# design 1

**src/rtl/dbus_issue_pkg.sv**
```systemverilog
// Shared types for the memory-stage data-bus initiator.
//   msize_t      : access size encoding (B/H/W/D)
//   dbus_state_t : issue FSM states, also exported on the debug port
//   dbus_req_t   : request bundle as seen on the dcache bus
//   dbus_resp_t  : response bundle from the dcache bus
//   size_mask()  : low address bits that must be zero for a natural alignment
package dbus_issue_pkg;

  localparam int DBUS_XLEN   = 64;
  localparam int DBUS_ADDR_W = 64;
  localparam int DBUS_STRB_W = DBUS_XLEN / 8;

  typedef enum logic [1:0] {
    MSIZE_B = 2'd0,
    MSIZE_H = 2'd1,
    MSIZE_W = 2'd2,
    MSIZE_D = 2'd3
  } msize_t;

  typedef enum logic [1:0] {
    ST_IDLE = 2'd0,
    ST_REQ  = 2'd1,
    ST_WAIT = 2'd2,
    ST_HOLD = 2'd3
  } dbus_state_t;

  typedef struct packed {
    logic                   valid;
    logic                   write;
    logic [DBUS_ADDR_W-1:0] addr;
    msize_t                 size;
    logic [DBUS_STRB_W-1:0] strobe;
    logic [DBUS_XLEN-1:0]   wdata;
  } dbus_req_t;

  typedef struct packed {
    logic                 addr_ok;
    logic                 data_ok;
    logic [DBUS_XLEN-1:0] rdata;
  } dbus_resp_t;

  function automatic logic [2:0] size_mask(input msize_t sz);
    case (sz)
      MSIZE_B: size_mask = 3'b000;
      MSIZE_H: size_mask = 3'b001;
      MSIZE_W: size_mask = 3'b011;
      default: size_mask = 3'b111;
    endcase
  endfunction

endpackage

```
**src/rtl/dbus_issue_store_align.sv**
```systemverilog
// Store lane alignment (purely combinational).
//   off_i    : byte offset within the doubleword (addr[2:0])
//   msize_i  : access size
//   wdata_i  : right-justified store data
//   strobe_o : byte-lane enables for the access
//   wdata_o  : store data shifted onto its byte lanes
module dbus_issue_store_align
  import dbus_issue_pkg::*;
#(
  parameter int XLEN  = DBUS_XLEN,
  parameter int SW    = XLEN / 8,
  parameter int OFF_W = $clog2(SW)
) (
  input  logic [OFF_W-1:0] off_i,
  input  msize_t           msize_i,
  input  logic [XLEN-1:0]  wdata_i,
  output logic [SW-1:0]    strobe_o,
  output logic [XLEN-1:0]  wdata_o
);

  logic [SW-1:0] base;

  always_comb begin
    base = '0;
    case (msize_i)
      MSIZE_B: base = SW'(1);
      MSIZE_H: base = SW'(3);
      MSIZE_W: base = SW'(15);
      default: base = '1;
    endcase
    // A doubleword is only ever issued aligned, so it always covers every lane.
    strobe_o = (msize_i == MSIZE_D) ? '1 : (base << off_i);
    // Upper bits of wdata_i fall off the top; the strobe says which lanes count.
    wdata_o  = wdata_i << {off_i, 3'b000};
  end

endmodule

```
**src/rtl/dbus_issue.sv**
```systemverilog
// Memory-stage data-bus initiator.
//   Issues one load/store per instruction, stalls the pipeline until the
//   response arrives and presents the raw 64-bit load doubleword on rdata.
//   Ports: clk/resetn; req_* from the memory stage; advance/flush from the
//   pipeline control; dreq_* request to the dcache bus; dresp_* response;
//   stall/rdata/misalign back to the pipeline; dbg_state exposes the FSM.
//
//   Handshake: dreq_valid rises with a request and stays high, with the
//   payload unchanged, until a cycle where dresp_addr_ok is seen (REQ state).
//   Data returns on dresp_data_ok, either in that same cycle or later (WAIT).
//   A request is never withdrawn; a flushed request drains and is discarded.
module dbus_issue
  import dbus_issue_pkg::*;
#(
  parameter int XLEN   = DBUS_XLEN,
  parameter int ADDR_W = DBUS_ADDR_W
) (
  input  logic              clk,
  input  logic              resetn,
  input  logic              req_valid,
  input  logic              req_write,
  input  logic [ADDR_W-1:0] req_addr,
  input  logic [XLEN-1:0]   req_wdata,
  input  logic [1:0]        req_msize,
  input  logic              advance,
  input  logic              flush,
  output logic              dreq_valid,
  output logic              dreq_write,
  output logic [ADDR_W-1:0] dreq_addr,
  output logic [1:0]        dreq_size,
  output logic [XLEN/8-1:0] dreq_strobe,
  output logic [XLEN-1:0]   dreq_wdata,
  input  logic              dresp_addr_ok,
  input  logic              dresp_data_ok,
  input  logic [XLEN-1:0]   dresp_rdata,
  output logic              stall,
  output logic [XLEN-1:0]   rdata,
  output logic              misalign,
  output dbus_state_t       dbg_state
);

  localparam int SW    = XLEN / 8;
  localparam int OFF_W = $clog2(SW);

  dbus_state_t       state_q;
  logic              flushed_q;
  logic              write_q;
  logic [ADDR_W-1:0] addr_q;
  logic [1:0]        size_q;
  logic [SW-1:0]     strobe_q;
  logic [XLEN-1:0]   wdata_q;
  logic [XLEN-1:0]   rdata_q;

  logic [SW-1:0]     al_strobe;
  logic [XLEN-1:0]   al_wdata;
  logic [SW-1:0]     new_strobe;
  logic [XLEN-1:0]   new_wdata;
  logic              misalign_raw;
  logic              launch;
  logic              kill;

  dbus_issue_store_align #(.XLEN(XLEN)) u_align (
    .off_i   (req_addr[OFF_W-1:0]),
    .msize_i (msize_t'(req_msize)),
    .wdata_i (req_wdata),
    .strobe_o(al_strobe),
    .wdata_o (al_wdata)
  );

  assign misalign_raw = req_valid &&
                        ((req_addr[2:0] & size_mask(msize_t'(req_msize))) != 3'b000);
  // resetn gates launch so the request drops the instant reset asserts,
  // even while the pipeline keeps req_valid high.
  assign launch = resetn && (state_q == ST_IDLE) && req_valid && !misalign_raw && !flush;
  assign kill   = flush || flushed_q;

  assign new_strobe = req_write ? al_strobe : '1;
  assign new_wdata  = req_write ? al_wdata  : '0;

  // Launch cycle drives the bus straight from req_*; REQ replays the latched copy.
  always_comb begin
    dreq_valid  = 1'b0;
    dreq_write  = 1'b0;
    dreq_addr   = '0;
    dreq_size   = 2'b00;
    dreq_strobe = '0;
    dreq_wdata  = '0;
    if (state_q == ST_REQ) begin
      dreq_valid  = 1'b1;
      dreq_write  = write_q;
      dreq_addr   = addr_q;
      dreq_size   = size_q;
      dreq_strobe = strobe_q;
      dreq_wdata  = wdata_q;
    end else if (launch) begin
      dreq_valid  = 1'b1;
      dreq_write  = req_write;
      dreq_addr   = req_addr;
      dreq_size   = req_msize;
      dreq_strobe = new_strobe;
      dreq_wdata  = new_wdata;
    end
  end

  assign stall     = launch || (state_q == ST_REQ) || (state_q == ST_WAIT);
  assign misalign  = (state_q == ST_IDLE) && misalign_raw;
  assign rdata     = rdata_q;
  assign dbg_state = state_q;

  always_ff @(posedge clk or negedge resetn) begin
    if (!resetn) begin
      state_q   <= ST_IDLE;
      flushed_q <= 1'b0;
      write_q   <= 1'b0;
      addr_q    <= '0;
      size_q    <= 2'b00;
      strobe_q  <= '0;
      wdata_q   <= '0;
      rdata_q   <= '0;
    end else begin
      case (state_q)
        ST_IDLE: begin
          if (launch) begin
            state_q   <= ST_REQ;
            flushed_q <= 1'b0;
            write_q   <= req_write;
            addr_q    <= req_addr;
            size_q    <= req_msize;
            strobe_q  <= new_strobe;
            wdata_q   <= new_wdata;
          end
        end
        ST_REQ: begin
          if (flush) flushed_q <= 1'b1;
          if (dresp_addr_ok) begin
            if (dresp_data_ok) begin
              // A squashed instruction's data is dropped and HOLD is skipped.
              if (kill) begin
                state_q <= ST_IDLE;
              end else begin
                state_q <= ST_HOLD;
                rdata_q <= dresp_rdata;
              end
            end else begin
              state_q <= ST_WAIT;
            end
          end
        end
        ST_WAIT: begin
          if (flush) flushed_q <= 1'b1;
          if (dresp_data_ok) begin
            if (kill) begin
              state_q <= ST_IDLE;
            end else begin
              state_q <= ST_HOLD;
              rdata_q <= dresp_rdata;
            end
          end
        end
        default: begin
          // HOLD keeps the finished instruction from re-issuing while
          // some other stage has the pipeline frozen.
          if (advance || flush) state_q <= ST_IDLE;
        end
      endcase
    end
  end

  // A response with no transaction open means the bus and this block disagree.
  a_no_stray_data : assert property (@(posedge clk) disable iff (!resetn)
    !(dresp_data_ok && ((state_q == ST_IDLE) || (state_q == ST_HOLD))));

endmodule

```
**config.mk**
```make
export PLATFORM = sky130hd
export DESIGN_NAME = dbus_issue
export DESIGN_NICKNAME = d
export VERILOG_FILES = /design/src/rtl/dbus_issue_pkg.sv /design/src/rtl/dbus_issue_store_align.sv /design/src/rtl/dbus_issue.sv
export SDC_FILE = /design/constraint.sdc
export NUM_CORES = 1
export LEC_CHECK = 0
export CORE_ASPECT_RATIO = 0.9
export CORE_UTILIZATION = 46
export DETAILED_ROUTE_END_ITERATION = 7
export PLACE_DENSITY = 0.82
export SLEW_MARGIN = 20
export SYNTH_ARGS = -nofsm -noshare
export SYNTH_HDL_FRONTEND = slang
export SYNTH_HIERARCHICAL = 1
export SYNTH_SLANG_ARGS = --single-unit
```
**constraint.sdc**
```tcl
create_clock -name clk -period 2.4 [get_ports clk]
set_input_delay 0.48 -clock clk [delete_from_list [all_inputs] [get_ports clk]]
set_output_delay 0.48 -clock clk [all_outputs]
set_load 0.02 [all_outputs]
```
# design 2

[config.mk]
export PLATFORM = sky130hd
export DESIGN_NAME = quad_sqrt_flat
export DESIGN_NICKNAME = d
export VERILOG_FILES = /design/src/rtl/quad_sqrt_if.sv /design/src/rtl/quad_sqrt.sv /design/src/flat_wrapper.sv
export SDC_FILE = /design/constraint.sdc
export NUM_CORES = 1
export LEC_CHECK = 0
export CORE_UTILIZATION = 56
export CTS_CLUSTER_SIZE = 8
export DETAILED_ROUTE_END_ITERATION = 7
export PLACE_DENSITY = 0.87
export SLEW_MARGIN = 20
export SYNTH_ARGS = -nofsm -noshare
export SYNTH_HDL_FRONTEND = slang
export SYNTH_SLANG_ARGS = --single-unit
[constraint.sdc]
create_clock -name clk -period 2.4 [get_ports clk]
set_input_delay 0.48 -clock clk [delete_from_list [all_inputs] [get_ports clk]]
set_output_delay 0.48 -clock clk [all_outputs]
set_load 0.02 [all_outputs]
[src/rtl/quad_sqrt_if.sv]
// Handshake bundle for quad_sqrt: operand in (c_data, 5.24) and magnitude out (r_data, 3.12).
interface quad_sqrt_if;
    logic        in_valid;
    logic        in_ready;
    logic [28:0] c_data;
    logic        out_valid;
    logic        out_ready;
    logic [14:0] r_data;

    modport master (
        output in_valid,
        output c_data,
        output out_ready,
        input  in_ready,
        input  out_valid,
        input  r_data
    );

    modport slave (
        input  in_valid,
        input  c_data,
        input  out_ready,
        output in_ready,
        output out_valid,
        output r_data
    );
endinterface

[src/rtl/quad_sqrt.sv]
// Radix-2 digit-recurrence square root, one root bit per clock: r = sqrt(c), 5.24 -> 3.12.
// Define SQRT_ROUND_EN for a 16-bit root with a guard bit and round-half-up to 15 bits.
module quad_sqrt #(
    parameter int unsigned FWL_R = 12
) (
    input  logic        clk,
    input  logic        rstn,
    quad_sqrt_if.slave  sif,
    output logic        busy
);

`ifdef SQRT_ROUND_EN
    localparam int unsigned N = 16;
`else
    localparam int unsigned N = 15;
`endif
    localparam int unsigned OPW = 2 * N;
    localparam int unsigned RW  = N + 2;

    typedef enum logic [1:0] {StIdle, StCalc, StDone} state_e;

    state_e           state_q, state_d;
    logic [OPW-1:0]   op_q, op_d;
    logic [RW-1:0]    rem_q, rem_d;
    logic [N-1:0]     root_q, root_d;
    logic [3:0]       cnt_q, cnt_d;
    logic             out_valid_q, out_valid_d;
    logic [14:0]      r_data_q, r_data_d;

    logic [OPW-1:0]   operand;
    logic [RW-1:0]    rem_sh;
    logic [RW:0]      trial;
    logic [14:0]      root_fin;
    logic [14:0]      root_trunc;

`ifdef SQRT_ROUND_EN
    // Two extra zero bits feed the guard iteration.
    assign operand = {1'b0, sif.c_data, 2'b00};

    logic [N:0] root_rnd;
    assign root_rnd = {1'b0, root_q} + 1'b1;
    assign root_fin = root_rnd[N] ? 15'h7FFF : root_rnd[N-1:1];
`else
    assign operand  = {1'b0, sif.c_data};
    assign root_fin = root_q;
`endif

    generate
        if (FWL_R >= 12) begin : g_full
            assign root_trunc = root_fin;
        end else begin : g_trunc
            assign root_trunc = {root_fin[14:12-FWL_R], {(12-FWL_R){1'b0}}};
        end
    endgenerate

    assign rem_sh = (rem_q << 2) | RW'(op_q[OPW-1 -: 2]);
    assign trial  = {1'b0, rem_sh} - {1'b0, root_q, 2'b01};

    always_ff @(posedge clk) begin
        if (!rstn) begin
            state_q <= StIdle;
        end else begin
            state_q <= state_d;
        end
    end

    always_ff @(posedge clk) begin
        if (!rstn) begin
            op_q        <= '0;
            rem_q       <= '0;
            root_q      <= '0;
            cnt_q       <= '0;
            out_valid_q <= 1'b0;
            r_data_q    <= '0;
        end else begin
            op_q        <= op_d;
            rem_q       <= rem_d;
            root_q      <= root_d;
            cnt_q       <= cnt_d;
            out_valid_q <= out_valid_d;
            r_data_q    <= r_data_d;
        end
    end

    always_comb begin
        state_d     = state_q;
        op_d        = op_q;
        rem_d       = rem_q;
        root_d      = root_q;
        cnt_d       = cnt_q;
        out_valid_d = out_valid_q;
        r_data_d    = r_data_q;
        unique case (state_q)
            StIdle: begin
                if (sif.in_valid) begin
                    op_d    = operand;
                    rem_d   = '0;
                    root_d  = '0;
                    cnt_d   = 4'(N - 1);
                    state_d = StCalc;
                end
            end
            StCalc: begin
                op_d   = op_q << 2;
                rem_d  = trial[RW] ? rem_sh : trial[RW-1:0];
                root_d = {root_q[N-2:0], ~trial[RW]};
                cnt_d  = cnt_q - 4'd1;
                if (cnt_q == '0) begin
                    cnt_d   = '0;
                    state_d = StDone;
                end
            end
            StDone: begin
                // First DONE cycle registers the result; out_ready is ignored until then.
                if (!out_valid_q) begin
                    out_valid_d = 1'b1;
                    r_data_d    = root_trunc;
                end else if (sif.out_ready) begin
                    out_valid_d = 1'b0;
                    state_d     = StIdle;
                end
            end
            default: state_d = StIdle;
        endcase
    end

    assign sif.in_ready  = (state_q == StIdle);
    assign sif.out_valid = out_valid_q;
    assign sif.r_data    = r_data_q;
    assign busy          = (state_q != StIdle);

endmodule

[src/flat_wrapper.sv]
// flat-port wrapper written by rule: the top's interface ports become plain ports
module quad_sqrt_flat 
#(
    parameter int unsigned FWL_R = 12
)
  (clk, rstn, busy, sif_in_valid, sif_c_data, sif_out_ready, sif_in_ready, sif_out_valid, sif_r_data);
  quad_sqrt_if sif_i ();
  input  logic clk;
  input  logic rstn;
  output logic busy;
  input wire logic [$bits(sif_i.in_valid)-1:0] sif_in_valid;
  input wire logic [$bits(sif_i.c_data)-1:0] sif_c_data;
  input wire logic [$bits(sif_i.out_ready)-1:0] sif_out_ready;
  output wire logic [$bits(sif_i.in_ready)-1:0] sif_in_ready;
  output wire logic [$bits(sif_i.out_valid)-1:0] sif_out_valid;
  output wire logic [$bits(sif_i.r_data)-1:0] sif_r_data;
  assign sif_i.in_valid = sif_in_valid;
  assign sif_i.c_data = sif_c_data;
  assign sif_i.out_ready = sif_out_ready;
  assign sif_in_ready = sif_i.in_ready;
  assign sif_out_valid = sif_i.out_valid;
  assign sif_r_data = sif_i.r_data;
  quad_sqrt #(.FWL_R(FWL_R)) u_core (.clk(clk), .rstn(rstn), .sif(sif_i), .busy(busy));
endmodule
# design 3

`src/rtl/cpu_controller.sv`:
```
// Single-cycle control unit: holds the PC and decodes IR into datapath controls.
// Optional feature macro: CPU_CONTROLLER_JAL_EN (op 0xF = JAL when defined, NOP otherwise).
module cpu_controller (
  input  logic        clk,
  input  logic        reset,
  input  logic [15:0] D,
  input  logic [15:0] IR,
  output logic [15:0] PC,
  output logic [3:0]  DA,
  output logic [3:0]  AA,
  output logic [3:0]  BA,
  output logic [2:0]  FS,
  output logic        MB,
  output logic        RW,
  output logic        MW,
  output logic [1:0]  resultSource
);

  localparam logic [3:0] OP_ADDI = 4'h8;
  localparam logic [3:0] OP_LD   = 4'h9;
  localparam logic [3:0] OP_ST   = 4'hA;
  localparam logic [3:0] OP_LDI  = 4'hB;
  localparam logic [3:0] OP_BZ   = 4'hC;
  localparam logic [3:0] OP_BNZ  = 4'hD;
  localparam logic [3:0] OP_JMP  = 4'hE;

  logic [15:0] r_pc;
  logic [3:0]  w_op;
  logic [15:0] w_pcInc;
  logic [15:0] w_off8;
  logic [15:0] w_nextPc;
  logic        w_rw;
  logic        w_mw;
`ifdef CPU_CONTROLLER_JAL_EN
  logic [15:0] w_joff;
`endif

  assign w_op    = IR[15:12];
  assign DA      = IR[11:8];
  assign AA      = IR[7:4];
  assign BA      = IR[3:0];
  assign w_pcInc = r_pc + 16'd1;
  assign w_off8  = {{8{IR[11]}}, IR[11:8], IR[3:0]};
`ifdef CPU_CONTROLLER_JAL_EN
  assign w_joff  = {{8{IR[7]}}, IR[7:0]};
`endif

  always_comb begin
    FS           = 3'b000;
    MB           = 1'b0;
    w_rw         = 1'b0;
    w_mw         = 1'b0;
    resultSource = 2'b00;
    w_nextPc     = w_pcInc;
    if (!w_op[3]) begin
      FS   = w_op[2:0];
      w_rw = 1'b1;
    end else begin
      case (w_op)
        OP_ADDI: begin
          MB   = 1'b1;
          w_rw = 1'b1;
        end
        OP_LD: begin
          w_rw         = 1'b1;
          resultSource = 2'b01;
        end
        OP_ST: w_mw = 1'b1;
        OP_LDI: begin
          w_rw         = 1'b1;
          resultSource = 2'b10;
        end
        OP_BZ:  if (D == 16'h0000) w_nextPc = r_pc + w_off8;
        OP_BNZ: if (D != 16'h0000) w_nextPc = r_pc + w_off8;
        OP_JMP: w_nextPc = D;
        default: begin
`ifdef CPU_CONTROLLER_JAL_EN
          w_rw         = 1'b1;
          resultSource = 2'b11;
          w_nextPc     = r_pc + w_joff;
`else
          w_nextPc     = w_pcInc;
`endif
        end
      endcase
    end
  end

  // Writes are suppressed while reset is held so a half-executed instruction cannot commit.
  assign RW = w_rw & ~reset;
  assign MW = w_mw & ~reset;
  assign PC = r_pc;

  always_ff @(posedge clk or posedge reset) begin
    if (reset) r_pc <= 16'h0000;
    else       r_pc <= w_nextPc;
  end

endmodule

```
`config.mk`:
```
export PLATFORM = sky130hd
export DESIGN_NAME = cpu_controller
export DESIGN_NICKNAME = d
export VERILOG_FILES = /design/src/rtl/cpu_controller.sv
export SDC_FILE = /design/constraint.sdc
export NUM_CORES = 1
export LEC_CHECK = 0
export ABC_AREA = 1
export CORE_ASPECT_RATIO = 1.2
export CORE_UTILIZATION = 41
export DETAILED_ROUTE_END_ITERATION = 7
export PLACE_DENSITY = 0.71
export SYNTH_ARGS = -nofsm -noshare
export SYNTH_HDL_FRONTEND = slang
export SYNTH_SLANG_ARGS = --single-unit
```
`constraint.sdc`:
```
create_clock -name clk -period 2.2 [get_ports clk]
set_clock_uncertainty 0.2 [all_clocks]
set_input_delay 0.44 -clock clk [delete_from_list [all_inputs] [get_ports clk]]
set_output_delay 0.44 -clock clk [all_outputs]
set_load 0.01 [all_outputs]
```
# design 4

`src/rtl/fetch_pc_unit.sv`:
```
// F-stage PC register, next-PC selection and IF/ID field generation.
// Optional FETCH_PERF_EN adds fetch/redirect event counters; otherwise the counter ports read 0.
module fetch_pc_unit #(
  parameter logic [31:0] PC_RESET   = 32'h0000_3000,
  parameter logic [31:0] EXC_ENTRY  = 32'h0000_4180,
  parameter logic [31:0] IMEM_BASE  = 32'h0000_3000,
  parameter logic [31:0] IMEM_LIMIT = 32'h0000_6FFF,
  parameter logic [4:0]  EXC_ADEL   = 5'd4
) (
  input  logic        clk,
  input  logic        reset,
  input  logic        stall,
  input  logic        req,
  input  logic        eret,
  input  logic [31:0] epc,
  input  logic        redirect,
  input  logic [31:0] redirect_target,
  input  logic        d_is_bj,
  output logic [31:0] imem_addr,
  input  logic [31:0] imem_rdata,
  output logic [31:0] f_pc,
  output logic [31:0] f_instr,
  output logic [4:0]  f_exccode,
  output logic        f_delay,
  output logic [31:0] fetch_count,
  output logic [31:0] redirect_count
);

  logic [31:0] pc_r;
  logic [31:0] next_pc_s;
  logic        fetch_bad_s;
  logic        take_redirect_s;

  assign fetch_bad_s = (pc_r[1:0] != 2'b00) || (pc_r < IMEM_BASE) || (pc_r > IMEM_LIMIT);

  // eret bypasses stall: the hazard unit only lets eret through once epc is settled.
  always_comb begin
    next_pc_s       = pc_r + 32'd4;
    take_redirect_s = 1'b0;
    if (req) begin
      next_pc_s = EXC_ENTRY;
    end else if (eret) begin
      next_pc_s = epc;
    end else if (stall) begin
      next_pc_s = pc_r;
    end else if (redirect) begin
      next_pc_s       = redirect_target;
      take_redirect_s = 1'b1;
    end else begin
      next_pc_s = pc_r + 32'd4;
    end
  end

  // PC register.
  always_ff @(posedge clk) begin
    if (reset) begin
      pc_r <= PC_RESET;
    end else begin
      pc_r <= next_pc_s;
    end
  end

  // Killed (eret) or faulting fetches hand a nop to decode.
  always_comb begin
    f_instr   = imem_rdata;
    f_exccode = 5'd0;
    if (eret) begin
      f_instr   = 32'd0;
      f_exccode = 5'd0;
    end else if (fetch_bad_s) begin
      f_instr   = 32'd0;
      f_exccode = EXC_ADEL;
    end else begin
      f_instr   = imem_rdata;
      f_exccode = 5'd0;
    end
  end

  assign f_pc      = pc_r;
  assign imem_addr = pc_r;
  assign f_delay   = d_is_bj & ~eret;

`ifdef FETCH_PERF_EN
  logic [31:0] fetch_count_r;
  logic [31:0] redirect_count_r;

  // Event counters; redirect only counts when that path actually wins.
  always_ff @(posedge clk) begin
    if (reset) begin
      fetch_count_r    <= 32'd0;
      redirect_count_r <= 32'd0;
    end else begin
      if (!req && !stall && !fetch_bad_s) begin
        fetch_count_r <= fetch_count_r + 32'd1;
      end else begin
        fetch_count_r <= fetch_count_r;
      end
      if (take_redirect_s) begin
        redirect_count_r <= redirect_count_r + 32'd1;
      end else begin
        redirect_count_r <= redirect_count_r;
      end
    end
  end

  assign fetch_count    = fetch_count_r;
  assign redirect_count = redirect_count_r;
`else
  logic unused_perf_s;
  assign unused_perf_s  = take_redirect_s;
  assign fetch_count    = 32'd0;
  assign redirect_count = 32'd0;
`endif

endmodule

```
`config.mk`:
```
export PLATFORM = sky130hd
export DESIGN_NAME = fetch_pc_unit
export DESIGN_NICKNAME = d
export VERILOG_FILES = /design/src/rtl/fetch_pc_unit.sv
export SDC_FILE = /design/constraint.sdc
export NUM_CORES = 1
export LEC_CHECK = 0
export CORE_MARGIN = 4
export CORE_UTILIZATION = 35
export CTS_BUF_LIST = sky130_fd_sc_hd__clkbuf_4
export DETAILED_ROUTE_END_ITERATION = 12
export MAX_ROUTING_LAYER = met4
export PLACE_DENSITY_LB_ADDON = 0.12
export REMOVE_ABC_BUFFERS = 1
export SYNTH_ARGS = -nofsm -noshare
export SYNTH_HDL_FRONTEND = slang
export SYNTH_SLANG_ARGS = --single-unit
```
`constraint.sdc`:
```
create_clock -name clk -period 2.1 [get_ports clk]
set_input_delay 0.315 -clock clk [delete_from_list [all_inputs] [get_ports clk]]
set_output_delay 0.315 -clock clk [all_outputs]
set_load 0.01 [all_outputs]
```
### Cells colored by class, design 1

The bar under the picture is 50 microns long.
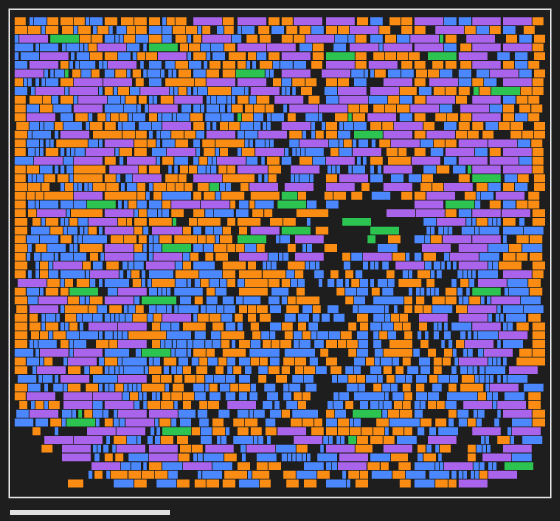
| class | color | cells |
|---|---|---|
| clock drivers and dummy loads | green | 36 |
| remaining logic cells | blue | 962 |
| registers | purple | 206 |
| remaining buffers and delay cells | orange | 702 |

==> notes.md, design 1 <==
Flow results follow.

The checks that failed: setup timing. The data-path buffer share of cell area in the final layout is 34.9%. The worst setup slack after layout is -0.816 ns. After technology mapping, the gate count stands at 1276. In the final layout, flip-flops and latches occupy 5160 sq um. Per report_power, the Combinational row totals 10600 uW. The worst setup path is captured at an output pin.

The timing report gives the biggest stage delay along the critical path as 0.41 ns. The flow ran to the end, but the final reports show violations. The type of the worst min-delay path is primary input to async pin. The maximum frequency from static timing analysis is a little over 0.3 GHz. The number of rows in the core area is 54. The fraction of met3 tracks used by global routing is between 7 and 8%. The count of vias placed by the detailed router is ~14k. The switching portion of total power comes to 41.5%. The library cells used most frequently in the layout, excluding fill and tap cells, are 361 x sky130_fd_sc_hd__nand2_1, 260 x sky130_fd_sc_hd__clkdlybuf4s50_1, 226 x sky130_fd_sc_hd__buf_4.

The number of levels the H-tree was split into is 1. The skew report gives the latency at the later pin of the worst-skew pair as 0.54 ns. The final setup violation count is 144.

The worst relative slew slack is 42.6%. The routed wire length per instance is 26.1 microns. The final weighted congestion of routability-driven global placement is around 0.97.
-- design 1: timing repair --
item / CTS / global route
gates resized: 813 / 218
gates cloned: 10 / 12
pin swaps: 9 / 97
setup buffers: 25 / 28
endpoints found under the setup margin: 197 / 242
-- design 1: logic make-up (layout without fill, tap and decap cells) --
kind of cell	count (synthesis)	count (layout)	synth area share [%]
compound gates	246	246	15.0
flops	206	206	45.0
mux	140	140	14.0
fa+ha+maj	4	4	0.437
other cells	0	6	0
simple gates	566	566	20.6
buf+inv	114	744	4.91
-- design 1: registers in the layout, summed over array words and instances, names as in the netlist --
name / flops
rdata: 64
dbg_state: 2
wdata_q: 64
flushed_q: 1
addr_q: 64
size_q: 2
strobe_q: 8
write_q: 1
-- design 1: stage by stage --
stage               hold slack [ns]  total power (uW)  utilization, %  setup TNS [ns]  setup WS (ns)
finish                        0.156             20000            84.9          -90.57         -0.816
global route                  0.224             20700            84.9          -97.44         -0.848
CTS                           0.197             18600            80.1          -74.28         -0.665
detailed placement            0.460             15000            74.6         -181.21          -1.07
global placement              0.451             14600            74.6         -168.82          -1.00
floorplan                     0.184             10500               -           -1.06         -0.110
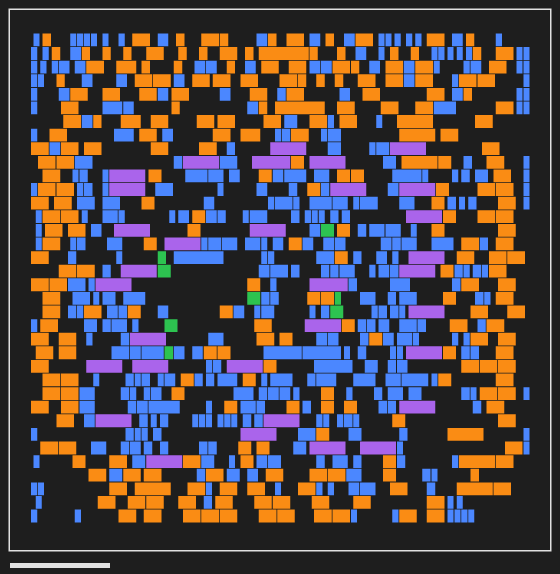
*Cells colored by class, design 4*
The bar under the picture is 20 microns long.
| class | color | cells |
|---|---|---|
| registers | purple | 32 |
| clock drivers and dummy loads | green | 8 |
| remaining logic cells | blue | 390 |
| remaining buffers and delay cells | orange | 258 |

==> notes.md, design 4 <==
Flow results follow.

The final weighted congestion of routability-driven global placement is between 0.8 and 0.9. After Yosys synthesis, AND-OR and OR-AND compound gates account for around 23% of the synthesized area. The critical path starts at f_pc[31]. The final layout contains routed wiring with a total length of 13400 microns. The number of synthesized flops with an enable pin is 0.

The number of nets in the layout is approximately 800. The count of buffers added on input and output ports is 200. For this run, the number of standard cells in the final layout without fillers is 821.

The finished cells cover approximately 5600 sq um. From synthesis to final layout, the design area changed by 58.8%. STA puts the critical path data required time at 1.78 ns.

The flow ran to the end, but the final reports show violations. The hold path depth is 4. Per the synthesis report, the dominant area consumer among library cells is sky130_fd_sc_hd__buf_4. The total power draw is 1970 uW. The number of endpoints with negative hold slack in the final report is 0. The first global-routing pass estimated 20400 microns of wire. From the final report, the count of setup violators was given as 33.

Per the repair_timing log after CTS, setup buffers inserted total 2. The final setup TNS is -4.33 ns. The number of different library cells in the post-synthesis netlist is 61. The worst register-to-register path depth is 5. The count of vias placed by the detailed router is 4031. Switching power as a fraction of the total was reported as between 30% and 40%.

The number of flip-flops in the largest register is 30. Per the CTS log, the root buffer master is sky130_fd_sc_hd__clkbuf_4. The final reports fail on setup timing. The die boundary width is 108 microns. Routing resource usage on met1 recorded by global route was approximately 30%.

The dominant power group is combinational cells. The post-layout minimum cycle time is 2.29 ns. The maximum number of buffers from clock root to sink is 2. Summing all multiplexer cells gives an area fraction of 2.58%. The share of total power dissipated in sequential elements is 33.8%. In this run the maximum-capacitance check reported violations numbering 0. The number of violations reported at the end of detailed-routing iteration 0 is 201. The setup skew after layout is 0.0124 ns. Per the synth stats, the proportion of register bits with asynchronous set or reset is 0%. The synthesis run identifies the leading combinational cell family as simple AND/OR/NAND/NOR gates. In the post-route analysis, the smallest setup slack over all paths is -0.190 ns.
==> design 4: final cells by class <==
class / instances / area (sq um)
Clock buffer: 5 / 37.5
Clock inverter: 3 / 13.8
Fill cell: 952 / 4220
Inverter: 13 / 48.8
Multi-Input combinational cell: 377 / 2230
Sequential cell: 32 / 643
Tap cell: 133 / 166
Timing Repair Buffer: 258 / 2410
==> design 4: logic make-up (layout without fill, tap and decap cells) <==
group | Yosys count | count (layout)
DFF | 32 | 32
and+or+nand+nor | 176 | 176
buffers and inverters | 145 | 279
AOI/OAI and AO/OA | 120 | 120
adders and majority gates | 1 | 1
other | 1 | 68
xor gates and xnor gates | 3 | 3
muxes | 9 | 9
==> design 4: critical path, cell delays in order, from the launching register on <==
cell and delay, ns:
sky130_fd_sc_hd__dfxtp_2 0.34, sky130_fd_sc_hd__nor4_2 0.26, sky130_fd_sc_hd__nand3_1 0.17, sky130_fd_sc_hd__nor3_4 0.23, sky130_fd_sc_hd__buf_12 0.13, sky130_fd_sc_hd__buf_12 0.11, sky130_fd_sc_hd__buf_16 0.12, sky130_fd_sc_hd__and3_4 0.18
sky130_fd_sc_hd__buf_6 0.09
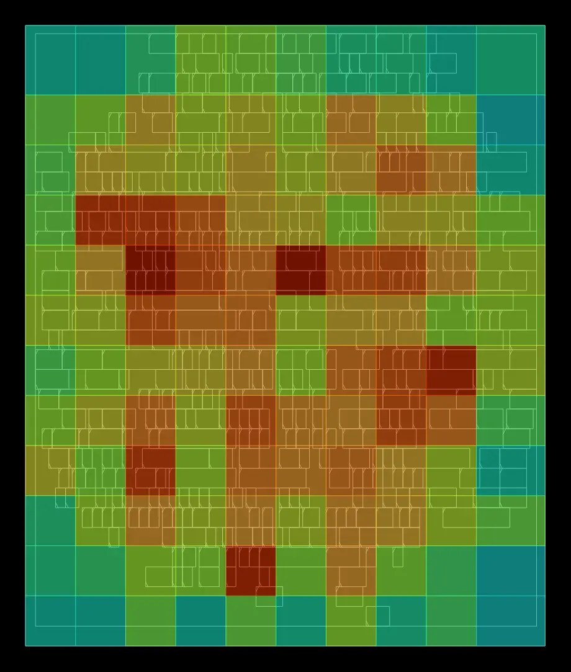
*Routing congestion, design 3*
GRT Resource Usage Total: 23.5%
routed len/inst: 13.1 microns

==> notes.md, design 3 <==
Flow results follow.

The final layout contains 536 nets. The clock insertion delay at the later pin of the skew report is 0.26 ns. On the reported timing paths, the clock transition at the registers reads 0.07 ns. The count of vias placed by the detailed router is 2775. For flop-to-flop paths, the worst setup slack is 0.20 ns. The layout has 112 buffers outside the clock class. The clock tree has to reach 16 sinks.

The ratio of final minimum period to clock period is 99.2%. Per the detailed placement report, the placed cell area equals 3310 sq um. The destination of the worst register-to-register timing path is PC[7]. At the end of routability-driven placement, the weighted congestion stood at 0.930. Across the run, the number of max-cap violations was 0.

Combinational logic burns 72.1% of the power. The register with the most flip-flops in the layout has 16 of them. The number of endpoints with negative hold slack in the final report is 0. The design has 16 sequential cells. Per the summary, power density relative to cell area is 836 nW/um^2. The filler cell count in the final layout is 501.

Among cell families on the critical path, the largest total delay comes from buffers and inverters. The pin closest to its max-slew limit shows a slew of 0.327 ns. The vertical die dimension is 85.5 microns. The flip-flop and latch count after synthesis is 16. The logic share of the area is 50.9%. The peak supply drop is 0.458 mV. The flow ran to the end, and the final reports show no timing, DRC or antenna violations. The synthesized netlist was found by Yosys to have 384 cells. The maximum number of buffers from clock root to sink is 2.
==> design 3: synthesized netlist by cell type, drive strengths merged <==
library cell	count	area, sq um
nand4	8	50.1
inv	55	206
fa	1	20.0
nor2	39	171
o21a	1	7.51
xnor2	2	17.5
buf	16	138
nor3	10	66.3
a21oi	11	55.1
nand3	59	415
nand3b	3	22.5
o21ai	1	5.00
or2	8	50.1
xor2	2	17.5
and2	1	6.26
ha	16	200
nand2	134	523
dfrtp	16	400
o21bai	1	7.51
==> design 3: per-layer routing <==
metal | vias to the layer above | track usage (%) | part of all wire [%]
met5 | - | 0 | 0
li1 | 1413 | - | -
met2 | 81 | 42.5 | 51
met4 | 0 | 6.24 | 2.1
met3 | 14 | 3.80 | 4.5
met1 | 1267 | 28.5 | 42
==> design 3: through the flow <==
stage / utilization (%) / hold slack [ns] / setup TNS, ns / std cells / worst slack, ns
after floorplan: - / 0.162 / 0 / 384 / 0.286
final: 63.5 / 0.366 / 0 / 548 / 0.0174
after global placement: 58.8 / 0.440 / -4.61 / 542 / -0.268
after detailed placement: 58.8 / 0.450 / -5.24 / 542 / -0.298
after CTS: 59.9 / 0.378 / -0.0302 / 546 / -0.0214
after global routing: 63.5 / 0.403 / -0.0261 / 548 / -0.0142
### Wiring by layer, design 2

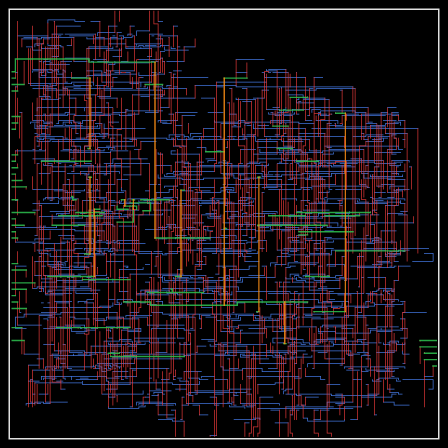
| layer | color | wire length |
|---|---|---|
| M4 | orange | 233 microns |
| M2 | red | 5260 microns |
| M3 | green | 404 microns |
| M1 | blue | 4540 microns |

==> notes.md, design 2 <==
Flow results follow.

Of the total power, the share spent switching nets is 39.2%. The cell with the most instances after synthesis is sky130_fd_sc_hd__dfxtp_1. For this design the top-level I/O count stands at around 50.

Detailed placement ended at an HPWL of 7460 microns. For reference, XOR and XNOR gates occupy ~1.6% of the area reported after synthesis. In this run, power in combinational logic comes to 3260 uW.

The number of nets in the layout is ~630. The number of standard cells after synthesis is 528. After floorplanning, the die was sized to cover 8280 sq um. According to the timing report, the arrival time at the worst endpoint equals 2.59 ns.

The worst path uses between 90% and 100% of the clock period. Setup repair after global routing left no endpoint under its margin. After Yosys synthesis, and, or, nand and nor cells account for 21.7% of the synthesized area. The report puts the cell count of the worst reg-to-reg path at 8.

The part of the total power dissipated in the clock network is 15.6%. The layout stage reports a final design area of 5310 sq um. Summed over all layers, the global routing overflow is 0. In the post-route analysis, the smallest setup slack over all paths is 0.100 ns. For this run, the share of the core covered by cells in the final layout is 69.1%. Per the Yosys statistics, synthesis produced between 500 and 600 cells. The run finished with clean final reports.

The post-synthesis chip area from yosys is 4430 sq um. The total of buffers placed on input and output ports is 50. The most frequently used flop master after synthesis is sky130_fd_sc_hd__dfxtp_1. The routed wire length per instance is 15.2 microns. The flip-flop and latch count after synthesis is approximately 82. The area fraction in mux cells is 2.29%. The first global-routing pass estimated 17700 microns of wire. In this run the number of cells on the critical path is 8.

The number of rows in the core area is 32. After Yosys synthesis, full adders, half adders and majority gates account for 4.51% of the synthesized area. The yosys warning tally is 0.

Sequential cells burn 28.6% of the power. The total wire length is between 10000 and 15000 microns.
## design 2: repair_timing
action,4_1_cts,5_1_grt
setup endpoints to repair,0,13
resized,0,5
setup buffers,0,0
## design 2: flip-flops by register name (all words and copies together) (netlist names)
signal and cells:
u_core.sif.r_data 15, u_core.root_fin 15, u_core.cnt_q 4, u_core.rem_q 15, u_core.sif.out_valid 1, u_core.op_q 30, u_core.state_q 2
## design 2: worst min-delay path: stages, from the launching register on
cell and delay (ns):
sky130_fd_sc_hd__dfxtp_1 0.32, sky130_fd_sc_hd__nand2_1 0.05, sky130_fd_sc_hd__a21boi_1 0.05
## design 2: routing by layer
| metal | global-route usage [%] | vias up | wire length, microns |
|---|---|---|---|
| met5 | 0 | - | 0 |
| met4 | 11.5 | 0 | 232 |
| met3 | 4.27 | 24 | 404 |
| met2 | 44.4 | 119 | 5260 |
| met1 | 33.2 | 1899 | 4540 |
| li1 | - | 1993 | - |
## design 2: cell type report
class,instances,area [sq um]
Multi-Input combinational cell,389,2560
Fill cell,618,2370
Sequential cell,82,1640
Timing Repair Buffer,78,731
Clock buffer,11,141
Tap cell,102,128
Inverter,19,71.3
Clock inverter,5,37.5

==> layout pictures side by side <==
Clock network drawn from the DEF.
Plate I
The bar under the picture is 20 microns long.
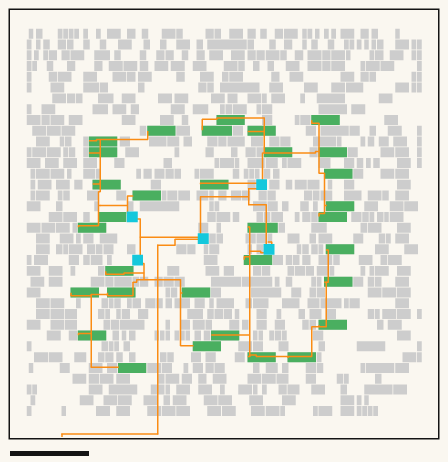
Plate II
The bar under the picture is 50 microns long.
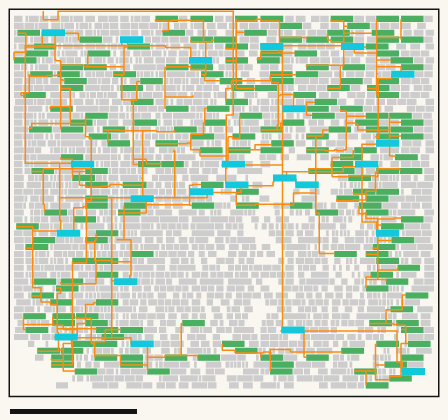
Plate III
The bar under the picture is 20 microns long.
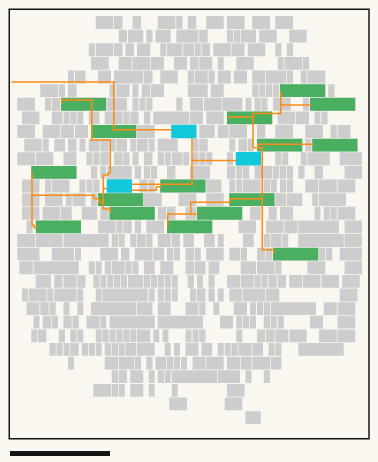
Plate IV
The bar under the picture is 20 microns long.
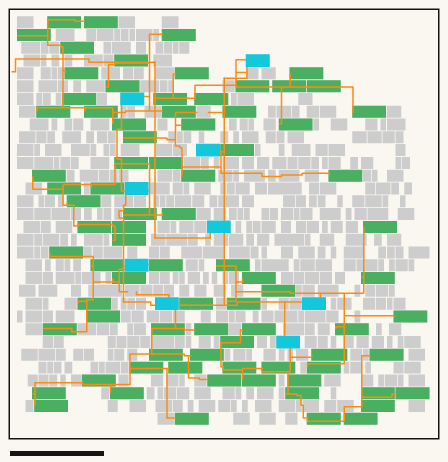
design 1: Plate II
design 2: Plate IV
design 4: Plate I
design 3: Plate III
The one with the fewest sequential cells is Plate III.
The one with the smallest die is Plate III.


# design 5

### Cells colored by class, design 5

The bar under the picture is 20 microns long.
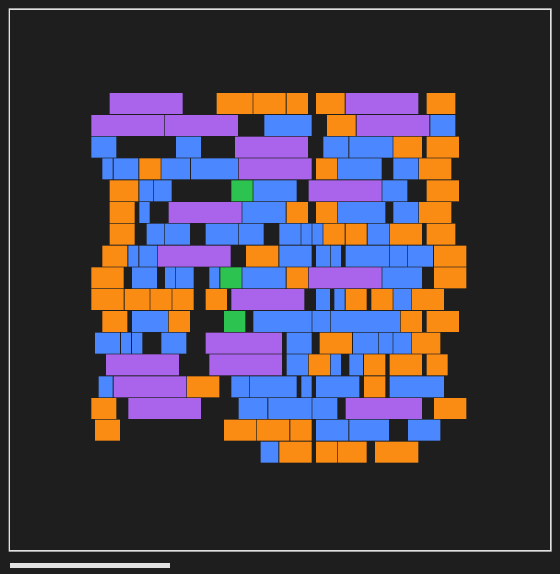

$ cat src/rtl/regfile_seq.sv
// Sequencer that drives a register file and ALU. Each instruction walks a fixed
// Moore state path, and every output is decoded from the registered state and the latched op/rn.
module regfile_seq (
  input  logic       clk,
  input  logic       clr,
  input  logic       instr_valid,
  input  logic [2:0] op,
  input  logic [2:0] rn,
  output logic       instr_ready,
  output logic       rf_clr,
  output logic       rf_we,
  output logic [1:0] rf_mux_sel,
  output logic [2:0] rf_read_seg,
  output logic [2:0] rf_write_seg,
  output logic       alu_en,
  output logic       done,
  output logic       err,
  output logic [7:0] retired
);

  typedef enum logic [2:0] {
    S_INIT  = 3'd0,
    S_IDLE  = 3'd1,
    S_READ  = 3'd2,
    S_WAIT  = 3'd3,
    S_EXEC  = 3'd4,
    S_WRITE = 3'd5,
    S_DONE  = 3'd6
  } state_t;

  state_t     state_q, state_d;
  logic [2:0] op_q, op_d;
  logic [2:0] rn_q, rn_d;
  logic       arm_q, arm_d;
  logic [7:0] retired_q, retired_d;

  always_ff @(posedge clk or negedge clr) begin
    if (!clr) begin
      state_q   <= S_INIT;
      op_q      <= 3'b000;
      rn_q      <= 3'b000;
      arm_q     <= 1'b0;
      retired_q <= 8'd0;
    end else begin
      state_q   <= state_d;
      op_q      <= op_d;
      rn_q      <= rn_d;
      arm_q     <= arm_d;
      retired_q <= retired_d;
    end
  end

  // arm_q stretches INIT so that rf_clr spans one full clock after reset release.
  always_comb begin
    state_d   = state_q;
    op_d      = op_q;
    rn_d      = rn_q;
    arm_d     = arm_q;
    retired_d = retired_q;
    case (state_q)
      S_INIT: begin
        arm_d = 1'b1;
        if (arm_q) state_d = S_IDLE;
      end
      S_IDLE: begin
        if (instr_valid) begin
          op_d = op;
          rn_d = rn;
          case (op)
            3'b001, 3'b010: state_d = (rn == 3'b000) ? S_DONE : S_WRITE;
            3'b011:         state_d = S_WRITE;
            3'b100, 3'b101: state_d = S_READ;
            default:        state_d = S_DONE;
          endcase
        end
      end
      S_READ:  state_d = S_WAIT;
      S_WAIT:  state_d = S_EXEC;
      S_EXEC:  state_d = (op_q == 3'b100) ? S_WRITE : S_DONE;
      S_WRITE: state_d = S_DONE;
      S_DONE: begin
        state_d   = S_IDLE;
        retired_d = retired_q + 8'd1;
      end
      default: state_d = S_INIT;
    endcase
  end

  always_comb begin
    instr_ready  = 1'b0;
    rf_clr       = 1'b0;
    rf_we        = 1'b0;
    rf_mux_sel   = 2'b00;
    rf_read_seg  = 3'b000;
    rf_write_seg = 3'b000;
    alu_en       = 1'b0;
    done         = 1'b0;
    err          = 1'b0;
    case (state_q)
      S_INIT: rf_clr      = 1'b1;
      S_IDLE: instr_ready = 1'b1;
      S_READ, S_WAIT: rf_read_seg = rn_q;
      S_EXEC: begin
        rf_read_seg = rn_q;
        alu_en      = 1'b1;
      end
      S_WRITE: begin
        rf_we = 1'b1;
        case (op_q)
          3'b001: begin rf_mux_sel = 2'b00; rf_write_seg = rn_q;   end
          3'b010: begin rf_mux_sel = 2'b01; rf_write_seg = rn_q;   end
          3'b011: begin rf_mux_sel = 2'b10; rf_write_seg = rn_q;   end
          3'b100: begin rf_mux_sel = 2'b11; rf_write_seg = 3'b000; end
          default: begin rf_mux_sel = 2'b00; rf_write_seg = 3'b000; end
        endcase
      end
      S_DONE: begin
        done = 1'b1;
        err  = op_q[2] & op_q[1];
      end
      default: ;
    endcase
  end

  assign retired = retired_q;

endmodule
$ cat config.mk
export PLATFORM = sky130hd
export DESIGN_NAME = regfile_seq
export DESIGN_NICKNAME = d
export VERILOG_FILES = /design/src/rtl/regfile_seq.sv
export SDC_FILE = /design/constraint.sdc
export NUM_CORES = 1
export LEC_CHECK = 0
export CAP_MARGIN = 20
export CORE_MARGIN = 10
export CORE_UTILIZATION = 45
export DETAILED_ROUTE_END_ITERATION = 12
export PLACE_DENSITY = 0.85
export SLEW_MARGIN = 20
export SYNTH_ARGS = -nofsm -noshare
export SYNTH_HDL_FRONTEND = slang
export SYNTH_SLANG_ARGS = --single-unit
$ cat constraint.sdc
create_clock -name clk -period 1.55 [get_ports clk]
set_input_delay 0.2325 -clock clk [delete_from_list [all_inputs] [get_ports clk]]
set_output_delay 0.2325 -clock clk [all_outputs]
set_load 0.02 [all_outputs]
# design 6

## src/rtl/arm_ctrl_pkg.sv

```systemverilog
// Shared types, encodings and the ARM condition evaluator for the multi-cycle controller.
package arm_ctrl_pkg;

    typedef enum logic [2:0] {
        ST_FETCH    = 3'd0,
        ST_DECODE   = 3'd1,
        ST_EXEC     = 3'd2,
        ST_MUL_WAIT = 3'd3,
        ST_MEM      = 3'd4,
        ST_WB       = 3'd5,
        ST_BRANCH   = 3'd6
    } state_e;

    localparam logic [1:0] INS_UNK = 2'd0;
    localparam logic [1:0] INS_DP  = 2'd1;
    localparam logic [1:0] INS_MEM = 2'd2;
    localparam logic [1:0] INS_BR  = 2'd3;

    localparam logic [2:0] DP_UNK = 3'd0;
    localparam logic [2:0] DP_IMM = 3'd1;
    localparam logic [2:0] DP_RSV = 3'd2;
    localparam logic [2:0] DP_RSR = 3'd3;
    localparam logic [2:0] DP_MUL = 3'd4;

    localparam logic [3:0] COND_EQ = 4'b0000;
    localparam logic [3:0] COND_NE = 4'b0001;
    localparam logic [3:0] COND_CS = 4'b0010;
    localparam logic [3:0] COND_CC = 4'b0011;
    localparam logic [3:0] COND_MI = 4'b0100;
    localparam logic [3:0] COND_PL = 4'b0101;
    localparam logic [3:0] COND_VS = 4'b0110;
    localparam logic [3:0] COND_VC = 4'b0111;
    localparam logic [3:0] COND_HI = 4'b1000;
    localparam logic [3:0] COND_LS = 4'b1001;
    localparam logic [3:0] COND_GE = 4'b1010;
    localparam logic [3:0] COND_LT = 4'b1011;
    localparam logic [3:0] COND_GT = 4'b1100;
    localparam logic [3:0] COND_LE = 4'b1101;
    localparam logic [3:0] COND_AL = 4'b1110;
    localparam logic [3:0] COND_NV = 4'b1111;

    // nzcv is ordered {N, Z, C, V}; NV is treated as never executing.
    function automatic logic cond_pass(input logic [3:0] cond, input logic [3:0] nzcv);
        logic n, z, c, v;
        n = nzcv[3];
        z = nzcv[2];
        c = nzcv[1];
        v = nzcv[0];
        case (cond)
            COND_EQ: cond_pass = z;
            COND_NE: cond_pass = ~z;
            COND_CS: cond_pass = c;
            COND_CC: cond_pass = ~c;
            COND_MI: cond_pass = n;
            COND_PL: cond_pass = ~n;
            COND_VS: cond_pass = v;
            COND_VC: cond_pass = ~v;
            COND_HI: cond_pass = c & ~z;
            COND_LS: cond_pass = ~c | z;
            COND_GE: cond_pass = (n == v);
            COND_LT: cond_pass = (n != v);
            COND_GT: cond_pass = ~z & (n == v);
            COND_LE: cond_pass = z | (n != v);
            COND_AL: cond_pass = 1'b1;
            default: cond_pass = 1'b0;
        endcase
    endfunction

endpackage

```

## src/rtl/arm_multicycle_ctrl_classify.sv

```systemverilog
// Combinational instruction classifier: ir -> {instruction class, data-processing subtype}.
module arm_ins_classify
    import arm_ctrl_pkg::*;
(
    input  logic [31:0] ir_i,
    output logic [1:0]  ins_type_o,
    output logic [2:0]  data_ins_type_o
);

    logic unused_ir_s;
    assign unused_ir_s = ^{ir_i[31:28], ir_i[23:8], ir_i[3:0]};

    // Class from ir[27:26]; subtype only meaningful for data-processing.
    always_comb begin
        ins_type_o      = INS_UNK;
        data_ins_type_o = DP_UNK;
        case (ir_i[27:26])
            2'b00:   ins_type_o = INS_DP;
            2'b01:   ins_type_o = INS_MEM;
            2'b10:   ins_type_o = INS_BR;
            default: ins_type_o = INS_UNK;
        endcase
        if (ir_i[27:26] == 2'b00) begin
            if (ir_i[25]) begin
                data_ins_type_o = DP_IMM;
            end else if (!ir_i[4]) begin
                data_ins_type_o = DP_RSV;
            end else if (!ir_i[7]) begin
                data_ins_type_o = DP_RSR;
            end else if (!ir_i[24] && (ir_i[6:5] == 2'b00)) begin
                data_ins_type_o = DP_MUL;
            end else begin
                data_ins_type_o = DP_UNK;
            end
        end else begin
            data_ins_type_o = DP_UNK;
        end
    end

endmodule

```

## src/rtl/arm_multicycle_ctrl.sv

```systemverilog
// Multi-cycle FETCH/DECODE/EXEC/MUL_WAIT/MEM/WB/BRANCH sequencer for the ARM-subset core.
// Optional macro ARM_CTRL_COND_CHECK_EN enables condition-code evaluation in DECODE.
module arm_multicycle_ctrl
    import arm_ctrl_pkg::*;
#(
    parameter int MUL_TIMEOUT = 16
) (
    input  logic        clk_i,
    input  logic        reset_i,
    input  logic [31:0] instr_in_i,
    input  logic        imem_ready_i,
    output logic        imem_req_o,
    input  logic [3:0]  flags_nzcv_i,
    input  logic        mul_done_i,
    input  logic        dmem_ready_i,
    output logic        dmem_req_o,
    output logic        dmem_we_o,
    output logic [31:0] ir_o,
    output logic [1:0]  ins_type_o,
    output logic [2:0]  data_ins_type_o,
    output logic        alu_en_o,
    output logic        mul_start_o,
    output logic        rf_we_o,
    output logic        lr_we_o,
    output logic        pc_we_o,
    output logic        pc_sel_o,
    output logic        illegal_instr_o,
    output logic [2:0]  state_dbg_o
);

    localparam logic [15:0] MUL_TO = 16'(MUL_TIMEOUT);

    state_e      state_q, state_d;
    logic [31:0] ir_q, ir_d;
    logic [1:0]  ins_type_q, ins_type_d;
    logic [2:0]  dp_type_q, dp_type_d;
    logic [15:0] mul_cnt_q, mul_cnt_d;

    logic [1:0]  cls_s;
    logic [2:0]  sub_s;
    logic        cond_ok_s;

    logic imem_req_s, dmem_req_s, dmem_we_s, alu_en_s, mul_start_s;
    logic rf_we_s, lr_we_s, pc_we_s, pc_sel_s, illegal_s;

    arm_ins_classify u_classify (
        .ir_i            (ir_q),
        .ins_type_o      (cls_s),
        .data_ins_type_o (sub_s)
    );

`ifdef ARM_CTRL_COND_CHECK_EN
    assign cond_ok_s = cond_pass(ir_q[31:28], flags_nzcv_i);
`else
    logic unused_flags_s;
    assign unused_flags_s = ^flags_nzcv_i;
    assign cond_ok_s      = 1'b1;
`endif

    // Next-state and strobe decode from the registered state.
    always_comb begin
        state_d     = state_q;
        ir_d        = ir_q;
        ins_type_d  = ins_type_q;
        dp_type_d   = dp_type_q;
        mul_cnt_d   = mul_cnt_q;
        imem_req_s  = 1'b0;
        dmem_req_s  = 1'b0;
        dmem_we_s   = 1'b0;
        alu_en_s    = 1'b0;
        mul_start_s = 1'b0;
        rf_we_s     = 1'b0;
        lr_we_s     = 1'b0;
        pc_we_s     = 1'b0;
        pc_sel_s    = 1'b0;
        illegal_s   = 1'b0;
        case (state_q)
            ST_FETCH: begin
                imem_req_s = 1'b1;
                if (imem_ready_i) begin
                    ir_d    = instr_in_i;
                    pc_we_s = 1'b1;
                    state_d = ST_DECODE;
                end else begin
                    state_d = ST_FETCH;
                end
            end
            ST_DECODE: begin
                ins_type_d = cls_s;
                dp_type_d  = sub_s;
                mul_cnt_d  = 16'd1;
                if (!cond_ok_s) begin
                    state_d = ST_FETCH;
                end else if ((cls_s == INS_UNK) || ((cls_s == INS_DP) && (sub_s == DP_UNK))) begin
                    illegal_s = 1'b1;
                    state_d   = ST_FETCH;
                end else begin
                    case (cls_s)
                        INS_DP:  state_d = (sub_s == DP_MUL) ? ST_MUL_WAIT : ST_EXEC;
                        INS_MEM: state_d = ST_MEM;
                        INS_BR:  state_d = ST_BRANCH;
                        default: state_d = ST_FETCH;
                    endcase
                end
            end
            ST_EXEC: begin
                alu_en_s = 1'b1;
                state_d  = ST_WB;
            end
            ST_MUL_WAIT: begin
                // mul_cnt_q is the 1-based cycle number within MUL_WAIT.
                mul_start_s = (mul_cnt_q == 16'd1);
                if (mul_done_i) begin
                    state_d = ST_WB;
                end else if ((MUL_TO != 16'd0) && (mul_cnt_q == MUL_TO)) begin
                    illegal_s = 1'b1;
                    state_d   = ST_FETCH;
                end else if (mul_cnt_q != 16'hFFFF) begin
                    mul_cnt_d = mul_cnt_q + 16'd1;
                end else begin
                    mul_cnt_d = mul_cnt_q;
                end
            end
            ST_MEM: begin
                dmem_req_s = 1'b1;
                dmem_we_s  = ~ir_q[20];
                if (dmem_ready_i) begin
                    state_d = ir_q[20] ? ST_WB : ST_FETCH;
                end else begin
                    state_d = ST_MEM;
                end
            end
            ST_WB: begin
                rf_we_s = !((ins_type_q == INS_DP) && (ir_q[24:23] == 2'b10));
                state_d = ST_FETCH;
            end
            ST_BRANCH: begin
                pc_we_s  = 1'b1;
                pc_sel_s = 1'b1;
                lr_we_s  = ir_q[24];
                state_d  = ST_FETCH;
            end
            default: begin
                state_d = ST_FETCH;
            end
        endcase
    end

    // State, instruction register and decode results.
    always_ff @(posedge clk_i) begin
        if (reset_i) begin
            state_q    <= ST_FETCH;
            ir_q       <= 32'd0;
            ins_type_q <= INS_UNK;
            dp_type_q  <= DP_UNK;
            mul_cnt_q  <= 16'd0;
        end else begin
            state_q    <= state_d;
            ir_q       <= ir_d;
            ins_type_q <= ins_type_d;
            dp_type_q  <= dp_type_d;
            mul_cnt_q  <= mul_cnt_d;
        end
    end

    // Strobes are held low for as long as reset is asserted.
    assign imem_req_o      = imem_req_s  & ~reset_i;
    assign dmem_req_o      = dmem_req_s  & ~reset_i;
    assign dmem_we_o       = dmem_we_s   & ~reset_i;
    assign alu_en_o        = alu_en_s    & ~reset_i;
    assign mul_start_o     = mul_start_s & ~reset_i;
    assign rf_we_o         = rf_we_s     & ~reset_i;
    assign lr_we_o         = lr_we_s     & ~reset_i;
    assign pc_we_o         = pc_we_s     & ~reset_i;
    assign pc_sel_o        = pc_sel_s    & ~reset_i;
    assign illegal_instr_o = illegal_s   & ~reset_i;
    assign ir_o            = ir_q;
    assign ins_type_o      = ins_type_q;
    assign data_ins_type_o = dp_type_q;
    assign state_dbg_o     = state_q;

endmodule

```

## config.mk

```make
export PLATFORM = sky130hd
export DESIGN_NAME = arm_multicycle_ctrl
export DESIGN_NICKNAME = d
export VERILOG_FILES = /design/src/rtl/arm_ctrl_pkg.sv /design/src/rtl/arm_multicycle_ctrl_classify.sv /design/src/rtl/arm_multicycle_ctrl.sv
export SDC_FILE = /design/constraint.sdc
export NUM_CORES = 1
export LEC_CHECK = 0
export ABC_CLOCK_PERIOD_IN_PS = 1900
export CORE_MARGIN = 8
export CORE_UTILIZATION = 41
export DETAILED_ROUTE_END_ITERATION = 6
export PLACE_DENSITY = 0.76
export SLEW_MARGIN = 20
export SYNTH_ARGS = -nofsm -noshare
export SYNTH_HDL_FRONTEND = slang
export SYNTH_SLANG_ARGS = --single-unit
```

## constraint.sdc

```tcl
create_clock -name clk_i -period 1.9 [get_ports clk_i]
set_input_delay 0.38 -clock clk_i [delete_from_list [all_inputs] [get_ports clk_i]]
set_output_delay 0.38 -clock clk_i [all_outputs]
set_load 0.005 [all_outputs]
```

# design 7

--- src/rtl/pool_fmap_reader.sv ---
// Streams pooled feature maps out of pool RAM port B, map by map, row-major, with row/map/frame tags.
// Optional ReLU at the FIFO output when POOL_RD_RELU_EN is defined.
module pool_fmap_reader #(
  parameter int DATA_WIDTH      = 16,
  parameter int POOL_ADDR_WIDTH = 10,
  parameter int MAP_W           = 12,
  parameter int MAP_H           = 12,
  parameter int NUM_MAPS        = 4,
  parameter int RD_LATENCY      = 1
) (
  input  logic                       clk,
  input  logic                       reset,
  input  logic                       start,
  input  logic [DATA_WIDTH-1:0]      q_b,
  output logic                       rden_b,
  output logic [POOL_ADDR_WIDTH-1:0] address_b,
  output logic [DATA_WIDTH-1:0]      out_data,
  output logic                       out_valid,
  input  logic                       out_ready,
  output logic                       out_eol,
  output logic                       out_eom,
  output logic                       out_last,
  output logic                       busy,
  output logic                       done
);

  localparam int TOTAL = NUM_MAPS * MAP_W * MAP_H;
  localparam int CW = (MAP_W > 1) ? $clog2(MAP_W) : 1;
  localparam int RW = (MAP_H > 1) ? $clog2(MAP_H) : 1;
  localparam int MW = (NUM_MAPS > 1) ? $clog2(NUM_MAPS) : 1;
  localparam logic [POOL_ADDR_WIDTH-1:0] LAST_ADDR = POOL_ADDR_WIDTH'(TOTAL - 1);

  generate
    if (TOTAL > (1 << POOL_ADDR_WIDTH)) begin : g_size_check
      $error("pool_fmap_reader: maps do not fit in the pool RAM address space");
    end
    if (RD_LATENCY < 1 || RD_LATENCY > 2) begin : g_lat_check
      $error("pool_fmap_reader: RD_LATENCY must be 1 or 2");
    end
  endgenerate

  typedef enum logic [1:0] {IDLE, READ, DRAIN} state_t;
  state_t state, state_nxt;

  logic [POOL_ADDR_WIDTH-1:0] addr;
  logic [CW-1:0] col;
  logic [RW-1:0] row;
  logic [MW-1:0] map;
  logic [2:0]    fifo_count;
  logic [1:0]    inflight;
  logic [1:0]    wr_ptr, rd_ptr;
  logic          credit_ok, issue, push, pop, accept, final_hs;
  logic [2:0]    issue_tag, head_tag;
  logic [DATA_WIDTH-1:0] head;

  logic                  pipe_v   [RD_LATENCY];
  logic [2:0]            pipe_tag [RD_LATENCY];
  logic [DATA_WIDTH-1:0] fifo_data [4];
  logic [2:0]            fifo_tag  [4];

  // Credits cover both buffered and in-flight reads so a stalled consumer never overflows the FIFO.
  assign credit_ok = ({1'b0, fifo_count} + {2'b00, inflight}) < 4'd4;
  assign issue     = rden_b;
  assign accept    = (state == IDLE) && start;
  assign push      = pipe_v[RD_LATENCY-1];
  assign out_valid = (fifo_count != 3'd0);
  assign pop       = out_valid && out_ready;
  assign head      = fifo_data[rd_ptr];
  assign head_tag  = fifo_tag[rd_ptr];
  assign final_hs  = (state == DRAIN) && pop && head_tag[0] && (fifo_count == 3'd1) && (inflight == 2'd0);

  assign issue_tag[2] = (col == CW'(MAP_W - 1));
  assign issue_tag[1] = issue_tag[2] && (row == RW'(MAP_H - 1));
  assign issue_tag[0] = issue_tag[1] && (map == MW'(NUM_MAPS - 1));

  always_ff @(posedge clk or posedge reset) begin
    if (reset) state <= IDLE;
    else       state <= state_nxt;
  end

  always_comb begin
    state_nxt = state;
    case (state)
      IDLE:    if (start) state_nxt = READ;
      READ:    if (issue && (addr == LAST_ADDR)) state_nxt = DRAIN;
      DRAIN:   if (final_hs) state_nxt = IDLE;
      default: state_nxt = IDLE;
    endcase
  end

  always_comb begin
    rden_b = 1'b0;
    busy   = 1'b0;
    case (state)
      READ: begin
        busy   = 1'b1;
        rden_b = credit_ok;
      end
      DRAIN:   busy = 1'b1;
      default: ;
    endcase
  end

  always_ff @(posedge clk or posedge reset) begin
    if (reset) begin
      addr <= '0;
      col  <= '0;
      row  <= '0;
      map  <= '0;
    end else if (accept) begin
      addr <= '0;
      col  <= '0;
      row  <= '0;
      map  <= '0;
    end else if (issue) begin
      addr <= (addr == LAST_ADDR) ? '0 : addr + POOL_ADDR_WIDTH'(1);
      if (issue_tag[2]) begin
        col <= '0;
        if (issue_tag[1]) begin
          row <= '0;
          map <= issue_tag[0] ? '0 : map + MW'(1);
        end else begin
          row <= row + RW'(1);
        end
      end else begin
        col <= col + CW'(1);
      end
    end
  end

  assign address_b = addr;

  // Tags travel alongside the read so they meet q_b at the FIFO input.
  always_ff @(posedge clk or posedge reset) begin
    if (reset) begin
      for (int i = 0; i < RD_LATENCY; i++) begin
        pipe_v[i]   <= 1'b0;
        pipe_tag[i] <= 3'b000;
      end
    end else begin
      pipe_v[0]   <= issue;
      pipe_tag[0] <= issue_tag;
      for (int i = 1; i < RD_LATENCY; i++) begin
        pipe_v[i]   <= pipe_v[i-1];
        pipe_tag[i] <= pipe_tag[i-1];
      end
    end
  end

  always_ff @(posedge clk or posedge reset) begin
    if (reset) begin
      inflight   <= 2'd0;
      fifo_count <= 3'd0;
      wr_ptr     <= 2'd0;
      rd_ptr     <= 2'd0;
      done       <= 1'b0;
    end else begin
      case ({issue, push})
        2'b10:   inflight <= inflight + 2'd1;
        2'b01:   inflight <= inflight - 2'd1;
        default: ;
      endcase
      case ({push, pop})
        2'b10:   fifo_count <= fifo_count + 3'd1;
        2'b01:   fifo_count <= fifo_count - 3'd1;
        default: ;
      endcase
      if (push) wr_ptr <= wr_ptr + 2'd1;
      if (pop)  rd_ptr <= rd_ptr + 2'd1;
      done <= final_hs;
    end
  end

  always_ff @(posedge clk) begin
    if (push) begin
      fifo_data[wr_ptr] <= q_b;
      fifo_tag[wr_ptr]  <= pipe_tag[RD_LATENCY-1];
    end
  end

`ifdef POOL_RD_RELU_EN
  assign out_data = (out_valid && !head[DATA_WIDTH-1]) ? head : '0;
`else
  assign out_data = out_valid ? head : '0;
`endif
  assign out_eol  = out_valid && head_tag[2];
  assign out_eom  = out_valid && head_tag[1];
  assign out_last = out_valid && head_tag[0];

endmodule
--- config.mk ---
export PLATFORM = sky130hd
export DESIGN_NAME = pool_fmap_reader
export DESIGN_NICKNAME = d
export VERILOG_FILES = /design/src/rtl/pool_fmap_reader.sv
export SDC_FILE = /design/constraint.sdc
export NUM_CORES = 1
export LEC_CHECK = 0
export CORE_MARGIN = 2
export CORE_UTILIZATION = 56
export CTS_CLUSTER_SIZE = 10
export DETAILED_ROUTE_END_ITERATION = 8
export GPL_TIMING_DRIVEN = 0
export PLACE_DENSITY = 0.79
export SYNTH_ARGS = -nofsm -noshare
export SYNTH_HDL_FRONTEND = slang
export SYNTH_SLANG_ARGS = --single-unit
--- constraint.sdc ---
create_clock -name clk -period 2.4 [get_ports clk]
set_input_delay 0.48 -clock clk [delete_from_list [all_inputs] [get_ports clk]]
set_output_delay 0.48 -clock clk [all_outputs]
set_load 0.005 [all_outputs]
# design 8

--- src/rtl/pipeline_ctrl.sv ---
// Pipeline stall/flush control and I/D refill-port arbiter for the 5-stage core.
// Latency: control outputs are combinational from registered state plus current hazard inputs.
// Backpressure: mem_req is held with a stable mem_sel until mem_done; stalls freeze upstream stages meanwhile.
module pipeline_ctrl #(
    parameter int REG_ADDR_WIDTH = 5,
    parameter int CNT_WIDTH      = 16
) (
    input  logic                      clk,
    input  logic                      rst,
    input  logic                      ic_miss_f,
    input  logic                      dc_miss_m,
    input  logic                      mem_done,
    input  logic [REG_ADDR_WIDTH-1:0] rs1_d,
    input  logic [REG_ADDR_WIDTH-1:0] rs2_d,
    input  logic [REG_ADDR_WIDTH-1:0] rd_e,
    input  logic                      mem_read_e,
    input  logic                      pc_src_e,
    output logic                      stall_f,
    output logic                      stall_d,
    output logic                      stall_e,
    output logic                      stall_m,
    output logic                      flush_d,
    output logic                      flush_e,
    output logic                      redirect_capture,
    output logic                      redirect_apply,
    output logic                      mem_req,
    output logic                      mem_sel,
    output logic [CNT_WIDTH-1:0]      stall_cycles
);

    typedef enum logic [1:0] {
        RUN     = 2'd0,
        IC_FILL = 2'd1,
        DC_FILL = 2'd2
    } state_t;

    state_t state;
    logic   redirect_pend;
    logic   lu_haz;

    // A load in E whose destination feeds the instruction in D; x0 never creates a dependency.
    assign lu_haz = mem_read_e && (rd_e != '0) && ((rd_e == rs1_d) || (rd_e == rs2_d));

    // FSM and redirect bookkeeping: the refill owner only changes once mem_done closes the current fill.
    always_ff @(posedge clk or posedge rst) begin
        if (rst) begin
            state         <= RUN;
            redirect_pend <= 1'b0;
        end else begin
            case (state)
                RUN: begin
                    // A pending redirect is consumed in the first RUN cycle after the fill.
                    redirect_pend <= 1'b0;
                    if (dc_miss_m)
                        state <= DC_FILL;
                    else if (pc_src_e)
                        state <= RUN;      // the missing fetch was on the wrong path
                    else if (!lu_haz && ic_miss_f)
                        state <= IC_FILL;
                end
                IC_FILL: begin
                    // The branch target cannot be fetched until the I fill ends, so remember it.
                    if (!dc_miss_m && pc_src_e)
                        redirect_pend <= 1'b1;
                    if (mem_done)
                        state <= dc_miss_m ? DC_FILL : RUN;
                end
                DC_FILL: begin
                    if (mem_done)
                        state <= RUN;
                end
                default: state <= RUN;
            endcase
        end
    end

    // Stall/flush/refill outputs; reset forces bubbles into F/D and D/E and drops the refill request.
    always_comb begin
        stall_f          = 1'b0;
        stall_d          = 1'b0;
        stall_e          = 1'b0;
        stall_m          = 1'b0;
        flush_d          = 1'b0;
        flush_e          = 1'b0;
        redirect_capture = 1'b0;
        redirect_apply   = 1'b0;
        mem_req          = 1'b0;
        mem_sel          = 1'b0;
        if (rst) begin
            flush_d = 1'b1;
            flush_e = 1'b1;
        end else begin
            case (state)
                RUN: begin
                    if (dc_miss_m) begin
                        stall_f = 1'b1;
                        stall_d = 1'b1;
                        stall_e = 1'b1;
                        stall_m = 1'b1;
                    end else if (pc_src_e) begin
                        flush_d = 1'b1;
                        flush_e = 1'b1;
                    end else if (lu_haz) begin
                        stall_f = 1'b1;
                        stall_d = 1'b1;
                        flush_e = 1'b1;
                    end else if (ic_miss_f) begin
                        stall_f = 1'b1;
                        flush_d = 1'b1;
                    end
                    if (redirect_pend) begin
                        redirect_apply = 1'b1;
                        flush_d        = 1'b1;
                    end
                end
                IC_FILL: begin
                    mem_req = 1'b1;
                    mem_sel = 1'b0;
                    stall_f = 1'b1;
                    if (dc_miss_m) begin
                        // Memory stage waits behind the I fill; freeze everything instead of draining.
                        stall_d = 1'b1;
                        stall_e = 1'b1;
                        stall_m = 1'b1;
                    end else begin
                        flush_d = 1'b1;
                        if (pc_src_e) begin
                            flush_e          = 1'b1;
                            redirect_capture = 1'b1;
                        end
                    end
                end
                DC_FILL: begin
                    mem_req = 1'b1;
                    mem_sel = 1'b1;
                    stall_f = 1'b1;
                    stall_d = 1'b1;
                    stall_e = 1'b1;
                    stall_m = 1'b1;
                end
                default: begin
                    flush_d = 1'b1;
                    flush_e = 1'b1;
                end
            endcase
        end
    end

    // Performance counter: fetch-stall cycles, saturating at all-ones.
    always_ff @(posedge clk or posedge rst) begin
        if (rst)
            stall_cycles <= '0;
        else if (stall_f && (stall_cycles != {CNT_WIDTH{1'b1}}))
            stall_cycles <= stall_cycles + 1'b1;
    end

endmodule

--- config.mk ---
export PLATFORM = sky130hd
export DESIGN_NAME = pipeline_ctrl
export DESIGN_NICKNAME = d
export VERILOG_FILES = /design/src/rtl/pipeline_ctrl.sv
export SDC_FILE = /design/constraint.sdc
export NUM_CORES = 1
export LEC_CHECK = 0
export CAP_MARGIN = 20
export CORE_MARGIN = 5
export CORE_UTILIZATION = 44
export DETAILED_ROUTE_END_ITERATION = 10
export GPL_ROUTABILITY_DRIVEN = 0
export PLACE_DENSITY = 0.84
export RECOVER_POWER = 100
export SYNTH_ARGS = -nofsm -noshare
export SYNTH_HDL_FRONTEND = slang
export SYNTH_SLANG_ARGS = --single-unit
--- constraint.sdc ---
create_clock -name clk -period 2.1 [get_ports clk]
set_input_delay 0.21 -clock clk [delete_from_list [all_inputs] [get_ports clk]]
set_output_delay 0.21 -clock clk [all_outputs]
set_load 0.02 [all_outputs]
### Wiring by layer, design 5

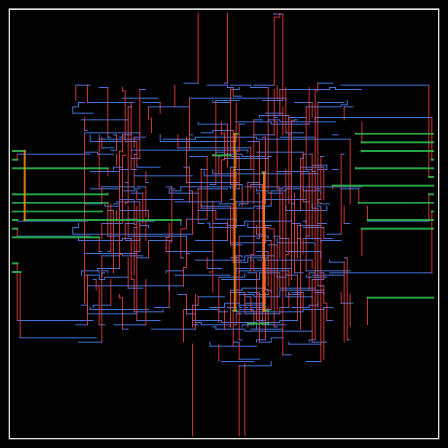
| layer | color | wire length |
|---|---|---|
| M4 | orange | 60.5 microns |
| M2 | red | 1400 microns |
| M3 | green | 219 microns |
| M1 | blue | 1280 microns |

## Picture notes: 'Cells colored by class' of design 5
| class | color | cells |
|---|---|---|
| remaining logic cells | blue | 73 |
| registers | purple | 18 |
| clock-net drivers | green | 3 |
| remaining buffers and delay cells | orange | 58 |

==> notes.md, design 5 <==
Flow results follow.

The number of antenna repair diodes is 0. In the log, the iteration count for the first detailed-route pass is 4. For this run, the top clock speed supported by timing is 0.589 GHz.

Max-slew check failures listed in the final report amount to 0. The total placed cells including tap cells is 167. Setup repair after global routing could not meet its margin everywhere. The die is 67.5 microns wide.

In the global route stage, overall resource usage came out at roughly 13%. The area fraction in mux cells is 7.65%. The total clock sinks is 18. In the layout the commonest cells are 21 x sky130_fd_sc_hd__buf_4, 20 x sky130_fd_sc_hd__buf_6, 16 x sky130_fd_sc_hd__dfrtp_1. Once iteration 0 of detailed routing completed, the report listed 31 DRC markers. The final reports fail on setup timing.

The critical path in the final layout is reported with a setup slack of -0.148 ns. The fraction of met3 tracks used by global routing is 4.63%. The count of vias placed by the detailed router is 950.

The final cell utilization of the core is 79.6%. In this run the tools logged warnings totalling 28. The overflow left after global routing is 0. The final setup violation count is 18. The run finished, with violations left. Post-CTS timing repair inserted 3 buffers for setup. The detailed router reported a total wirelength of 2960 microns. The library cell occupying the most area in the post-synthesis netlist is sky130_fd_sc_hd__dfrtp_1. The total power draw is 3310 uW. The max-cap violation count is 0. On the worst setup and hold paths after CTS, the clock-pin slew comes to 0.10 ns.

The combined area of all synthesized cells is 1010 sq um. For this run, the chip area from Yosys synthesis comes to approximately 1000 sq um.
design 5: worst paths after layout:
kind | from | to | slack [ns] | depth (start not counted)
hold reg to reg | retired[7] | retired[7] | 0.47 | 1
max in group asynchronous | clr | state_q[2] | 1.07 | 2
setup reg to reg | state_q[1] | rn_q[2] | -0.08 | 6
hold / removal | clr | retired[4] | 0.27 | 2
min in group clk | retired[7] | retired[7] | 0.47 | 1
setup / recovery | op_q[2] | rf_write_seg[0] | -0.15 | 4
design 5: per-layer routing:
layer	vias to the layer above	routed length, microns
met1	468	1280
met4	0	60
met2	32	1400
met5	-	0
met3	6	218
li1	444	-
design 5: worst register-to-register path, stage by stage (launching register included):
cell and delay (ns):
sky130_fd_sc_hd__dfrtp_1 0.40, sky130_fd_sc_hd__buf_6 0.14, sky130_fd_sc_hd__buf_8 0.13, sky130_fd_sc_hd__nor3b_4 0.18, sky130_fd_sc_hd__buf_4 0.14, sky130_fd_sc_hd__and2_4 0.22
sky130_fd_sc_hd__mux2_4 0.32
design 5: area by class of cell:
type / instances / area share [%]
multi-input cells: 71 / 37.9
repair buffers: 58 / 31.9
well taps: 28 / 2.03
flip-flops and latches: 18 / 26.2
inverters: 2 / 0.579
clock buffers: 3 / 1.30
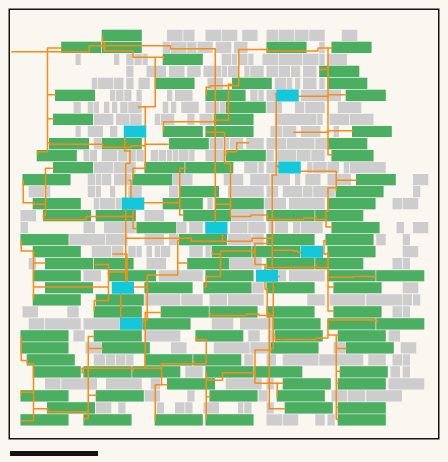
*Clock network drawn from the DEF, design 7*
The bar under the picture is 20 microns long.
[clock-net drivers] cyan | count: 9
[clock wires] orange | length: 1140 microns
[flip-flops] green | count: 112
flops lie: all over the die

==> notes.md, design 7 <==
Flow results follow.

Note, the detailed placer reported a final HPWL of 5460 microns. The ratio of final minimum period to clock period is a little over nine tenths. Per the GRT congestion report, total overflow comes to 0. Setup repair after global routing could not meet its margin everywhere.

The xor/xnor cell area share of the yosys netlist is under 10%. The final setup TNS is 0 ns. The reg-to-reg setup timing slack is about 0.17 ns.

The pre-CTS setup check shows a worst slack of -0.306 ns. The proportion of cell area occupied by registers is 53.2%. The number of standard cells in the layout, taps in and fillers out is roughly 510. The final power report lists total power as ~6400 uW. Per the detailed placement report, the placed cell area equals 5480 sq um. Per the detail_route log, met3 wirelength is 220 microns. The number of inverters outside the clock class in the layout is 11. The final cell utilization of the core is slightly above 70%. The run finished with clean final reports.
==> design 7: worst max-delay path, cell delays in order (launching register included) <==
cell	delay (ns)
sky130_fd_sc_hd__dfrtp_2	0.41
sky130_fd_sc_hd__buf_6	0.14
sky130_fd_sc_hd__buf_12	0.11
sky130_fd_sc_hd__buf_8	0.10
sky130_fd_sc_hd__mux4_2	0.50
sky130_fd_sc_hd__nor2b_1	0.14
sky130_fd_sc_hd__buf_2	0.13
==> design 7: report_power, final <==
part,internal [uW],switching (uW)
Combinational,1600,1210
Clock,395,640
Sequential,2360,183
Total,4350,2030
==> design 7: how the worst max path moves through the flow <==
| stage | end | cells past startpoint | slack (ns) | start |
|---|---|---|---|---|
| 3_3_place_gp | out_data[8] | 5 | -0.24 | rd_ptr[1] |
| 5_1_grt | out_data[15] | 6 | -0.03 | rd_ptr[0] |
| 4_1_cts | out_data[2] | 6 | -0.1 | rd_ptr[0] |
| 3_5_place_dp | out_data[11] | 5 | -0.31 | rd_ptr[1] |
| 6_report | out_eom | 6 | 0.03 | rd_ptr[0] |
| 2_1_floorplan | state[0] | 7 | 0.42 | fifo_count[1] |
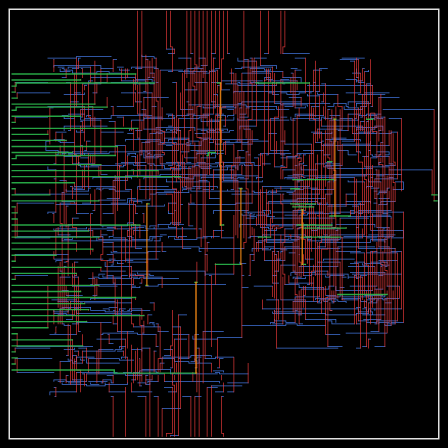
*Wiring by layer, design 6*
| layer | color | wire length |
|---|---|---|
| M3 | green | 845 microns |
| M4 | orange | 122 microns |
| M2 | red | 4620 microns |
| M1 | blue | 3610 microns |

==> notes.md, design 6 <==
Flow results follow.

The flow ran to the end, but the final reports show violations. The checks that failed: setup timing. In the hold report, the worst path ends at data_ins_type_o[1]. The die boundary width is roughly 96 microns. The area share of the leading cell type in the synthesized netlist is 42.4%.

The total clock sinks is around 56. At the later pin of the worst-skew pair, clock insertion delay measures 0.30 ns. Summing the areas of all and, or, nand and nor instances in the mapped netlist gives between 30% and 40% of the synthesized area. The static leakage is approximately 0.0017 uW. The synthesized design contains between 50 and 60 register bits.

The remaining antenna violation count is 0. The area recorded from the Yosys report for this design is 2650 sq um. The routed wire length per instance is around 17 microns.

The I/O pin count is 91. The worst setup slack after layout is -0.527 ns. Entering global routing, the biggest net connects around 42 pins. The worst setup path is of the flip-flop to output pin kind. Per report_power, the combinational group accounts for 27.9% of the total. Setup repair after global routing could not meet its margin everywhere. The count of vias placed by the detailed router is ~3.0k. From synthesis to final layout, the design area changed by 64.2%. The power in the clock group is between 700 and 800 uW. The source of the critical timing path is mul_cnt_q[2]. Clock tree buffers and inverters occupy 2.56% of the routed design's cell area. The filler cell count in the final layout is ~520. The number of global-route vias before repair is 2883. For this run, the register share of the synthesized area comes to 42.4%. The total power draw is 2890 uW.

The overall routing resource usage is about 18%. The first global-routing pass estimated about 13000 microns of wire. The final report lists the setup-violating endpoint count as 18.

The core region is approximately 6300 sq um. The number of levels the H-tree was split into is 2. The area taken by multi-input combinational cells is reported as between 1500 and 2000 sq um. The number of inverters outside the clock class in the layout is 6. The share of synthesized cell area in full adder, half adder and majority cells is 2.84%.

According to the floorplan log, the row count is 29. The met1 track demand over resource in global routing is 18.8%. The report shows a maximum critical-path fanout of 2. The internal portion of total power is approximately 2100 uW. Across the run, the number of max-cap violations was 0. The data-path buffer share of cell area in the final layout is 32.4%. The layout report lists the combined flip-flop and latch area as 1130 sq um.

The flow reports that sequential cells draw between 40% and 50% of the design power. According to the cell report, the number of logic gates is 252.
-- design 6: repair_timing --
item                                    in CTS  in global routing
gates cloned                                 0                  3
resized                                     37                 29
pin swaps                                    6                 18
endpoints found under the setup margin      26                 21
setup buffers                                1                  5
-- design 6: critical path, stage by stage, from the launching register on --
cell and delay (ns):
sky130_fd_sc_hd__dfxtp_1 0.35, sky130_fd_sc_hd__nor4_2 0.46, sky130_fd_sc_hd__nand4_1 0.19, sky130_fd_sc_hd__buf_4 0.17, sky130_fd_sc_hd__or3_4 0.33, sky130_fd_sc_hd__a21oi_2 0.13
sky130_fd_sc_hd__buf_2 0.12
-- design 6: kinds of logic after synthesis --
| kind of cell | count (synthesis) |
|---|---|
| AOI/OAI and AO/OA | 77 |
| adders and majority gates | 6 |
| buffers and inverters | 27 |
| DFF | 56 |
| muxes | 2 |
| and+or+nand+nor | 167 |
-- design 6: flip-flops by register name (all words and copies together) (netlist names) --
| name | cells |
|---|---|
| mul_cnt_q | 16 |
| ir_o | 32 |
| state_dbg_o | 3 |
| ins_type_o | 2 |
| data_ins_type_o | 3 |
### Cells colored by class, design 8

The bar under the picture is 20 microns long.
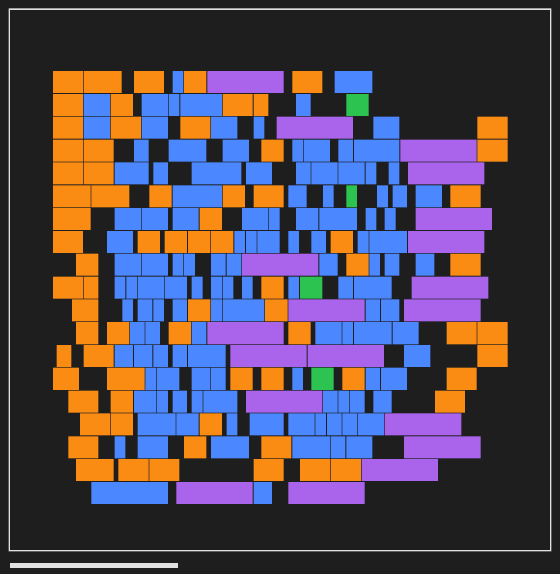
| class | color | cells |
|---|---|---|
| registers | purple | 19 |
| remaining buffers and delay cells | orange | 72 |
| remaining logic cells | blue | 126 |
| clock drivers and dummy loads | green | 4 |

### Wiring by layer, design 8

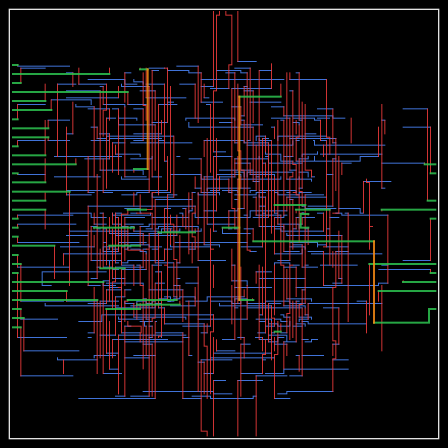
| layer | color | wire length |
|---|---|---|
| M3 | green | 279 microns |
| M4 | orange | 57.8 microns |
| M2 | red | 1950 microns |
| M1 | blue | 1530 microns |

==> notes.md, design 8 <==
Flow results follow.

After Yosys synthesis, and, or, nand and nor cells account for approximately a fifth of the synthesized area. The share of synthesized cell area in full adder, half adder and majority cells is 4.81%. The critical path ends at flush_d. Detailed placement finished with a half-perimeter wire length of 2820 microns. The synthesis run shows the most used standard cells to be 19 x sky130_fd_sc_hd__dfrtp_1, 19 x sky130_fd_sc_hd__nand2_1, 13 x sky130_fd_sc_hd__a21oi_1, 13 x sky130_fd_sc_hd__xor2_1, 11 x sky130_fd_sc_hd__xnor2_1. After synthesis, the mean cell area works out to between 8 and 9 sq um. After detailed placement, the total cell area comes to 1970 sq um. The worst register-to-register path ends at stall_cycles[12]. At the worst endpoint, the arrival time is 1.86 ns. The number of global-route vias before repair came to between 1k and 1.5k. The reg-to-reg setup timing slack is about 0.10 ns. Sequential cells placed in the final layout were counted as 19.

The count of buffers added by post-CTS timing repair for setup is 1. Using the TritonRoute via totals, the vias-per-cell ratio works out to 5.51. After synthesis the cells add up to 1300 sq um.

STA classifies the critical path startpoint as a primary input. The largest registers in the layout are stall_cycles: 16 flops, state: 2 flops, redirect_pend: 1 flops. The flow ran to the end, and the final reports show no timing, DRC or antenna violations. Entering global routing, the biggest net connects 20 pins. Of the post-synthesis cell area, the dominant cell type holds 36.6%. The proportion of cell area occupied by registers is a little under a quarter.
## design 8: layout by cell type, fill, tap and decap left out, types with 4 or more instances in the layout
cell                              instances
sky130_fd_sc_hd__clkdlybuf4s50_1         32
sky130_fd_sc_hd__inv_1                    8
sky130_fd_sc_hd__nand3_1                  7
sky130_fd_sc_hd__buf_4                   27
sky130_fd_sc_hd__nor2_1                   9
sky130_fd_sc_hd__dlymetal6s2s_1           6
sky130_fd_sc_hd__ha_1                     4
sky130_fd_sc_hd__a211oi_2                 4
sky130_fd_sc_hd__dfrtp_1                 19
sky130_fd_sc_hd__nand2_1                 18
sky130_fd_sc_hd__xor2_1                  13
sky130_fd_sc_hd__xnor2_1                 10
sky130_fd_sc_hd__a21oi_1                 13
## design 8: how the worst min path moves through the flow
stage          slack (ns)          endpoint
5_1_grt              0.53   stall_cycles[9]
3_5_place_dp         0.49  stall_cycles[15]
6_report             0.51   stall_cycles[9]
4_1_cts              0.51   stall_cycles[9]
2_1_floorplan        0.16     redirect_pend
3_3_place_gp         0.48   stall_cycles[9]
## design 8: power by group
group          switching [uW]  internal (uW)
sequential                102            445
combinational             522            503
clock                     119           74.4

## Gallery

Supply network.
The bar under the picture is 20 microns long. Pins as bars on the die edge.
image #1
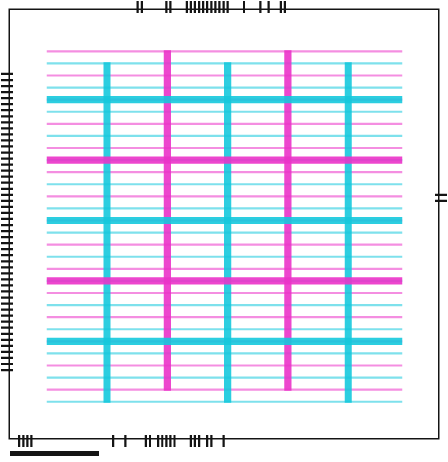
image #2
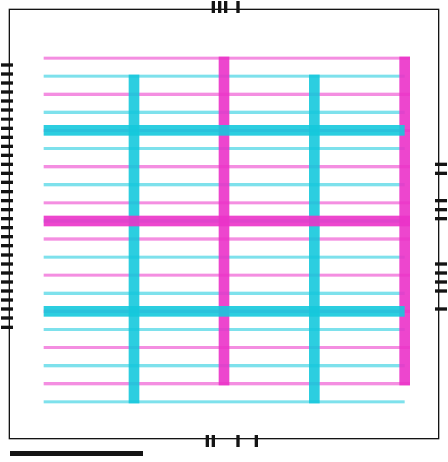
image #3
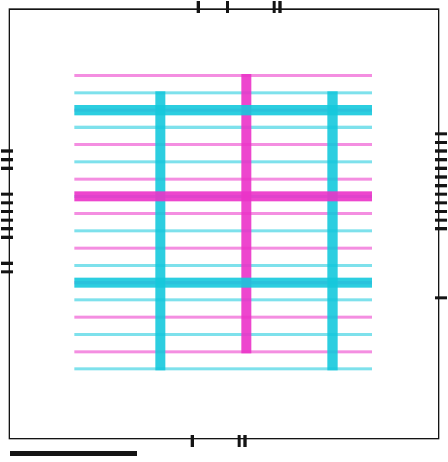
image #4
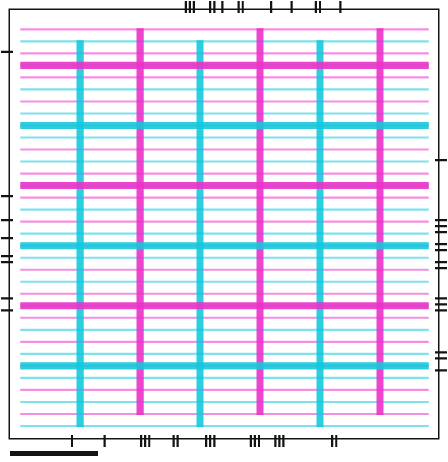
Of these, fewest pins: image #3
Of these, most pins: image #1
Design 5 is image #3.
Design 8 is image #2.
Design 7 is image #4.
Design 6 is image #1.

Key to image #1:
| net | color |
|---|---|
| VDD | magenta |
| VSS | cyan |
met4 straps: 5
met1 rails: 30
signal pins: 91
rows: 29


# design 9

### Routing congestion, design 9

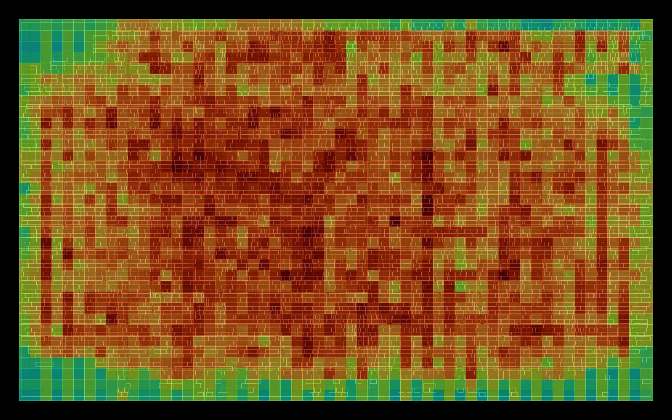

<file path="config.mk">
export PLATFORM = sky130hd
export DESIGN_NAME = id_stage
export DESIGN_NICKNAME = d
export VERILOG_FILES = /design/src/rtl/id_stage.sv
export SDC_FILE = /design/constraint.sdc
export NUM_CORES = 2
export LEC_CHECK = 0
export CAP_MARGIN = 20
export CORE_ASPECT_RATIO = 0.6
export CORE_UTILIZATION = 65
export CTS_CLUSTER_SIZE = 10
export DETAILED_ROUTE_END_ITERATION = 8
export PLACE_DENSITY_LB_ADDON = 0.25
export SLEW_MARGIN = 25
export SYNTH_ARGS = -nofsm -noshare
export SYNTH_HDL_FRONTEND = slang
export SYNTH_SLANG_ARGS = --single-unit
</file>
<file path="constraint.sdc">
create_clock -name clk -period 15.35 [get_ports clk]
set_input_delay 3.07 -clock clk [delete_from_list [all_inputs] [get_ports clk]]
set_output_delay 3.07 -clock clk [all_outputs]
set_load 0.01 [all_outputs]
</file>
<file path="src/rtl/id_stage.sv">
// id_stage: instruction decode stage.
// Holds the IF/ID pipeline register and the register file. Detects load-use
// and control-operand hazards. Resolves J/JAL/JR and BEQ/BNE in ID and
// returns the redirect controls and targets to fetch.
module id_stage #(
  parameter int DW   = 32,
  parameter int NREG = 32
) (
  input  logic          clk,
  input  logic          CLR_n,
  input  logic [31:0]   IR_in,
  input  logic [DW-1:0] PC_in,
  input  logic          ex_MemRead,
  input  logic          ex_RegWrite,
  input  logic [4:0]    ex_wreg,
  input  logic          mem_MemRead,
  input  logic [4:0]    mem_wreg,
  input  logic          wb_RegWrite,
  input  logic [4:0]    wb_rd,
  input  logic [DW-1:0] wb_data,
  output logic [31:0]   IR_q,
  output logic [DW-1:0] PC_q,
  output logic          id_valid,
  output logic [DW-1:0] rs_data,
  output logic [DW-1:0] rt_data,
  output logic [DW-1:0] imm_ext,
  output logic [DW-1:0] link_addr,
  output logic [DW-1:0] jaddr,
  output logic [DW-1:0] baddr,
  output logic          J,
  output logic          JAL,
  output logic          JR,
  output logic          Branch,
  output logic          stall
);

  localparam logic [5:0] OP_RTYPE = 6'h00;
  localparam logic [5:0] OP_J     = 6'h02;
  localparam logic [5:0] OP_JAL   = 6'h03;
  localparam logic [5:0] OP_BEQ   = 6'h04;
  localparam logic [5:0] OP_BNE   = 6'h05;
  localparam logic [5:0] OP_SW    = 6'h2B;
  localparam logic [5:0] FN_JR    = 6'h08;

  logic          vld_p1;
  logic [DW-1:0] regs [NREG];

  logic [5:0] op;
  logic [5:0] funct;
  logic [4:0] rs;
  logic [4:0] rt;

  logic is_j, is_jal, is_jr, is_beq, is_bne;
  logic uses_rt;
  logic ctl_rd_rs, ctl_rd_rt;
  logic wb_fwd;
  logic load_use, ex_ctl_haz, mem_ctl_haz;
  logic go;
  logic redirect;

  // ---- IF/ID boundary: fields of the latched instruction ----
  assign op    = IR_q[31:26];
  assign rs    = IR_q[25:21];
  assign rt    = IR_q[20:16];
  assign funct = IR_q[5:0];

  assign is_j    = (op == OP_J);
  assign is_jal  = (op == OP_JAL);
  assign is_jr   = (op == OP_RTYPE) && (funct == FN_JR);
  assign is_beq  = (op == OP_BEQ);
  assign is_bne  = (op == OP_BNE);
  assign uses_rt = (op == OP_RTYPE) || is_beq || is_bne || (op == OP_SW);

  // Sources that control-flow resolution in ID needs right now.
  assign ctl_rd_rs = is_beq || is_bne || is_jr;
  assign ctl_rd_rt = is_beq || is_bne;

  assign wb_fwd = wb_RegWrite && (wb_rd != 5'd0);

  // Register-file reads with same-cycle write-back bypass; r0 is hardwired zero.
  always_comb begin
    rs_data = regs[rs];
    rt_data = regs[rt];
    if (wb_fwd && (wb_rd == rs)) rs_data = wb_data;
    if (wb_fwd && (wb_rd == rt)) rt_data = wb_data;
    if (rs == 5'd0) rs_data = '0;
    if (rt == 5'd0) rt_data = '0;
  end

  // Hazard detection: load-use, and branch/JR operands not yet available.
  always_comb begin
    load_use    = ex_MemRead && (ex_wreg != 5'd0) &&
                  ((ex_wreg == rs) || (uses_rt && (ex_wreg == rt)));
    ex_ctl_haz  = ex_RegWrite && (ex_wreg != 5'd0) &&
                  ((ctl_rd_rs && (ex_wreg == rs)) || (ctl_rd_rt && (ex_wreg == rt)));
    mem_ctl_haz = mem_MemRead && (mem_wreg != 5'd0) &&
                  ((ctl_rd_rs && (mem_wreg == rs)) || (ctl_rd_rt && (mem_wreg == rt)));
    stall       = vld_p1 && (load_use || ex_ctl_haz || mem_ctl_haz);
  end

  // Redirects only fire for a real, non-stalled instruction, so they can
  // never coincide with stall and are all zero while in reset.
  assign go       = vld_p1 && !stall;
  assign J        = go && is_j;
  assign JAL      = go && is_jal;
  assign JR       = go && is_jr;
  assign Branch   = go && ((is_beq && (rs_data == rt_data)) ||
                           (is_bne && (rs_data != rt_data)));
  assign redirect = J || JAL || JR || Branch;
  assign id_valid = go;

  // Target arithmetic, all modulo 2^DW.
  assign imm_ext   = {{(DW-16){IR_q[15]}}, IR_q[15:0]};
  assign link_addr = PC_q + DW'(4);
  assign baddr     = link_addr + (imm_ext << 2);
  assign jaddr     = is_jr ? rs_data : {link_addr[DW-1:DW-4], IR_q[25:0], 2'b00};

  // ---- IF/ID pipeline register: squash on redirect, hold on stall ----
  // On a squash PC_q is left as is; the bubble it accompanies is invalid.
  always_ff @(posedge clk or negedge CLR_n) begin
    if (!CLR_n) begin
      IR_q   <= '0;
      PC_q   <= '0;
      vld_p1 <= 1'b0;
    end else if (redirect) begin
      IR_q   <= '0;
      vld_p1 <= 1'b0;
    end else if (!stall) begin
      IR_q   <= IR_in;
      PC_q   <= PC_in;
      vld_p1 <= 1'b1;
    end
  end

  // Register file write port; r0 is never written.
  always_ff @(posedge clk or negedge CLR_n) begin
    if (!CLR_n) begin
      for (int i = 0; i < NREG; i++) regs[i] <= '0;
    end else if (wb_fwd) begin
      regs[wb_rd] <= wb_data;
    end
  end

endmodule

</file>
# design 10

**config.mk**
```make
export PLATFORM = sky130hd
export DESIGN_NAME = display_mux_ctrl
export DESIGN_NICKNAME = d
export VERILOG_FILES = /design/src/rtl/display_pkg.sv /design/src/rtl/display_mux_ctrl_slot_timer.sv /design/src/rtl/display_mux_ctrl.sv
export SDC_FILE = /design/constraint.sdc
export NUM_CORES = 1
export LEC_CHECK = 0
export CAP_MARGIN = 20
export CELL_PAD_IN_SITES_DETAIL_PLACEMENT = 1
export CELL_PAD_IN_SITES_GLOBAL_PLACEMENT = 2
export CORE_AREA = 2 2 71 73
export DETAILED_ROUTE_END_ITERATION = 8
export DIE_AREA = 0 0 73 75
export GPL_ROUTABILITY_DRIVEN = 0
export PLACE_DENSITY_LB_ADDON = 0.1
export SKIP_CTS_REPAIR_TIMING = 1
export SYNTH_ARGS = -nofsm -noshare
export SYNTH_HDL_FRONTEND = slang
export SYNTH_HIERARCHICAL = 1
export SYNTH_SLANG_ARGS = --single-unit
```
**constraint.sdc**
```tcl
create_clock -name clk -period 7.3 [get_ports clk]
set_clock_uncertainty 0.05 [all_clocks]
set_input_delay 1.095 -clock clk [delete_from_list [all_inputs] [get_ports clk]]
set_output_delay 1.095 -clock clk [all_outputs]
set_load 0.02 [all_outputs]
```
**src/rtl/display_pkg.sv**
```systemverilog
// Shared types, defaults and the digit-select encoder for the display multiplexer.
package display_pkg;

  typedef enum logic {
    BLANK,
    DRIVE
  } state_t;

  localparam int unsigned DEF_REFRESH_DIV = 24000;
  localparam int unsigned DEF_DEAD_CYCLES = 240;
  localparam int unsigned MAX_DIGITS      = 8;

  // One-hot select for digit idx, inverted when the digit enables are active-low.
  function automatic logic [MAX_DIGITS-1:0] sel_encode(input logic [2:0] idx,
                                                       input logic       active_low);
    logic [MAX_DIGITS-1:0] oh;
    oh = MAX_DIGITS'(1) << idx;
    return active_low ? ~oh : oh;
  endfunction

endpackage

```
**src/rtl/display_mux_ctrl_slot_timer.sv**
```systemverilog
// Slot counter and digit index; event outputs flag what the next clock edge does.
module slot_timer
  import display_pkg::*;
#(
  parameter int unsigned REFRESH_DIV = DEF_REFRESH_DIV,
  parameter int unsigned DEAD_CYCLES = DEF_DEAD_CYCLES,
  parameter int unsigned NUM_DIGITS  = 2,
  localparam int unsigned CW = $clog2(REFRESH_DIV),
  localparam int unsigned IW = $clog2(NUM_DIGITS)
) (
  input  logic          clk,
  input  logic          reset,
  input  logic          run,
  output logic [IW-1:0] idx_next,
  output logic          dead_done,
  output logic          slot_wrap,
  output logic          frame_wrap
);

  if (DEAD_CYCLES < 1 || DEAD_CYCLES >= REFRESH_DIV) begin : g_bad_dead
    $error("slot_timer: DEAD_CYCLES must satisfy 1 <= DEAD_CYCLES < REFRESH_DIV");
  end

  logic [CW-1:0] cnt, cnt_next;
  logic [IW-1:0] idx;

  assign slot_wrap  = run && (cnt == CW'(REFRESH_DIV - 1));
  assign dead_done  = run && (cnt == CW'(DEAD_CYCLES - 1));
  assign frame_wrap = slot_wrap && (idx == IW'(NUM_DIGITS - 1));

  always_comb begin
    cnt_next = cnt;
    idx_next = idx;
    if (!run) begin
      cnt_next = '0;
      idx_next = '0;
    end else if (slot_wrap) begin
      cnt_next = '0;
      idx_next = frame_wrap ? '0 : idx + 1'b1;
    end else begin
      cnt_next = cnt + 1'b1;
    end
  end

  always_ff @(posedge clk or negedge reset) begin
    if (!reset) begin
      cnt <= '0;
      idx <= '0;
    end else begin
      cnt <= cnt_next;
      idx <= idx_next;
    end
  end

endmodule

```
**src/rtl/display_mux_ctrl.sv**
```systemverilog
// Multiplexed seven-segment digit scheduler with dead-time blanking and frame-atomic updates.
// Optional leading-zero suppression is enabled by defining DISPLAY_LEADING_ZERO_BLANK_EN.
module display_mux_ctrl
  import display_pkg::*;
#(
  parameter int unsigned NUM_DIGITS     = 2,
  parameter int unsigned REFRESH_DIV    = DEF_REFRESH_DIV,
  parameter int unsigned DEAD_CYCLES    = DEF_DEAD_CYCLES,
  parameter bit          SEL_ACTIVE_LOW = 1'b1
) (
  input  logic                    clk,
  input  logic                    reset,
  input  logic                    en,
  input  logic                    upd,
  input  logic [4*NUM_DIGITS-1:0] digit_data,
  output logic [3:0]              sy,
  output logic                    blank,
  output logic [NUM_DIGITS-1:0]   sel,
  output logic                    frame_start
);

  localparam int unsigned IW = $clog2(NUM_DIGITS);
  localparam logic [NUM_DIGITS-1:0] SEL_OFF = {NUM_DIGITS{SEL_ACTIVE_LOW}};

  if (NUM_DIGITS < 2 || NUM_DIGITS > MAX_DIGITS) begin : g_bad_digits
    $error("display_mux_ctrl: NUM_DIGITS must be in 2..8");
  end

  state_t                  state, state_next;
  logic                    running, restart, run;
  logic [4*NUM_DIGITS-1:0] pending, pending_next;
  logic [4*NUM_DIGITS-1:0] active, active_next;
  logic [IW-1:0]           idx_next;
  logic                    dead_done, slot_wrap, frame_wrap;
  logic                    suppress;
  logic [3:0]              sy_next;
  logic [NUM_DIGITS-1:0]   sel_next;
  logic [MAX_DIGITS-1:0]   sel_full;
  logic                    unused_sel_bits;

  // First enabled edge (after reset or en rising) restarts at frame start with counters held at 0.
  assign restart = en && !running;
  assign run     = en && running;

  slot_timer #(
    .REFRESH_DIV (REFRESH_DIV),
    .DEAD_CYCLES (DEAD_CYCLES),
    .NUM_DIGITS  (NUM_DIGITS)
  ) u_slot_timer (
    .clk        (clk),
    .reset      (reset),
    .run        (run),
    .idx_next   (idx_next),
    .dead_done  (dead_done),
    .slot_wrap  (slot_wrap),
    .frame_wrap (frame_wrap)
  );

  always_comb begin
    pending_next = upd ? digit_data : pending;
    active_next  = active;
    if (restart || frame_wrap) active_next = upd ? digit_data : pending;

    suppress = 1'b0;
`ifdef DISPLAY_LEADING_ZERO_BLANK_EN
    begin
      logic hi_zero;
      hi_zero = 1'b1;
      for (int unsigned k = NUM_DIGITS - 1; k >= 1; k--) begin
        hi_zero = hi_zero && (active_next[4*k +: 4] == 4'h0);
        if (idx_next == IW'(k) && hi_zero) suppress = 1'b1;
      end
    end
`endif

    state_next = state;
    if (!en || restart) begin
      state_next = BLANK;
    end else begin
      unique case (state)
        BLANK: if (dead_done && !suppress) state_next = DRIVE;
        DRIVE: if (slot_wrap) state_next = BLANK;
        default: state_next = BLANK;
      endcase
    end

    sy_next = '0;
    for (int unsigned i = 0; i < NUM_DIGITS; i++) begin
      if (idx_next == IW'(i)) sy_next = active_next[4*i +: 4];
    end

    sel_full = sel_encode(3'(idx_next), SEL_ACTIVE_LOW);
    sel_next = (state_next == DRIVE) ? sel_full[NUM_DIGITS-1:0] : SEL_OFF;
  end

  assign unused_sel_bits = ^sel_full;

  always_ff @(posedge clk or negedge reset) begin
    if (!reset) state <= BLANK;
    else        state <= state_next;
  end

  // Outputs are registered from next-cycle values so they line up with cnt and idx.
  always_ff @(posedge clk or negedge reset) begin
    if (!reset) begin
      running     <= 1'b0;
      pending     <= '0;
      active      <= '0;
      sy          <= '0;
      blank       <= 1'b1;
      sel         <= SEL_OFF;
      frame_start <= 1'b0;
    end else begin
      running     <= en;
      pending     <= pending_next;
      active      <= active_next;
      sy          <= sy_next;
      blank       <= (state_next != DRIVE);
      sel         <= sel_next;
      frame_start <= restart || frame_wrap;
    end
  end

endmodule

```
### Clock network drawn from the DEF, design 10

The bar under the picture is 20 microns long.
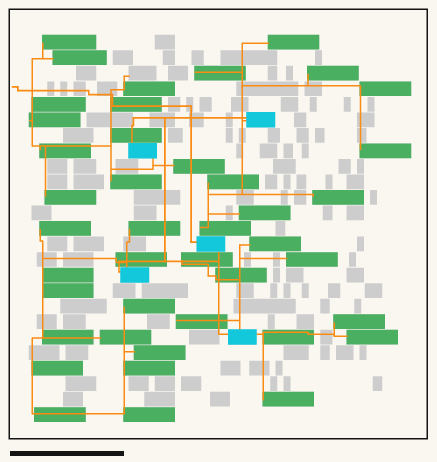
[clock-net drivers] cyan | count: 5
[clock wires] orange | length: 533 microns
[flip-flops] green | count: 42
flops lie: all over the die
routed clock nets: 6

==> notes.md, design 10 <==
Flow results follow.

The type of the worst min-delay path is flip-flop to flip-flop. The finished design was reported to have a net count of roughly 180. Subtracting the final worst setup slack from the clock period gives 3.14 ns. The share of final-layout standard cells stronger than drive strength 1 is 20.7%. The number of nets produced by synthesis is 156. Traced cell by cell, the critical path runs through clkdlybuf4s50_1 -> and2_1 -> nand2_1 -> nor2_1 -> ha_1 -> a21o_1 -> mux4_2. The first-pass GRT wire length is 5910 microns.

The number of rows in the core area is 25. The CTS tree is built. The maximum number of buffers from clock root to sink is 2. Ranked by total cell area, the synthesized netlist is headed by sky130_fd_sc_hd__dfrtp_1 53%, sky130_fd_sc_hd__mux2_4 6.5%, sky130_fd_sc_hd__xnor2_1 5.7%. The count of vias placed by the detailed router is 1124. The flow ran to the end, and the final reports show no timing, DRC or antenna violations. The starting density of the core is 39.7%.

The share of flip-flops with an asynchronous set or reset after synthesis is 100%.
design 10: report_power, final:
part           leakage [uW]  internal [uW]  total, uW  switching [uW]
combinational      0.000288           32.8       56.9            24.0
sequential         0.000528            251        258            7.31
clock             0.0000714            146        224            78.5
total              0.000887            430        539             110
design 10: layout make-up:
type | instances | area share (%)
Sequential cell | 42 | 47.9
Clock buffer | 6 | 3.75
Multi-Input combinational cell | 91 | 33.5
Tap cell | 54 | 3.07
Clock inverter | 2 | 2.73
Timing Repair Buffer | 19 | 8.41
Inverter | 4 | 0.682
design 10: per-layer routing:
| layer | part of all wire, % | wire length, microns |
|---|---|---|
| met5 | 0 | 0 |
| met4 | 1.4 | 48 |
| met3 | 3.4 | 114 |
| met2 | 53 | 1790 |
| met1 | 42 | 1430 |
design 10: worst max-delay path, delay by kind of cell:
kind            cells  cell delay, ns
mux                 1            0.56
simple gates        3            0.52
buf+inv             1            0.50
compound gates      1            0.40
fa+ha+maj           1            0.17
design 10: registers in the layout, indices dropped and copies added, names as in the netlist:
register,flops
running,1
sel,2
sy,4
pending,8
frame_start,1
u_slot_timer/cnt,15
active,8
state,1
u_slot_timer/idx,1
blank,1
### Cells colored by class, design 9

The bar under the picture is 100 microns long.
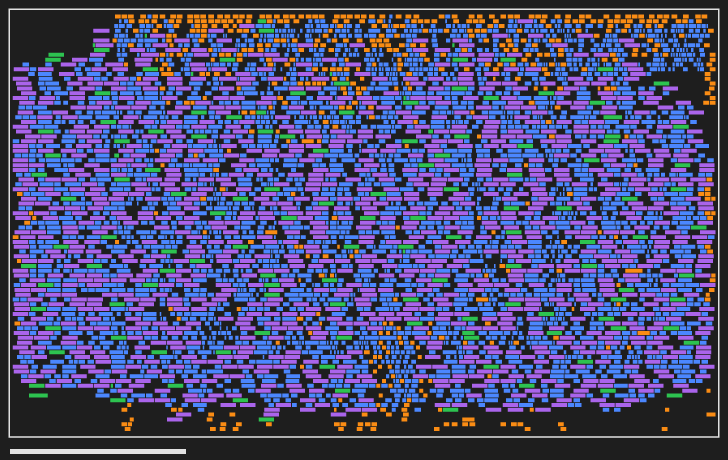
| class | color | cells |
|---|---|---|
| clock drivers and dummy loads | green | 136 |
| registers | purple | 1089 |
| remaining buffers and delay cells | orange | 519 |
| remaining logic cells | blue | 3000 |

## Picture notes: 'Routing congestion' of design 9
GRT busiest layer: met2
GRT Resource Usage Total: 44.9%
met1 track demand over resource in global routing: 61.1%

==> notes.md, design 9 <==
Flow results follow.

regs holds more flip-flops than any other register. The clock insertion delay at the later pin of the skew report is 0.75 ns. The yosys warning tally is 0.

The starting density of the core is 65.9%. The slowest stage of the critical path belongs to the cell sky130_fd_sc_hd__nor3_1. The dominant kind of combinational cell is multiplexers. The final setup TNS is 0 ns. The final weighted congestion of routability-driven global placement is 1.02. STA shows the worst reg2reg path with a cell count of 14. The post-cts sizing count is 0.

In the Yosys stats the netlist draws on approximately 74 distinct library cells. The report gives the cell count of the worst hold path as 0. The number of remaining DRC errors is 0. The setup skew after layout is 0.0349 ns. The reg-to-reg setup timing slack is 8.88 ns.

The synthesis report gives the async set-or-reset register share as 100%. The final setup violation count is 0. The run finished with clean final reports. The half-perimeter wire length of the detailed placement result is approximately 130000 microns.

The remaining antenna violation count is 0. The number of buffers added to fix hold violations after cts is 0. The synthesized design contains 0 enable-type register cells.

At the worst endpoint, the arrival time is 9.23 ns. The critical path maximum fanout is 34. The floorplan step set the die width to 401 microns. The endpoint identified for the worst register-to-register timing path is IR_q[20].

Yosys attributes the largest share of cell area to sky130_fd_sc_hd__dfrtp_1 44%, sky130_fd_sc_hd__mux2_2 18%, sky130_fd_sc_hd__mux4_2 15%.
design 9: report_power, final:
part	switching, uW	internal (uW)	total [uW]
sequential	491	3410	3900
combinational	1480	1570	3050
clock	1150	1410	2560
design 9: stage by stage:
step / power (uW) / util, % / worst slack (ns) / hold WS (ns) / std cells
floorplan: 5740 / - / 5.99 / 0.441 / 4628
global placement: 6730 / 70.2 / 3.43 / 0.381 / 5853
detailed placement: 6850 / 70.2 / 3.27 / 0.385 / 5853
CTS: 9400 / 73.6 / 3.26 / 0.397 / 5989
global route: 9790 / 73.6 / 3.02 / 0.413 / 5991
finish: 9510 / 73.6 / 3.05 / 0.399 / 5998
design 9: area by class of cell:
class	count	share of cell area (%)
well taps	1246	2.24
clock buffers	130	4.42
repair buffers	519	7.05
inverters	57	0.308
multi-input cells	2943	46.5
clock inverters	6	0.164
diodes	8	0.0288
flip-flops and latches	1089	39.3
design 9: cell usage after synthesis (all sizes together) (57+ instances only):
master,count
dfrtp,1089
mux2,1017
mux4,413
clkbuf,292
mux2i,252
buf,246
a22oi,185
nand2,169
nand3,90
a221o,73
xnor2,71
nor2,67
inv,57

# design 11

### Clock network drawn from the DEF, design 11

The bar under the picture is 20 microns long.
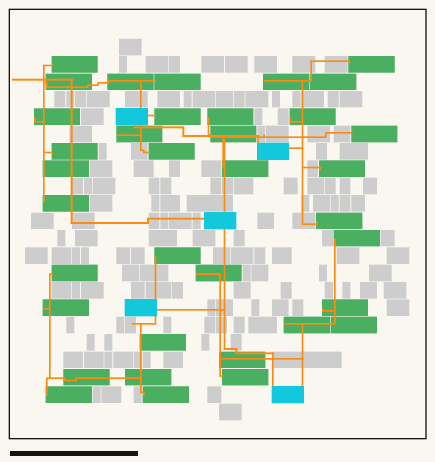

$ cat config.mk
export PLATFORM = sky130hd
export DESIGN_NAME = sipo_frame_deserializer
export DESIGN_NICKNAME = d
export VERILOG_FILES = /design/src/rtl/sipo_frame_deserializer_pkg.sv /design/src/rtl/sipo_frame_deserializer_sipo_shift.sv /design/src/rtl/sipo_frame_deserializer.sv
export SDC_FILE = /design/constraint.sdc
export NUM_CORES = 1
export LEC_CHECK = 0
export CAP_MARGIN = 20
export CORE_AREA = 2 2 63 65
export DETAILED_ROUTE_END_ITERATION = 10
export DIE_AREA = 0 0 65 67
export SYNTH_ARGS = -nofsm -noshare
export SYNTH_HDL_FRONTEND = slang
export SYNTH_SLANG_ARGS = --single-unit
$ cat constraint.sdc
create_clock -name clk -period 3.1 [get_ports clk]
set_input_delay 0.62 -clock clk [delete_from_list [all_inputs] [get_ports clk]]
set_output_delay 0.62 -clock clk [all_outputs]
set_load 0.05 [all_outputs]
$ cat src/rtl/sipo_frame_deserializer_pkg.sv
// Shared constants for the serial frame deserializer: FSM encodings and default
// word/sync geometry used by the serial blocks.
package sipo_frame_deserializer_pkg;

  localparam logic [0:0] ST_HUNT   = 1'b0;
  localparam logic [0:0] ST_LOCKED = 1'b1;

  localparam int unsigned DEF_WIDTH       = 8;
  localparam int unsigned DEF_SYNC_LEN    = 8;
  localparam int unsigned DEF_FRAME_WORDS = 4;
  localparam logic [7:0]  DEF_SYNC_PATTERN = 8'hD5;

endpackage

$ cat src/rtl/sipo_frame_deserializer_sipo_shift.sv
// Right-shifting serial-in/parallel-out register; the newest bit enters at the MSB
// so the first-received bit ends up at bit 0 once N bits have been shifted in.
module sipo_shift #(
  parameter int unsigned N = 8
) (
  input  logic         clk,
  input  logic         rst,
  input  logic         en,
  input  logic         clr,
  input  logic         si,
  output logic [N-1:0] q
);

  // clr wins over en so a match/frame-end edge leaves the register empty
  always_ff @(posedge clk) begin
    if (rst || clr) q <= '0;
    else if (en)    q <= {si, q[N-1:1]};
  end

endmodule

$ cat src/rtl/sipo_frame_deserializer.sv
// Serial frame deserializer: hunts for a sync word, then assembles FRAME_WORDS
// LSB-first words into a valid/ready holding register.
module sipo_frame_deserializer
  import sipo_frame_deserializer_pkg::*;
#(
  parameter int unsigned          WIDTH        = DEF_WIDTH,
  parameter int unsigned          SYNC_LEN     = DEF_SYNC_LEN,
  parameter logic [SYNC_LEN-1:0]  SYNC_PATTERN = DEF_SYNC_PATTERN,
  parameter int unsigned          FRAME_WORDS  = DEF_FRAME_WORDS
) (
  input  logic             clk,
  input  logic             rst,
  input  logic             si,
  input  logic             si_en,
  output logic [WIDTH-1:0] out_data,
  output logic             out_valid,
  input  logic             out_ready,
  output logic             locked,
  output logic             overflow
);

  localparam int unsigned FILL_W = $clog2(SYNC_LEN + 1);
  localparam int unsigned BIT_W  = $clog2(WIDTH + 1);
  localparam int unsigned WORD_W = $clog2(FRAME_WORDS + 1);

  logic [0:0]          state_q;
  logic [FILL_W-1:0]   fill_q;
  logic [BIT_W-1:0]    bit_cnt_q;
  logic [WORD_W-1:0]   word_cnt_q;

  logic [SYNC_LEN-1:0] h_q;
  logic [SYNC_LEN-1:0] h_next;
  logic [WIDTH-1:0]    d_q;
  logic [WIDTH-1:0]    word;

  logic hunt_en, data_en;
  logic fill_full_next, sync_hit;
  logic word_done, frame_done;
  logic accept, load;

  assign hunt_en = si_en && (state_q == ST_HUNT);
  assign data_en = si_en && (state_q == ST_LOCKED);

  // Match is judged on the post-shift window, so the bit arriving now counts
  assign h_next         = {si, h_q[SYNC_LEN-1:1]};
  assign fill_full_next = (fill_q >= FILL_W'(SYNC_LEN - 1));
  assign sync_hit       = hunt_en && fill_full_next && (h_next == SYNC_PATTERN);

  assign word       = {si, d_q[WIDTH-1:1]};
  assign word_done  = data_en && (bit_cnt_q == BIT_W'(WIDTH - 1));
  assign frame_done = word_done && (word_cnt_q == WORD_W'(FRAME_WORDS - 1));

  assign accept = out_valid && out_ready;
  assign load   = word_done && (!out_valid || out_ready);

  assign locked = (state_q == ST_LOCKED);

  sipo_shift #(.N(SYNC_LEN)) u_hunt_shift (
    .clk (clk),
    .rst (rst),
    .en  (hunt_en),
    .clr (sync_hit || frame_done),
    .si  (si),
    .q   (h_q)
  );

  sipo_shift #(.N(WIDTH)) u_data_shift (
    .clk (clk),
    .rst (rst),
    .en  (data_en),
    .clr (sync_hit),
    .si  (si),
    .q   (d_q)
  );

  // FSM and counters
  always_ff @(posedge clk) begin
    if (rst) begin
      state_q    <= ST_HUNT;
      fill_q     <= '0;
      bit_cnt_q  <= '0;
      word_cnt_q <= '0;
    end else begin
      case (state_q)
        ST_HUNT: begin
          if (sync_hit) begin
            state_q    <= ST_LOCKED;
            bit_cnt_q  <= '0;
            word_cnt_q <= '0;
          end else if (hunt_en && (fill_q < FILL_W'(SYNC_LEN))) begin
            fill_q <= fill_q + FILL_W'(1);
          end
        end
        ST_LOCKED: begin
          if (word_done) begin
            bit_cnt_q <= '0;
            if (frame_done) begin
              state_q    <= ST_HUNT;
              word_cnt_q <= '0;
              fill_q     <= '0;
            end else begin
              word_cnt_q <= word_cnt_q + WORD_W'(1);
            end
          end else if (data_en) begin
            bit_cnt_q <= bit_cnt_q + BIT_W'(1);
          end
        end
        default: state_q <= ST_HUNT;
      endcase
    end
  end

  // Holding register: a word that completes while the previous one is still
  // pending and not being accepted is dropped and flagged.
  always_ff @(posedge clk) begin
    if (rst) begin
      out_data  <= '0;
      out_valid <= 1'b0;
      overflow  <= 1'b0;
    end else begin
      if (load) begin
        out_data  <= word;
        out_valid <= 1'b1;
      end else if (accept) begin
        out_valid <= 1'b0;
      end
      if (word_done && !load) overflow <= 1'b1;
    end
  end

endmodule

# design 12

File: src/rtl/hazard_ctrl_pkg.sv
// Purpose : shared pipeline codes for the ID-stage hazard controller (md op codes, cp0 ops, md FSM states).
// Latency : n/a (types and constants only).
// Backpressure: n/a.
package hazard_ctrl_pkg;

  localparam logic [1:0] MD_NONE  = 2'b00;
  localparam logic [1:0] MD_MULT  = 2'b01;
  localparam logic [1:0] MD_DIV   = 2'b10;
  localparam logic [2:0] CP0_MFC0 = 3'b001;

  typedef enum logic {
    RUN     = 1'b0,
    MD_WAIT = 1'b1
  } md_state_e;

  // Code 2'b11 is reserved and behaves as "no multiply/divide".
  function automatic logic is_md_op(input logic [1:0] op);
    return (op == MD_MULT) || (op == MD_DIV);
  endfunction

endpackage

File: src/rtl/hazard_ctrl_if.sv
// Purpose : bundles the ID/EX hazard inputs and the pipeline control outputs of hazard_ctrl.
// Latency : n/a (wiring only).
// Backpressure: n/a; slave (hazard_ctrl) drives controls, master (pipeline) drives hazard info.
interface hazard_ctrl_if #(
  parameter int PERF_W = 16
);
  logic [4:0]        id_rs;
  logic [4:0]        id_rt;
  logic              id_use_rs;
  logic              id_use_rt;
  logic [1:0]        id_md_op;
  logic              id_rd_hilo;
  logic [4:0]        ex_rw;
  logic              ex_memRd;
  logic [2:0]        ex_cp0op;
  logic              ex_br_taken;
  logic              exc_flush;
  logic              pc_write;
  logic              ifid_write;
  logic              ifid_flush;
  logic              idex_flush;
  logic              exmem_flush;
  logic              md_start;
  logic              md_busy;
  logic [PERF_W-1:0] perf_stall;

  modport master (
    output id_rs, id_rt, id_use_rs, id_use_rt, id_md_op, id_rd_hilo,
           ex_rw, ex_memRd, ex_cp0op, ex_br_taken, exc_flush,
    input  pc_write, ifid_write, ifid_flush, idex_flush, exmem_flush,
           md_start, md_busy, perf_stall
  );

  modport slave (
    input  id_rs, id_rt, id_use_rs, id_use_rt, id_md_op, id_rd_hilo,
           ex_rw, ex_memRd, ex_cp0op, ex_br_taken, exc_flush,
    output pc_write, ifid_write, ifid_flush, idex_flush, exmem_flush,
           md_start, md_busy, perf_stall
  );
endinterface

File: src/rtl/hazard_ctrl_md_tracker.sv
// Purpose : tracks occupancy of the multi-cycle mult/div unit with a countdown FSM.
// Latency : busy rises the edge after start and stays high for LAT cycles; done marks the last one.
// Backpressure: none; caller must only pulse start while busy is low; abort wins over everything.
// Ports   : clk, rst_n | start, is_div, abort (in) | busy, done (out)
module md_tracker
  import hazard_ctrl_pkg::*;
#(
  parameter int MULT_LAT = 4,
  parameter int DIV_LAT  = 32,
  parameter int CNT_W    = 6
) (
  input  logic clk,
  input  logic rst_n,
  input  logic start,
  input  logic is_div,
  input  logic abort,
  output logic busy,
  output logic done
);

  md_state_e        state_q, state_d;
  logic [CNT_W-1:0] md_cnt_q, md_cnt_d;

  always_comb begin
    state_d  = state_q;
    md_cnt_d = md_cnt_q;
    if (abort) begin
      state_d  = RUN;
      md_cnt_d = '0;
    end else if (state_q == RUN) begin
      if (start) begin
        state_d  = MD_WAIT;
        md_cnt_d = is_div ? CNT_W'(DIV_LAT - 1) : CNT_W'(MULT_LAT - 1);
      end
    end else begin
      if (md_cnt_q == '0) begin
        state_d = RUN;
      end else begin
        md_cnt_d = md_cnt_q - 1'b1;
      end
    end
  end

  always_ff @(posedge clk or negedge rst_n) begin
    if (!rst_n) begin
      state_q  <= RUN;
      md_cnt_q <= '0;
    end else begin
      state_q  <= state_d;
      md_cnt_q <= md_cnt_d;
    end
  end

  assign busy = (state_q == MD_WAIT);
  assign done = (state_q == MD_WAIT) && (md_cnt_q == '0);

endmodule

File: src/rtl/hazard_ctrl.sv
// Purpose : ID-stage hazard/stall controller: load-use, mfc0-use, HI/LO busy stalls plus branch/exception flushes.
// Latency : controls are combinational from current inputs and state; perf_stall updates one edge later.
// Backpressure: stalls hold PC and IF/ID and inject an ID/EX bubble; flushes always override stalls.
// Ports   : clk, rst_n (plain) | hif (slave modport: ID/EX hazard info in, pipeline controls out)
module hazard_ctrl
  import hazard_ctrl_pkg::*;
#(
  parameter int MULT_LAT = 4,
  parameter int DIV_LAT  = 32,
  parameter int CNT_W    = 6,
  parameter int PERF_W   = 16
) (
  input  logic           clk,
  input  logic           rst_n,
  hazard_ctrl_if.slave   hif
);

  logic              dep_rs, dep_rt, lu_stall, md_stall, stall;
  logic              md_busy_w, md_done_w;
  logic              pc_write, ifid_write, ifid_flush, idex_flush, exmem_flush, md_start;
  logic [PERF_W-1:0] perf_stall_q, perf_stall_d;

  // $zero never carries a real dependence.
  assign dep_rs   = hif.id_use_rs && (hif.id_rs != 5'd0) && (hif.id_rs == hif.ex_rw);
  assign dep_rt   = hif.id_use_rt && (hif.id_rt != 5'd0) && (hif.id_rt == hif.ex_rw);
  assign lu_stall = (hif.ex_memRd || (hif.ex_cp0op == CP0_MFC0)) && (dep_rs || dep_rt);
  // The done cycle is part of busy: HI/LO results land at the end of it, so readers wait one more edge.
  assign md_stall = (md_busy_w || md_done_w) && (hif.id_rd_hilo || is_md_op(hif.id_md_op));
  assign stall    = lu_stall || md_stall;

  always_comb begin
    pc_write    = 1'b1;
    ifid_write  = 1'b1;
    ifid_flush  = 1'b0;
    idex_flush  = 1'b0;
    exmem_flush = 1'b0;
    md_start    = 1'b0;
    if (hif.exc_flush) begin
      ifid_flush  = 1'b1;
      idex_flush  = 1'b1;
      exmem_flush = 1'b1;
    end else if (hif.ex_br_taken) begin
      // A mult/div sitting in ID is being squashed, so it must not start.
      ifid_flush = 1'b1;
      idex_flush = 1'b1;
    end else if (stall) begin
      pc_write   = 1'b0;
      ifid_write = 1'b0;
      idex_flush = 1'b1;
    end else begin
      md_start = is_md_op(hif.id_md_op) && !md_busy_w;
    end
  end

  md_tracker #(
    .MULT_LAT (MULT_LAT),
    .DIV_LAT  (DIV_LAT),
    .CNT_W    (CNT_W)
  ) u_md_tracker (
    .clk    (clk),
    .rst_n  (rst_n),
    .start  (md_start),
    .is_div (hif.id_md_op == MD_DIV),
    .abort  (hif.exc_flush),
    .busy   (md_busy_w),
    .done   (md_done_w)
  );

  always_comb begin
    perf_stall_d = perf_stall_q;
    if (!pc_write && (perf_stall_q != '1)) begin
      perf_stall_d = perf_stall_q + 1'b1;
    end
  end

  always_ff @(posedge clk or negedge rst_n) begin
    if (!rst_n) begin
      perf_stall_q <= '0;
    end else begin
      perf_stall_q <= perf_stall_d;
    end
  end

  assign hif.pc_write    = pc_write;
  assign hif.ifid_write  = ifid_write;
  assign hif.ifid_flush  = ifid_flush;
  assign hif.idex_flush  = idex_flush;
  assign hif.exmem_flush = exmem_flush;
  assign hif.md_start    = md_start;
  assign hif.md_busy     = md_busy_w;
  assign hif.perf_stall  = perf_stall_q;

endmodule

File: src/flat_wrapper.sv
// flat-port wrapper written by rule: the top's interface ports become plain ports
module hazard_ctrl_flat import hazard_ctrl_pkg::*;
#(
  parameter int MULT_LAT = 4,
  parameter int DIV_LAT  = 32,
  parameter int CNT_W    = 6,
  parameter int PERF_W   = 16
)
  (clk, rst_n, hif_id_rs, hif_id_rt, hif_id_use_rs, hif_id_use_rt, hif_id_md_op, hif_id_rd_hilo, hif_ex_rw, hif_ex_memRd, hif_ex_cp0op, hif_ex_br_taken, hif_exc_flush, hif_pc_write, hif_ifid_write, hif_ifid_flush, hif_idex_flush, hif_exmem_flush, hif_md_start, hif_md_busy, hif_perf_stall);
  hazard_ctrl_if #(.PERF_W(PERF_W)) hif_i ();
  input  logic clk;
  input  logic rst_n;
  input wire logic [$bits(hif_i.id_rs)-1:0] hif_id_rs;
  input wire logic [$bits(hif_i.id_rt)-1:0] hif_id_rt;
  input wire logic [$bits(hif_i.id_use_rs)-1:0] hif_id_use_rs;
  input wire logic [$bits(hif_i.id_use_rt)-1:0] hif_id_use_rt;
  input wire logic [$bits(hif_i.id_md_op)-1:0] hif_id_md_op;
  input wire logic [$bits(hif_i.id_rd_hilo)-1:0] hif_id_rd_hilo;
  input wire logic [$bits(hif_i.ex_rw)-1:0] hif_ex_rw;
  input wire logic [$bits(hif_i.ex_memRd)-1:0] hif_ex_memRd;
  input wire logic [$bits(hif_i.ex_cp0op)-1:0] hif_ex_cp0op;
  input wire logic [$bits(hif_i.ex_br_taken)-1:0] hif_ex_br_taken;
  input wire logic [$bits(hif_i.exc_flush)-1:0] hif_exc_flush;
  output wire logic [$bits(hif_i.pc_write)-1:0] hif_pc_write;
  output wire logic [$bits(hif_i.ifid_write)-1:0] hif_ifid_write;
  output wire logic [$bits(hif_i.ifid_flush)-1:0] hif_ifid_flush;
  output wire logic [$bits(hif_i.idex_flush)-1:0] hif_idex_flush;
  output wire logic [$bits(hif_i.exmem_flush)-1:0] hif_exmem_flush;
  output wire logic [$bits(hif_i.md_start)-1:0] hif_md_start;
  output wire logic [$bits(hif_i.md_busy)-1:0] hif_md_busy;
  output wire logic [$bits(hif_i.perf_stall)-1:0] hif_perf_stall;
  assign hif_i.id_rs = hif_id_rs;
  assign hif_i.id_rt = hif_id_rt;
  assign hif_i.id_use_rs = hif_id_use_rs;
  assign hif_i.id_use_rt = hif_id_use_rt;
  assign hif_i.id_md_op = hif_id_md_op;
  assign hif_i.id_rd_hilo = hif_id_rd_hilo;
  assign hif_i.ex_rw = hif_ex_rw;
  assign hif_i.ex_memRd = hif_ex_memRd;
  assign hif_i.ex_cp0op = hif_ex_cp0op;
  assign hif_i.ex_br_taken = hif_ex_br_taken;
  assign hif_i.exc_flush = hif_exc_flush;
  assign hif_pc_write = hif_i.pc_write;
  assign hif_ifid_write = hif_i.ifid_write;
  assign hif_ifid_flush = hif_i.ifid_flush;
  assign hif_idex_flush = hif_i.idex_flush;
  assign hif_exmem_flush = hif_i.exmem_flush;
  assign hif_md_start = hif_i.md_start;
  assign hif_md_busy = hif_i.md_busy;
  assign hif_perf_stall = hif_i.perf_stall;
  hazard_ctrl #(.MULT_LAT(MULT_LAT), .DIV_LAT(DIV_LAT), .CNT_W(CNT_W), .PERF_W(PERF_W)) u_core (.clk(clk), .rst_n(rst_n), .hif(hif_i));
endmodule
File: config.mk
export PLATFORM = sky130hd
export DESIGN_NAME = hazard_ctrl_flat
export DESIGN_NICKNAME = d
export VERILOG_FILES = /design/src/rtl/hazard_ctrl_pkg.sv /design/src/rtl/hazard_ctrl_if.sv /design/src/rtl/hazard_ctrl_md_tracker.sv /design/src/rtl/hazard_ctrl.sv /design/src/flat_wrapper.sv
export SDC_FILE = /design/constraint.sdc
export NUM_CORES = 1
export LEC_CHECK = 0
export ABC_AREA = 1
export CORE_ASPECT_RATIO = 0.9
export CORE_MARGIN = 4
export CORE_UTILIZATION = 50
export CTS_BUF_LIST = sky130_fd_sc_hd__clkbuf_8
export DETAILED_ROUTE_END_ITERATION = 10
export GPL_ROUTABILITY_DRIVEN = 1
export PLACE_DENSITY = 0.83
export SLEW_MARGIN = 10
export SYNTH_ARGS = -nofsm -noshare
export SYNTH_HDL_FRONTEND = slang
export SYNTH_HIERARCHICAL = 1
export SYNTH_SLANG_ARGS = --single-unit
File: constraint.sdc
create_clock -name clk -period 2.48 [get_ports clk]
set_input_delay 0.496 -clock clk [delete_from_list [all_inputs] [get_ports clk]]
set_output_delay 0.496 -clock clk [all_outputs]
set_load 0.005 [all_outputs]
# design 13

--- config.mk ---
export PLATFORM = sky130hd
export DESIGN_NAME = instruction_queue
export DESIGN_NICKNAME = d
export VERILOG_FILES = /design/src/rtl/instruction_queue.sv
export SDC_FILE = /design/constraint.sdc
export NUM_CORES = 1
export LEC_CHECK = 0
export CELL_PAD_IN_SITES_DETAIL_PLACEMENT = 1
export CELL_PAD_IN_SITES_GLOBAL_PLACEMENT = 1
export CORE_ASPECT_RATIO = 1.4
export CORE_UTILIZATION = 44
export DETAILED_ROUTE_END_ITERATION = 10
export GPL_TIMING_DRIVEN = 0
export PLACE_DENSITY = 0.79
export SLEW_MARGIN = 20
export SYNTH_ARGS = -nofsm -noshare
export SYNTH_HDL_FRONTEND = slang
export SYNTH_SLANG_ARGS = --single-unit
--- constraint.sdc ---
create_clock -name Clock -period 6.15 [get_ports Clock]
set_clock_uncertainty 0.1 [all_clocks]
set_input_delay 1.23 -clock Clock [delete_from_list [all_inputs] [get_ports Clock]]
set_output_delay 1.23 -clock Clock [all_outputs]
set_load 0.02 [all_outputs]
--- src/rtl/instruction_queue.sv ---
// In-order instruction queue feeding the adder/multiplier reservation stations; decodes the head opcode.
// Latency: push at edge E0 -> earliest one-cycle issue pulse at E1; at most one pop per cycle.
// Backpressure: InstReady = ~Full; head-of-line blocks on a busy RS or HALT, never reorders.
module instruction_queue #(
    parameter int DEPTH = 8,
    parameter int AW    = 3
) (
    input  logic          Clock,
    input  logic          Reset,
    input  logic [15:0]   InstIn,
    input  logic          InstValid,
    output logic          InstReady,
    input  logic          Flush,
    input  logic          DisponivelAdd,
    input  logic          DisponivelMul,
    output logic [15:0]   Instruction,
    output logic          Adderin,
    output logic          Mulin,
    output logic [AW:0]   Count,
    output logic          Empty,
    output logic          Full,
    output logic          IllegalOp,
    output logic          Halted,
    output logic [15:0]   StallCycles
);

    typedef struct packed {
        logic [2:0] spare;
        logic [2:0] rz;
        logic [2:0] ry;
        logic [2:0] rx;
        logic [3:0] opcode;
    } inst_t;

    typedef enum logic [1:0] {
        CLS_ADD,
        CLS_MUL,
        CLS_HALT,
        CLS_ILL
    } op_class_t;

    typedef enum logic {
        RUN,
        HALTED
    } state_t;

    localparam logic [AW:0] FULL_CNT = (AW+1)'(DEPTH);

    inst_t          mem [DEPTH];
    logic [AW-1:0]  rd_ptr;
    logic [AW-1:0]  wr_ptr;
    state_t         state;
    logic           cool_add;
    logic           cool_mul;

    inst_t          head;
    op_class_t      head_cls;
    logic           head_vld;
    logic           do_add;
    logic           do_mul;
    logic           do_ill;
    logic           do_halt;
    logic           stall;
    logic           push;
    logic           pop;

    function automatic op_class_t classify(input logic [3:0] op);
        op_class_t cls;
        case (op)
            4'h0, 4'h1, 4'h4, 4'h5: cls = CLS_ADD;
            4'h2, 4'h3:             cls = CLS_MUL;
            4'hF:                   cls = CLS_HALT;
            default:                cls = CLS_ILL;
        endcase
        return cls;
    endfunction

    assign Full      = (Count == FULL_CNT);
    assign Empty     = (Count == '0);
    assign InstReady = ~Full;

    // Head decode; the cool bits keep an RS from seeing two pulses before its free flag catches up.
    always_comb begin
        head     = mem[rd_ptr];
        head_cls = classify(head.opcode);
        head_vld = (state == RUN) && !Empty;
        do_add   = head_vld && (head_cls == CLS_ADD) && DisponivelAdd && !cool_add;
        do_mul   = head_vld && (head_cls == CLS_MUL) && DisponivelMul && !cool_mul;
        do_ill   = head_vld && (head_cls == CLS_ILL);
        do_halt  = head_vld && (head_cls == CLS_HALT);
        stall    = head_vld && (((head_cls == CLS_ADD) && !do_add) ||
                                ((head_cls == CLS_MUL) && !do_mul));
        pop      = do_add || do_mul || do_ill || do_halt;
        push     = InstValid && !Full;
    end

    always_ff @(posedge Clock or posedge Reset) begin
        if (Reset) begin
            for (int i = 0; i < DEPTH; i++) begin
                mem[i] <= '0;
            end
        end else if (push && !Flush) begin
            mem[wr_ptr] <= inst_t'(InstIn);
        end
    end

    always_ff @(posedge Clock or posedge Reset) begin
        if (Reset) begin
            state       <= RUN;
            Instruction <= '0;
            Adderin     <= 1'b0;
            Mulin       <= 1'b0;
            IllegalOp   <= 1'b0;
            Halted      <= 1'b0;
            StallCycles <= '0;
            Count       <= '0;
            rd_ptr      <= '0;
            wr_ptr      <= '0;
            cool_add    <= 1'b0;
            cool_mul    <= 1'b0;
        end else begin
            Adderin   <= 1'b0;
            Mulin     <= 1'b0;
            IllegalOp <= 1'b0;
            cool_add  <= 1'b0;
            cool_mul  <= 1'b0;
            if (Flush) begin
                state  <= RUN;
                Halted <= 1'b0;
                Count  <= '0;
                rd_ptr <= '0;
                wr_ptr <= '0;
            end else begin
                case (state)
                    RUN: begin
                        if (do_add) begin
                            Instruction <= head;
                            Adderin     <= 1'b1;
                            cool_add    <= 1'b1;
                        end
                        if (do_mul) begin
                            Instruction <= head;
                            Mulin       <= 1'b1;
                            cool_mul    <= 1'b1;
                        end
                        if (do_ill) begin
                            IllegalOp <= 1'b1;
                        end
                        if (do_halt) begin
                            state  <= HALTED;
                            Halted <= 1'b1;
                        end
                    end
                    HALTED: begin
                        Halted <= 1'b1;
                    end
                    default: begin
                        state <= RUN;
                    end
                endcase
                if (stall && (StallCycles != 16'hFFFF)) begin
                    StallCycles <= StallCycles + 16'd1;
                end
                if (push) begin
                    wr_ptr <= wr_ptr + 1'b1;
                end
                if (pop) begin
                    rd_ptr <= rd_ptr + 1'b1;
                end
                Count <= Count + (AW+1)'(push) - (AW+1)'(pop);
            end
        end
    end

    a_one_target: assert property (@(posedge Clock) disable iff (Reset) !(Adderin && Mulin));
    a_count_range: assert property (@(posedge Clock) disable iff (Reset) Count <= FULL_CNT);
    a_add_spacing: assert property (@(posedge Clock) disable iff (Reset) Adderin |=> !Adderin);
    a_mul_spacing: assert property (@(posedge Clock) disable iff (Reset) Mulin |=> !Mulin);

endmodule

### Wiring by layer, design 13

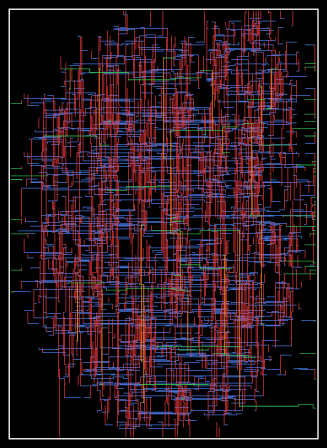
| layer | color | wire length |
|---|---|---|
| M1 | blue | 7800 microns |
| M4 | orange | 557 microns |
| M2 | red | 10500 microns |
| M3 | green | 560 microns |

==> notes.md, design 13 <==
Flow results follow.

The synthesized netlist devotes 1.68% of its cell area to adder and majority cells. The count of buffers added by post-CTS timing repair for setup is 0. Setup total negative slack on the finished layout was measured at 0 ns. The remaining antenna violation count is 0. The post-synthesis chip area from yosys is 7890 sq um. The area fraction in mux cells is 30.2%. The destination of the worst register-to-register timing path is Count[2]. Setup repair after global routing left no endpoint under its margin.

The script extracted a total leakage power of 0.00422 uW. The count of vias placed by the detailed router is 4846. The number of cells traversed by the worst register-to-register path is 13. The worst relative slew slack is 25.6%. In this run the mean area of a mapped cell was 14.7 sq um. The final max-slew violation count is 0. The clock insertion delay at the later pin of the skew report is around 0.43 ns. In this run the biggest area consumer among cell types represents 55.5% of the synthesized area.

The total power draw is 4050 uW. The most frequently used flop master after synthesis is sky130_fd_sc_hd__dfrtp_1. Looking at the clock tree report, the H-tree level count equals 4.

Dividing total power by cell area gives a power density of about 430 nW/um^2. The CTS tree is built. The overflow left after global routing is 0. The number of clock sinks came to roughly 180.

The flip-flop and latch count after synthesis is 175. The design area is 9440 sq um. The endpoint class of the critical path is an output pin. The destination of the worst hold path is Instruction[1].

Checking hold timing, the worst path is listed with class flip-flop to flip-flop. The iteration count of the initial detailed-routing pass is 4. Of the total synthesized cell area, the portion taken by XOR and XNOR cells is 2.22%. At the end of routability-driven placement, the weighted congestion stood at 0.774. The flow ran to the end, and the final reports show no timing, DRC or antenna violations. In the global route stage, met2 resource usage came out at 40.7%. The worst setup slack before clock tree synthesis is roughly 2.1 ns. The routed wire length per instance is between 20 and 25 microns. The hold path depth is 1.

The number of antenna repair diodes is 0. The synthesis report gives the async set-or-reset register share as 100%. For this block, wires on met1 add up to 7800 microns.

The vertical die dimension is between 150 and 200 microns.
[design 13: cells by family after synthesis]
kind of cell | Yosys count
simple gates | 91
compound gates | 26
xor+xnor | 20
flops | 175
mux | 179
buf+inv | 36
fa+ha+maj | 10
[design 13: area by class of cell]
cell class	instances	area share [%]
Sequential cell	175	46.4
Multi-Input combinational cell	326	35.5
Timing Repair Buffer	64	6.98
Clock buffer	25	5.36
Tap cell	236	3.13
Buffer	28	1.37
Clock inverter	5	0.835
Inverter	8	0.398
[design 13: state kept, by name, summed over array words and instances, names as in the netlist]
register / cells
mem: 128
Count: 4
IllegalOp: 1
rd_ptr: 3
StallCycles: 16
cool_add: 1
wr_ptr: 3
Instruction: 16
cool_mul: 1
state: 1
Halted: 1
[design 13: report_power, final]
| part | switching, uW | internal, uW |
|---|---|---|
| combinational | 675 | 682 |
| clock | 435 | 648 |
| sequential | 173 | 1440 |
| total | 1280 | 2770 |
[design 13: worst max-delay path, stage by stage, from the launching register on]
cell and delay (ns):
sky130_fd_sc_hd__dfrtp_1 0.38, sky130_fd_sc_hd__inv_1 0.11, sky130_fd_sc_hd__ha_1 0.15, sky130_fd_sc_hd__nor3b_1 0.62, sky130_fd_sc_hd__clkdlybuf4s50_1 0.75
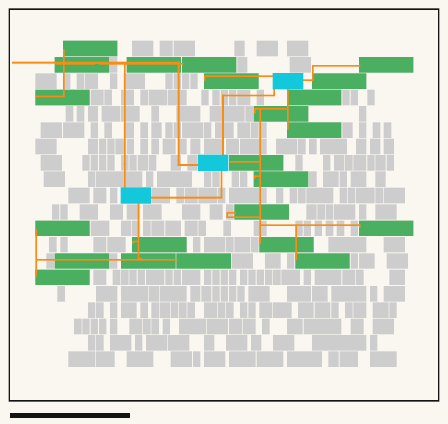
*Clock network drawn from the DEF, design 12*
The bar under the picture is 20 microns long.
[clock wires] orange | length: 299 microns
[flip-flops] green | count: 23
[clock-net drivers] cyan | count: 3
routed clock nets: 4

### Wiring by layer, design 12

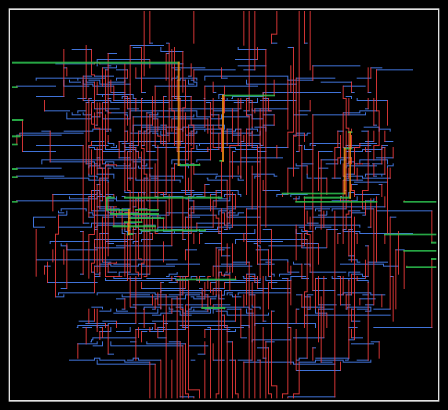
| layer | color | wire length |
|---|---|---|
| M1 | blue | 2130 microns |
| M3 | green | 178 microns |
| M2 | red | 2370 microns |
| M4 | orange | 50.3 microns |

==> notes.md, design 12 <==
Flow results follow.

The flow ran to the end, and the final reports show no timing, DRC or antenna violations. STA classifies the critical path endpoint as an output pin. The core area is 3430 sq um. After Yosys synthesis, AND-OR and OR-AND compound gates account for 4.81% of the synthesized area. The number of different library cells in the post-synthesis netlist is 31.

The cell count in the Yosys report is 261. The final max-slew violation count is 0. Looking at the gate-level netlist, the highest instance count belongs to sky130_fd_sc_hd__nand2_1.

The share of flip-flops with an asynchronous set or reset after synthesis is 100%. In the finished design, the share of the clock period the worst path needs comes to approximately 98%. Clock skew on the completed layout was measured at 0.00282 ns. The destination of the worst register-to-register timing path is u_core/u_md_tracker/md_cnt_q[0]. The number of levels the H-tree was split into is 1. For this run, the number of standard cells in the final layout without fillers is approximately 360. CTS reports a maximum clock tree buffer depth of 2. Checking hold timing, the worst path is listed with class flip-flop to flip-flop. The maximum frequency from static timing analysis is 0.413 GHz. The yosys warning tally is 6. The kind of cell with the highest combined delay along the critical path is buffers and inverters. The report lists the power per cell area as 403 nW/um^2.

Summed over its instances, the top area cell type makes up between 30% and 40% of the synthesized netlist area. Among all stages on the critical path, the largest delay is contributed by sky130_fd_sc_hd__clkdlybuf4s50_1. The synthesis run shows the most used standard cells to be 91 x sky130_fd_sc_hd__nand2_1, 35 x sky130_fd_sc_hd__inv_1, 25 x sky130_fd_sc_hd__nor2_1. Per the timing report, the most critical flop-to-flop path originates at u_core/u_md_tracker/md_cnt_q[1]. Of all power groups, the one with the highest power is registers.

The part of the total power dissipated in sequential elements is 44.8%. The total power draw is between 1000 and 1500 uW.
design 12: state kept, by name (all words and copies together), names as in the netlist:
signal,cells
u_core/u_md_tracker/md_cnt_q,6
u_core/u_md_tracker/busy,1
u_core/hif.perf_stall,16
design 12: worst min-delay path: stages (launching register included):
cell,delay (ns)
sky130_fd_sc_hd__dfrtp_1,0.35
sky130_fd_sc_hd__nand2_1,0.06
sky130_fd_sc_hd__nand2_1,0.06
design 12: area by class of cell:
type	instances	area (sq um)
clock buffers	3	41.3
flip-flops and latches	23	576
multi-input cells	196	1100
clock inverters	1	3.75
inverters	35	131
well taps	44	55.1
repair buffers	61	578
fillers	285	947
design 12: how the worst max path moves through the flow:
stage	start	to	slack, ns	cells after the start
2_1_floorplan	u_core/u_md_tracker/md_cnt_q[0]	hif_pc_write	0.40	11
3_3_place_gp	hif_id_md_op[0]	hif_md_start	-0.35	8
3_5_place_dp	hif_id_md_op[0]	hif_md_start	-0.39	8
4_1_cts	hif_ex_rw[1]	hif_pc_write	0.01	13
5_1_grt	hif_id_rt[0]	hif_md_start	-0.01	11
6_report	hif_id_md_op[1]	hif_md_start	0.06	7
### Supply network, design 11

The bar under the picture is 20 microns long. Pins as bars on the die edge.
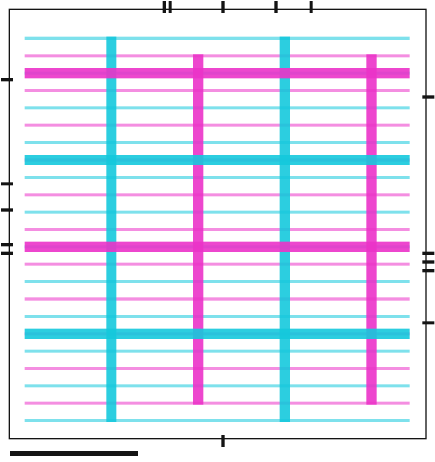
| net | color |
|---|---|
| VDD | magenta |
| VSS | cyan |
met5 straps: 4
signal pins: 16
rows: 22
met1 rails: 23
met4 straps: 4

## Picture notes: 'Clock network drawn from the DEF' of design 11
[clock-net drivers] cyan | count: 5
[clock wires] orange | length: 421 microns
[flip-flops] green | count: 36
flops lie: all over the die
routed clock nets: 6

==> notes.md, design 11 <==
Flow results follow.

The die boundary width is 65 microns. Global routing used 16.4% of the available tracks. Sorting the synthesized cells by area gives the leading types as sky130_fd_sc_hd__dfxtp_1 46%, sky130_fd_sc_hd__mux2i_1 10%, sky130_fd_sc_hd__nand2_1 4.5%. The clock H-tree reported by CTS has 2 levels. The share of synthesized area in the top cell type comes to roughly 46%. The setup skew after layout is roughly 0.0065 ns.

Per the STA report, the cell with the highest stage delay on the worst path is sky130_fd_sc_hd__clkdlybuf4s50_1. Among cell families on the critical path, the largest total delay comes from buffers and inverters. The worst path meets setup with 0.920 ns of slack. The area of the die is 4360 sq um.

The script reports the combined buffer and inverter count of the critical path as 2. The flow measured a signed area growth from synthesis to layout of 17.7%. The peak supply drop is about 0.28 mV. The worst relative slew slack is 53.8%. The number of remaining DRC errors is 0. The routed wire length per instance is 13.2 microns.

In this run the cell area of the synthesized design comes to between 1500 and 2000 sq um. For reference, the final report shows the max-slew violation count at 0. The area fraction in and, or, nand and nor cells after synthesis is 22.2%.

The internal portion of total power is 718 uW. The synthesized instance count is approximately 170. Setup repair after global routing left no endpoint under its margin.

Excluding fillers, the count of instances in the completed layout stands at 229. The count of buffers added by post-CTS timing repair for setup is 0. The worst path needs 2.18 ns of the cycle, external delays included.

The library cell occupying the most area in the post-synthesis netlist is sky130_fd_sc_hd__dfxtp_1. The count of nets left with antenna violations once routing finished came out at 0. The run finished with clean final reports. The cell count in the Yosys report is 165.

Detailed routing placed a total of roughly 140 microns of wire on met3. The number of antenna repair diodes is 0. On met3, the global router reports a usage of 5.57%. The OpenROAD warning count is 26. The cell sequence reported for the critical path is clkdlybuf4s50_1 -> nor2b_1 -> buf_4 -> nand4_1 -> a32oi_1 -> nor2_1.

around 120 cells are multi-input combinational gates. Once synthesis finished, the tally of register bits stood at 36. The tree is rooted in a sky130_fd_sc_hd__clkbuf_8. By instance count after routing, the leading logic cell type is sky130_fd_sc_hd__dfxtp_1. The post-cts sizing count is 0.
-- design 11: power groups by stage --
stage | combinational [uW] | clock [uW] | sequential, uW
floorplan | 23.4 | 0 | 479
global placement | 32.3 | 0 | 479
detailed placement | 32.9 | 0 | 480
CTS | 32.9 | 412 | 469
global route | 36.3 | 436 | 469
finish | 32.6 | 395 | 469
-- design 11: registers in the layout, summed over array words and instances, names as in the netlist --
| register | cells |
|---|---|
| out_data | 8 |
| u_data_shift.q | 7 |
| u_hunt_shift.q | 7 |
| bit_cnt_q | 4 |
| fill_q | 4 |
| word_cnt_q | 3 |
| locked | 1 |
| out_valid | 1 |
| overflow | 1 |
-- design 11: final timing paths --
kind                startpoint           endpoint  slack [ns]  cells past startpoint
max                      si_en       bit_cnt_q[2]        0.92                      6
min          u_hunt_shift.q[6]  u_hunt_shift.q[5]        0.47                      2
max reg2reg       bit_cnt_q[0]        out_data[0]        1.38                      5
min reg2reg  u_hunt_shift.q[6]  u_hunt_shift.q[5]        0.47                      2

# design 14

## src/rtl/hazard_scoreboard.sv

```systemverilog
// Load-use / branch-operand hazard scoreboard for the 5-stage pipeline ID stage.
// Optional stall statistics are enabled with `define HAZARD_STALL_COUNT_EN.
module hazard_scoreboard #(
   parameter int LOAD_EX_WAIT = 1,
   parameter int LOAD_ID_WAIT = 2,
   parameter int ALU_ID_WAIT  = 1
) (
   input  logic        CLOCK,
   input  logic        RESET,
   input  logic [31:0] Instruction_IN,
   input  logic        ID_Valid,
   input  logic        ID_UsesRS,
   input  logic        ID_UsesRT,
   input  logic        ID_Branch,
   input  logic        ID_RegWrite,
   input  logic        ID_MemRead,
   input  logic [4:0]  ID_RegD,
   input  logic        FLUSH,
   output logic        STALL,
   output logic        PC_Write,
   output logic        IFID_Write,
   output logic        IDEX_Bubble,
   output logic [31:0] STALL_CYCLES
);

   localparam logic [1:0] LD_EX_W  = LOAD_EX_WAIT[1:0];
   localparam logic [1:0] LD_ID_W  = LOAD_ID_WAIT[1:0];
   localparam logic [1:0] ALU_ID_W = ALU_ID_WAIT[1:0];

   logic [4:0] rs;
   logic [4:0] rt;
   logic       unused_instr_bits;

   assign rs = Instruction_IN[25:21];
   assign rt = Instruction_IN[20:16];
   assign unused_instr_bits = ^{Instruction_IN[31:26], Instruction_IN[15:0]};

   logic [1:0] ex_wait [32];
   logic [1:0] id_wait [32];

   logic haz_ex;
   logic haz_id;
   logic issue;

   always_comb begin
      haz_ex = (ID_UsesRS && (ex_wait[rs] != 2'd0)) ||
               (ID_UsesRT && (ex_wait[rt] != 2'd0));
      haz_id = ID_Branch &&
               ((ID_UsesRS && (id_wait[rs] != 2'd0)) ||
                (ID_UsesRT && (id_wait[rt] != 2'd0)));
   end

   assign STALL       = ID_Valid && !FLUSH && (haz_ex || haz_id);
   assign PC_Write    = !STALL;
   assign IFID_Write  = !STALL;
   assign IDEX_Bubble = STALL;

   // Lookups above use pre-issue state, so a self-dependent instruction never sees its own entry.
   assign issue = ID_Valid && !STALL && !FLUSH && ID_RegWrite && (ID_RegD != 5'd0);

   genvar gi;
   generate
      for (gi = 0; gi < 32; gi++) begin : g_entry
         if (gi == 0) begin : g_zero
            assign ex_wait[gi] = 2'd0;
            assign id_wait[gi] = 2'd0;
         end else begin : g_track
            logic [1:0] ex_reg;
            logic [1:0] id_reg;
            logic [1:0] ex_next;
            logic [1:0] id_next;
            logic       hit;

            assign hit = issue && (ID_RegD == 5'(gi));

            // Youngest producer wins: an issue overwrites any older pending write.
            always_comb begin
               ex_next = (ex_reg != 2'd0) ? ex_reg - 2'd1 : 2'd0;
               id_next = (id_reg != 2'd0) ? id_reg - 2'd1 : 2'd0;
               if (hit) begin
                  ex_next = ID_MemRead ? LD_EX_W : 2'd0;
                  id_next = ID_MemRead ? LD_ID_W : ALU_ID_W;
               end
            end

            always_ff @(posedge CLOCK or negedge RESET) begin
               if (!RESET) begin
                  ex_reg <= 2'd0;
                  id_reg <= 2'd0;
               end else begin
                  ex_reg <= ex_next;
                  id_reg <= id_next;
               end
            end

            assign ex_wait[gi] = ex_reg;
            assign id_wait[gi] = id_reg;
         end
      end
   endgenerate

`ifdef HAZARD_STALL_COUNT_EN
   logic [31:0] stall_cycles_reg;
   logic [31:0] stall_cycles_next;

   always_comb begin
      stall_cycles_next = stall_cycles_reg;
      if (STALL && (stall_cycles_reg != 32'hFFFF_FFFF)) begin
         stall_cycles_next = stall_cycles_reg + 32'd1;
      end
   end

   always_ff @(posedge CLOCK or negedge RESET) begin
      if (!RESET) begin
         stall_cycles_reg <= 32'd0;
      end else begin
         stall_cycles_reg <= stall_cycles_next;
      end
   end

   assign STALL_CYCLES = stall_cycles_reg;
`else
   assign STALL_CYCLES = 32'd0;
`endif

endmodule

```

## config.mk

```make
export PLATFORM = sky130hd
export DESIGN_NAME = hazard_scoreboard
export DESIGN_NICKNAME = d
export VERILOG_FILES = /design/src/rtl/hazard_scoreboard.sv
export SDC_FILE = /design/constraint.sdc
export NUM_CORES = 1
export LEC_CHECK = 0
export CORE_MARGIN = 10
export CORE_UTILIZATION = 30
export DETAILED_ROUTE_END_ITERATION = 6
export MAX_ROUTING_LAYER = met4
export PLACE_DENSITY = 0.56
export SLEW_MARGIN = 5
export SYNTH_ARGS = -nofsm -noshare
export SYNTH_HDL_FRONTEND = slang
export SYNTH_SLANG_ARGS = --single-unit
```

## constraint.sdc

```tcl
create_clock -name CLOCK -period 4.2 [get_ports CLOCK]
set_input_delay 1.26 -clock CLOCK [delete_from_list [all_inputs] [get_ports CLOCK]]
set_output_delay 1.26 -clock CLOCK [all_outputs]
set_load 0.03 [all_outputs]
```

# design 15

<file path="src/rtl/fc_stream_wrapper_if.sv">
// Streaming handshake bundle for fc_stream_wrapper.
//   s_valid/s_ready/s_data/s_last : activation beats into the wrapper
//   m_valid/m_ready/m_data        : registered layer result out of the wrapper
// Modports:
//   slave  - the wrapper's view (consumes s_*, produces m_*)
//   master - the environment's view (produces s_*, consumes m_*)
interface fc_stream_wrapper_if #(
   parameter int WIDTH = 8,
   parameter int ZW    = 23
);
   logic             s_valid;
   logic             s_ready;
   logic [WIDTH-1:0] s_data;
   logic             s_last;
   logic             m_valid;
   logic             m_ready;
   logic [ZW-1:0]    m_data;

   modport slave (
      input  s_valid, s_data, s_last, m_ready,
      output s_ready, m_valid, m_data
   );

   modport master (
      output s_valid, s_data, s_last, m_ready,
      input  s_ready, m_valid, m_data
   );
endinterface

</file>
<file path="src/rtl/fc_stream_wrapper.sv">
// Collects one frame of IN activations from a valid/ready stream into a
// buffer, presents the frame on x_vec to a combinational layer, registers
// the layer result z_in and offers it downstream with valid/ready.
// Ports:
//   clk, rst_n : clock, asynchronous active-low reset
//   bus        : fc_stream_wrapper_if.slave (s_* input stream, m_* result)
//   x_vec      : buffered frame, element k at [k*WIDTH +: WIDTH]
//   z_in       : layer result computed from x_vec
//   err_len    : one-cycle pulse when a frame is dropped for wrong length
//
// state  | meaning
// FILL   | accepting beats into buffer[cnt]; s_ready high
// SETTLE | frame complete, one cycle for the layer to settle on x_vec
// OUT    | result held on m_data/m_valid until downstream takes it
module fc_stream_wrapper #(
   parameter int WIDTH = 8,
   parameter int IN    = 128,
   parameter int ZW    = 23
) (
   input  logic                  clk,
   input  logic                  rst_n,
   fc_stream_wrapper_if.slave    bus,
   output logic [IN*WIDTH-1:0]   x_vec,
   input  logic [ZW-1:0]         z_in,
   output logic                  err_len
);

   localparam int CW = (IN > 1) ? $clog2(IN) : 1;

   typedef enum logic [1:0] {FILL, SETTLE, OUT} state_t;

   state_t            state;
   state_t            state_next;
   logic [CW-1:0]     cnt;
   logic [WIDTH-1:0]  buffer [IN];
   logic              m_valid_q;
   logic [ZW-1:0]     m_data_q;

   logic beat;
   logic at_end;
   logic frame_ok;
   logic frame_bad;

   assign bus.s_ready = (state == FILL);
   assign bus.m_valid = m_valid_q;
   assign bus.m_data  = m_data_q;

   assign beat      = bus.s_valid && (state == FILL);
   assign at_end    = (cnt == CW'(IN - 1));
   assign frame_ok  = beat && bus.s_last && at_end;
   // s_last and the final slot must coincide; either one alone drops the frame
   assign frame_bad = beat && (bus.s_last != at_end);

   genvar g;
   for (g = 0; g < IN; g++) begin : g_xvec
      assign x_vec[g*WIDTH +: WIDTH] = buffer[g];
   end

   always_ff @(posedge clk or negedge rst_n) begin
      if (!rst_n) begin
         state <= FILL;
      end else begin
         state <= state_next;
      end
   end

   always_comb begin
      state_next = state;
      case (state)
         FILL:    if (frame_ok) state_next = SETTLE;
         SETTLE:  state_next = OUT;
         OUT:     if (bus.m_ready) state_next = FILL;
         default: state_next = FILL;
      endcase
   end

   always_ff @(posedge clk or negedge rst_n) begin
      if (!rst_n) begin
         cnt       <= '0;
         err_len   <= 1'b0;
         m_valid_q <= 1'b0;
         m_data_q  <= '0;
         for (int k = 0; k < IN; k++) begin
            buffer[k] <= '0;
         end
      end else begin
         err_len <= frame_bad;
         if (beat) begin
            buffer[cnt] <= bus.s_data;
            if (bus.s_last || at_end) begin
               cnt <= '0;
            end else begin
               cnt <= cnt + CW'(1);
            end
         end
         // x_vec has been stable for the whole SETTLE cycle, so z_in is final
         if (state == SETTLE) begin
            m_valid_q <= 1'b1;
            m_data_q  <= z_in;
         end else if (state == OUT && bus.m_ready) begin
            m_valid_q <= 1'b0;
         end
      end
   end

endmodule

</file>
<file path="src/flat_wrapper.sv">
// flat-port wrapper written by rule: the top's interface ports become plain ports
module fc_stream_wrapper_flat 
#(
   parameter int WIDTH = 8,
   parameter int IN    = 128,
   parameter int ZW    = 23
)
  (clk, rst_n, x_vec, z_in, err_len, bus_s_valid, bus_s_data, bus_s_last, bus_m_ready, bus_s_ready, bus_m_valid, bus_m_data);
  fc_stream_wrapper_if #(.WIDTH(WIDTH), .ZW(ZW)) bus_i ();
  input  logic clk;
  input  logic rst_n;
  output logic [IN*WIDTH-1:0] x_vec;
  input  logic [ZW-1:0] z_in;
  output logic err_len;
  input wire logic [$bits(bus_i.s_valid)-1:0] bus_s_valid;
  input wire logic [$bits(bus_i.s_data)-1:0] bus_s_data;
  input wire logic [$bits(bus_i.s_last)-1:0] bus_s_last;
  input wire logic [$bits(bus_i.m_ready)-1:0] bus_m_ready;
  output wire logic [$bits(bus_i.s_ready)-1:0] bus_s_ready;
  output wire logic [$bits(bus_i.m_valid)-1:0] bus_m_valid;
  output wire logic [$bits(bus_i.m_data)-1:0] bus_m_data;
  assign bus_i.s_valid = bus_s_valid;
  assign bus_i.s_data = bus_s_data;
  assign bus_i.s_last = bus_s_last;
  assign bus_i.m_ready = bus_m_ready;
  assign bus_s_ready = bus_i.s_ready;
  assign bus_m_valid = bus_i.m_valid;
  assign bus_m_data = bus_i.m_data;
  fc_stream_wrapper #(.WIDTH(WIDTH), .IN(IN), .ZW(ZW)) u_core (.clk(clk), .rst_n(rst_n), .bus(bus_i), .x_vec(x_vec), .z_in(z_in), .err_len(err_len));
endmodule
</file>
<file path="config.mk">
export PLATFORM = sky130hd
export DESIGN_NAME = fc_stream_wrapper_flat
export DESIGN_NICKNAME = d
export VERILOG_FILES = /design/src/rtl/fc_stream_wrapper_if.sv /design/src/rtl/fc_stream_wrapper.sv /design/src/flat_wrapper.sv
export SDC_FILE = /design/constraint.sdc
export NUM_CORES = 1
export LEC_CHECK = 0
export CORE_AREA = 8 8 422 424
export CTS_BUF_LIST = sky130_fd_sc_hd__clkbuf_16
export DETAILED_ROUTE_END_ITERATION = 12
export DIE_AREA = 0 0 430 432
export SYNTH_ARGS = -nofsm -noshare
export SYNTH_HDL_FRONTEND = slang
export SYNTH_SLANG_ARGS = --single-unit
</file>
<file path="constraint.sdc">
create_clock -name clk -period 2.4 [get_ports clk]
set_input_delay 0.48 -clock clk [delete_from_list [all_inputs] [get_ports clk]]
set_output_delay 0.48 -clock clk [all_outputs]
set_load 0.005 [all_outputs]
</file>
# design 16

[src/rtl/dram_arb_pkg.sv]
// Shared types and constants for the DRAM read/write command arbiter.
package dram_arb_pkg;

  typedef enum logic [1:0] {
    StIdle,
    StIssue,
    StWaitDone
  } arb_state_e;

  localparam logic CMD_RD = 1'b0;
  localparam logic CMD_WR = 1'b1;

  localparam int unsigned DefAddrW = 32;
  localparam int unsigned DefLenW  = 32;

endpackage

[src/rtl/dram_rw_arbiter.sv]
// Read-priority arbiter sharing one DRAM command port between a read and a write requester.
// Optional command watchdog is built when ARB_TIMEOUT_EN is defined.
module dram_rw_arbiter
  import dram_arb_pkg::*;
#(
  parameter int unsigned ADDR_W         = DefAddrW,
  parameter int unsigned LEN_W          = DefLenW,
  parameter int unsigned STARVE_MAX     = 4,
  parameter int unsigned TIMEOUT_CYCLES = 65535
) (
  input  logic              clk,
  input  logic              rst,
  input  logic              rd_req,
  input  logic [ADDR_W-1:0] rd_addr,
  input  logic [LEN_W-1:0]  rd_num,
  output logic              rd_ack,
  output logic              rd_busy,
  input  logic              wr_req,
  input  logic [ADDR_W-1:0] wr_addr,
  input  logic [7:0]        wr_len,
  output logic              wr_ack,
  output logic              wr_busy,
  output logic              cmd_valid,
  input  logic              cmd_ready,
  output logic              cmd_write,
  output logic [ADDR_W-1:0] cmd_addr,
  output logic [LEN_W-1:0]  cmd_len,
  input  logic              cmd_done,
  output logic              err_timeout
);

  localparam int unsigned StarveW = (STARVE_MAX > 0) ? $clog2(STARVE_MAX + 1) : 1;

  if (TIMEOUT_CYCLES == 0) begin : g_param_check
    $error("TIMEOUT_CYCLES must be non-zero");
  end

  arb_state_e state_q, state_d;

  logic               cmd_valid_q, cmd_valid_d;
  logic               cmd_write_q, cmd_write_d;
  logic [ADDR_W-1:0]  cmd_addr_q,  cmd_addr_d;
  logic [LEN_W-1:0]   cmd_len_q,   cmd_len_d;
  logic               rd_busy_q,   rd_busy_d;
  logic               wr_busy_q,   wr_busy_d;
  logic [StarveW-1:0] starve_q,    starve_d;

  logic grant_wr, grant_rd, accept, timeout;

  // Reads win unless the write has already waited STARVE_MAX read grants.
  assign grant_wr = (state_q == StIdle) && wr_req &&
                    (!rd_req || (starve_q == StarveW'(STARVE_MAX)));
  assign grant_rd = (state_q == StIdle) && rd_req && !grant_wr;
  assign accept   = (state_q == StIssue) && cmd_valid_q && cmd_ready;

`ifdef ARB_TIMEOUT_EN
  logic [31:0] to_cnt_q, to_cnt_d;
  logic        err_q, err_d;

  assign timeout = (state_q == StWaitDone) && !cmd_done &&
                   (to_cnt_q == 32'(TIMEOUT_CYCLES - 1));

  // Outside WAIT_DONE the counter sits at zero, so it restarts on every entry.
  always_comb begin
    to_cnt_d = '0;
    err_d    = err_q | timeout;
    if (state_q == StWaitDone) begin
      to_cnt_d = to_cnt_q + 32'd1;
    end
  end

  always_ff @(posedge clk) begin
    if (rst) begin
      to_cnt_q <= '0;
      err_q    <= 1'b0;
    end else begin
      to_cnt_q <= to_cnt_d;
      err_q    <= err_d;
    end
  end

  assign err_timeout = err_q;
`else
  assign timeout     = 1'b0;
  assign err_timeout = 1'b0;
`endif

  // State register.
  always_ff @(posedge clk) begin
    if (rst) begin
      state_q <= StIdle;
    end else begin
      state_q <= state_d;
    end
  end

  // Next-state logic.
  always_comb begin
    state_d = state_q;
    unique case (state_q)
      StIdle: begin
        if (grant_wr || grant_rd) begin
          state_d = StIssue;
        end
      end
      StIssue: begin
        if (accept) begin
          state_d = StWaitDone;
        end
      end
      StWaitDone: begin
        if (cmd_done || timeout) begin
          state_d = StIdle;
        end
      end
      default: state_d = StIdle;
    endcase
  end

  // Command, busy and starvation datapath.
  always_comb begin
    cmd_valid_d = cmd_valid_q;
    cmd_write_d = cmd_write_q;
    cmd_addr_d  = cmd_addr_q;
    cmd_len_d   = cmd_len_q;
    rd_busy_d   = rd_busy_q;
    wr_busy_d   = wr_busy_q;
    starve_d    = starve_q;

    if (grant_wr) begin
      cmd_valid_d = 1'b1;
      cmd_write_d = CMD_WR;
      cmd_addr_d  = wr_addr;
      cmd_len_d   = LEN_W'(wr_len) + LEN_W'(1);
      starve_d    = '0;
    end else if (grant_rd) begin
      cmd_valid_d = 1'b1;
      cmd_write_d = CMD_RD;
      cmd_addr_d  = rd_addr;
      cmd_len_d   = rd_num;
      if (!wr_req) begin
        starve_d = '0;
      end else if (starve_q != StarveW'(STARVE_MAX)) begin
        starve_d = starve_q + StarveW'(1);
      end
    end

    if (accept) begin
      cmd_valid_d = 1'b0;
      rd_busy_d   = (cmd_write_q == CMD_RD);
      wr_busy_d   = (cmd_write_q == CMD_WR);
    end

    if ((state_q == StWaitDone) && (cmd_done || timeout)) begin
      rd_busy_d = 1'b0;
      wr_busy_d = 1'b0;
    end
  end

  always_ff @(posedge clk) begin
    if (rst) begin
      cmd_valid_q <= 1'b0;
      cmd_write_q <= 1'b0;
      cmd_addr_q  <= '0;
      cmd_len_q   <= '0;
      rd_busy_q   <= 1'b0;
      wr_busy_q   <= 1'b0;
      starve_q    <= '0;
    end else begin
      cmd_valid_q <= cmd_valid_d;
      cmd_write_q <= cmd_write_d;
      cmd_addr_q  <= cmd_addr_d;
      cmd_len_q   <= cmd_len_d;
      rd_busy_q   <= rd_busy_d;
      wr_busy_q   <= wr_busy_d;
      starve_q    <= starve_d;
    end
  end

  // Outputs; acks are combinational so they coincide with the accepting handshake.
  always_comb begin
    cmd_valid = cmd_valid_q;
    cmd_write = cmd_write_q;
    cmd_addr  = cmd_addr_q;
    cmd_len   = cmd_len_q;
    rd_busy   = rd_busy_q;
    wr_busy   = wr_busy_q;
    rd_ack    = accept && (cmd_write_q == CMD_RD);
    wr_ack    = accept && (cmd_write_q == CMD_WR);
  end

endmodule

[config.mk]
export PLATFORM = sky130hd
export DESIGN_NAME = dram_rw_arbiter
export DESIGN_NICKNAME = d
export VERILOG_FILES = /design/src/rtl/dram_arb_pkg.sv /design/src/rtl/dram_rw_arbiter.sv
export SDC_FILE = /design/constraint.sdc
export NUM_CORES = 1
export LEC_CHECK = 0
export ABC_AREA = 0
export CORE_ASPECT_RATIO = 1.4
export CORE_MARGIN = 2
export CORE_UTILIZATION = 41
export CTS_CLUSTER_SIZE = 24
export DETAILED_ROUTE_END_ITERATION = 8
export GPL_ROUTABILITY_DRIVEN = 0
export GPL_TIMING_DRIVEN = 0
export HOLD_SLACK_MARGIN = 0.02
export PLACE_DENSITY_LB_ADDON = 0.1
export SLEW_MARGIN = 20
export SYNTH_ARGS = -nofsm -noshare
export SYNTH_HDL_FRONTEND = slang
export SYNTH_SLANG_ARGS = --single-unit
export TNS_END_PERCENT = 1
[constraint.sdc]
create_clock -name clk -period 3.6 [get_ports clk]
set_input_delay 1.08 -clock clk [delete_from_list [all_inputs] [get_ports clk]]
set_output_delay 1.08 -clock clk [all_outputs]
set_load 0.01 [all_outputs]
# design 17

<file path="config.mk">
export PLATFORM = sky130hd
export DESIGN_NAME = serial_tx_fifo_flat
export DESIGN_NICKNAME = d
export VERILOG_FILES = /design/src/rtl/serial_tx_fifo_pkg.sv /design/src/rtl/serial_tx_fifo_if.sv /design/src/rtl/serial_tx_fifo_ram.sv /design/src/rtl/serial_tx_fifo.sv /design/src/flat_wrapper.sv
export SDC_FILE = /design/constraint.sdc
export NUM_CORES = 1
export LEC_CHECK = 0
export ABC_CLOCK_PERIOD_IN_PS = 2700
export CAP_MARGIN = 20
export CORE_UTILIZATION = 46
export CTS_CLUSTER_SIZE = 40
export DETAILED_ROUTE_END_ITERATION = 6
export HOLD_SLACK_MARGIN = 0.06
export PLACE_DENSITY = 0.66
export SYNTH_ARGS = -nofsm -noshare
export SYNTH_HDL_FRONTEND = slang
export SYNTH_HIERARCHICAL = 1
export SYNTH_SLANG_ARGS = --single-unit
</file>
<file path="constraint.sdc">
create_clock -name clk -period 2.7 [get_ports clk]
set_input_delay 0.675 -clock clk [delete_from_list [all_inputs] [get_ports clk]]
set_output_delay 0.675 -clock clk [all_outputs]
set_load 0.02 [all_outputs]
</file>
<file path="src/rtl/serial_tx_fifo_pkg.sv">
// Shared types for the serial transmit FIFO: byte type, output-slot state and pointer sizing.
package Vermicom_pkg;

    typedef logic [7:0] byte_t;

    typedef enum logic {
        SlotEmpty = 1'b0,
        SlotFull  = 1'b1
    } slot_state_t;

    // Pointer width for an array of the given entry count; never narrower than one bit.
    function automatic int unsigned ptr_width(input int unsigned entries);
        return (entries > 1) ? $clog2(entries) : 1;
    endfunction

endpackage

</file>
<file path="src/rtl/serial_tx_fifo_if.sv">
// Producer/transmitter handshake bundle for serial_tx_fifo.
// Carries threshold/irq only when SERIAL_TX_FIFO_LOW_WATER_IRQ_EN is defined.
interface serial_tx_fifo_if
    import Vermicom_pkg::*;
#(
    parameter int unsigned DEPTH = 16
);
    localparam int unsigned LW = $clog2(DEPTH) + 1;

    logic          clear;
    logic          wr_valid;
    byte_t         wr_data;
    logic          wr_ready;
    logic          rd_valid;
    byte_t         rd_data;
    logic          rd_ready;
    logic [LW-1:0] level;
    logic          overflow;
`ifdef SERIAL_TX_FIFO_LOW_WATER_IRQ_EN
    logic [LW-1:0] threshold;
    logic          irq;

    modport master (
        output clear, wr_valid, wr_data, rd_ready, threshold,
        input  wr_ready, rd_valid, rd_data, level, overflow, irq
    );
    modport slave (
        input  clear, wr_valid, wr_data, rd_ready, threshold,
        output wr_ready, rd_valid, rd_data, level, overflow, irq
    );
`else
    modport master (
        output clear, wr_valid, wr_data, rd_ready,
        input  wr_ready, rd_valid, rd_data, level, overflow
    );
    modport slave (
        input  clear, wr_valid, wr_data, rd_ready,
        output wr_ready, rd_valid, rd_data, level, overflow
    );
`endif
endinterface

</file>
<file path="src/rtl/serial_tx_fifo_ram.sv">
// Byte storage behind the output slot: synchronous write, asynchronous read, no reset.
module serial_tx_fifo_ram
    import Vermicom_pkg::*;
#(
    parameter int unsigned ENTRIES = 15,
    parameter int unsigned AW      = 4
) (
    input  logic          clk,
    input  logic          we,
    input  logic [AW-1:0] waddr,
    input  byte_t         wdata,
    input  logic [AW-1:0] raddr,
    output byte_t         rdata
);
    byte_t mem [ENTRIES];

    always_ff @(posedge clk) begin
        if (we) begin
            mem[waddr] <= wdata;
        end
    end

    assign rdata = mem[raddr];

endmodule

</file>
<file path="src/rtl/serial_tx_fifo.sv">
// Byte FIFO with a registered first-word-fall-through output slot in front of a DEPTH-1 array.
// Optional low-water interrupt selected by SERIAL_TX_FIFO_LOW_WATER_IRQ_EN.
module serial_tx_fifo
    import Vermicom_pkg::*;
#(
    parameter int unsigned DEPTH = 16
) (
    input  logic             clk,
    input  logic             reset_n,
    serial_tx_fifo_if.slave  bus
);
    localparam int unsigned LW      = $clog2(DEPTH) + 1;
    localparam int unsigned ENTRIES = DEPTH - 1;
    localparam int unsigned AW      = ptr_width(ENTRIES);
    localparam logic [AW-1:0] PtrLast = AW'(ENTRIES - 1);

    slot_state_t   state_q;
    byte_t         slot_q;
    logic [LW-1:0] level_q;
    logic          overflow_q;
    logic [AW-1:0] wr_ptr_q, rd_ptr_q;

    logic  wr_ready, rd_valid, push, pop, arr_empty, arr_we, arr_re;
    byte_t arr_rdata;

    function automatic logic [AW-1:0] ptr_inc(input logic [AW-1:0] p);
        return (p == PtrLast) ? '0 : p + 1'b1;
    endfunction

    // wr_ready uses the pre-pop level, so a full FIFO refuses a push even while popping.
    assign wr_ready  = (level_q != LW'(DEPTH));
    assign rd_valid  = (state_q == SlotFull);
    assign push      = bus.wr_valid && wr_ready;
    assign pop       = rd_valid && bus.rd_ready;
    assign arr_empty = (state_q == SlotEmpty) || (level_q == LW'(1));
    assign arr_re    = !bus.clear && pop && !arr_empty;
    // Bypass the array when the slot is empty or is being refilled straight from wr_data.
    assign arr_we    = !bus.clear && push && rd_valid && !(pop && arr_empty);

    always_ff @(posedge clk or negedge reset_n) begin
        if (!reset_n) begin
            state_q    <= SlotEmpty;
            slot_q     <= '0;
            level_q    <= '0;
            overflow_q <= 1'b0;
            wr_ptr_q   <= '0;
            rd_ptr_q   <= '0;
        end else if (bus.clear) begin
            state_q    <= SlotEmpty;
            level_q    <= '0;
            overflow_q <= 1'b0;
            wr_ptr_q   <= '0;
            rd_ptr_q   <= '0;
        end else begin
            if (bus.wr_valid && !wr_ready) overflow_q <= 1'b1;
            if (arr_we) wr_ptr_q <= ptr_inc(wr_ptr_q);
            if (arr_re) rd_ptr_q <= ptr_inc(rd_ptr_q);

            if (push && !pop)      level_q <= level_q + 1'b1;
            else if (!push && pop) level_q <= level_q - 1'b1;

            unique case (state_q)
                SlotEmpty: begin
                    if (push) begin
                        slot_q  <= bus.wr_data;
                        state_q <= SlotFull;
                    end
                end
                SlotFull: begin
                    if (pop) begin
                        if (!arr_empty) slot_q <= arr_rdata;
                        else if (push)  slot_q <= bus.wr_data;
                        else            state_q <= SlotEmpty;
                    end
                end
                default: state_q <= SlotEmpty;
            endcase
        end
    end

    serial_tx_fifo_ram #(
        .ENTRIES (ENTRIES),
        .AW      (AW)
    ) u_ram (
        .clk   (clk),
        .we    (arr_we),
        .waddr (wr_ptr_q),
        .wdata (bus.wr_data),
        .raddr (rd_ptr_q),
        .rdata (arr_rdata)
    );

    assign bus.wr_ready = wr_ready;
    assign bus.rd_valid = rd_valid;
    assign bus.rd_data  = slot_q;
    assign bus.level    = level_q;
    assign bus.overflow = overflow_q;

`ifdef SERIAL_TX_FIFO_LOW_WATER_IRQ_EN
    logic irq_q;

    // Compares the registered level, so irq trails a crossing by one cycle.
    always_ff @(posedge clk or negedge reset_n) begin
        if (!reset_n) irq_q <= 1'b0;
        else          irq_q <= (level_q <= bus.threshold);
    end

    assign bus.irq = irq_q;
`endif

endmodule

</file>
<file path="src/flat_wrapper.sv">
// flat-port wrapper written by rule: the top's interface ports become plain ports
module serial_tx_fifo_flat import Vermicom_pkg::*;
#(
    parameter int unsigned DEPTH = 16
)
  (clk, reset_n, bus_clear, bus_wr_valid, bus_wr_data, bus_rd_ready, bus_wr_ready, bus_rd_valid, bus_rd_data, bus_level, bus_overflow);
  serial_tx_fifo_if #(.DEPTH(DEPTH)) bus_i ();
  input  logic clk;
  input  logic reset_n;
  input wire logic [$bits(bus_i.clear)-1:0] bus_clear;
  input wire logic [$bits(bus_i.wr_valid)-1:0] bus_wr_valid;
  input wire logic [$bits(bus_i.wr_data)-1:0] bus_wr_data;
  input wire logic [$bits(bus_i.rd_ready)-1:0] bus_rd_ready;
  output wire logic [$bits(bus_i.wr_ready)-1:0] bus_wr_ready;
  output wire logic [$bits(bus_i.rd_valid)-1:0] bus_rd_valid;
  output wire logic [$bits(bus_i.rd_data)-1:0] bus_rd_data;
  output wire logic [$bits(bus_i.level)-1:0] bus_level;
  output wire logic [$bits(bus_i.overflow)-1:0] bus_overflow;
  assign bus_i.clear = bus_clear;
  assign bus_i.wr_valid = bus_wr_valid;
  assign bus_i.wr_data = bus_wr_data;
  assign bus_i.rd_ready = bus_rd_ready;
  assign bus_wr_ready = bus_i.wr_ready;
  assign bus_rd_valid = bus_i.rd_valid;
  assign bus_rd_data = bus_i.rd_data;
  assign bus_level = bus_i.level;
  assign bus_overflow = bus_i.overflow;
  serial_tx_fifo #(.DEPTH(DEPTH)) u_core (.clk(clk), .reset_n(reset_n), .bus(bus_i));
endmodule
</file>

==> notes/layouts.md <==
Pictures saved along the way, in no particular order.

Wiring by layer.
shot_01.png
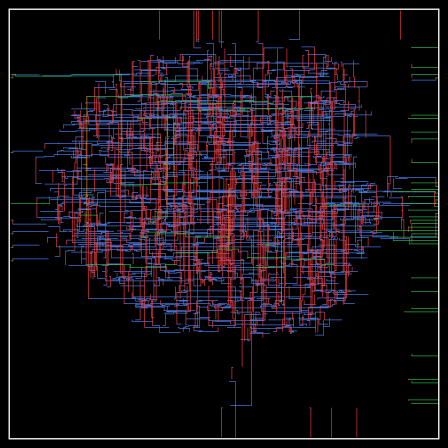
shot_02.png
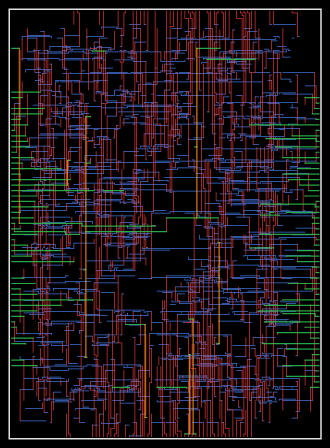
shot_03.png
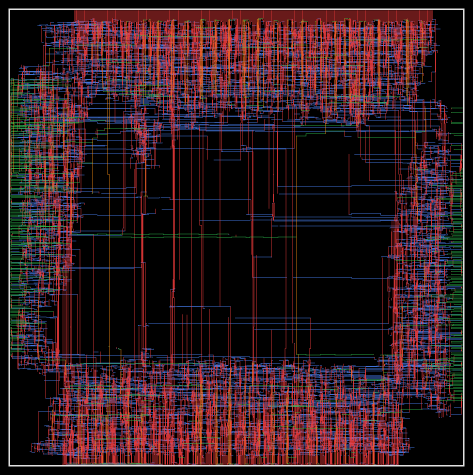
shot_04.png
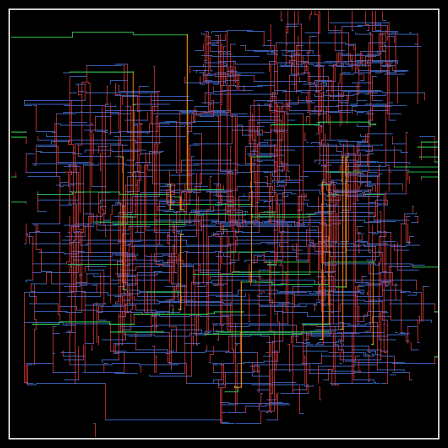
shot_01.png -> design 14
shot_03.png -> design 15
shot_04.png -> design 17
shot_02.png -> design 16
The one with the most wire is shot_03.png.
The one with the least wire is shot_02.png.

Key to shot_01.png:
| layer | color | wire length |
|---|---|---|
| M3 | green | 882 microns |
| M4 | orange | 269 microns |
| M1 | blue | 9120 microns |
| M2 | red | 8470 microns |

### Supply network, design 17

The bar under the picture is 20 microns long. Pins as bars on the die edge.
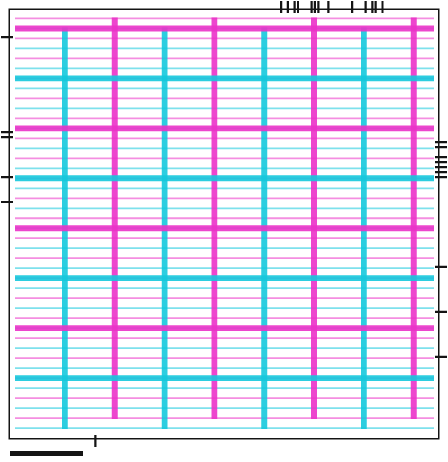
| net | color |
|---|---|
| VSS | cyan |
| VDD | magenta |
met1 rails: 42
rows: 41
signal pins: 29

==> notes.md, design 17 <==
Flow results follow.

The reg-to-reg setup timing slack is between 0.15 and 0.2 ns. The destination of the worst register-to-register timing path is u_core/u_ram/mem[0][0]. The number of global-route vias before repair is 3347. The detailed router put a total of 5690 microns of wire on met1. The total of buffers placed on input and output ports is 28. Post-route period utilization is reported as 94.3%. The final report gives the core utilization as around 57%. The part of the total power dissipated in the clock network is 40.6%.

In the Yosys report, the sequential cells make up slightly below 70% of the chip area. Per report_power, the top consumer among the power groups is registers. The number of endpoints with negative hold slack in the final report is 0.

The met1 track demand over resource in global routing is between 20% and 30%. Sequential cells consume a total of roughly 2500 uW. Looking at the VDD voltage map, the peak drop is 0.526 mV.

The tool flagged a number of max-cap violations equal to 0. The number of standard cells in the layout, taps in and fillers out is between 500 and 600. Synthesis inferred 143 register bits. In this run the standard cell core region covers 12700 sq um. The worst hold path was traced through 2 stages. In the global route stage, overall resource usage came out at a little over 20%.

The script extracted a total leakage power of ~0.0024 uW. The flow ran to the end, and the final reports show no timing, DRC or antenna violations. The design area is 7210 sq um.

The half-perimeter wire length of the detailed placement result is roughly 7900 microns. Per the timing report, the achievable frequency comes out to 0.393 GHz. Looking at the max-slew report, the worst-margin pin has a slew of 0.824 ns. The share of the core area taken by cells at floorplan is 47.4%.

The number of logic stages on the critical path including buffering is 9. In this run the biggest area consumer among cell types represents 59.7% of the synthesized area. The data arrival time at the worst-slack endpoint is 2.69 ns. The largest single stage delay on the critical path is 0.56 ns.

Per the layout area report, the combinational fraction of cell area is 24.3%. The met2 demand-to-capacity share in global routing is 30.7%. In the final layout, the fill cell count is 1026. The most frequently used flop master after synthesis is sky130_fd_sc_hd__edfxtp_1.
-- design 17: cell families after synthesis --
family,Yosys count,synth area share [%]
buffers and inverters,22,2.18
xor gates and xnor gates,2,0.290
and+or+nand+nor,75,6.82
adders and majority gates,8,1.66
AOI/OAI and AO/OA,65,8.23
DFF,143,69.2
muxes,35,11.6
-- design 17: Yosys cell counts (5+ instances only) --
master and n:
sky130_fd_sc_hd__mux4_1 12, sky130_fd_sc_hd__a2bb2oi_1 8, sky130_fd_sc_hd__a21oi_1 9, sky130_fd_sc_hd__a221o_1 8, sky130_fd_sc_hd__a22o_1 8, sky130_fd_sc_hd__nand3_1 6
sky130_fd_sc_hd__mux2i_1 8, sky130_fd_sc_hd__mux4_2 12, sky130_fd_sc_hd__buf_2 6, sky130_fd_sc_hd__nand2b_1 7, sky130_fd_sc_hd__nor2_1 18, sky130_fd_sc_hd__o21ai_0 7
sky130_fd_sc_hd__nor3_1 6, sky130_fd_sc_hd__nand2_1 15, sky130_fd_sc_hd__dfrtp_1 23, sky130_fd_sc_hd__o22ai_1 8, sky130_fd_sc_hd__ha_1 8, sky130_fd_sc_hd__nor2b_1 5
sky130_fd_sc_hd__edfxtp_1 120, sky130_fd_sc_hd__inv_1 6
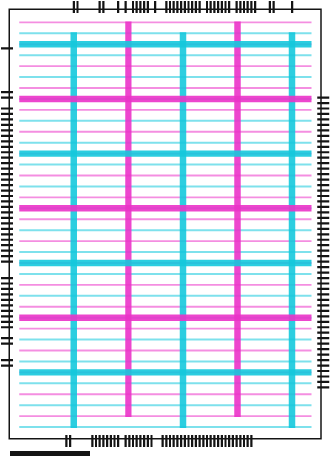
*Supply network, design 16*
The bar under the picture is 20 microns long. Pins as bars on the die edge.
| net | color |
|---|---|
| VSS | cyan |
| VDD | magenta |
signal pins: 181
met1 rails: 38

==> notes.md, design 16 <==
Flow results follow.

The run finished with clean final reports. Per STA, the library cell used most along the worst path is sky130_fd_sc_hd__clkdlybuf4s50_1. The number of remaining DRC errors is 0. Before CTS, the worst setup slack after placement is between 0.02 and 0.025 ns. The number of inverters outside the clock class in the layout is 5.

The share of flip-flops with an asynchronous set or reset after synthesis is 0%. The cell count in the Yosys report is 364. The total wire length is 9660 microns.

The number of standard cells in the layout, taps in and fillers out is between 600 and 700. Max-slew check failures listed in the final report amount to 0. The number of different library cells in the post-synthesis netlist is 35. In the layout the commonest cells are 179 x sky130_fd_sc_hd__clkdlybuf4s50_1, 74 x sky130_fd_sc_hd__nand2_1, 73 x sky130_fd_sc_hd__dfxtp_1. The number of hold buffers added after CTS was 0. For reference, the top cells by area after synthesis are sky130_fd_sc_hd__dfxtp_1 48%, sky130_fd_sc_hd__a311oi_1 10%, sky130_fd_sc_hd__nand2_1 9.0%. The number of synthesized flops with an enable pin is 0.

The flip-flop and latch count after synthesis is 73. According to the floorplan report, the die width is 77.2 microns. For this sky-water flow run, the detailed-routed wirelength per cell is reported as 14.8 microns. The end point of the critical path is rd_ack.

Post-CTS repair ended up resizing 0 cells. The destination of the worst register-to-register timing path is cmd_addr[29]. The startpoint type of the worst setup path is a primary input.

For this run, the leading register cell type out of synthesis is sky130_fd_sc_hd__dfxtp_1. The final setup TNS is 0 ns. The most common logic cell in the routed design is sky130_fd_sc_hd__clkdlybuf4s50_1.
[design 16: kinds of logic after synthesis]
logic type,synth area share (%)
mux,0.651
buf+inv,5.62
other cells,0.122
simple gates,21.3
compound gates,21.2
xor+xnor,2.28
fa+ha+maj,1.22
flops,47.6
[design 16: power by group]
group | leakage, uW | internal [uW] | total, uW | switching (uW)
combinational | 0.00128 | 315 | 562 | 246
clock | 0.0000778 | 267 | 541 | 273
sequential | 0.000602 | 883 | 923 | 40.7
[design 16: worst register-to-register path: stages (launching register included)]
cell and delay, ns:
sky130_fd_sc_hd__dfxtp_1 0.33, sky130_fd_sc_hd__inv_1 0.07, sky130_fd_sc_hd__ha_1 0.23, sky130_fd_sc_hd__nand2_2 0.12, sky130_fd_sc_hd__a2111o_1 0.15, sky130_fd_sc_hd__clkbuf_1 0.33
sky130_fd_sc_hd__clkbuf_1 0.43, sky130_fd_sc_hd__nand2_1 0.10, sky130_fd_sc_hd__a311oi_1 0.30
[design 16: stage by stage]
step                hold slack [ns]  utilization [%]
finish                        0.498             70.4
global route                  0.528             70.4
CTS                           0.500             70.3
detailed placement            0.490             68.2
global placement              0.478             68.2
floorplan                     0.518                -
### Routing congestion, design 14

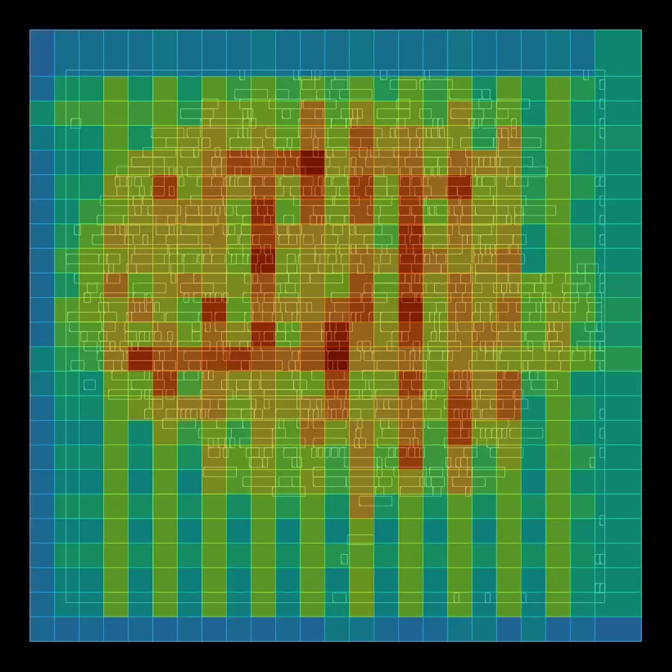
met3 Usage GRT: 2.96%
routed len/inst: 17.7 microns
met2 layer usage reported by global route: 19.6%
met1 track demand over resource in global routing: 17.7%
GRT Resource Usage Total: 13.2%

==> notes.md, design 14 <==
Flow results follow.

The vertical die dimension is 172 microns. The path class of the tightest hold or removal check is flip-flop to flip-flop. The number of well-tap cells placed is 285. After layout, the buffer instance count without clock buffers stands at 93. The source of the critical timing path is Instruction_IN[17]. The number of global-route vias before repair is 5255. The number of rows in the core area is 55. The run finished, with violations left. For this run, the final setup violation count is recorded as 4. The peak supply drop is 0.272 mV. The synthesis report names the predominant flop master as sky130_fd_sc_hd__dfrtp_1. The CTS tree is built. For this run, the chip area from Yosys synthesis comes to between 6000 and 7000 sq um. Yosys attributes the largest share of cell area to sky130_fd_sc_hd__dfrtp_1 45%, sky130_fd_sc_hd__mux2i_1 10%, sky130_fd_sc_hd__nor2_1 5.5%.

Before antenna repair, the detailed router went through 4 iterations. The final reports fail on setup timing. The H-tree was split into 4 levels. For the worst flop-to-flop path, the logic depth is 11. The most critical hold endpoint after final layout shows a slack of 0.466 ns.

In the final layout, the multi-input gates occupy ~3600 sq um. The reg-to-reg setup timing slack is 1.23 ns. The destination of the worst register-to-register timing path is g_entry[30].g_track.id_reg[1].

The area growth from synthesis to final layout is 27.1%. The sequential logic power is 1200 uW. The library cell occupying the most area in the post-synthesis netlist is sky130_fd_sc_hd__dfrtp_1. The critical path goes through buf_6 -> buf_8 -> buf_8 -> clkinv_8 -> mux4_2 -> nand3_2 -> nor4b_4 -> o41ai_4 -> o21ai_4 -> nand2_4 -> clkinv_4 -> buf_6.

The first global-routing pass estimated 29100 microns of wire. The report lists the number of cells resized after CTS as 50. The cell with the most instances after synthesis is sky130_fd_sc_hd__dfrtp_1. The cell family contributing the most delay on the critical path is buffers and inverters. After synthesis, flip-flops and latches occupy 44.9% of the total area. The internal portion of total power is 2140 uW.

The worst setup slack after layout is -0.187 ns. The part of the total power dissipated in sequential elements is ~41%.
## design 14: cell families after synthesis
kind of cell,after synthesis,share of synthesized area (%)
and+or+nand+nor,258,18.5
DFF,124,44.9
other,1,0.0543
muxes,88,15.9
buffers and inverters,99,8.11
AOI/OAI and AO/OA,111,12.5
## design 14: metrics by stage
step	power, uW	std cells	TNS, ns
after detailed placement	1540	1016	-8.01
after floorplan	1420	712	-0.0898
final	2920	1060	-0.686
after global placement	1530	1016	-6.97
after CTS	2940	1056	-1.17
after global routing	3030	1060	-0.962
## design 14: routing by layer
layer,vias up,share of wire (%),track usage [%]
li1,2504,-,-
met1,2609,49,17.7
met2,111,45,19.6
met3,22,4.7,2.96
met4,0,1.4,3.97
met5,-,0,-
### Clock network drawn from the DEF, design 15

The bar under the picture is 100 microns long.
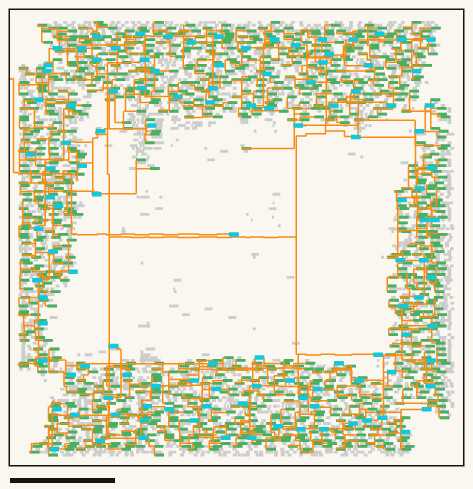
[clock wires] orange | length: 14600 microns
[clock-net drivers] cyan | count: 116
[flip-flops] green | count: 1058
flops lie: all over the die

### Supply network, design 15

The bar under the picture is 100 microns long. Pins as bars on the die edge.
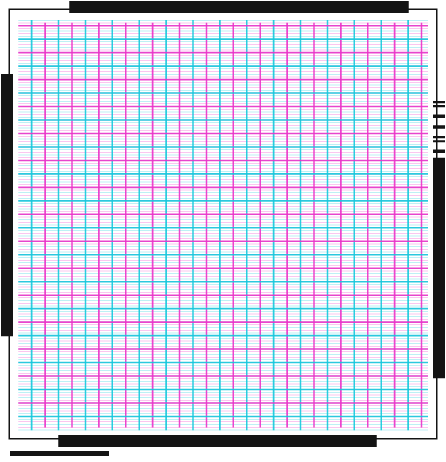
| net | color |
|---|---|
| VDD | magenta |
| VSS | cyan |
met1 rails: 153
rows: 152
signal pins: 1086
met5 straps: 30

==> notes.md, design 15 <==
Flow results follow.

Prior to clock tree synthesis, the placed netlist has a worst setup slack of -0.439 ns. The destination of the worst hold path is u_core.x_vec[654]. The critical path in the final layout is reported with a setup slack of about 0.15 ns.

The stat command in Yosys gives a chip area of slightly above 40000 sq um. The number of cells traversed by the worst register-to-register path is 6. The number of nets produced by synthesis is about 2.5k. The maximum number of buffers from clock root to sink is 3. The arrival time of data at the worst endpoint is listed as ~1.8 ns. The number of different library cells in the post-synthesis netlist is 41. The final layout contains 3853 nets. At the end of routability-driven placement, the weighted congestion stood at just under 0.8.

Setup repair after global routing left no endpoint under its margin. The synthesized design spends more area on one cell type than any other, namely sky130_fd_sc_hd__dfrtp_1. The number of endpoints with negative hold slack in the final report is 0. The first-pass GRT wire length is 224000 microns. Per the OpenROAD floorplan log, the area of the core is 171000 sq um. STA classifies the critical path endpoint as an output pin.

The biggest slice of the total power is consumed by registers. Broken down by cell family, the worst path's largest delay share belongs to buffers and inverters. Signal routing reaches up to met4. In the layout the commonest cells are 1075 x sky130_fd_sc_hd__clkdlybuf4s50_1, 1056 x sky130_fd_sc_hd__dfrtp_1, 1046 x sky130_fd_sc_hd__mux2_2. Across all register-to-register paths, the minimum setup slack is roughly 0.16 ns. The warning tally printed by Yosys for this design is 0.

The transition time at the pin with the least slew margin is 0.585 ns. The remaining antenna violation count is 0. The type of the worst min-delay path is primary input to flip-flop. The run finished with clean final reports. The internal power of the cells totals 29900 uW.
## design 15: cell families after synthesis
logic type,Yosys count,synth area share (%)
AND-OR/OR-AND,13,0.183
adder cells (fa/ha/maj),3,0.0928
buffers and inverters,171,1.70
flip-flops,1058,65.5
multiplexers,1047,29.2
AND/OR/NAND/NOR,181,3.41
## design 15: how the worst max path moves through the flow
stage	startpoint	end	slack (ns)
4_1_cts	u_core.x_vec[560]	x_vec[560]	0.01
3_3_place_gp	bus_s_valid	u_core.x_vec[114]	-0.39
3_5_place_dp	bus_s_valid	u_core.x_vec[304]	-0.44
5_1_grt	u_core.state[1]	bus_s_ready	0.03
6_report	u_core.x_vec[560]	x_vec[560]	0.15
2_1_floorplan	u_core.state[1]	u_core.x_vec[880]	0.23
## design 15: final cells by class
class,count,share of cell area [%]
Clock inverter,99,1.44
Clock buffer,117,4.83
Sequential cell,1058,43.7
Inverter,3,0.0186
Tap cell,2233,4.61
Antenna cell,5,0.0207
Multi-Input combinational cell,1244,22.2
Timing Repair Buffer,1391,23.2
## design 15: sequential cells by signal, summed over array words and instances (netlist names)
signal              cells
u_core.cnt              7
u_core.x_vec         1024
u_core.bus.m_data      23
u_core.err_len          1
u_core.bus.m_valid      1
u_core.state            2

# design 18

### Routing congestion, design 18

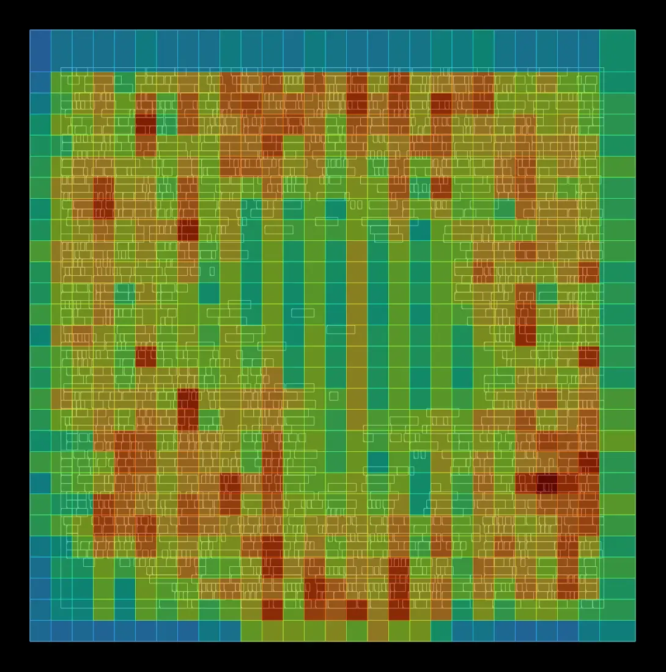

[config.mk]
export PLATFORM = sky130hd
export DESIGN_NAME = mccu_period_ctrl_flat
export DESIGN_NICKNAME = d
export VERILOG_FILES = /design/src/rtl/mccu_period_ctrl_if.sv /design/src/rtl/mccu_period_ctrl.sv /design/src/flat_wrapper.sv
export SDC_FILE = /design/constraint.sdc
export NUM_CORES = 1
export LEC_CHECK = 0
export CAP_MARGIN = 40
export CORE_AREA = 10 10 188 190
export DETAILED_ROUTE_END_ITERATION = 8
export DIE_AREA = 0 0 198 200
export PLACE_DENSITY = 0.74
export SYNTH_ARGS = -nofsm -noshare
export SYNTH_HDL_FRONTEND = slang
export SYNTH_SLANG_ARGS = --single-unit
[constraint.sdc]
create_clock -name clk_i -period 2.95 [get_ports clk_i]
set_clock_uncertainty 0.15 [all_clocks]
set_input_delay 0.59 -clock clk_i [delete_from_list [all_inputs] [get_ports clk_i]]
set_output_delay 0.59 -clock clk_i [all_outputs]
set_load 0.01 [all_outputs]
[src/rtl/mccu_period_ctrl_if.sv]
// Signal bundle between the register wrapper / MCCU side and the period controller.
// master drives the controls and observes the status; slave is the controller.
interface mccu_period_ctrl_if #(
  parameter int unsigned DATA_WIDTH = 32,
  parameter int unsigned N_CORES    = 4,
  parameter int unsigned CNT_WIDTH  = 16
);
  logic                                 start_i;
  logic                                 stop_i;
  logic [DATA_WIDTH-1:0]                period_i;
  logic [N_CORES-1:0][DATA_WIDTH-1:0]   reload_quota_i;
  logic [N_CORES-1:0]                   irq_i;
  logic [N_CORES-1:0]                   irq_ack_i;
  logic                                 mccu_enable_o;
  logic [N_CORES-1:0]                   update_quota_o;
  logic [N_CORES-1:0][DATA_WIDTH-1:0]   quota_o;
  logic [N_CORES-1:0]                   overrun_o;
  logic [N_CORES-1:0]                   stall_o;
  logic [N_CORES-1:0][CNT_WIDTH-1:0]    overrun_cnt_o;
  logic [DATA_WIDTH-1:0]                period_cnt_o;
  logic                                 irq_o;
  logic [1:0]                           state_o;

  modport master (
    output start_i, stop_i, period_i, reload_quota_i, irq_i, irq_ack_i,
    input  mccu_enable_o, update_quota_o, quota_o, overrun_o, stall_o,
           overrun_cnt_o, period_cnt_o, irq_o, state_o
  );

  modport slave (
    input  start_i, stop_i, period_i, reload_quota_i, irq_i, irq_ack_i,
    output mccu_enable_o, update_quota_o, quota_o, overrun_o, stall_o,
           overrun_cnt_o, period_cnt_o, irq_o, state_o
  );
endinterface

[src/rtl/mccu_period_ctrl.sv]
// Period controller for the MCCU: replenishes per-core quotas every period and
// tracks quota interruptions as sticky overruns, per-period stalls and counters.
module mccu_period_ctrl #(
  parameter int unsigned DATA_WIDTH = 32,
  parameter int unsigned N_CORES    = 4,
  parameter int unsigned CNT_WIDTH  = 16
) (
  input  logic               clk_i,
  input  logic               rstn_i,
  mccu_period_ctrl_if.slave  bus
);

  typedef enum logic [1:0] {
    IDLE = 2'd0,
    LOAD = 2'd1,
    RUN  = 2'd2
  } state_e;

  state_e                             state_q, state_d;
  logic [DATA_WIDTH-1:0]              timer_q, timer_d;
  logic [DATA_WIDTH-1:0]              period_cnt_q, period_cnt_d;
  logic [DATA_WIDTH-1:0]              reload_val;
  logic [N_CORES-1:0][DATA_WIDTH-1:0] quota_q, quota_d;
  logic [N_CORES-1:0][CNT_WIDTH-1:0]  cnt_q, cnt_d;
  logic [N_CORES-1:0]                 update_q, update_d;
  logic [N_CORES-1:0]                 overrun_q, overrun_d;
  logic [N_CORES-1:0]                 stall_q, stall_d;
  logic [N_CORES-1:0]                 seen_q, seen_d;
  logic [N_CORES-1:0]                 irq_en;
  logic                               enable_q, enable_d;
  logic                               irq_q, irq_d;
  logic                               boundary;

  // One-shot mode (period 0) parks the timer at 0 so it never reaches a boundary.
  assign reload_val = (bus.period_i == '0) ? '0 : bus.period_i - DATA_WIDTH'(1);
  assign boundary   = (state_q == RUN) && (timer_q == '0) &&
                      (bus.period_i != '0) && !bus.stop_i;
  assign irq_en     = bus.irq_i & {N_CORES{enable_q}};

  // State register
  always_ff @(posedge clk_i or negedge rstn_i) begin
    if (!rstn_i) state_q <= IDLE;
    else         state_q <= state_d;
  end

  // Next-state logic; stop overrides everything
  always_comb begin
    state_d = state_q;
    case (state_q)
      IDLE:    if (bus.start_i) state_d = LOAD;
      LOAD:    state_d = RUN;
      RUN:     state_d = RUN;
      default: state_d = IDLE;
    endcase
    if (bus.stop_i) state_d = IDLE;
  end

  // Output / datapath next values
  always_comb begin
    timer_d      = timer_q;
    period_cnt_d = period_cnt_q;
    quota_d      = quota_q;
    update_d     = '0;
    enable_d     = (state_d == RUN);
    overrun_d    = (overrun_q & ~bus.irq_ack_i) | irq_en;
    stall_d      = stall_q | irq_en;
    seen_d       = seen_q | irq_en;
    cnt_d        = cnt_q;

    // Counting uses the old seen bits, so a boundary-cycle irq credits the ending period.
    for (int unsigned c = 0; c < N_CORES; c++) begin
      if (irq_en[c] && !seen_q[c] && (cnt_q[c] != '1)) begin
        cnt_d[c] = cnt_q[c] + CNT_WIDTH'(1);
      end
    end

    if (state_q == IDLE && state_d == LOAD) begin
      update_d = '1;
      quota_d  = bus.reload_quota_i;
      timer_d  = reload_val;
      stall_d  = '0;
      seen_d   = '0;
    end else if (boundary) begin
      update_d     = '1;
      quota_d      = bus.reload_quota_i;
      timer_d      = reload_val;
      period_cnt_d = period_cnt_q + DATA_WIDTH'(1);
      stall_d      = '0;
      seen_d       = '0;
    end else if (state_q == RUN && timer_q != '0) begin
      timer_d = timer_q - DATA_WIDTH'(1);
    end

    irq_d = |overrun_d;
  end

  // Output and datapath registers
  always_ff @(posedge clk_i or negedge rstn_i) begin
    if (!rstn_i) begin
      timer_q      <= '0;
      period_cnt_q <= '0;
      quota_q      <= '0;
      cnt_q        <= '0;
      update_q     <= '0;
      overrun_q    <= '0;
      stall_q      <= '0;
      seen_q       <= '0;
      enable_q     <= 1'b0;
      irq_q        <= 1'b0;
    end else begin
      timer_q      <= timer_d;
      period_cnt_q <= period_cnt_d;
      quota_q      <= quota_d;
      cnt_q        <= cnt_d;
      update_q     <= update_d;
      overrun_q    <= overrun_d;
      stall_q      <= stall_d;
      seen_q       <= seen_d;
      enable_q     <= enable_d;
      irq_q        <= irq_d;
    end
  end

  assign bus.state_o        = state_q;
  assign bus.mccu_enable_o  = enable_q;
  assign bus.update_quota_o = update_q;
  assign bus.quota_o        = quota_q;
  assign bus.overrun_o      = overrun_q;
  assign bus.stall_o        = stall_q;
  assign bus.overrun_cnt_o  = cnt_q;
  assign bus.period_cnt_o   = period_cnt_q;
  assign bus.irq_o          = irq_q;

endmodule

[src/flat_wrapper.sv]
// flat-port wrapper written by rule: the top's interface ports become plain ports
module mccu_period_ctrl_flat 
#(
  parameter int unsigned DATA_WIDTH = 32,
  parameter int unsigned N_CORES    = 4,
  parameter int unsigned CNT_WIDTH  = 16
)
  (clk_i, rstn_i, bus_start_i, bus_stop_i, bus_period_i, bus_reload_quota_i, bus_irq_i, bus_irq_ack_i, bus_mccu_enable_o, bus_update_quota_o, bus_quota_o, bus_overrun_o, bus_stall_o, bus_overrun_cnt_o, bus_period_cnt_o, bus_irq_o, bus_state_o);
  mccu_period_ctrl_if #(.DATA_WIDTH(DATA_WIDTH), .N_CORES(N_CORES), .CNT_WIDTH(CNT_WIDTH)) bus_i ();
  input  logic clk_i;
  input  logic rstn_i;
  input wire logic [$bits(bus_i.start_i)-1:0] bus_start_i;
  input wire logic [$bits(bus_i.stop_i)-1:0] bus_stop_i;
  input wire logic [$bits(bus_i.period_i)-1:0] bus_period_i;
  input wire logic [$bits(bus_i.reload_quota_i)-1:0] bus_reload_quota_i;
  input wire logic [$bits(bus_i.irq_i)-1:0] bus_irq_i;
  input wire logic [$bits(bus_i.irq_ack_i)-1:0] bus_irq_ack_i;
  output wire logic [$bits(bus_i.mccu_enable_o)-1:0] bus_mccu_enable_o;
  output wire logic [$bits(bus_i.update_quota_o)-1:0] bus_update_quota_o;
  output wire logic [$bits(bus_i.quota_o)-1:0] bus_quota_o;
  output wire logic [$bits(bus_i.overrun_o)-1:0] bus_overrun_o;
  output wire logic [$bits(bus_i.stall_o)-1:0] bus_stall_o;
  output wire logic [$bits(bus_i.overrun_cnt_o)-1:0] bus_overrun_cnt_o;
  output wire logic [$bits(bus_i.period_cnt_o)-1:0] bus_period_cnt_o;
  output wire logic [$bits(bus_i.irq_o)-1:0] bus_irq_o;
  output wire logic [$bits(bus_i.state_o)-1:0] bus_state_o;
  assign bus_i.start_i = bus_start_i;
  assign bus_i.stop_i = bus_stop_i;
  assign bus_i.period_i = bus_period_i;
  assign bus_i.reload_quota_i = bus_reload_quota_i;
  assign bus_i.irq_i = bus_irq_i;
  assign bus_i.irq_ack_i = bus_irq_ack_i;
  assign bus_mccu_enable_o = bus_i.mccu_enable_o;
  assign bus_update_quota_o = bus_i.update_quota_o;
  assign bus_quota_o = bus_i.quota_o;
  assign bus_overrun_o = bus_i.overrun_o;
  assign bus_stall_o = bus_i.stall_o;
  assign bus_overrun_cnt_o = bus_i.overrun_cnt_o;
  assign bus_period_cnt_o = bus_i.period_cnt_o;
  assign bus_irq_o = bus_i.irq_o;
  assign bus_state_o = bus_i.state_o;
  mccu_period_ctrl #(.DATA_WIDTH(DATA_WIDTH), .N_CORES(N_CORES), .CNT_WIDTH(CNT_WIDTH)) u_core (.clk_i(clk_i), .rstn_i(rstn_i), .bus(bus_i));
endmodule
# design 19

`config.mk`:
```
export PLATFORM = sky130hd
export DESIGN_NAME = rocker_drive_flat
export DESIGN_NICKNAME = d
export VERILOG_FILES = /design/src/rtl/rocker_drive_if.sv /design/src/rtl/rocker_drive.sv /design/src/flat_wrapper.sv
export SDC_FILE = /design/constraint.sdc
export NUM_CORES = 1
export LEC_CHECK = 0
export ABC_CLOCK_PERIOD_IN_PS = 9300
export CELL_PAD_IN_SITES_DETAIL_PLACEMENT = 1
export CELL_PAD_IN_SITES_GLOBAL_PLACEMENT = 1
export CORE_MARGIN = 1
export CORE_UTILIZATION = 31
export DETAILED_ROUTE_END_ITERATION = 6
export PLACE_DENSITY = 0.58
export SETUP_SLACK_MARGIN = 0.2
export SYNTH_ARGS = -nofsm -noshare
export SYNTH_HDL_FRONTEND = slang
export SYNTH_SLANG_ARGS = --single-unit
export TNS_END_PERCENT = 1
```
`constraint.sdc`:
```
create_clock -name clk -period 9.3 [get_ports clk]
set_input_delay 0.93 -clock clk [delete_from_list [all_inputs] [get_ports clk]]
set_output_delay 0.93 -clock clk [all_outputs]
set_load 0.02 [all_outputs]
```
`src/rtl/rocker_drive_if.sv`:
```
// Level-command link between the rocking controller and the actuator-side drive.
// The controller drives Fplus/Fmin/Amin and samples the Flow swing phase.
interface rocker_drive_if;
    logic Fplus;
    logic Fmin;
    logic Amin;
    logic Flow;

    modport master (output Fplus, output Fmin, output Amin, input Flow);
    modport slave  (input Fplus, input Fmin, input Amin, output Flow);
endinterface

```
`src/rtl/rocker_drive.sv`:
```
// Rocker actuator drive: holds frequency/amplitude levels, times the swing
// half-periods, and produces motor direction plus amplitude-scaled PWM.
module rocker_drive #(
    parameter int FREQ_W = 4,
    parameter int AMP_W  = 4,
    parameter int BASE   = 4,
    parameter int F_INIT = 8,
    parameter int A_INIT = 8
) (
    input  logic              clk,
    input  logic              reset,
    rocker_drive_if.slave     cmd,
    output logic              motor_dir,
    output logic              motor_pwm,
    output logic              period_end,
    output logic [FREQ_W-1:0] freq,
    output logic [AMP_W-1:0]  amp,
    output logic              at_limit
);

    localparam int PRE_W = (BASE > 1) ? $clog2(BASE) : 1;
    localparam logic [PRE_W-1:0]  PRE_LAST = PRE_W'(BASE - 1);
    localparam logic [FREQ_W-1:0] FMAX     = '1;
    localparam logic [AMP_W-1:0]  AMAX     = '1;

    logic [PRE_W-1:0]  pre_q, pre_d;
    logic [FREQ_W-1:0] unit_q, unit_d;
    logic [AMP_W-1:0]  pwm_cnt_q, pwm_cnt_d;
    logic              rec_q, rec_d;
    logic              flow_q, flow_d;
    logic              pend_q, pend_d;
    logic              pwm_q, pwm_d;
    logic [FREQ_W-1:0] freq_q, freq_d;
    logic [AMP_W-1:0]  amp_q, amp_d;

    logic [FREQ_W-1:0] unit_last;
    logic              pre_wrap;
    logic              half_end;

    always_comb begin
        freq_d = freq_q;
        amp_d  = amp_q;
        rec_d  = rec_q;
        if (pend_q) begin
            if (cmd.Fplus && !cmd.Fmin && (freq_q != FMAX)) begin
                freq_d = freq_q + 1'b1;
            end else if (cmd.Fmin && !cmd.Fplus && (freq_q != '0)) begin
                freq_d = freq_q - 1'b1;
            end

            // Two consecutive quiet samples earn back one amplitude step.
            if (cmd.Amin) begin
                if (amp_q != '0) begin
                    amp_d = amp_q - 1'b1;
                end
                rec_d = 1'b0;
            end else if (rec_q) begin
                if (amp_q != AMAX) begin
                    amp_d = amp_q + 1'b1;
                end
                rec_d = 1'b0;
            end else begin
                rec_d = 1'b1;
            end
        end
    end

    // Length is judged against the level the new half-period will run at,
    // so a frequency change at period_end never yields a stale-length half.
    always_comb begin
        unit_last = FMAX - freq_d;
        pre_wrap  = (pre_q == PRE_LAST);
        half_end  = pre_wrap && (unit_q >= unit_last);

        pre_d  = pre_wrap ? '0 : pre_q + 1'b1;
        unit_d = unit_q;
        if (pre_wrap) begin
            unit_d = (unit_q >= unit_last) ? '0 : unit_q + 1'b1;
        end

        flow_d    = flow_q ^ half_end;
        pend_d    = half_end && flow_q;
        pwm_cnt_d = pwm_cnt_q + 1'b1;
        pwm_d     = (pwm_cnt_q < amp_q);
    end

    always_ff @(posedge clk) begin
        if (!reset) begin
            pre_q     <= '0;
            unit_q    <= '0;
            pwm_cnt_q <= '0;
            rec_q     <= 1'b0;
            flow_q    <= 1'b0;
            pend_q    <= 1'b0;
            pwm_q     <= 1'b0;
            freq_q    <= FREQ_W'(F_INIT);
            amp_q     <= AMP_W'(A_INIT);
        end else begin
            pre_q     <= pre_d;
            unit_q    <= unit_d;
            pwm_cnt_q <= pwm_cnt_d;
            rec_q     <= rec_d;
            flow_q    <= flow_d;
            pend_q    <= pend_d;
            pwm_q     <= pwm_d;
            freq_q    <= freq_d;
            amp_q     <= amp_d;
        end
    end

    assign cmd.Flow   = flow_q;
    assign motor_dir  = flow_q;
    assign motor_pwm  = pwm_q;
    assign period_end = pend_q;
    assign freq       = freq_q;
    assign amp        = amp_q;
    assign at_limit   = (freq_q == '0) || (freq_q == FMAX);

endmodule
```
`src/flat_wrapper.sv`:
```
// flat-port wrapper written by rule: the top's interface ports become plain ports
module rocker_drive_flat 
#(
    parameter int FREQ_W = 4,
    parameter int AMP_W  = 4,
    parameter int BASE   = 4,
    parameter int F_INIT = 8,
    parameter int A_INIT = 8
)
  (clk, reset, motor_dir, motor_pwm, period_end, freq, amp, at_limit, cmd_Fplus, cmd_Fmin, cmd_Amin, cmd_Flow);
  rocker_drive_if cmd_i ();
  input  logic clk;
  input  logic reset;
  output logic motor_dir;
  output logic motor_pwm;
  output logic period_end;
  output logic [FREQ_W-1:0] freq;
  output logic [AMP_W-1:0] amp;
  output logic at_limit;
  input wire logic [$bits(cmd_i.Fplus)-1:0] cmd_Fplus;
  input wire logic [$bits(cmd_i.Fmin)-1:0] cmd_Fmin;
  input wire logic [$bits(cmd_i.Amin)-1:0] cmd_Amin;
  output wire logic [$bits(cmd_i.Flow)-1:0] cmd_Flow;
  assign cmd_i.Fplus = cmd_Fplus;
  assign cmd_i.Fmin = cmd_Fmin;
  assign cmd_i.Amin = cmd_Amin;
  assign cmd_Flow = cmd_i.Flow;
  rocker_drive #(.FREQ_W(FREQ_W), .AMP_W(AMP_W), .BASE(BASE), .F_INIT(F_INIT), .A_INIT(A_INIT)) u_core (.clk(clk), .reset(reset), .cmd(cmd_i), .motor_dir(motor_dir), .motor_pwm(motor_pwm), .period_end(period_end), .freq(freq), .amp(amp), .at_limit(at_limit));
endmodule
```
### Cells colored by class, design 18

The bar under the picture is 50 microns long.
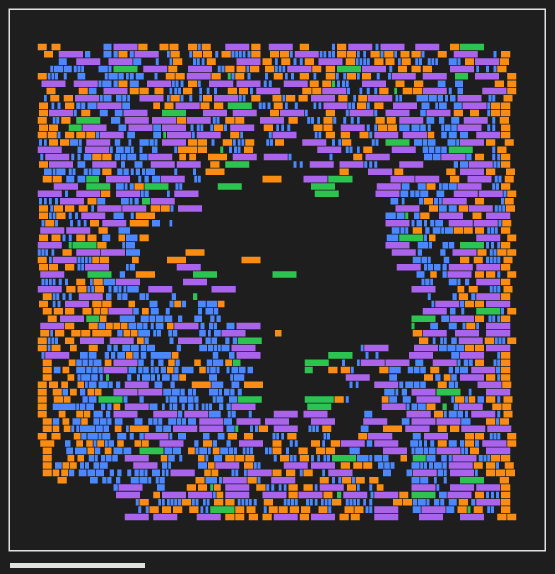
| class | color | cells |
|---|---|---|
| clock drivers and dummy loads | green | 59 |
| remaining logic cells | blue | 986 |
| registers | purple | 273 |
| remaining buffers and delay cells | orange | 510 |

### Clock network drawn from the DEF, design 18

The bar under the picture is 50 microns long.
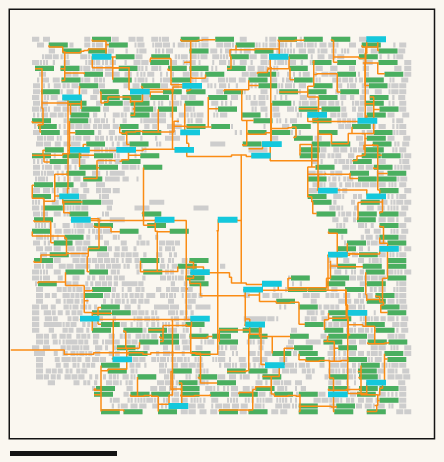
[clock-net drivers] cyan | count: 34
[flip-flops] green | count: 273
[clock wires] orange | length: 3660 microns
flops lie: all over the die
routed clock nets: 35

Notes on 'Routing congestion' of design 18 above:
GRT Resource Usage Total: 19.4%
GRT busiest layer: met2

==> notes.md, design 18 <==
Flow results follow.

The worst setup path is launched from a primary input. The maximum frequency from static timing analysis is 0.357 GHz. After Yosys synthesis, AND-OR and OR-AND compound gates account for about 3.4% of the synthesized area. The share of final-layout standard cells stronger than drive strength 1 is 10.4%. The peak supply drop is 0.492 mV. The fraction of met3 tracks used by global routing is 6.70%.

The worst register-to-register path begins at u_core.timer_q[8]. TritonCTS built the clock tree. The met2 demand-to-capacity share in global routing is 34.1%. The area fraction in and, or, nand and nor cells after synthesis is 27.3%. The number of flip-flops in the largest register is 128. Wire segments on met2 add up to 20000 microns in the final route. The number of endpoints with negative hold slack in the final report is 0. The area of the die is slightly below 40000 sq um. The part of the total power dissipated in the clock network is 27.3%.

Per the detail_route report, routed wire per instance is 17.9 microns. The power report attributes to the sequential group a share of 39.3%. The run finished with clean final reports. On the critical path, the stage with the largest delay is an instance of sky130_fd_sc_hd__or4b_1.

The end point of the critical path is u_core.timer_q[30].
-- design 18: layout by cell type, fill, tap and decap left out, types with 27 or more instances in the layout --
master / n
sky130_fd_sc_hd__xor2_1: 66
sky130_fd_sc_hd__nand2_1: 438
sky130_fd_sc_hd__xnor2_1: 72
sky130_fd_sc_hd__clkdlybuf4s50_1: 410
sky130_fd_sc_hd__buf_4: 83
sky130_fd_sc_hd__nor2_1: 65
sky130_fd_sc_hd__clkbuf_16: 35
sky130_fd_sc_hd__nor3_1: 33
sky130_fd_sc_hd__o21ai_0: 27
sky130_fd_sc_hd__nand3_1: 48
sky130_fd_sc_hd__dfrtp_1: 273
-- design 18: worst register-to-register path, stage by stage, from the launching register on --
cell                      delay [ns]
sky130_fd_sc_hd__dfrtp_1        0.40
sky130_fd_sc_hd__or4_4          0.56
sky130_fd_sc_hd__or3_4          0.42
sky130_fd_sc_hd__nor4_4         0.27
sky130_fd_sc_hd__buf_4          0.21
sky130_fd_sc_hd__nand3_2        0.13
sky130_fd_sc_hd__buf_12         0.16
sky130_fd_sc_hd__nor3_1         0.25
sky130_fd_sc_hd__xor2_1         0.17
### Wiring by layer, design 19

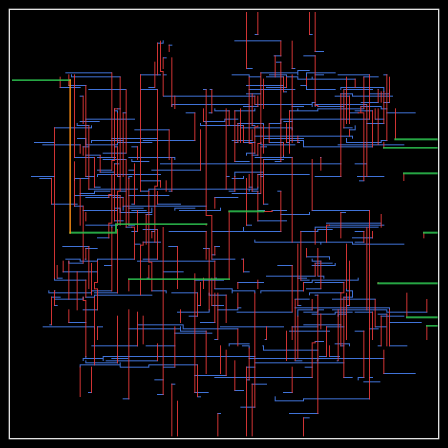
| layer | color | wire length |
|---|---|---|
| M2 | red | 1400 microns |
| M1 | blue | 1390 microns |
| M3 | green | 92.4 microns |
| M4 | orange | 24.5 microns |

### Clock network drawn from the DEF, design 19

The bar under the picture is 20 microns long.
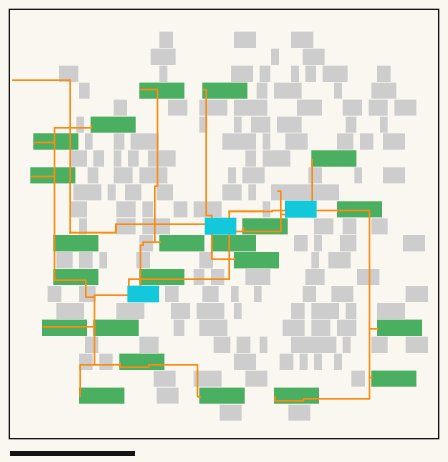
[clock-net drivers] cyan | count: 3
[clock wires] orange | length: 363 microns
[flip-flops] green | count: 22
flops lie: all over the die

==> notes.md, design 19 <==
Flow results follow.

The met2 demand-to-capacity share in global routing is between 20 and 30%. The number of nets produced by synthesis is 170. The number of antenna violations at the first check in global routing came to 0. The iteration count of the initial detailed-routing pass is 2. The number of warnings reported in the stage logs is 27. The run finished with clean final reports.

The area of the die is between 4000 and 5000 sq um. Setup repair after global routing left no endpoint under its margin. The dominant kind of combinational cell is simple AND/OR/NAND/NOR gates.

Gates resized during post-CTS repair numbered 0. The xor/xnor cell area share of the yosys netlist is 3.81%. The slowest library cell on the worst path is sky130_fd_sc_hd__clkdlybuf4s50_1. The maximum frequency from static timing analysis is 0.276 GHz.

The critical path goes through clkdlybuf4s50_1 -> and2b_1 -> a22o_2 -> nand2_1 -> xnor2_1 -> ha_1 -> nand2b_1 -> a211oi_1 -> o21ai_0 -> and2_1 -> ha_1 -> and2_1. In this run the number of cells on the critical path is 12. The number of global-route vias before repair came to 1111.
design 19: worst register-to-register path, stage by stage, from the launching register on:
cell,delay (ns)
sky130_fd_sc_hd__dfxtp_1,0.37
sky130_fd_sc_hd__inv_1,0.13
sky130_fd_sc_hd__ha_1,0.20
sky130_fd_sc_hd__or3b_4,0.40
sky130_fd_sc_hd__a22o_2,0.22
sky130_fd_sc_hd__nand2_1,0.12
sky130_fd_sc_hd__xnor2_1,0.14
sky130_fd_sc_hd__ha_1,0.24
sky130_fd_sc_hd__nand2b_1,0.14
sky130_fd_sc_hd__a211oi_1,0.48
sky130_fd_sc_hd__o21ai_0,0.16
sky130_fd_sc_hd__and2_1,0.18
sky130_fd_sc_hd__ha_1,0.26
sky130_fd_sc_hd__and2_1,0.15
design 19: area by class of cell:
type	count	area [sq um]
Fill cell	512	2490
Multi-Input combinational cell	111	867
Sequential cell	22	440
Timing Repair Buffer	17	170
Tap cell	50	62.6
Clock buffer	3	41.3
Inverter	11	41.3
Clock inverter	1	30.0

# design 20

### Wiring by layer, design 20

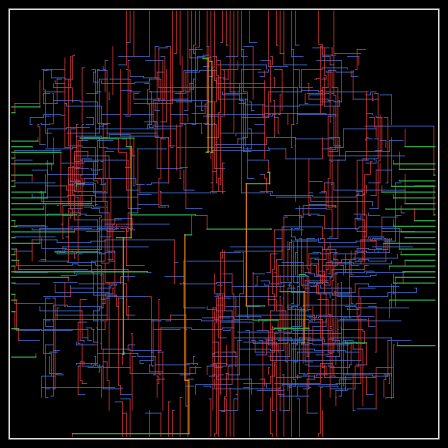

==> src/rtl/issue_queue_alloc_if.sv <==
`default_nettype none
// ============================================================================
//  Module      : issue_queue_alloc_if
//  Description : Bundle of the dispatch, wakeup, age-matrix and issue signals
//                of the issue-queue allocator.
//                  slave  : the issue queue itself
//                  master : its environment (dispatch, writeback, age matrix,
//                           downstream execution)
//  Signals     : disp_*        micro-op offered by dispatch / disp_ready back
//                wb_*          result-tag wakeup broadcast
//                alloc_*       insert row and update enable for the age matrix
//                ready_entries ready vector for the age matrix
//                grant_entry   one-hot oldest-ready grant from the age matrix
//                issue_*       issued micro-op handshake and contents
//  Revision    : 1.0 - initial release
// ============================================================================
interface issue_queue_alloc_if #(
    parameter int ENTRIES   = 2,
    parameter int TAG_W     = 6,
    parameter int PAYLOAD_W = 32
);
    localparam int c_IDX_W = $clog2(ENTRIES);

    // dispatch
    logic                 disp_valid;
    logic                 disp_ready;
    logic [TAG_W-1:0]     disp_src1_tag;
    logic                 disp_src1_rdy;
    logic [TAG_W-1:0]     disp_src2_tag;
    logic                 disp_src2_rdy;
    logic [TAG_W-1:0]     disp_dst_tag;
    logic [PAYLOAD_W-1:0] disp_payload;

    // wakeup broadcast
    logic                 wb_valid;
    logic [TAG_W-1:0]     wb_tag;

    // age-matrix side
    logic [c_IDX_W-1:0]   alloc_row;
    logic                 alloc_fire;
    logic [ENTRIES-1:0]   ready_entries;
    logic [ENTRIES-1:0]   grant_entry;

    // issue
    logic                 issue_valid;
    logic                 issue_ready;
    logic [TAG_W-1:0]     issue_dst_tag;
    logic [PAYLOAD_W-1:0] issue_payload;

    modport slave (
        input  disp_valid, disp_src1_tag, disp_src1_rdy, disp_src2_tag,
               disp_src2_rdy, disp_dst_tag, disp_payload,
               wb_valid, wb_tag, grant_entry, issue_ready,
        output disp_ready, alloc_row, alloc_fire, ready_entries,
               issue_valid, issue_dst_tag, issue_payload
    );

    modport master (
        output disp_valid, disp_src1_tag, disp_src1_rdy, disp_src2_tag,
               disp_src2_rdy, disp_dst_tag, disp_payload,
               wb_valid, wb_tag, grant_entry, issue_ready,
        input  disp_ready, alloc_row, alloc_fire, ready_entries,
               issue_valid, issue_dst_tag, issue_payload
    );

endinterface : issue_queue_alloc_if
`default_nettype wire

==> src/rtl/issue_queue_alloc.sv <==
`default_nettype none
// ============================================================================
//  Module      : issue_queue_alloc
//  Description : Storage and allocation side of the issue unit. Writes
//                dispatched micro-ops into free rows, tracks source readiness
//                from wakeup broadcasts, exports the insert row and ready
//                vector to the age matrix, and issues/frees the row selected
//                by the age matrix's one-hot grant.
//  Ports       : clk        clock
//                reset      asynchronous, active-low reset
//                flush      synchronous flush, invalidates every row
//                iq         issue_queue_alloc_if.slave (dispatch, wakeup,
//                           age-matrix and issue signals)
//                occupancy  number of valid rows (optional, see below)
//  Options     : `define ISSUE_QUEUE_OCCUPANCY_EN adds the registered
//                occupancy output; without it the port and counter are absent.
//  Revision    : 1.0 - initial release
// ============================================================================
module issue_queue_alloc #(
    parameter int ENTRIES   = 2,
    parameter int TAG_W     = 6,
    parameter int PAYLOAD_W = 32
) (
    input  wire logic                         clk,
    input  wire logic                         reset,
    input  wire logic                         flush,
    issue_queue_alloc_if.slave                iq
`ifdef ISSUE_QUEUE_OCCUPANCY_EN
    ,
    output logic [$clog2(ENTRIES+1)-1:0]      occupancy
`endif
);

    localparam int c_IDX_W = $clog2(ENTRIES);
    localparam int c_OCC_W = $clog2(ENTRIES+1);

    // ------------------------------------------------------------------------
    // Row state, gathered into vectors/arrays from the per-row registers
    // ------------------------------------------------------------------------
    logic [ENTRIES-1:0]   w_valid;
    logic [ENTRIES-1:0]   w_src1_rdy;
    logic [ENTRIES-1:0]   w_src2_rdy;
    logic [TAG_W-1:0]     w_dst_tag  [ENTRIES];
    logic [PAYLOAD_W-1:0] w_payload  [ENTRIES];

    logic [ENTRIES-1:0]   w_ready;
    logic                 w_any_free;
    logic [c_IDX_W-1:0]   w_alloc_row;
    logic                 w_disp_ready;
    logic                 w_alloc_fire;
    logic                 w_byp_src1_rdy;
    logic                 w_byp_src2_rdy;
    logic [ENTRIES-1:0]   w_dealloc;
    logic                 w_issue_valid;
    logic [TAG_W-1:0]     w_issue_dst_tag;
    logic [PAYLOAD_W-1:0] w_issue_payload;

    // ------------------------------------------------------------------------
    // Allocation: lowest free row, taken from registered valid bits only so
    // a row freed by an issue this cycle cannot be re-used until next cycle.
    // ------------------------------------------------------------------------
    assign w_any_free = ~(&w_valid);

    always_comb begin
        w_alloc_row = '0;
        for (int i = ENTRIES - 1; i >= 0; i--) begin
            if (!w_valid[i]) begin
                w_alloc_row = c_IDX_W'(i);
            end
        end
    end

    assign w_disp_ready = w_any_free & ~flush;
    assign w_alloc_fire = iq.disp_valid & w_disp_ready;

    // A broadcast in the dispatch cycle would otherwise be missed, since the
    // row does not yet hold the tag to compare against.
    assign w_byp_src1_rdy = iq.disp_src1_rdy |
                            (iq.wb_valid & (iq.wb_tag == iq.disp_src1_tag));
    assign w_byp_src2_rdy = iq.disp_src2_rdy |
                            (iq.wb_valid & (iq.wb_tag == iq.disp_src2_tag));

    // ------------------------------------------------------------------------
    // Issue: one-hot grant mux. A grant on a non-ready row still raises
    // issue_valid but must not free the row.
    // ------------------------------------------------------------------------
    assign w_ready       = w_valid & w_src1_rdy & w_src2_rdy;
    assign w_issue_valid = |iq.grant_entry;
    assign w_dealloc     = iq.grant_entry & w_ready & {ENTRIES{iq.issue_ready}};

    always_comb begin
        w_issue_dst_tag = '0;
        w_issue_payload = '0;
        for (int i = 0; i < ENTRIES; i++) begin
            if (iq.grant_entry[i]) begin
                w_issue_dst_tag = w_issue_dst_tag | w_dst_tag[i];
                w_issue_payload = w_issue_payload | w_payload[i];
            end
        end
    end

    // ------------------------------------------------------------------------
    // Per-row registers
    // ------------------------------------------------------------------------
    generate
        for (genvar gi = 0; gi < ENTRIES; gi++) begin : g_row
            logic                 r_valid;
            logic                 r_src1_rdy;
            logic                 r_src2_rdy;
            logic [TAG_W-1:0]     r_src1_tag;
            logic [TAG_W-1:0]     r_src2_tag;
            logic [TAG_W-1:0]     r_dst_tag;
            logic [PAYLOAD_W-1:0] r_payload;
            logic                 w_write;
            logic                 w_wake1;
            logic                 w_wake2;

            assign w_write = w_alloc_fire & (w_alloc_row == c_IDX_W'(gi));
            assign w_wake1 = iq.wb_valid & (iq.wb_tag == r_src1_tag);
            assign w_wake2 = iq.wb_valid & (iq.wb_tag == r_src2_tag);

            // Control bits: cleared by reset, flush and dealloc. A write never
            // coincides with a dealloc because only free rows are written.
            always_ff @(posedge clk or negedge reset) begin
                if (!reset) begin
                    r_valid    <= 1'b0;
                    r_src1_rdy <= 1'b0;
                    r_src2_rdy <= 1'b0;
                end else if (flush) begin
                    r_valid    <= 1'b0;
                    r_src1_rdy <= 1'b0;
                    r_src2_rdy <= 1'b0;
                end else if (w_write) begin
                    r_valid    <= 1'b1;
                    r_src1_rdy <= w_byp_src1_rdy;
                    r_src2_rdy <= w_byp_src2_rdy;
                end else if (w_dealloc[gi]) begin
                    r_valid    <= 1'b0;
                    r_src1_rdy <= 1'b0;
                    r_src2_rdy <= 1'b0;
                end else if (r_valid) begin
                    // ready bits are sticky while the row is live
                    if (w_wake1) begin
                        r_src1_rdy <= 1'b1;
                    end
                    if (w_wake2) begin
                        r_src2_rdy <= 1'b1;
                    end
                end
            end

            // Tag/payload storage is only meaningful while r_valid is set,
            // so it carries no reset.
            always_ff @(posedge clk) begin
                if (w_write) begin
                    r_src1_tag <= iq.disp_src1_tag;
                    r_src2_tag <= iq.disp_src2_tag;
                    r_dst_tag  <= iq.disp_dst_tag;
                    r_payload  <= iq.disp_payload;
                end
            end

            assign w_valid[gi]    = r_valid;
            assign w_src1_rdy[gi] = r_src1_rdy;
            assign w_src2_rdy[gi] = r_src2_rdy;
            assign w_dst_tag[gi]  = r_dst_tag;
            assign w_payload[gi]  = r_payload;
        end
    endgenerate

    // ------------------------------------------------------------------------
    // Optional occupancy counter, tracking actual row valid transitions
    // ------------------------------------------------------------------------
`ifdef ISSUE_QUEUE_OCCUPANCY_EN
    logic [c_OCC_W-1:0] r_occupancy;
    logic               w_any_dealloc;

    assign w_any_dealloc = |w_dealloc;

    always_ff @(posedge clk or negedge reset) begin
        if (!reset) begin
            r_occupancy <= '0;
        end else if (flush) begin
            r_occupancy <= '0;
        end else if (w_alloc_fire && !w_any_dealloc) begin
            r_occupancy <= r_occupancy + c_OCC_W'(1);
        end else if (!w_alloc_fire && w_any_dealloc) begin
            r_occupancy <= r_occupancy - c_OCC_W'(1);
        end
    end

    assign occupancy = r_occupancy;
`endif

    // ------------------------------------------------------------------------
    // Outputs
    // ------------------------------------------------------------------------
    assign iq.disp_ready    = w_disp_ready;
    assign iq.alloc_row     = w_alloc_row;
    assign iq.alloc_fire    = w_alloc_fire;
    assign iq.ready_entries = w_ready;
    assign iq.issue_valid   = w_issue_valid;
    assign iq.issue_dst_tag = w_issue_dst_tag;
    assign iq.issue_payload = w_issue_payload;

endmodule : issue_queue_alloc
`default_nettype wire

==> src/flat_wrapper.sv <==
// flat-port wrapper written by rule: the top's interface ports become plain ports
module issue_queue_alloc_flat 
#(
    parameter int ENTRIES   = 2,
    parameter int TAG_W     = 6,
    parameter int PAYLOAD_W = 32
)
  (clk, reset, flush, iq_disp_valid, iq_disp_src1_tag, iq_disp_src1_rdy, iq_disp_src2_tag, iq_disp_src2_rdy, iq_disp_dst_tag, iq_disp_payload, iq_wb_valid, iq_wb_tag, iq_grant_entry, iq_issue_ready, iq_disp_ready, iq_alloc_row, iq_alloc_fire, iq_ready_entries, iq_issue_valid, iq_issue_dst_tag, iq_issue_payload);
  issue_queue_alloc_if #(.ENTRIES(ENTRIES), .TAG_W(TAG_W), .PAYLOAD_W(PAYLOAD_W)) iq_i ();
  input  wire logic clk;
  input  wire logic reset;
  input  wire logic flush;
  input wire logic [$bits(iq_i.disp_valid)-1:0] iq_disp_valid;
  input wire logic [$bits(iq_i.disp_src1_tag)-1:0] iq_disp_src1_tag;
  input wire logic [$bits(iq_i.disp_src1_rdy)-1:0] iq_disp_src1_rdy;
  input wire logic [$bits(iq_i.disp_src2_tag)-1:0] iq_disp_src2_tag;
  input wire logic [$bits(iq_i.disp_src2_rdy)-1:0] iq_disp_src2_rdy;
  input wire logic [$bits(iq_i.disp_dst_tag)-1:0] iq_disp_dst_tag;
  input wire logic [$bits(iq_i.disp_payload)-1:0] iq_disp_payload;
  input wire logic [$bits(iq_i.wb_valid)-1:0] iq_wb_valid;
  input wire logic [$bits(iq_i.wb_tag)-1:0] iq_wb_tag;
  input wire logic [$bits(iq_i.grant_entry)-1:0] iq_grant_entry;
  input wire logic [$bits(iq_i.issue_ready)-1:0] iq_issue_ready;
  output wire logic [$bits(iq_i.disp_ready)-1:0] iq_disp_ready;
  output wire logic [$bits(iq_i.alloc_row)-1:0] iq_alloc_row;
  output wire logic [$bits(iq_i.alloc_fire)-1:0] iq_alloc_fire;
  output wire logic [$bits(iq_i.ready_entries)-1:0] iq_ready_entries;
  output wire logic [$bits(iq_i.issue_valid)-1:0] iq_issue_valid;
  output wire logic [$bits(iq_i.issue_dst_tag)-1:0] iq_issue_dst_tag;
  output wire logic [$bits(iq_i.issue_payload)-1:0] iq_issue_payload;
  assign iq_i.disp_valid = iq_disp_valid;
  assign iq_i.disp_src1_tag = iq_disp_src1_tag;
  assign iq_i.disp_src1_rdy = iq_disp_src1_rdy;
  assign iq_i.disp_src2_tag = iq_disp_src2_tag;
  assign iq_i.disp_src2_rdy = iq_disp_src2_rdy;
  assign iq_i.disp_dst_tag = iq_disp_dst_tag;
  assign iq_i.disp_payload = iq_disp_payload;
  assign iq_i.wb_valid = iq_wb_valid;
  assign iq_i.wb_tag = iq_wb_tag;
  assign iq_i.grant_entry = iq_grant_entry;
  assign iq_i.issue_ready = iq_issue_ready;
  assign iq_disp_ready = iq_i.disp_ready;
  assign iq_alloc_row = iq_i.alloc_row;
  assign iq_alloc_fire = iq_i.alloc_fire;
  assign iq_ready_entries = iq_i.ready_entries;
  assign iq_issue_valid = iq_i.issue_valid;
  assign iq_issue_dst_tag = iq_i.issue_dst_tag;
  assign iq_issue_payload = iq_i.issue_payload;
  issue_queue_alloc #(.ENTRIES(ENTRIES), .TAG_W(TAG_W), .PAYLOAD_W(PAYLOAD_W)) u_core (.clk(clk), .reset(reset), .flush(flush), .iq(iq_i));
endmodule
==> config.mk <==
export PLATFORM = sky130hd
export DESIGN_NAME = issue_queue_alloc_flat
export DESIGN_NICKNAME = d
export VERILOG_FILES = /design/src/rtl/issue_queue_alloc_if.sv /design/src/rtl/issue_queue_alloc.sv /design/src/flat_wrapper.sv
export SDC_FILE = /design/constraint.sdc
export NUM_CORES = 1
export LEC_CHECK = 0
export CAP_MARGIN = 20
export CORE_MARGIN = 5
export CORE_UTILIZATION = 48
export DETAILED_ROUTE_END_ITERATION = 6
export PLACE_DENSITY = 0.85
export RECOVER_POWER = 50
export SYNTH_ARGS = -nofsm -noshare
export SYNTH_HDL_FRONTEND = slang
export SYNTH_SLANG_ARGS = --single-unit
==> constraint.sdc <==
create_clock -name clk -period 3.1 [get_ports clk]
set_input_delay 0.62 -clock clk [delete_from_list [all_inputs] [get_ports clk]]
set_output_delay 0.62 -clock clk [all_outputs]
set_load 0.02 [all_outputs]
# design 21

===== src/rtl/blockstacker_pkg.sv =====
// Shared definitions for the block-stacker game datapath: screen and block
// geometry defaults, the erase colour, and the draw FSM state encoding.
package blockstacker_pkg;

   localparam int SCREEN_W = 160;
   localparam int SCREEN_H = 120;
   localparam int BLOCK_W  = 4;
   localparam int BLOCK_H  = 4;

   localparam logic [2:0] COLOUR_BLACK = 3'b000;

   typedef enum logic [1:0] {
      IDLE = 2'd0,
      DRAW = 2'd1,
      DONE = 2'd2
   } draw_state_t;

endpackage


===== src/rtl/draw_block_if.sv =====
// Request/pixel bundle between the position/colour loader, the block
// rasteriser and the VGA adapter write port.
interface draw_block_if;

   logic       start;
   logic [7:0] x_in;
   logic [6:0] y_in;
   logic [2:0] colour_in;
   logic       busy;
   logic       done;
   logic [7:0] vga_x;
   logic [6:0] vga_y;
   logic [2:0] vga_colour;
   logic       plot;

   modport master (
      output start, x_in, y_in, colour_in,
      input  busy, done, vga_x, vga_y, vga_colour, plot
   );

   modport slave (
      input  start, x_in, y_in, colour_in,
      output busy, done, vga_x, vga_y, vga_colour, plot
   );

endinterface


===== src/rtl/block_pixel_counter.sv =====
// Row-major pixel walker for one block: cx runs across a row, cy steps
// down when cx wraps; last flags the bottom-right pixel.
module block_pixel_counter #(
   parameter int BLOCK_W = 4,
   parameter int BLOCK_H = 4
) (
   input  logic       clk,
   input  logic       resetn,
   input  logic       clear,
   input  logic       enable,
   output logic [3:0] cx,
   output logic [3:0] cy,
   output logic       last
);

   localparam logic [3:0] CX_MAX = 4'(BLOCK_W - 1);
   localparam logic [3:0] CY_MAX = 4'(BLOCK_H - 1);

   assign last = (cx == CX_MAX) && (cy == CY_MAX);

   // Clear dominates enable so the walker always starts a block at (0,0).
   always_ff @(posedge clk or negedge resetn) begin
      if (!resetn) begin
         cx <= 4'd0;
         cy <= 4'd0;
      end else if (clear) begin
         cx <= 4'd0;
         cy <= 4'd0;
      end else if (enable) begin
         if (cx == CX_MAX) begin
            cx <= 4'd0;
            cy <= (cy == CY_MAX) ? 4'd0 : cy + 4'd1;
         end else begin
            cx <= cx + 4'd1;
         end
      end
   end

endmodule


===== src/rtl/draw_block.sv =====
// Rasterises one BLOCK_W x BLOCK_H game block into the VGA adapter, one
// registered pixel per clock, clipping pixels that fall off the screen.
module draw_block #(
   parameter int BLOCK_W  = blockstacker_pkg::BLOCK_W,
   parameter int BLOCK_H  = blockstacker_pkg::BLOCK_H,
   parameter int SCREEN_W = blockstacker_pkg::SCREEN_W,
   parameter int SCREEN_H = blockstacker_pkg::SCREEN_H
) (
   input logic         clk,
   input logic         resetn,
   draw_block_if.slave bus
);

   import blockstacker_pkg::*;

   draw_state_t state;
   logic [7:0]  ox;
   logic [6:0]  oy;
   logic [2:0]  oc;
   logic        tail;
   logic [3:0]  cx;
   logic [3:0]  cy;
   logic        pix_last;
   logic [8:0]  sum_x;
   logic [7:0]  sum_y;
   logic        in_view;

   logic        busy_q;
   logic        done_q;
   logic        plot_q;
   logic [7:0]  vga_x_q;
   logic [6:0]  vga_y_q;
   logic [2:0]  vga_colour_q;

   block_pixel_counter #(
      .BLOCK_W (BLOCK_W),
      .BLOCK_H (BLOCK_H)
   ) u_counter (
      .clk    (clk),
      .resetn (resetn),
      .clear  (state != DRAW),
      .enable ((state == DRAW) && !tail),
      .cx     (cx),
      .cy     (cy),
      .last   (pix_last)
   );

   // Widened sums so an origin near the edge is detected rather than wrapped.
   assign sum_x   = {1'b0, ox} + {5'b0, cx};
   assign sum_y   = {1'b0, oy} + {4'b0, cy};
   assign in_view = (sum_x < 9'(SCREEN_W)) && (sum_y < 8'(SCREEN_H));

   // tail marks the cycle after the last pixel, which becomes the done cycle.
   always_ff @(posedge clk or negedge resetn) begin
      if (!resetn) begin
         state        <= IDLE;
         ox           <= 8'd0;
         oy           <= 7'd0;
         oc           <= 3'd0;
         tail         <= 1'b0;
         busy_q       <= 1'b0;
         done_q       <= 1'b0;
         plot_q       <= 1'b0;
         vga_x_q      <= 8'd0;
         vga_y_q      <= 7'd0;
         vga_colour_q <= 3'd0;
      end else begin
         case (state)
            IDLE, DONE: begin
               done_q <= 1'b0;
               plot_q <= 1'b0;
               busy_q <= 1'b0;
               tail   <= 1'b0;
               state  <= IDLE;
               if (bus.start) begin
                  ox     <= bus.x_in;
                  oy     <= bus.y_in;
                  oc     <= bus.colour_in;
                  busy_q <= 1'b1;
                  state  <= DRAW;
               end
            end
            DRAW: begin
               if (tail) begin
                  plot_q <= 1'b0;
                  done_q <= 1'b1;
                  tail   <= 1'b0;
                  state  <= DONE;
               end else begin
                  vga_x_q      <= sum_x[7:0];
                  vga_y_q      <= sum_y[6:0];
                  vga_colour_q <= oc;
                  plot_q       <= in_view;
                  tail         <= pix_last;
               end
            end
            default: begin
               state  <= IDLE;
               busy_q <= 1'b0;
               done_q <= 1'b0;
               plot_q <= 1'b0;
               tail   <= 1'b0;
            end
         endcase
      end
   end

   assign bus.busy       = busy_q;
   assign bus.done       = done_q;
   assign bus.plot       = plot_q;
   assign bus.vga_x      = vga_x_q;
   assign bus.vga_y      = vga_y_q;
   assign bus.vga_colour = vga_colour_q;

endmodule


===== src/flat_wrapper.sv =====
// flat-port wrapper written by rule: the top's interface ports become plain ports
module draw_block_flat import blockstacker_pkg::*;
#(
   parameter int BLOCK_W  = blockstacker_pkg::BLOCK_W,
   parameter int BLOCK_H  = blockstacker_pkg::BLOCK_H,
   parameter int SCREEN_W = blockstacker_pkg::SCREEN_W,
   parameter int SCREEN_H = blockstacker_pkg::SCREEN_H
)
  (clk, resetn, bus_start, bus_x_in, bus_y_in, bus_colour_in, bus_busy, bus_done, bus_vga_x, bus_vga_y, bus_vga_colour, bus_plot);
  draw_block_if bus_i ();
  input logic clk;
  input logic resetn;
  input wire logic [$bits(bus_i.start)-1:0] bus_start;
  input wire logic [$bits(bus_i.x_in)-1:0] bus_x_in;
  input wire logic [$bits(bus_i.y_in)-1:0] bus_y_in;
  input wire logic [$bits(bus_i.colour_in)-1:0] bus_colour_in;
  output wire logic [$bits(bus_i.busy)-1:0] bus_busy;
  output wire logic [$bits(bus_i.done)-1:0] bus_done;
  output wire logic [$bits(bus_i.vga_x)-1:0] bus_vga_x;
  output wire logic [$bits(bus_i.vga_y)-1:0] bus_vga_y;
  output wire logic [$bits(bus_i.vga_colour)-1:0] bus_vga_colour;
  output wire logic [$bits(bus_i.plot)-1:0] bus_plot;
  assign bus_i.start = bus_start;
  assign bus_i.x_in = bus_x_in;
  assign bus_i.y_in = bus_y_in;
  assign bus_i.colour_in = bus_colour_in;
  assign bus_busy = bus_i.busy;
  assign bus_done = bus_i.done;
  assign bus_vga_x = bus_i.vga_x;
  assign bus_vga_y = bus_i.vga_y;
  assign bus_vga_colour = bus_i.vga_colour;
  assign bus_plot = bus_i.plot;
  draw_block #(.BLOCK_W(BLOCK_W), .BLOCK_H(BLOCK_H), .SCREEN_W(SCREEN_W), .SCREEN_H(SCREEN_H)) u_core (.clk(clk), .resetn(resetn), .bus(bus_i));
endmodule

===== config.mk =====
export PLATFORM = sky130hd
export DESIGN_NAME = draw_block_flat
export DESIGN_NICKNAME = d
export VERILOG_FILES = /design/src/rtl/blockstacker_pkg.sv /design/src/rtl/draw_block_if.sv /design/src/rtl/block_pixel_counter.sv /design/src/rtl/draw_block.sv /design/src/flat_wrapper.sv
export SDC_FILE = /design/constraint.sdc
export NUM_CORES = 1
export LEC_CHECK = 0
export ABC_AREA = 1
export CAP_MARGIN = 20
export CORE_MARGIN = 3
export CORE_UTILIZATION = 50
export DETAILED_ROUTE_END_ITERATION = 12
export GPL_ROUTABILITY_DRIVEN = 0
export PLACE_DENSITY_LB_ADDON = 0.12
export RECOVER_POWER = 50
export SLEW_MARGIN = 5
export SYNTH_ARGS = -nofsm -noshare
export SYNTH_HDL_FRONTEND = slang
export SYNTH_SLANG_ARGS = --single-unit

===== constraint.sdc =====
create_clock -name clk -period 4.2 [get_ports clk]
set_input_delay 0.42 -clock clk [delete_from_list [all_inputs] [get_ports clk]]
set_output_delay 0.42 -clock clk [all_outputs]
set_load 0.02 [all_outputs]

# design 22

$ cat config.mk
export PLATFORM = sky130hd
export DESIGN_NAME = multiplier_flat
export DESIGN_NICKNAME = d
export VERILOG_FILES = /design/src/rtl/multiplier_if.sv /design/src/rtl/multiplier.sv /design/src/flat_wrapper.sv
export SDC_FILE = /design/constraint.sdc
export NUM_CORES = 1
export LEC_CHECK = 0
export ABC_AREA = 0
export CAP_MARGIN = 15
export CORE_MARGIN = 4
export CORE_UTILIZATION = 45
export DETAILED_ROUTE_END_ITERATION = 10
export PLACE_DENSITY_LB_ADDON = 0.05
export SETUP_SLACK_MARGIN = 0.3
export SYNTH_ARGS = -nofsm -noshare
export SYNTH_HDL_FRONTEND = slang
export SYNTH_SLANG_ARGS = --single-unit
$ cat constraint.sdc
create_clock -name iClk -period 16.7 [get_ports iClk]
set_input_delay 1.67 -clock iClk [delete_from_list [all_inputs] [get_ports iClk]]
set_output_delay 1.67 -clock iClk [all_outputs]
set_load 0.005 [all_outputs]
$ cat src/rtl/multiplier_if.sv
// Handshake/data bundle for the sequential shift-add multiplier.
//   iEn     : enable, gates operand capture and each iteration step
//   iClr    : synchronous clear, aborts the operation and zeroes outputs
//   iData0  : multiplicand (BITWIDTH bits)
//   iData1  : multiplier   (BITWIDTH bits)
//   oData   : registered full-width product (2*BITWIDTH bits)
//   oValid  : one-cycle pulse, oData holds a new product
//   oBusy   : high while an operation is in progress
// Modports: master drives the inputs, slave (the multiplier) drives the outputs.
interface multiplier_if #(
  parameter int BITWIDTH = 32
);
  logic                    iEn;
  logic                    iClr;
  logic [BITWIDTH-1:0]     iData0;
  logic [BITWIDTH-1:0]     iData1;
  logic [2*BITWIDTH-1:0]   oData;
  logic                    oValid;
  logic                    oBusy;

  modport master (
    output iEn, iClr, iData0, iData1,
    input  oData, oValid, oBusy
  );

  modport slave (
    input  iEn, iClr, iData0, iData1,
    output oData, oValid, oBusy
  );
endinterface

$ cat src/rtl/multiplier.sv
// Sequential radix-2 shift-add multiplier, one multiplier bit per enabled cycle.
// Ports:
//   iClk : clock, all state updates on the rising edge
//   iRst : asynchronous active-high reset
//   bus  : multiplier_if.slave (iEn, iClr, iData0, iData1, oData, oValid, oBusy)
// Latency with iEn held high: capture edge plus BITWIDTH processing edges;
// oValid pulses for one cycle while the block is already back in IDLE.
// Configuration macro: MULTIPLIER_SIGNED_EN selects two's-complement operands
// and product; when undefined the block is purely unsigned.
module multiplier #(
  parameter int BITWIDTH = 32
) (
  input  logic        iClk,
  input  logic        iRst,
  multiplier_if.slave bus
);

  localparam int PW = 2 * BITWIDTH;
  localparam int CW = $clog2(BITWIDTH);

  typedef enum logic {
    IDLE,
    BUSY
  } state_e;

  state_e                state_q, state_d;
  logic [PW-1:0]         mcand_q, mcand_d;   // multiplicand, pre-extended to product width
  logic [BITWIDTH-1:0]   mplier_q, mplier_d;
  logic [CW-1:0]         cnt_q, cnt_d;
  logic [PW-1:0]         acc_q, acc_d;
  logic [PW-1:0]         data_q, data_d;
  logic                  valid_q, valid_d;

  logic [PW-1:0]         mcand_ext;
  logic [PW-1:0]         addend;
  logic [PW-1:0]         acc_sum;
  logic                  last_bit;

  assign last_bit = (cnt_q == CW'(BITWIDTH - 1));

  always_comb begin
`ifdef MULTIPLIER_SIGNED_EN
    mcand_ext = {{BITWIDTH{bus.iData0[BITWIDTH-1]}}, bus.iData0};
`else
    mcand_ext = {{BITWIDTH{1'b0}}, bus.iData0};
`endif
  end

  always_comb begin
    addend = mplier_q[cnt_q] ? (mcand_q << cnt_q) : '0;
`ifdef MULTIPLIER_SIGNED_EN
    // MSB of a two's-complement multiplier carries weight -2^(BITWIDTH-1)
    acc_sum = last_bit ? (acc_q - addend) : (acc_q + addend);
`else
    acc_sum = acc_q + addend;
`endif
  end

  always_comb begin
    state_d  = state_q;
    mcand_d  = mcand_q;
    mplier_d = mplier_q;
    cnt_d    = cnt_q;
    acc_d    = acc_q;
    data_d   = data_q;
    valid_d  = 1'b0;

    if (bus.iClr) begin
      // clear wins over enable: abort, zero everything, no capture
      state_d  = IDLE;
      mcand_d  = '0;
      mplier_d = '0;
      cnt_d    = '0;
      acc_d    = '0;
      data_d   = '0;
    end else if (bus.iEn) begin
      case (state_q)
        IDLE: begin
          mcand_d  = mcand_ext;
          mplier_d = bus.iData1;
          cnt_d    = '0;
          acc_d    = '0;
          state_d  = BUSY;
        end
        BUSY: begin
          acc_d = acc_sum;
          if (last_bit) begin
            data_d  = acc_sum;
            valid_d = 1'b1;
            cnt_d   = '0;
            state_d = IDLE;
          end else begin
            cnt_d = cnt_q + 1'b1;
          end
        end
        default: state_d = IDLE;
      endcase
    end
  end

  always_ff @(posedge iClk or posedge iRst) begin
    if (iRst) begin
      state_q  <= IDLE;
      mcand_q  <= '0;
      mplier_q <= '0;
      cnt_q    <= '0;
      acc_q    <= '0;
      data_q   <= '0;
      valid_q  <= 1'b0;
    end else begin
      state_q  <= state_d;
      mcand_q  <= mcand_d;
      mplier_q <= mplier_d;
      cnt_q    <= cnt_d;
      acc_q    <= acc_d;
      data_q   <= data_d;
      valid_q  <= valid_d;
    end
  end

  assign bus.oData  = data_q;
  assign bus.oValid = valid_q;
  assign bus.oBusy  = (state_q == BUSY);

endmodule

$ cat src/flat_wrapper.sv
// flat-port wrapper written by rule: the top's interface ports become plain ports
module multiplier_flat 
#(
  parameter int BITWIDTH = 32
)
  (iClk, iRst, bus_iEn, bus_iClr, bus_iData0, bus_iData1, bus_oData, bus_oValid, bus_oBusy);
  multiplier_if #(.BITWIDTH(BITWIDTH)) bus_i ();
  input  logic iClk;
  input  logic iRst;
  input wire logic [$bits(bus_i.iEn)-1:0] bus_iEn;
  input wire logic [$bits(bus_i.iClr)-1:0] bus_iClr;
  input wire logic [$bits(bus_i.iData0)-1:0] bus_iData0;
  input wire logic [$bits(bus_i.iData1)-1:0] bus_iData1;
  output wire logic [$bits(bus_i.oData)-1:0] bus_oData;
  output wire logic [$bits(bus_i.oValid)-1:0] bus_oValid;
  output wire logic [$bits(bus_i.oBusy)-1:0] bus_oBusy;
  assign bus_i.iEn = bus_iEn;
  assign bus_i.iClr = bus_iClr;
  assign bus_i.iData0 = bus_iData0;
  assign bus_i.iData1 = bus_iData1;
  assign bus_oData = bus_i.oData;
  assign bus_oValid = bus_i.oValid;
  assign bus_oBusy = bus_i.oBusy;
  multiplier #(.BITWIDTH(BITWIDTH)) u_core (.iClk(iClk), .iRst(iRst), .bus(bus_i));
endmodule
### Routing congestion, design 20

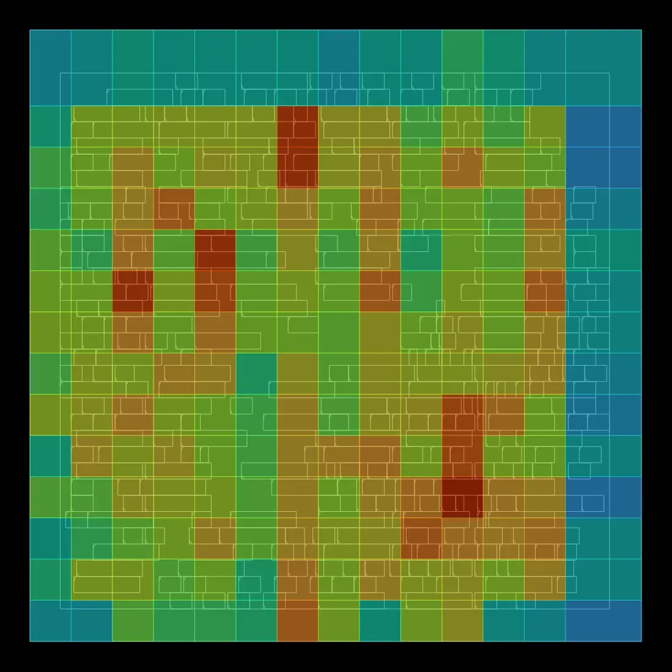
core occupancy in the finished layout: 66.7%
met2 layer usage reported by global route: 28.0%
GRT busiest layer: met2

Notes on 'Wiring by layer' of design 20 above:
| layer | color | wire length |
|---|---|---|
| M3 | green | 530 microns |
| M2 | red | 4370 microns |
| M1 | blue | 3400 microns |
| M4 | orange | 187 microns |

==> notes.md, design 20 <==
Flow results follow.

The run finished with clean final reports. The kind of critical path is primary input to output pin. The commonest cells after synthesis are 100 x sky130_fd_sc_hd__edfxtp_1, 38 x sky130_fd_sc_hd__a22o_1, 22 x sky130_fd_sc_hd__xor2_1. Per the final timing report, the hold violations number 0. The number of remaining DRC errors is 0.

The data-path buffer share of cell area in the final layout is 21.0%. The number of synthesized flops with an enable pin is roughly 100. The type of the worst min-delay path is flip-flop to flip-flop. Max-cap violations in this run came to 0. The layout has 596 filler cells. Summing over every cut layer, the via total after detailed routing is about 2.5k. The power share of the combinational group is 12.8%. The post-CTS hold buffer count recorded in the log is 0.

Per STA, the highest per-stage delay on the worst path measures 0.61 ns. The proportion of cell area occupied by registers is 57.3%. The overall routing resource usage is 16.6%.
[design 20: through the flow]
step / power [uW] / util [%] / hold slack (ns) / cells
2_1_floorplan: 1850 / - / 0.324 / 232
3_3_place_gp: 2050 / 64.5 / 0.527 / 438
3_5_place_dp: 2060 / 64.5 / 0.536 / 438
4_1_cts: 2840 / 66.7 / 0.499 / 454
5_1_grt: 2920 / 66.7 / 0.578 / 455
6_report: 2800 / 66.7 / 0.556 / 455
[design 20: cell families (layout without fill, tap and decap cells)]
group	count (synthesis)	in the layout	share of synthesized area (%)
buffers and inverters	16	133	1.86
other	0	1	0
DFF	106	106	76.9
xor gates and xnor gates	36	36	7.69
and+or+nand+nor	23	23	3.08
AOI/OAI and AO/OA	51	51	10.4
[design 20: worst max path at each step]
stage,start,endpoint,slack [ns],cells past startpoint
after CTS,iq_grant_entry[0],iq_issue_payload[25],0.31,4
final,iq_grant_entry[0],iq_issue_payload[31],0.31,4
after detailed placement,iq_grant_entry[0],iq_issue_payload[25],0.31,4
after global placement,iq_grant_entry[0],iq_issue_payload[31],0.32,4
after global routing,iq_grant_entry[0],iq_issue_payload[25],0.26,4
after floorplan,flush,u_core.g_row[0].r_dst_tag[0],0.58,2
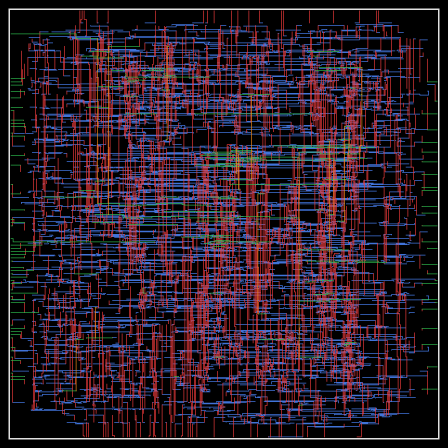
*Wiring by layer, design 22*
| layer | color | wire length |
|---|---|---|
| M4 | orange | 581 microns |
| M3 | green | 1660 microns |
| M1 | blue | 19300 microns |
| M2 | red | 17400 microns |

### Routing congestion, design 22

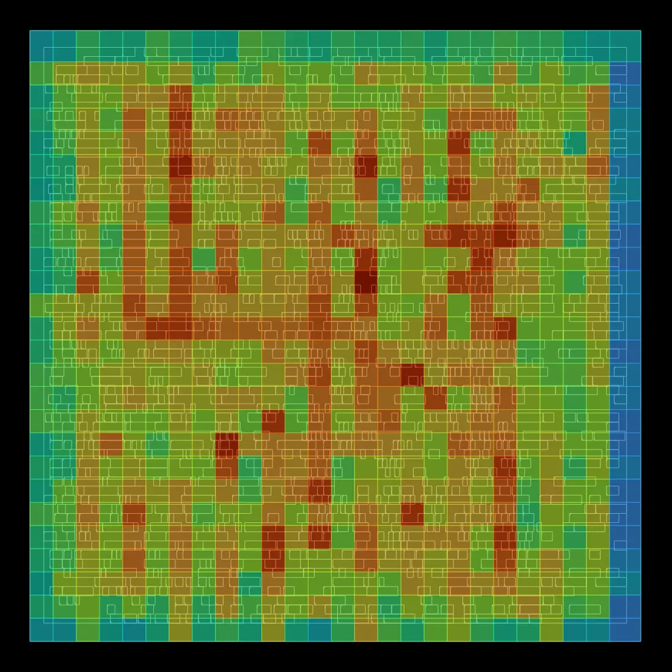
routed len/inst: 20.1 microns
core occupancy in the finished layout: 52.7%

==> notes.md, design 22 <==
Flow results follow.

The worst setup path is captured at a flip-flop. The number of clock buffers in the layout is 19. According to the floorplan report, the die width is 182 microns. The run finished with clean final reports. In this run, the number of DRC markers left after iteration 0 of detailed routing was about 970. The part of the total power dissipated in the clock network is 39.4%. The total wire length is 38900 microns.

The most common logic cells in the final layout are 196 x sky130_fd_sc_hd__dfrtp_1, 153 x sky130_fd_sc_hd__nand2_1, 132 x sky130_fd_sc_hd__clkdlybuf4s50_1. The number of global-route vias before repair is between 10k and 15k. The number of synthesized flops with an enable pin is 0. The number of antenna violations at the first check in global routing was 0.

The post-synth register bit count is 199. STA classifies the critical path startpoint as a flip-flop. Of the synthesized area, sequential elements account for 36.6%. The final max-slew violation count is 0. For this design the ratio of total power to cell area is between 60 and 70 nW/um^2. The most frequently used flop master after synthesis is sky130_fd_sc_hd__dfrtp_1.

The top cell class by occupied area is multi-input combinational cells. The combined area of all synthesized cells is 13600 sq um. The final setup violation count is 0.

Hold repair after CTS inserted 0 buffers. The flow reports power dissipated in the clock network as 421 uW. Per the OpenROAD power report, leakage power amounts to approximately 0.0067 uW.
==> design 22: cell families (layout without fill, tap and decap cells) <==
logic type,count (synthesis),in the layout
AND-OR/OR-AND,482,482
XOR/XNOR,59,59
adder cells (fa/ha/maj),66,66
buffers and inverters,144,205
flip-flops,199,199
multiplexers,90,90
AND/OR/NAND/NOR,446,446
==> design 22: path summary, 6_finish.rpt <==
check,startpoint,to,slack (ns),cells after the start
worst max-delay path,u_core.cnt_q[0],u_core.acc_q[58],10.12,17
worst min-delay path,u_core.mplier_q[29],u_core.mplier_q[29],0.48,2
worst max register to register,u_core.cnt_q[0],u_core.acc_q[58],10.12,17
worst min register to register,u_core.mplier_q[29],u_core.mplier_q[29],0.48,2
max in group asynchronous,iRst,u_core.acc_q[56],13.39,3
min in group asynchronous,iRst,u_core.bus.oData[7],1.82,2
==> design 22: stage by stage <==
stage | cells | util, % | area (sq um)
CTS | 1937 | 52.7 | 15700
floorplan | 1486 | - | 13600
detailed placement | 1905 | 50.8 | 15100
finish | 1937 | 52.7 | 15700
global route | 1937 | 52.7 | 15700
global placement | 1905 | 50.8 | 15100
### Routing congestion, design 21

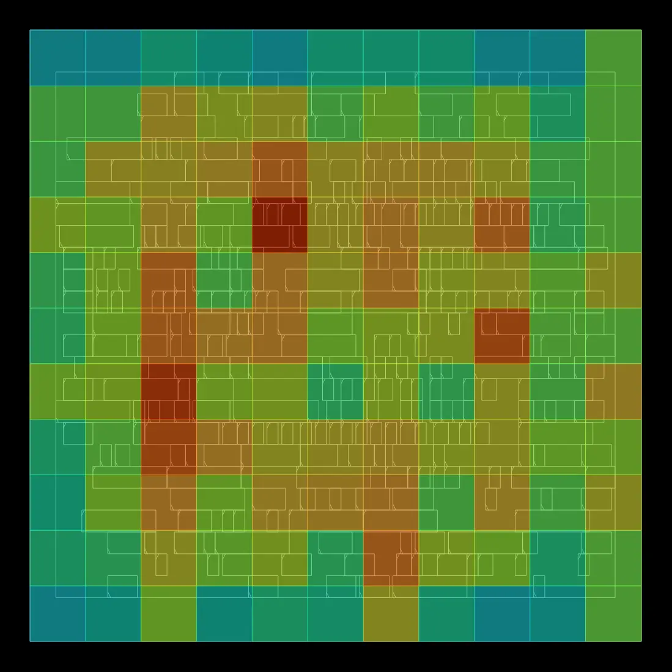
met3 Usage GRT: 4.27%
met2 layer usage reported by global route: 29.8%

==> notes.md, design 21 <==
Flow results follow.

The run finished with clean final reports. The share of final-layout standard cells stronger than drive strength 1 is 9.29%. For the worst setup path, the data required time is 4.36 ns. The core area is between 4000 and 5000 sq um.

The final critical path takes up 58.4% of the cycle. Dividing the detail-routed wire length by the instance count gives between 10 and 15 microns. The first global-routing pass estimated roughly 8300 microns of wire.

met2 is the most crowded layer. The maximum frequency from static timing analysis is 0.408 GHz. The final max-slew violation count is 0.

The overall routing resource usage is ~18%. For the final routed database, the setup TNS stands at 0 ns. The peak supply drop is 0.384 mV. The max-cap violation count is 0. The maximum number of pins on one net before global-route repair is 50. The layout has 7 clock buffers.

The final report gives the standard cell area, fillers excluded, as approximately 3000 sq um. From bottom edge to top edge, the die measures 75.9 microns. The H-tree was split into 2 levels. In this run the post-CTS setup repair buffer count came out at 0.
## design 21: registers in the layout (all words and copies together) (netlist names), 2 cells and up
register,count
u_core.bus.vga_x,8
u_core.ox,8
u_core.bus.vga_y,7
u_core.oy,7
u_core.u_counter.cx,4
u_core.u_counter.cy,4
u_core.bus.vga_colour,3
u_core.oc,3
u_core.state,2
## design 21: worst register-to-register path, stage by stage, from the launching register on
cell and delay, ns:
sky130_fd_sc_hd__dfrtp_1 0.39, sky130_fd_sc_hd__nor2_1 0.24, sky130_fd_sc_hd__clkinv_1 0.15, sky130_fd_sc_hd__nor2_1 0.79, sky130_fd_sc_hd__inv_2 0.49, sky130_fd_sc_hd__nand2_1 0.18
sky130_fd_sc_hd__o21ai_1 0.08
## design 21: layer usage
metal / share of wire (%) / wire length (microns)
met1: 49 / 2310
met3: 3.3 / 158
met4: 1.2 / 55
met5: 0 / 0
met2: 47 / 2240
## design 21: power breakdown
part	internal [uW]	switching [uW]	leakage, uW
Combinational	547	671	0.000813
Sequential	703	162	0.000583
Clock	131	145	0.0000443
Total	1380	978	0.00144
## design 21: logic make-up after synthesis
kind of cell	after synthesis
mux	14
xor+xnor	6
flops	49
simple gates	127
fa+ha+maj	12
compound gates	28
buf+inv	33


## Gallery

Supply network.
(a)
The bar under the picture is 20 microns long. Pins as bars on the die edge.
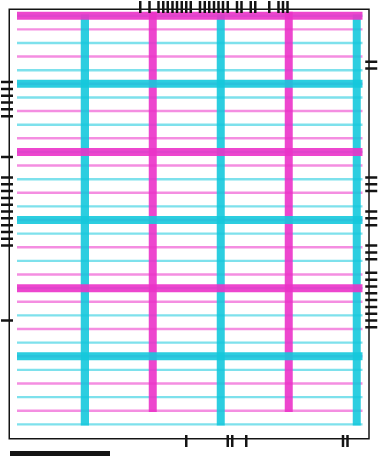
(b)
The bar under the picture is 20 microns long. Pins as bars on the die edge.
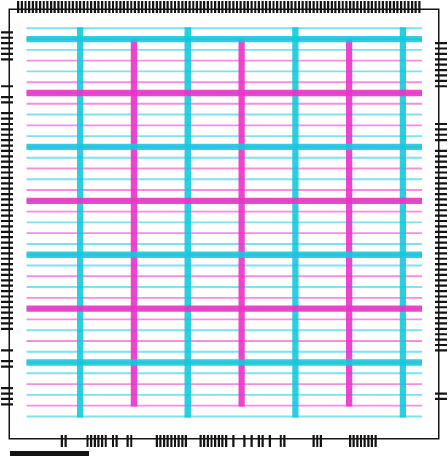
(c)
The bar under the picture is 50 microns long. Pins as bars on the die edge.
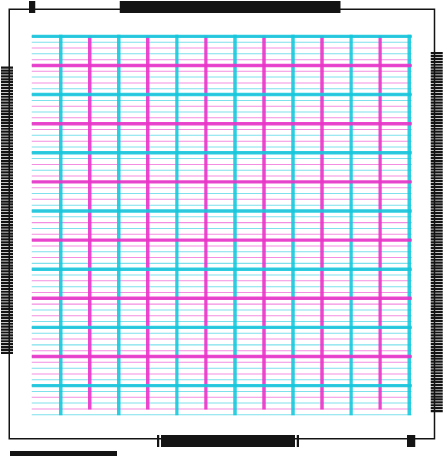
(d)
The bar under the picture is 20 microns long. Pins as bars on the die edge.
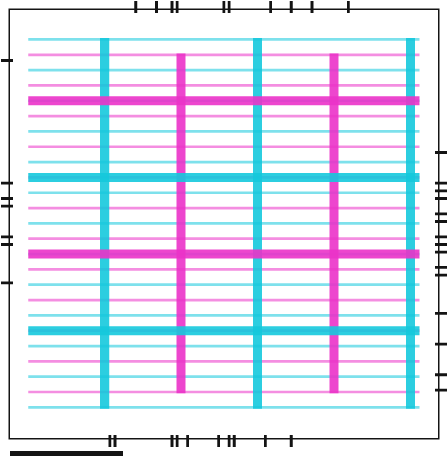
(e)
The bar under the picture is 100 microns long. Pins as bars on the die edge.
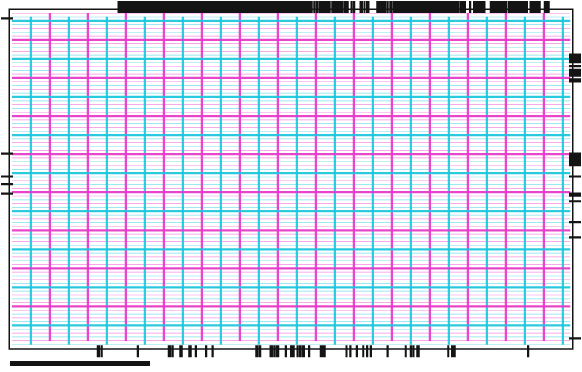
(f)
The bar under the picture is 50 microns long. Pins as bars on the die edge.
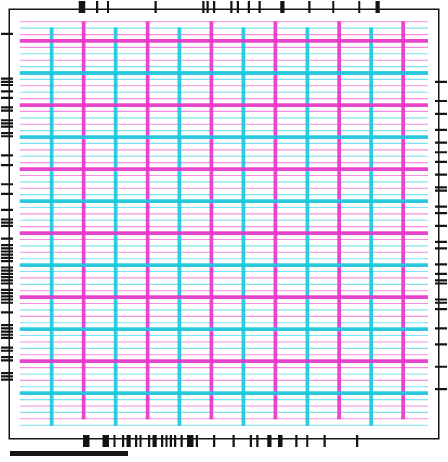
(e): design 9
(a): design 3
(b): design 4
(f): design 22
(c): design 18
(d): design 21

Key to (a):
| net | color |
|---|---|
| VSS | cyan |
| VDD | magenta |
rows: 30
met5 straps: 6
met1 rails: 31


==> screenshots <==
Supply network.
picture 1
The bar under the picture is 50 microns long. Pins as bars on the die edge.
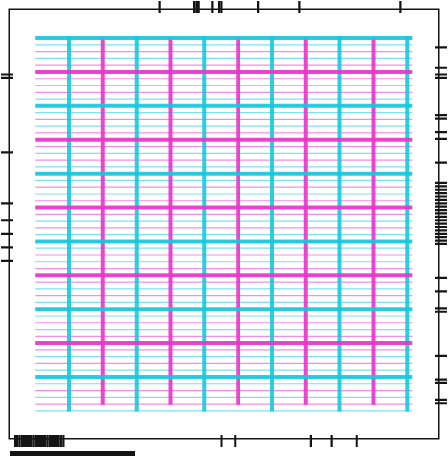
picture 2
The bar under the picture is 20 microns long. Pins as bars on the die edge.
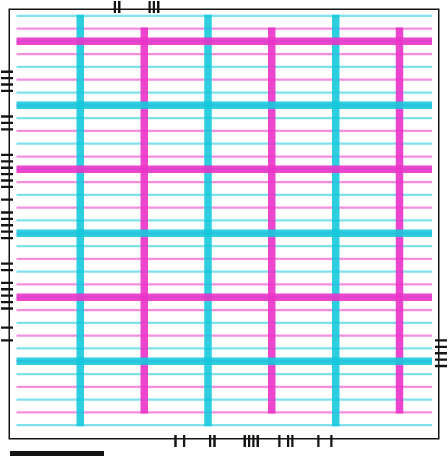
picture 3
The bar under the picture is 20 microns long. Pins as bars on the die edge.
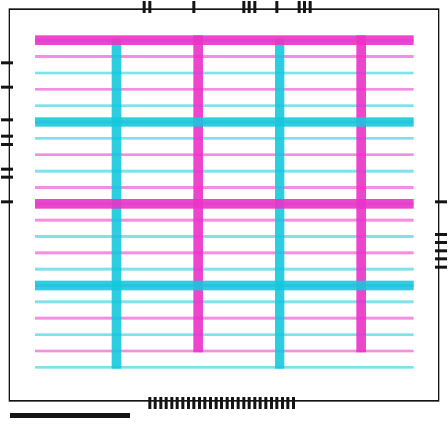
picture 4
The bar under the picture is 20 microns long. Pins as bars on the die edge.
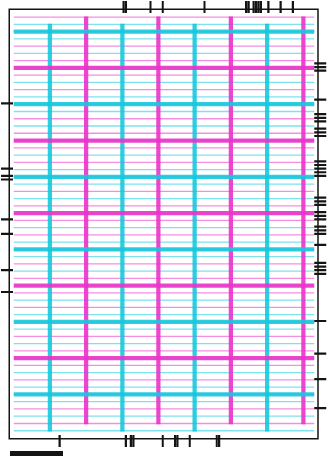
picture 5
The bar under the picture is 20 microns long. Pins as bars on the die edge.
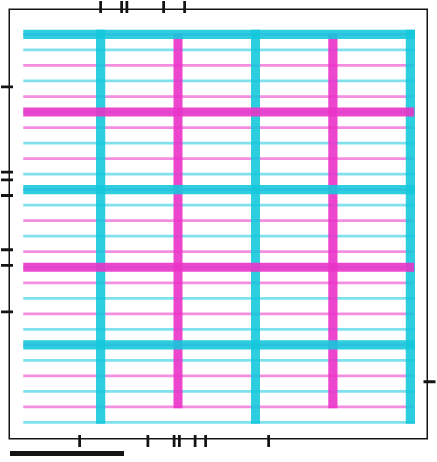
picture 6
The bar under the picture is 20 microns long. Pins as bars on the die edge.
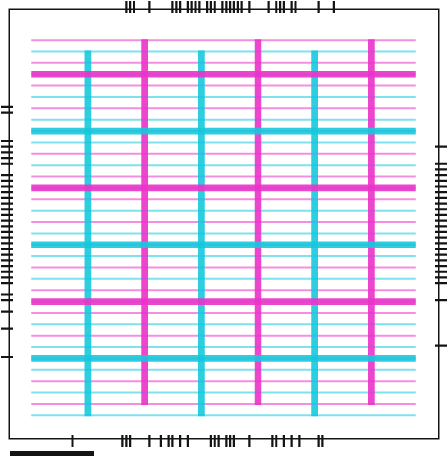
picture 6: design 20
picture 5: design 10
picture 2: design 2
picture 4: design 13
picture 1: design 14
picture 3: design 12
- largest die: picture 1
- smallest die: picture 3

Key to picture 6:
| net | color |
|---|---|
| VDD | magenta |
| VSS | cyan |
signal pins: 110
met1 rails: 34
met4 straps: 6

No activity file was given, so power comes from the tool's default toggle rates.
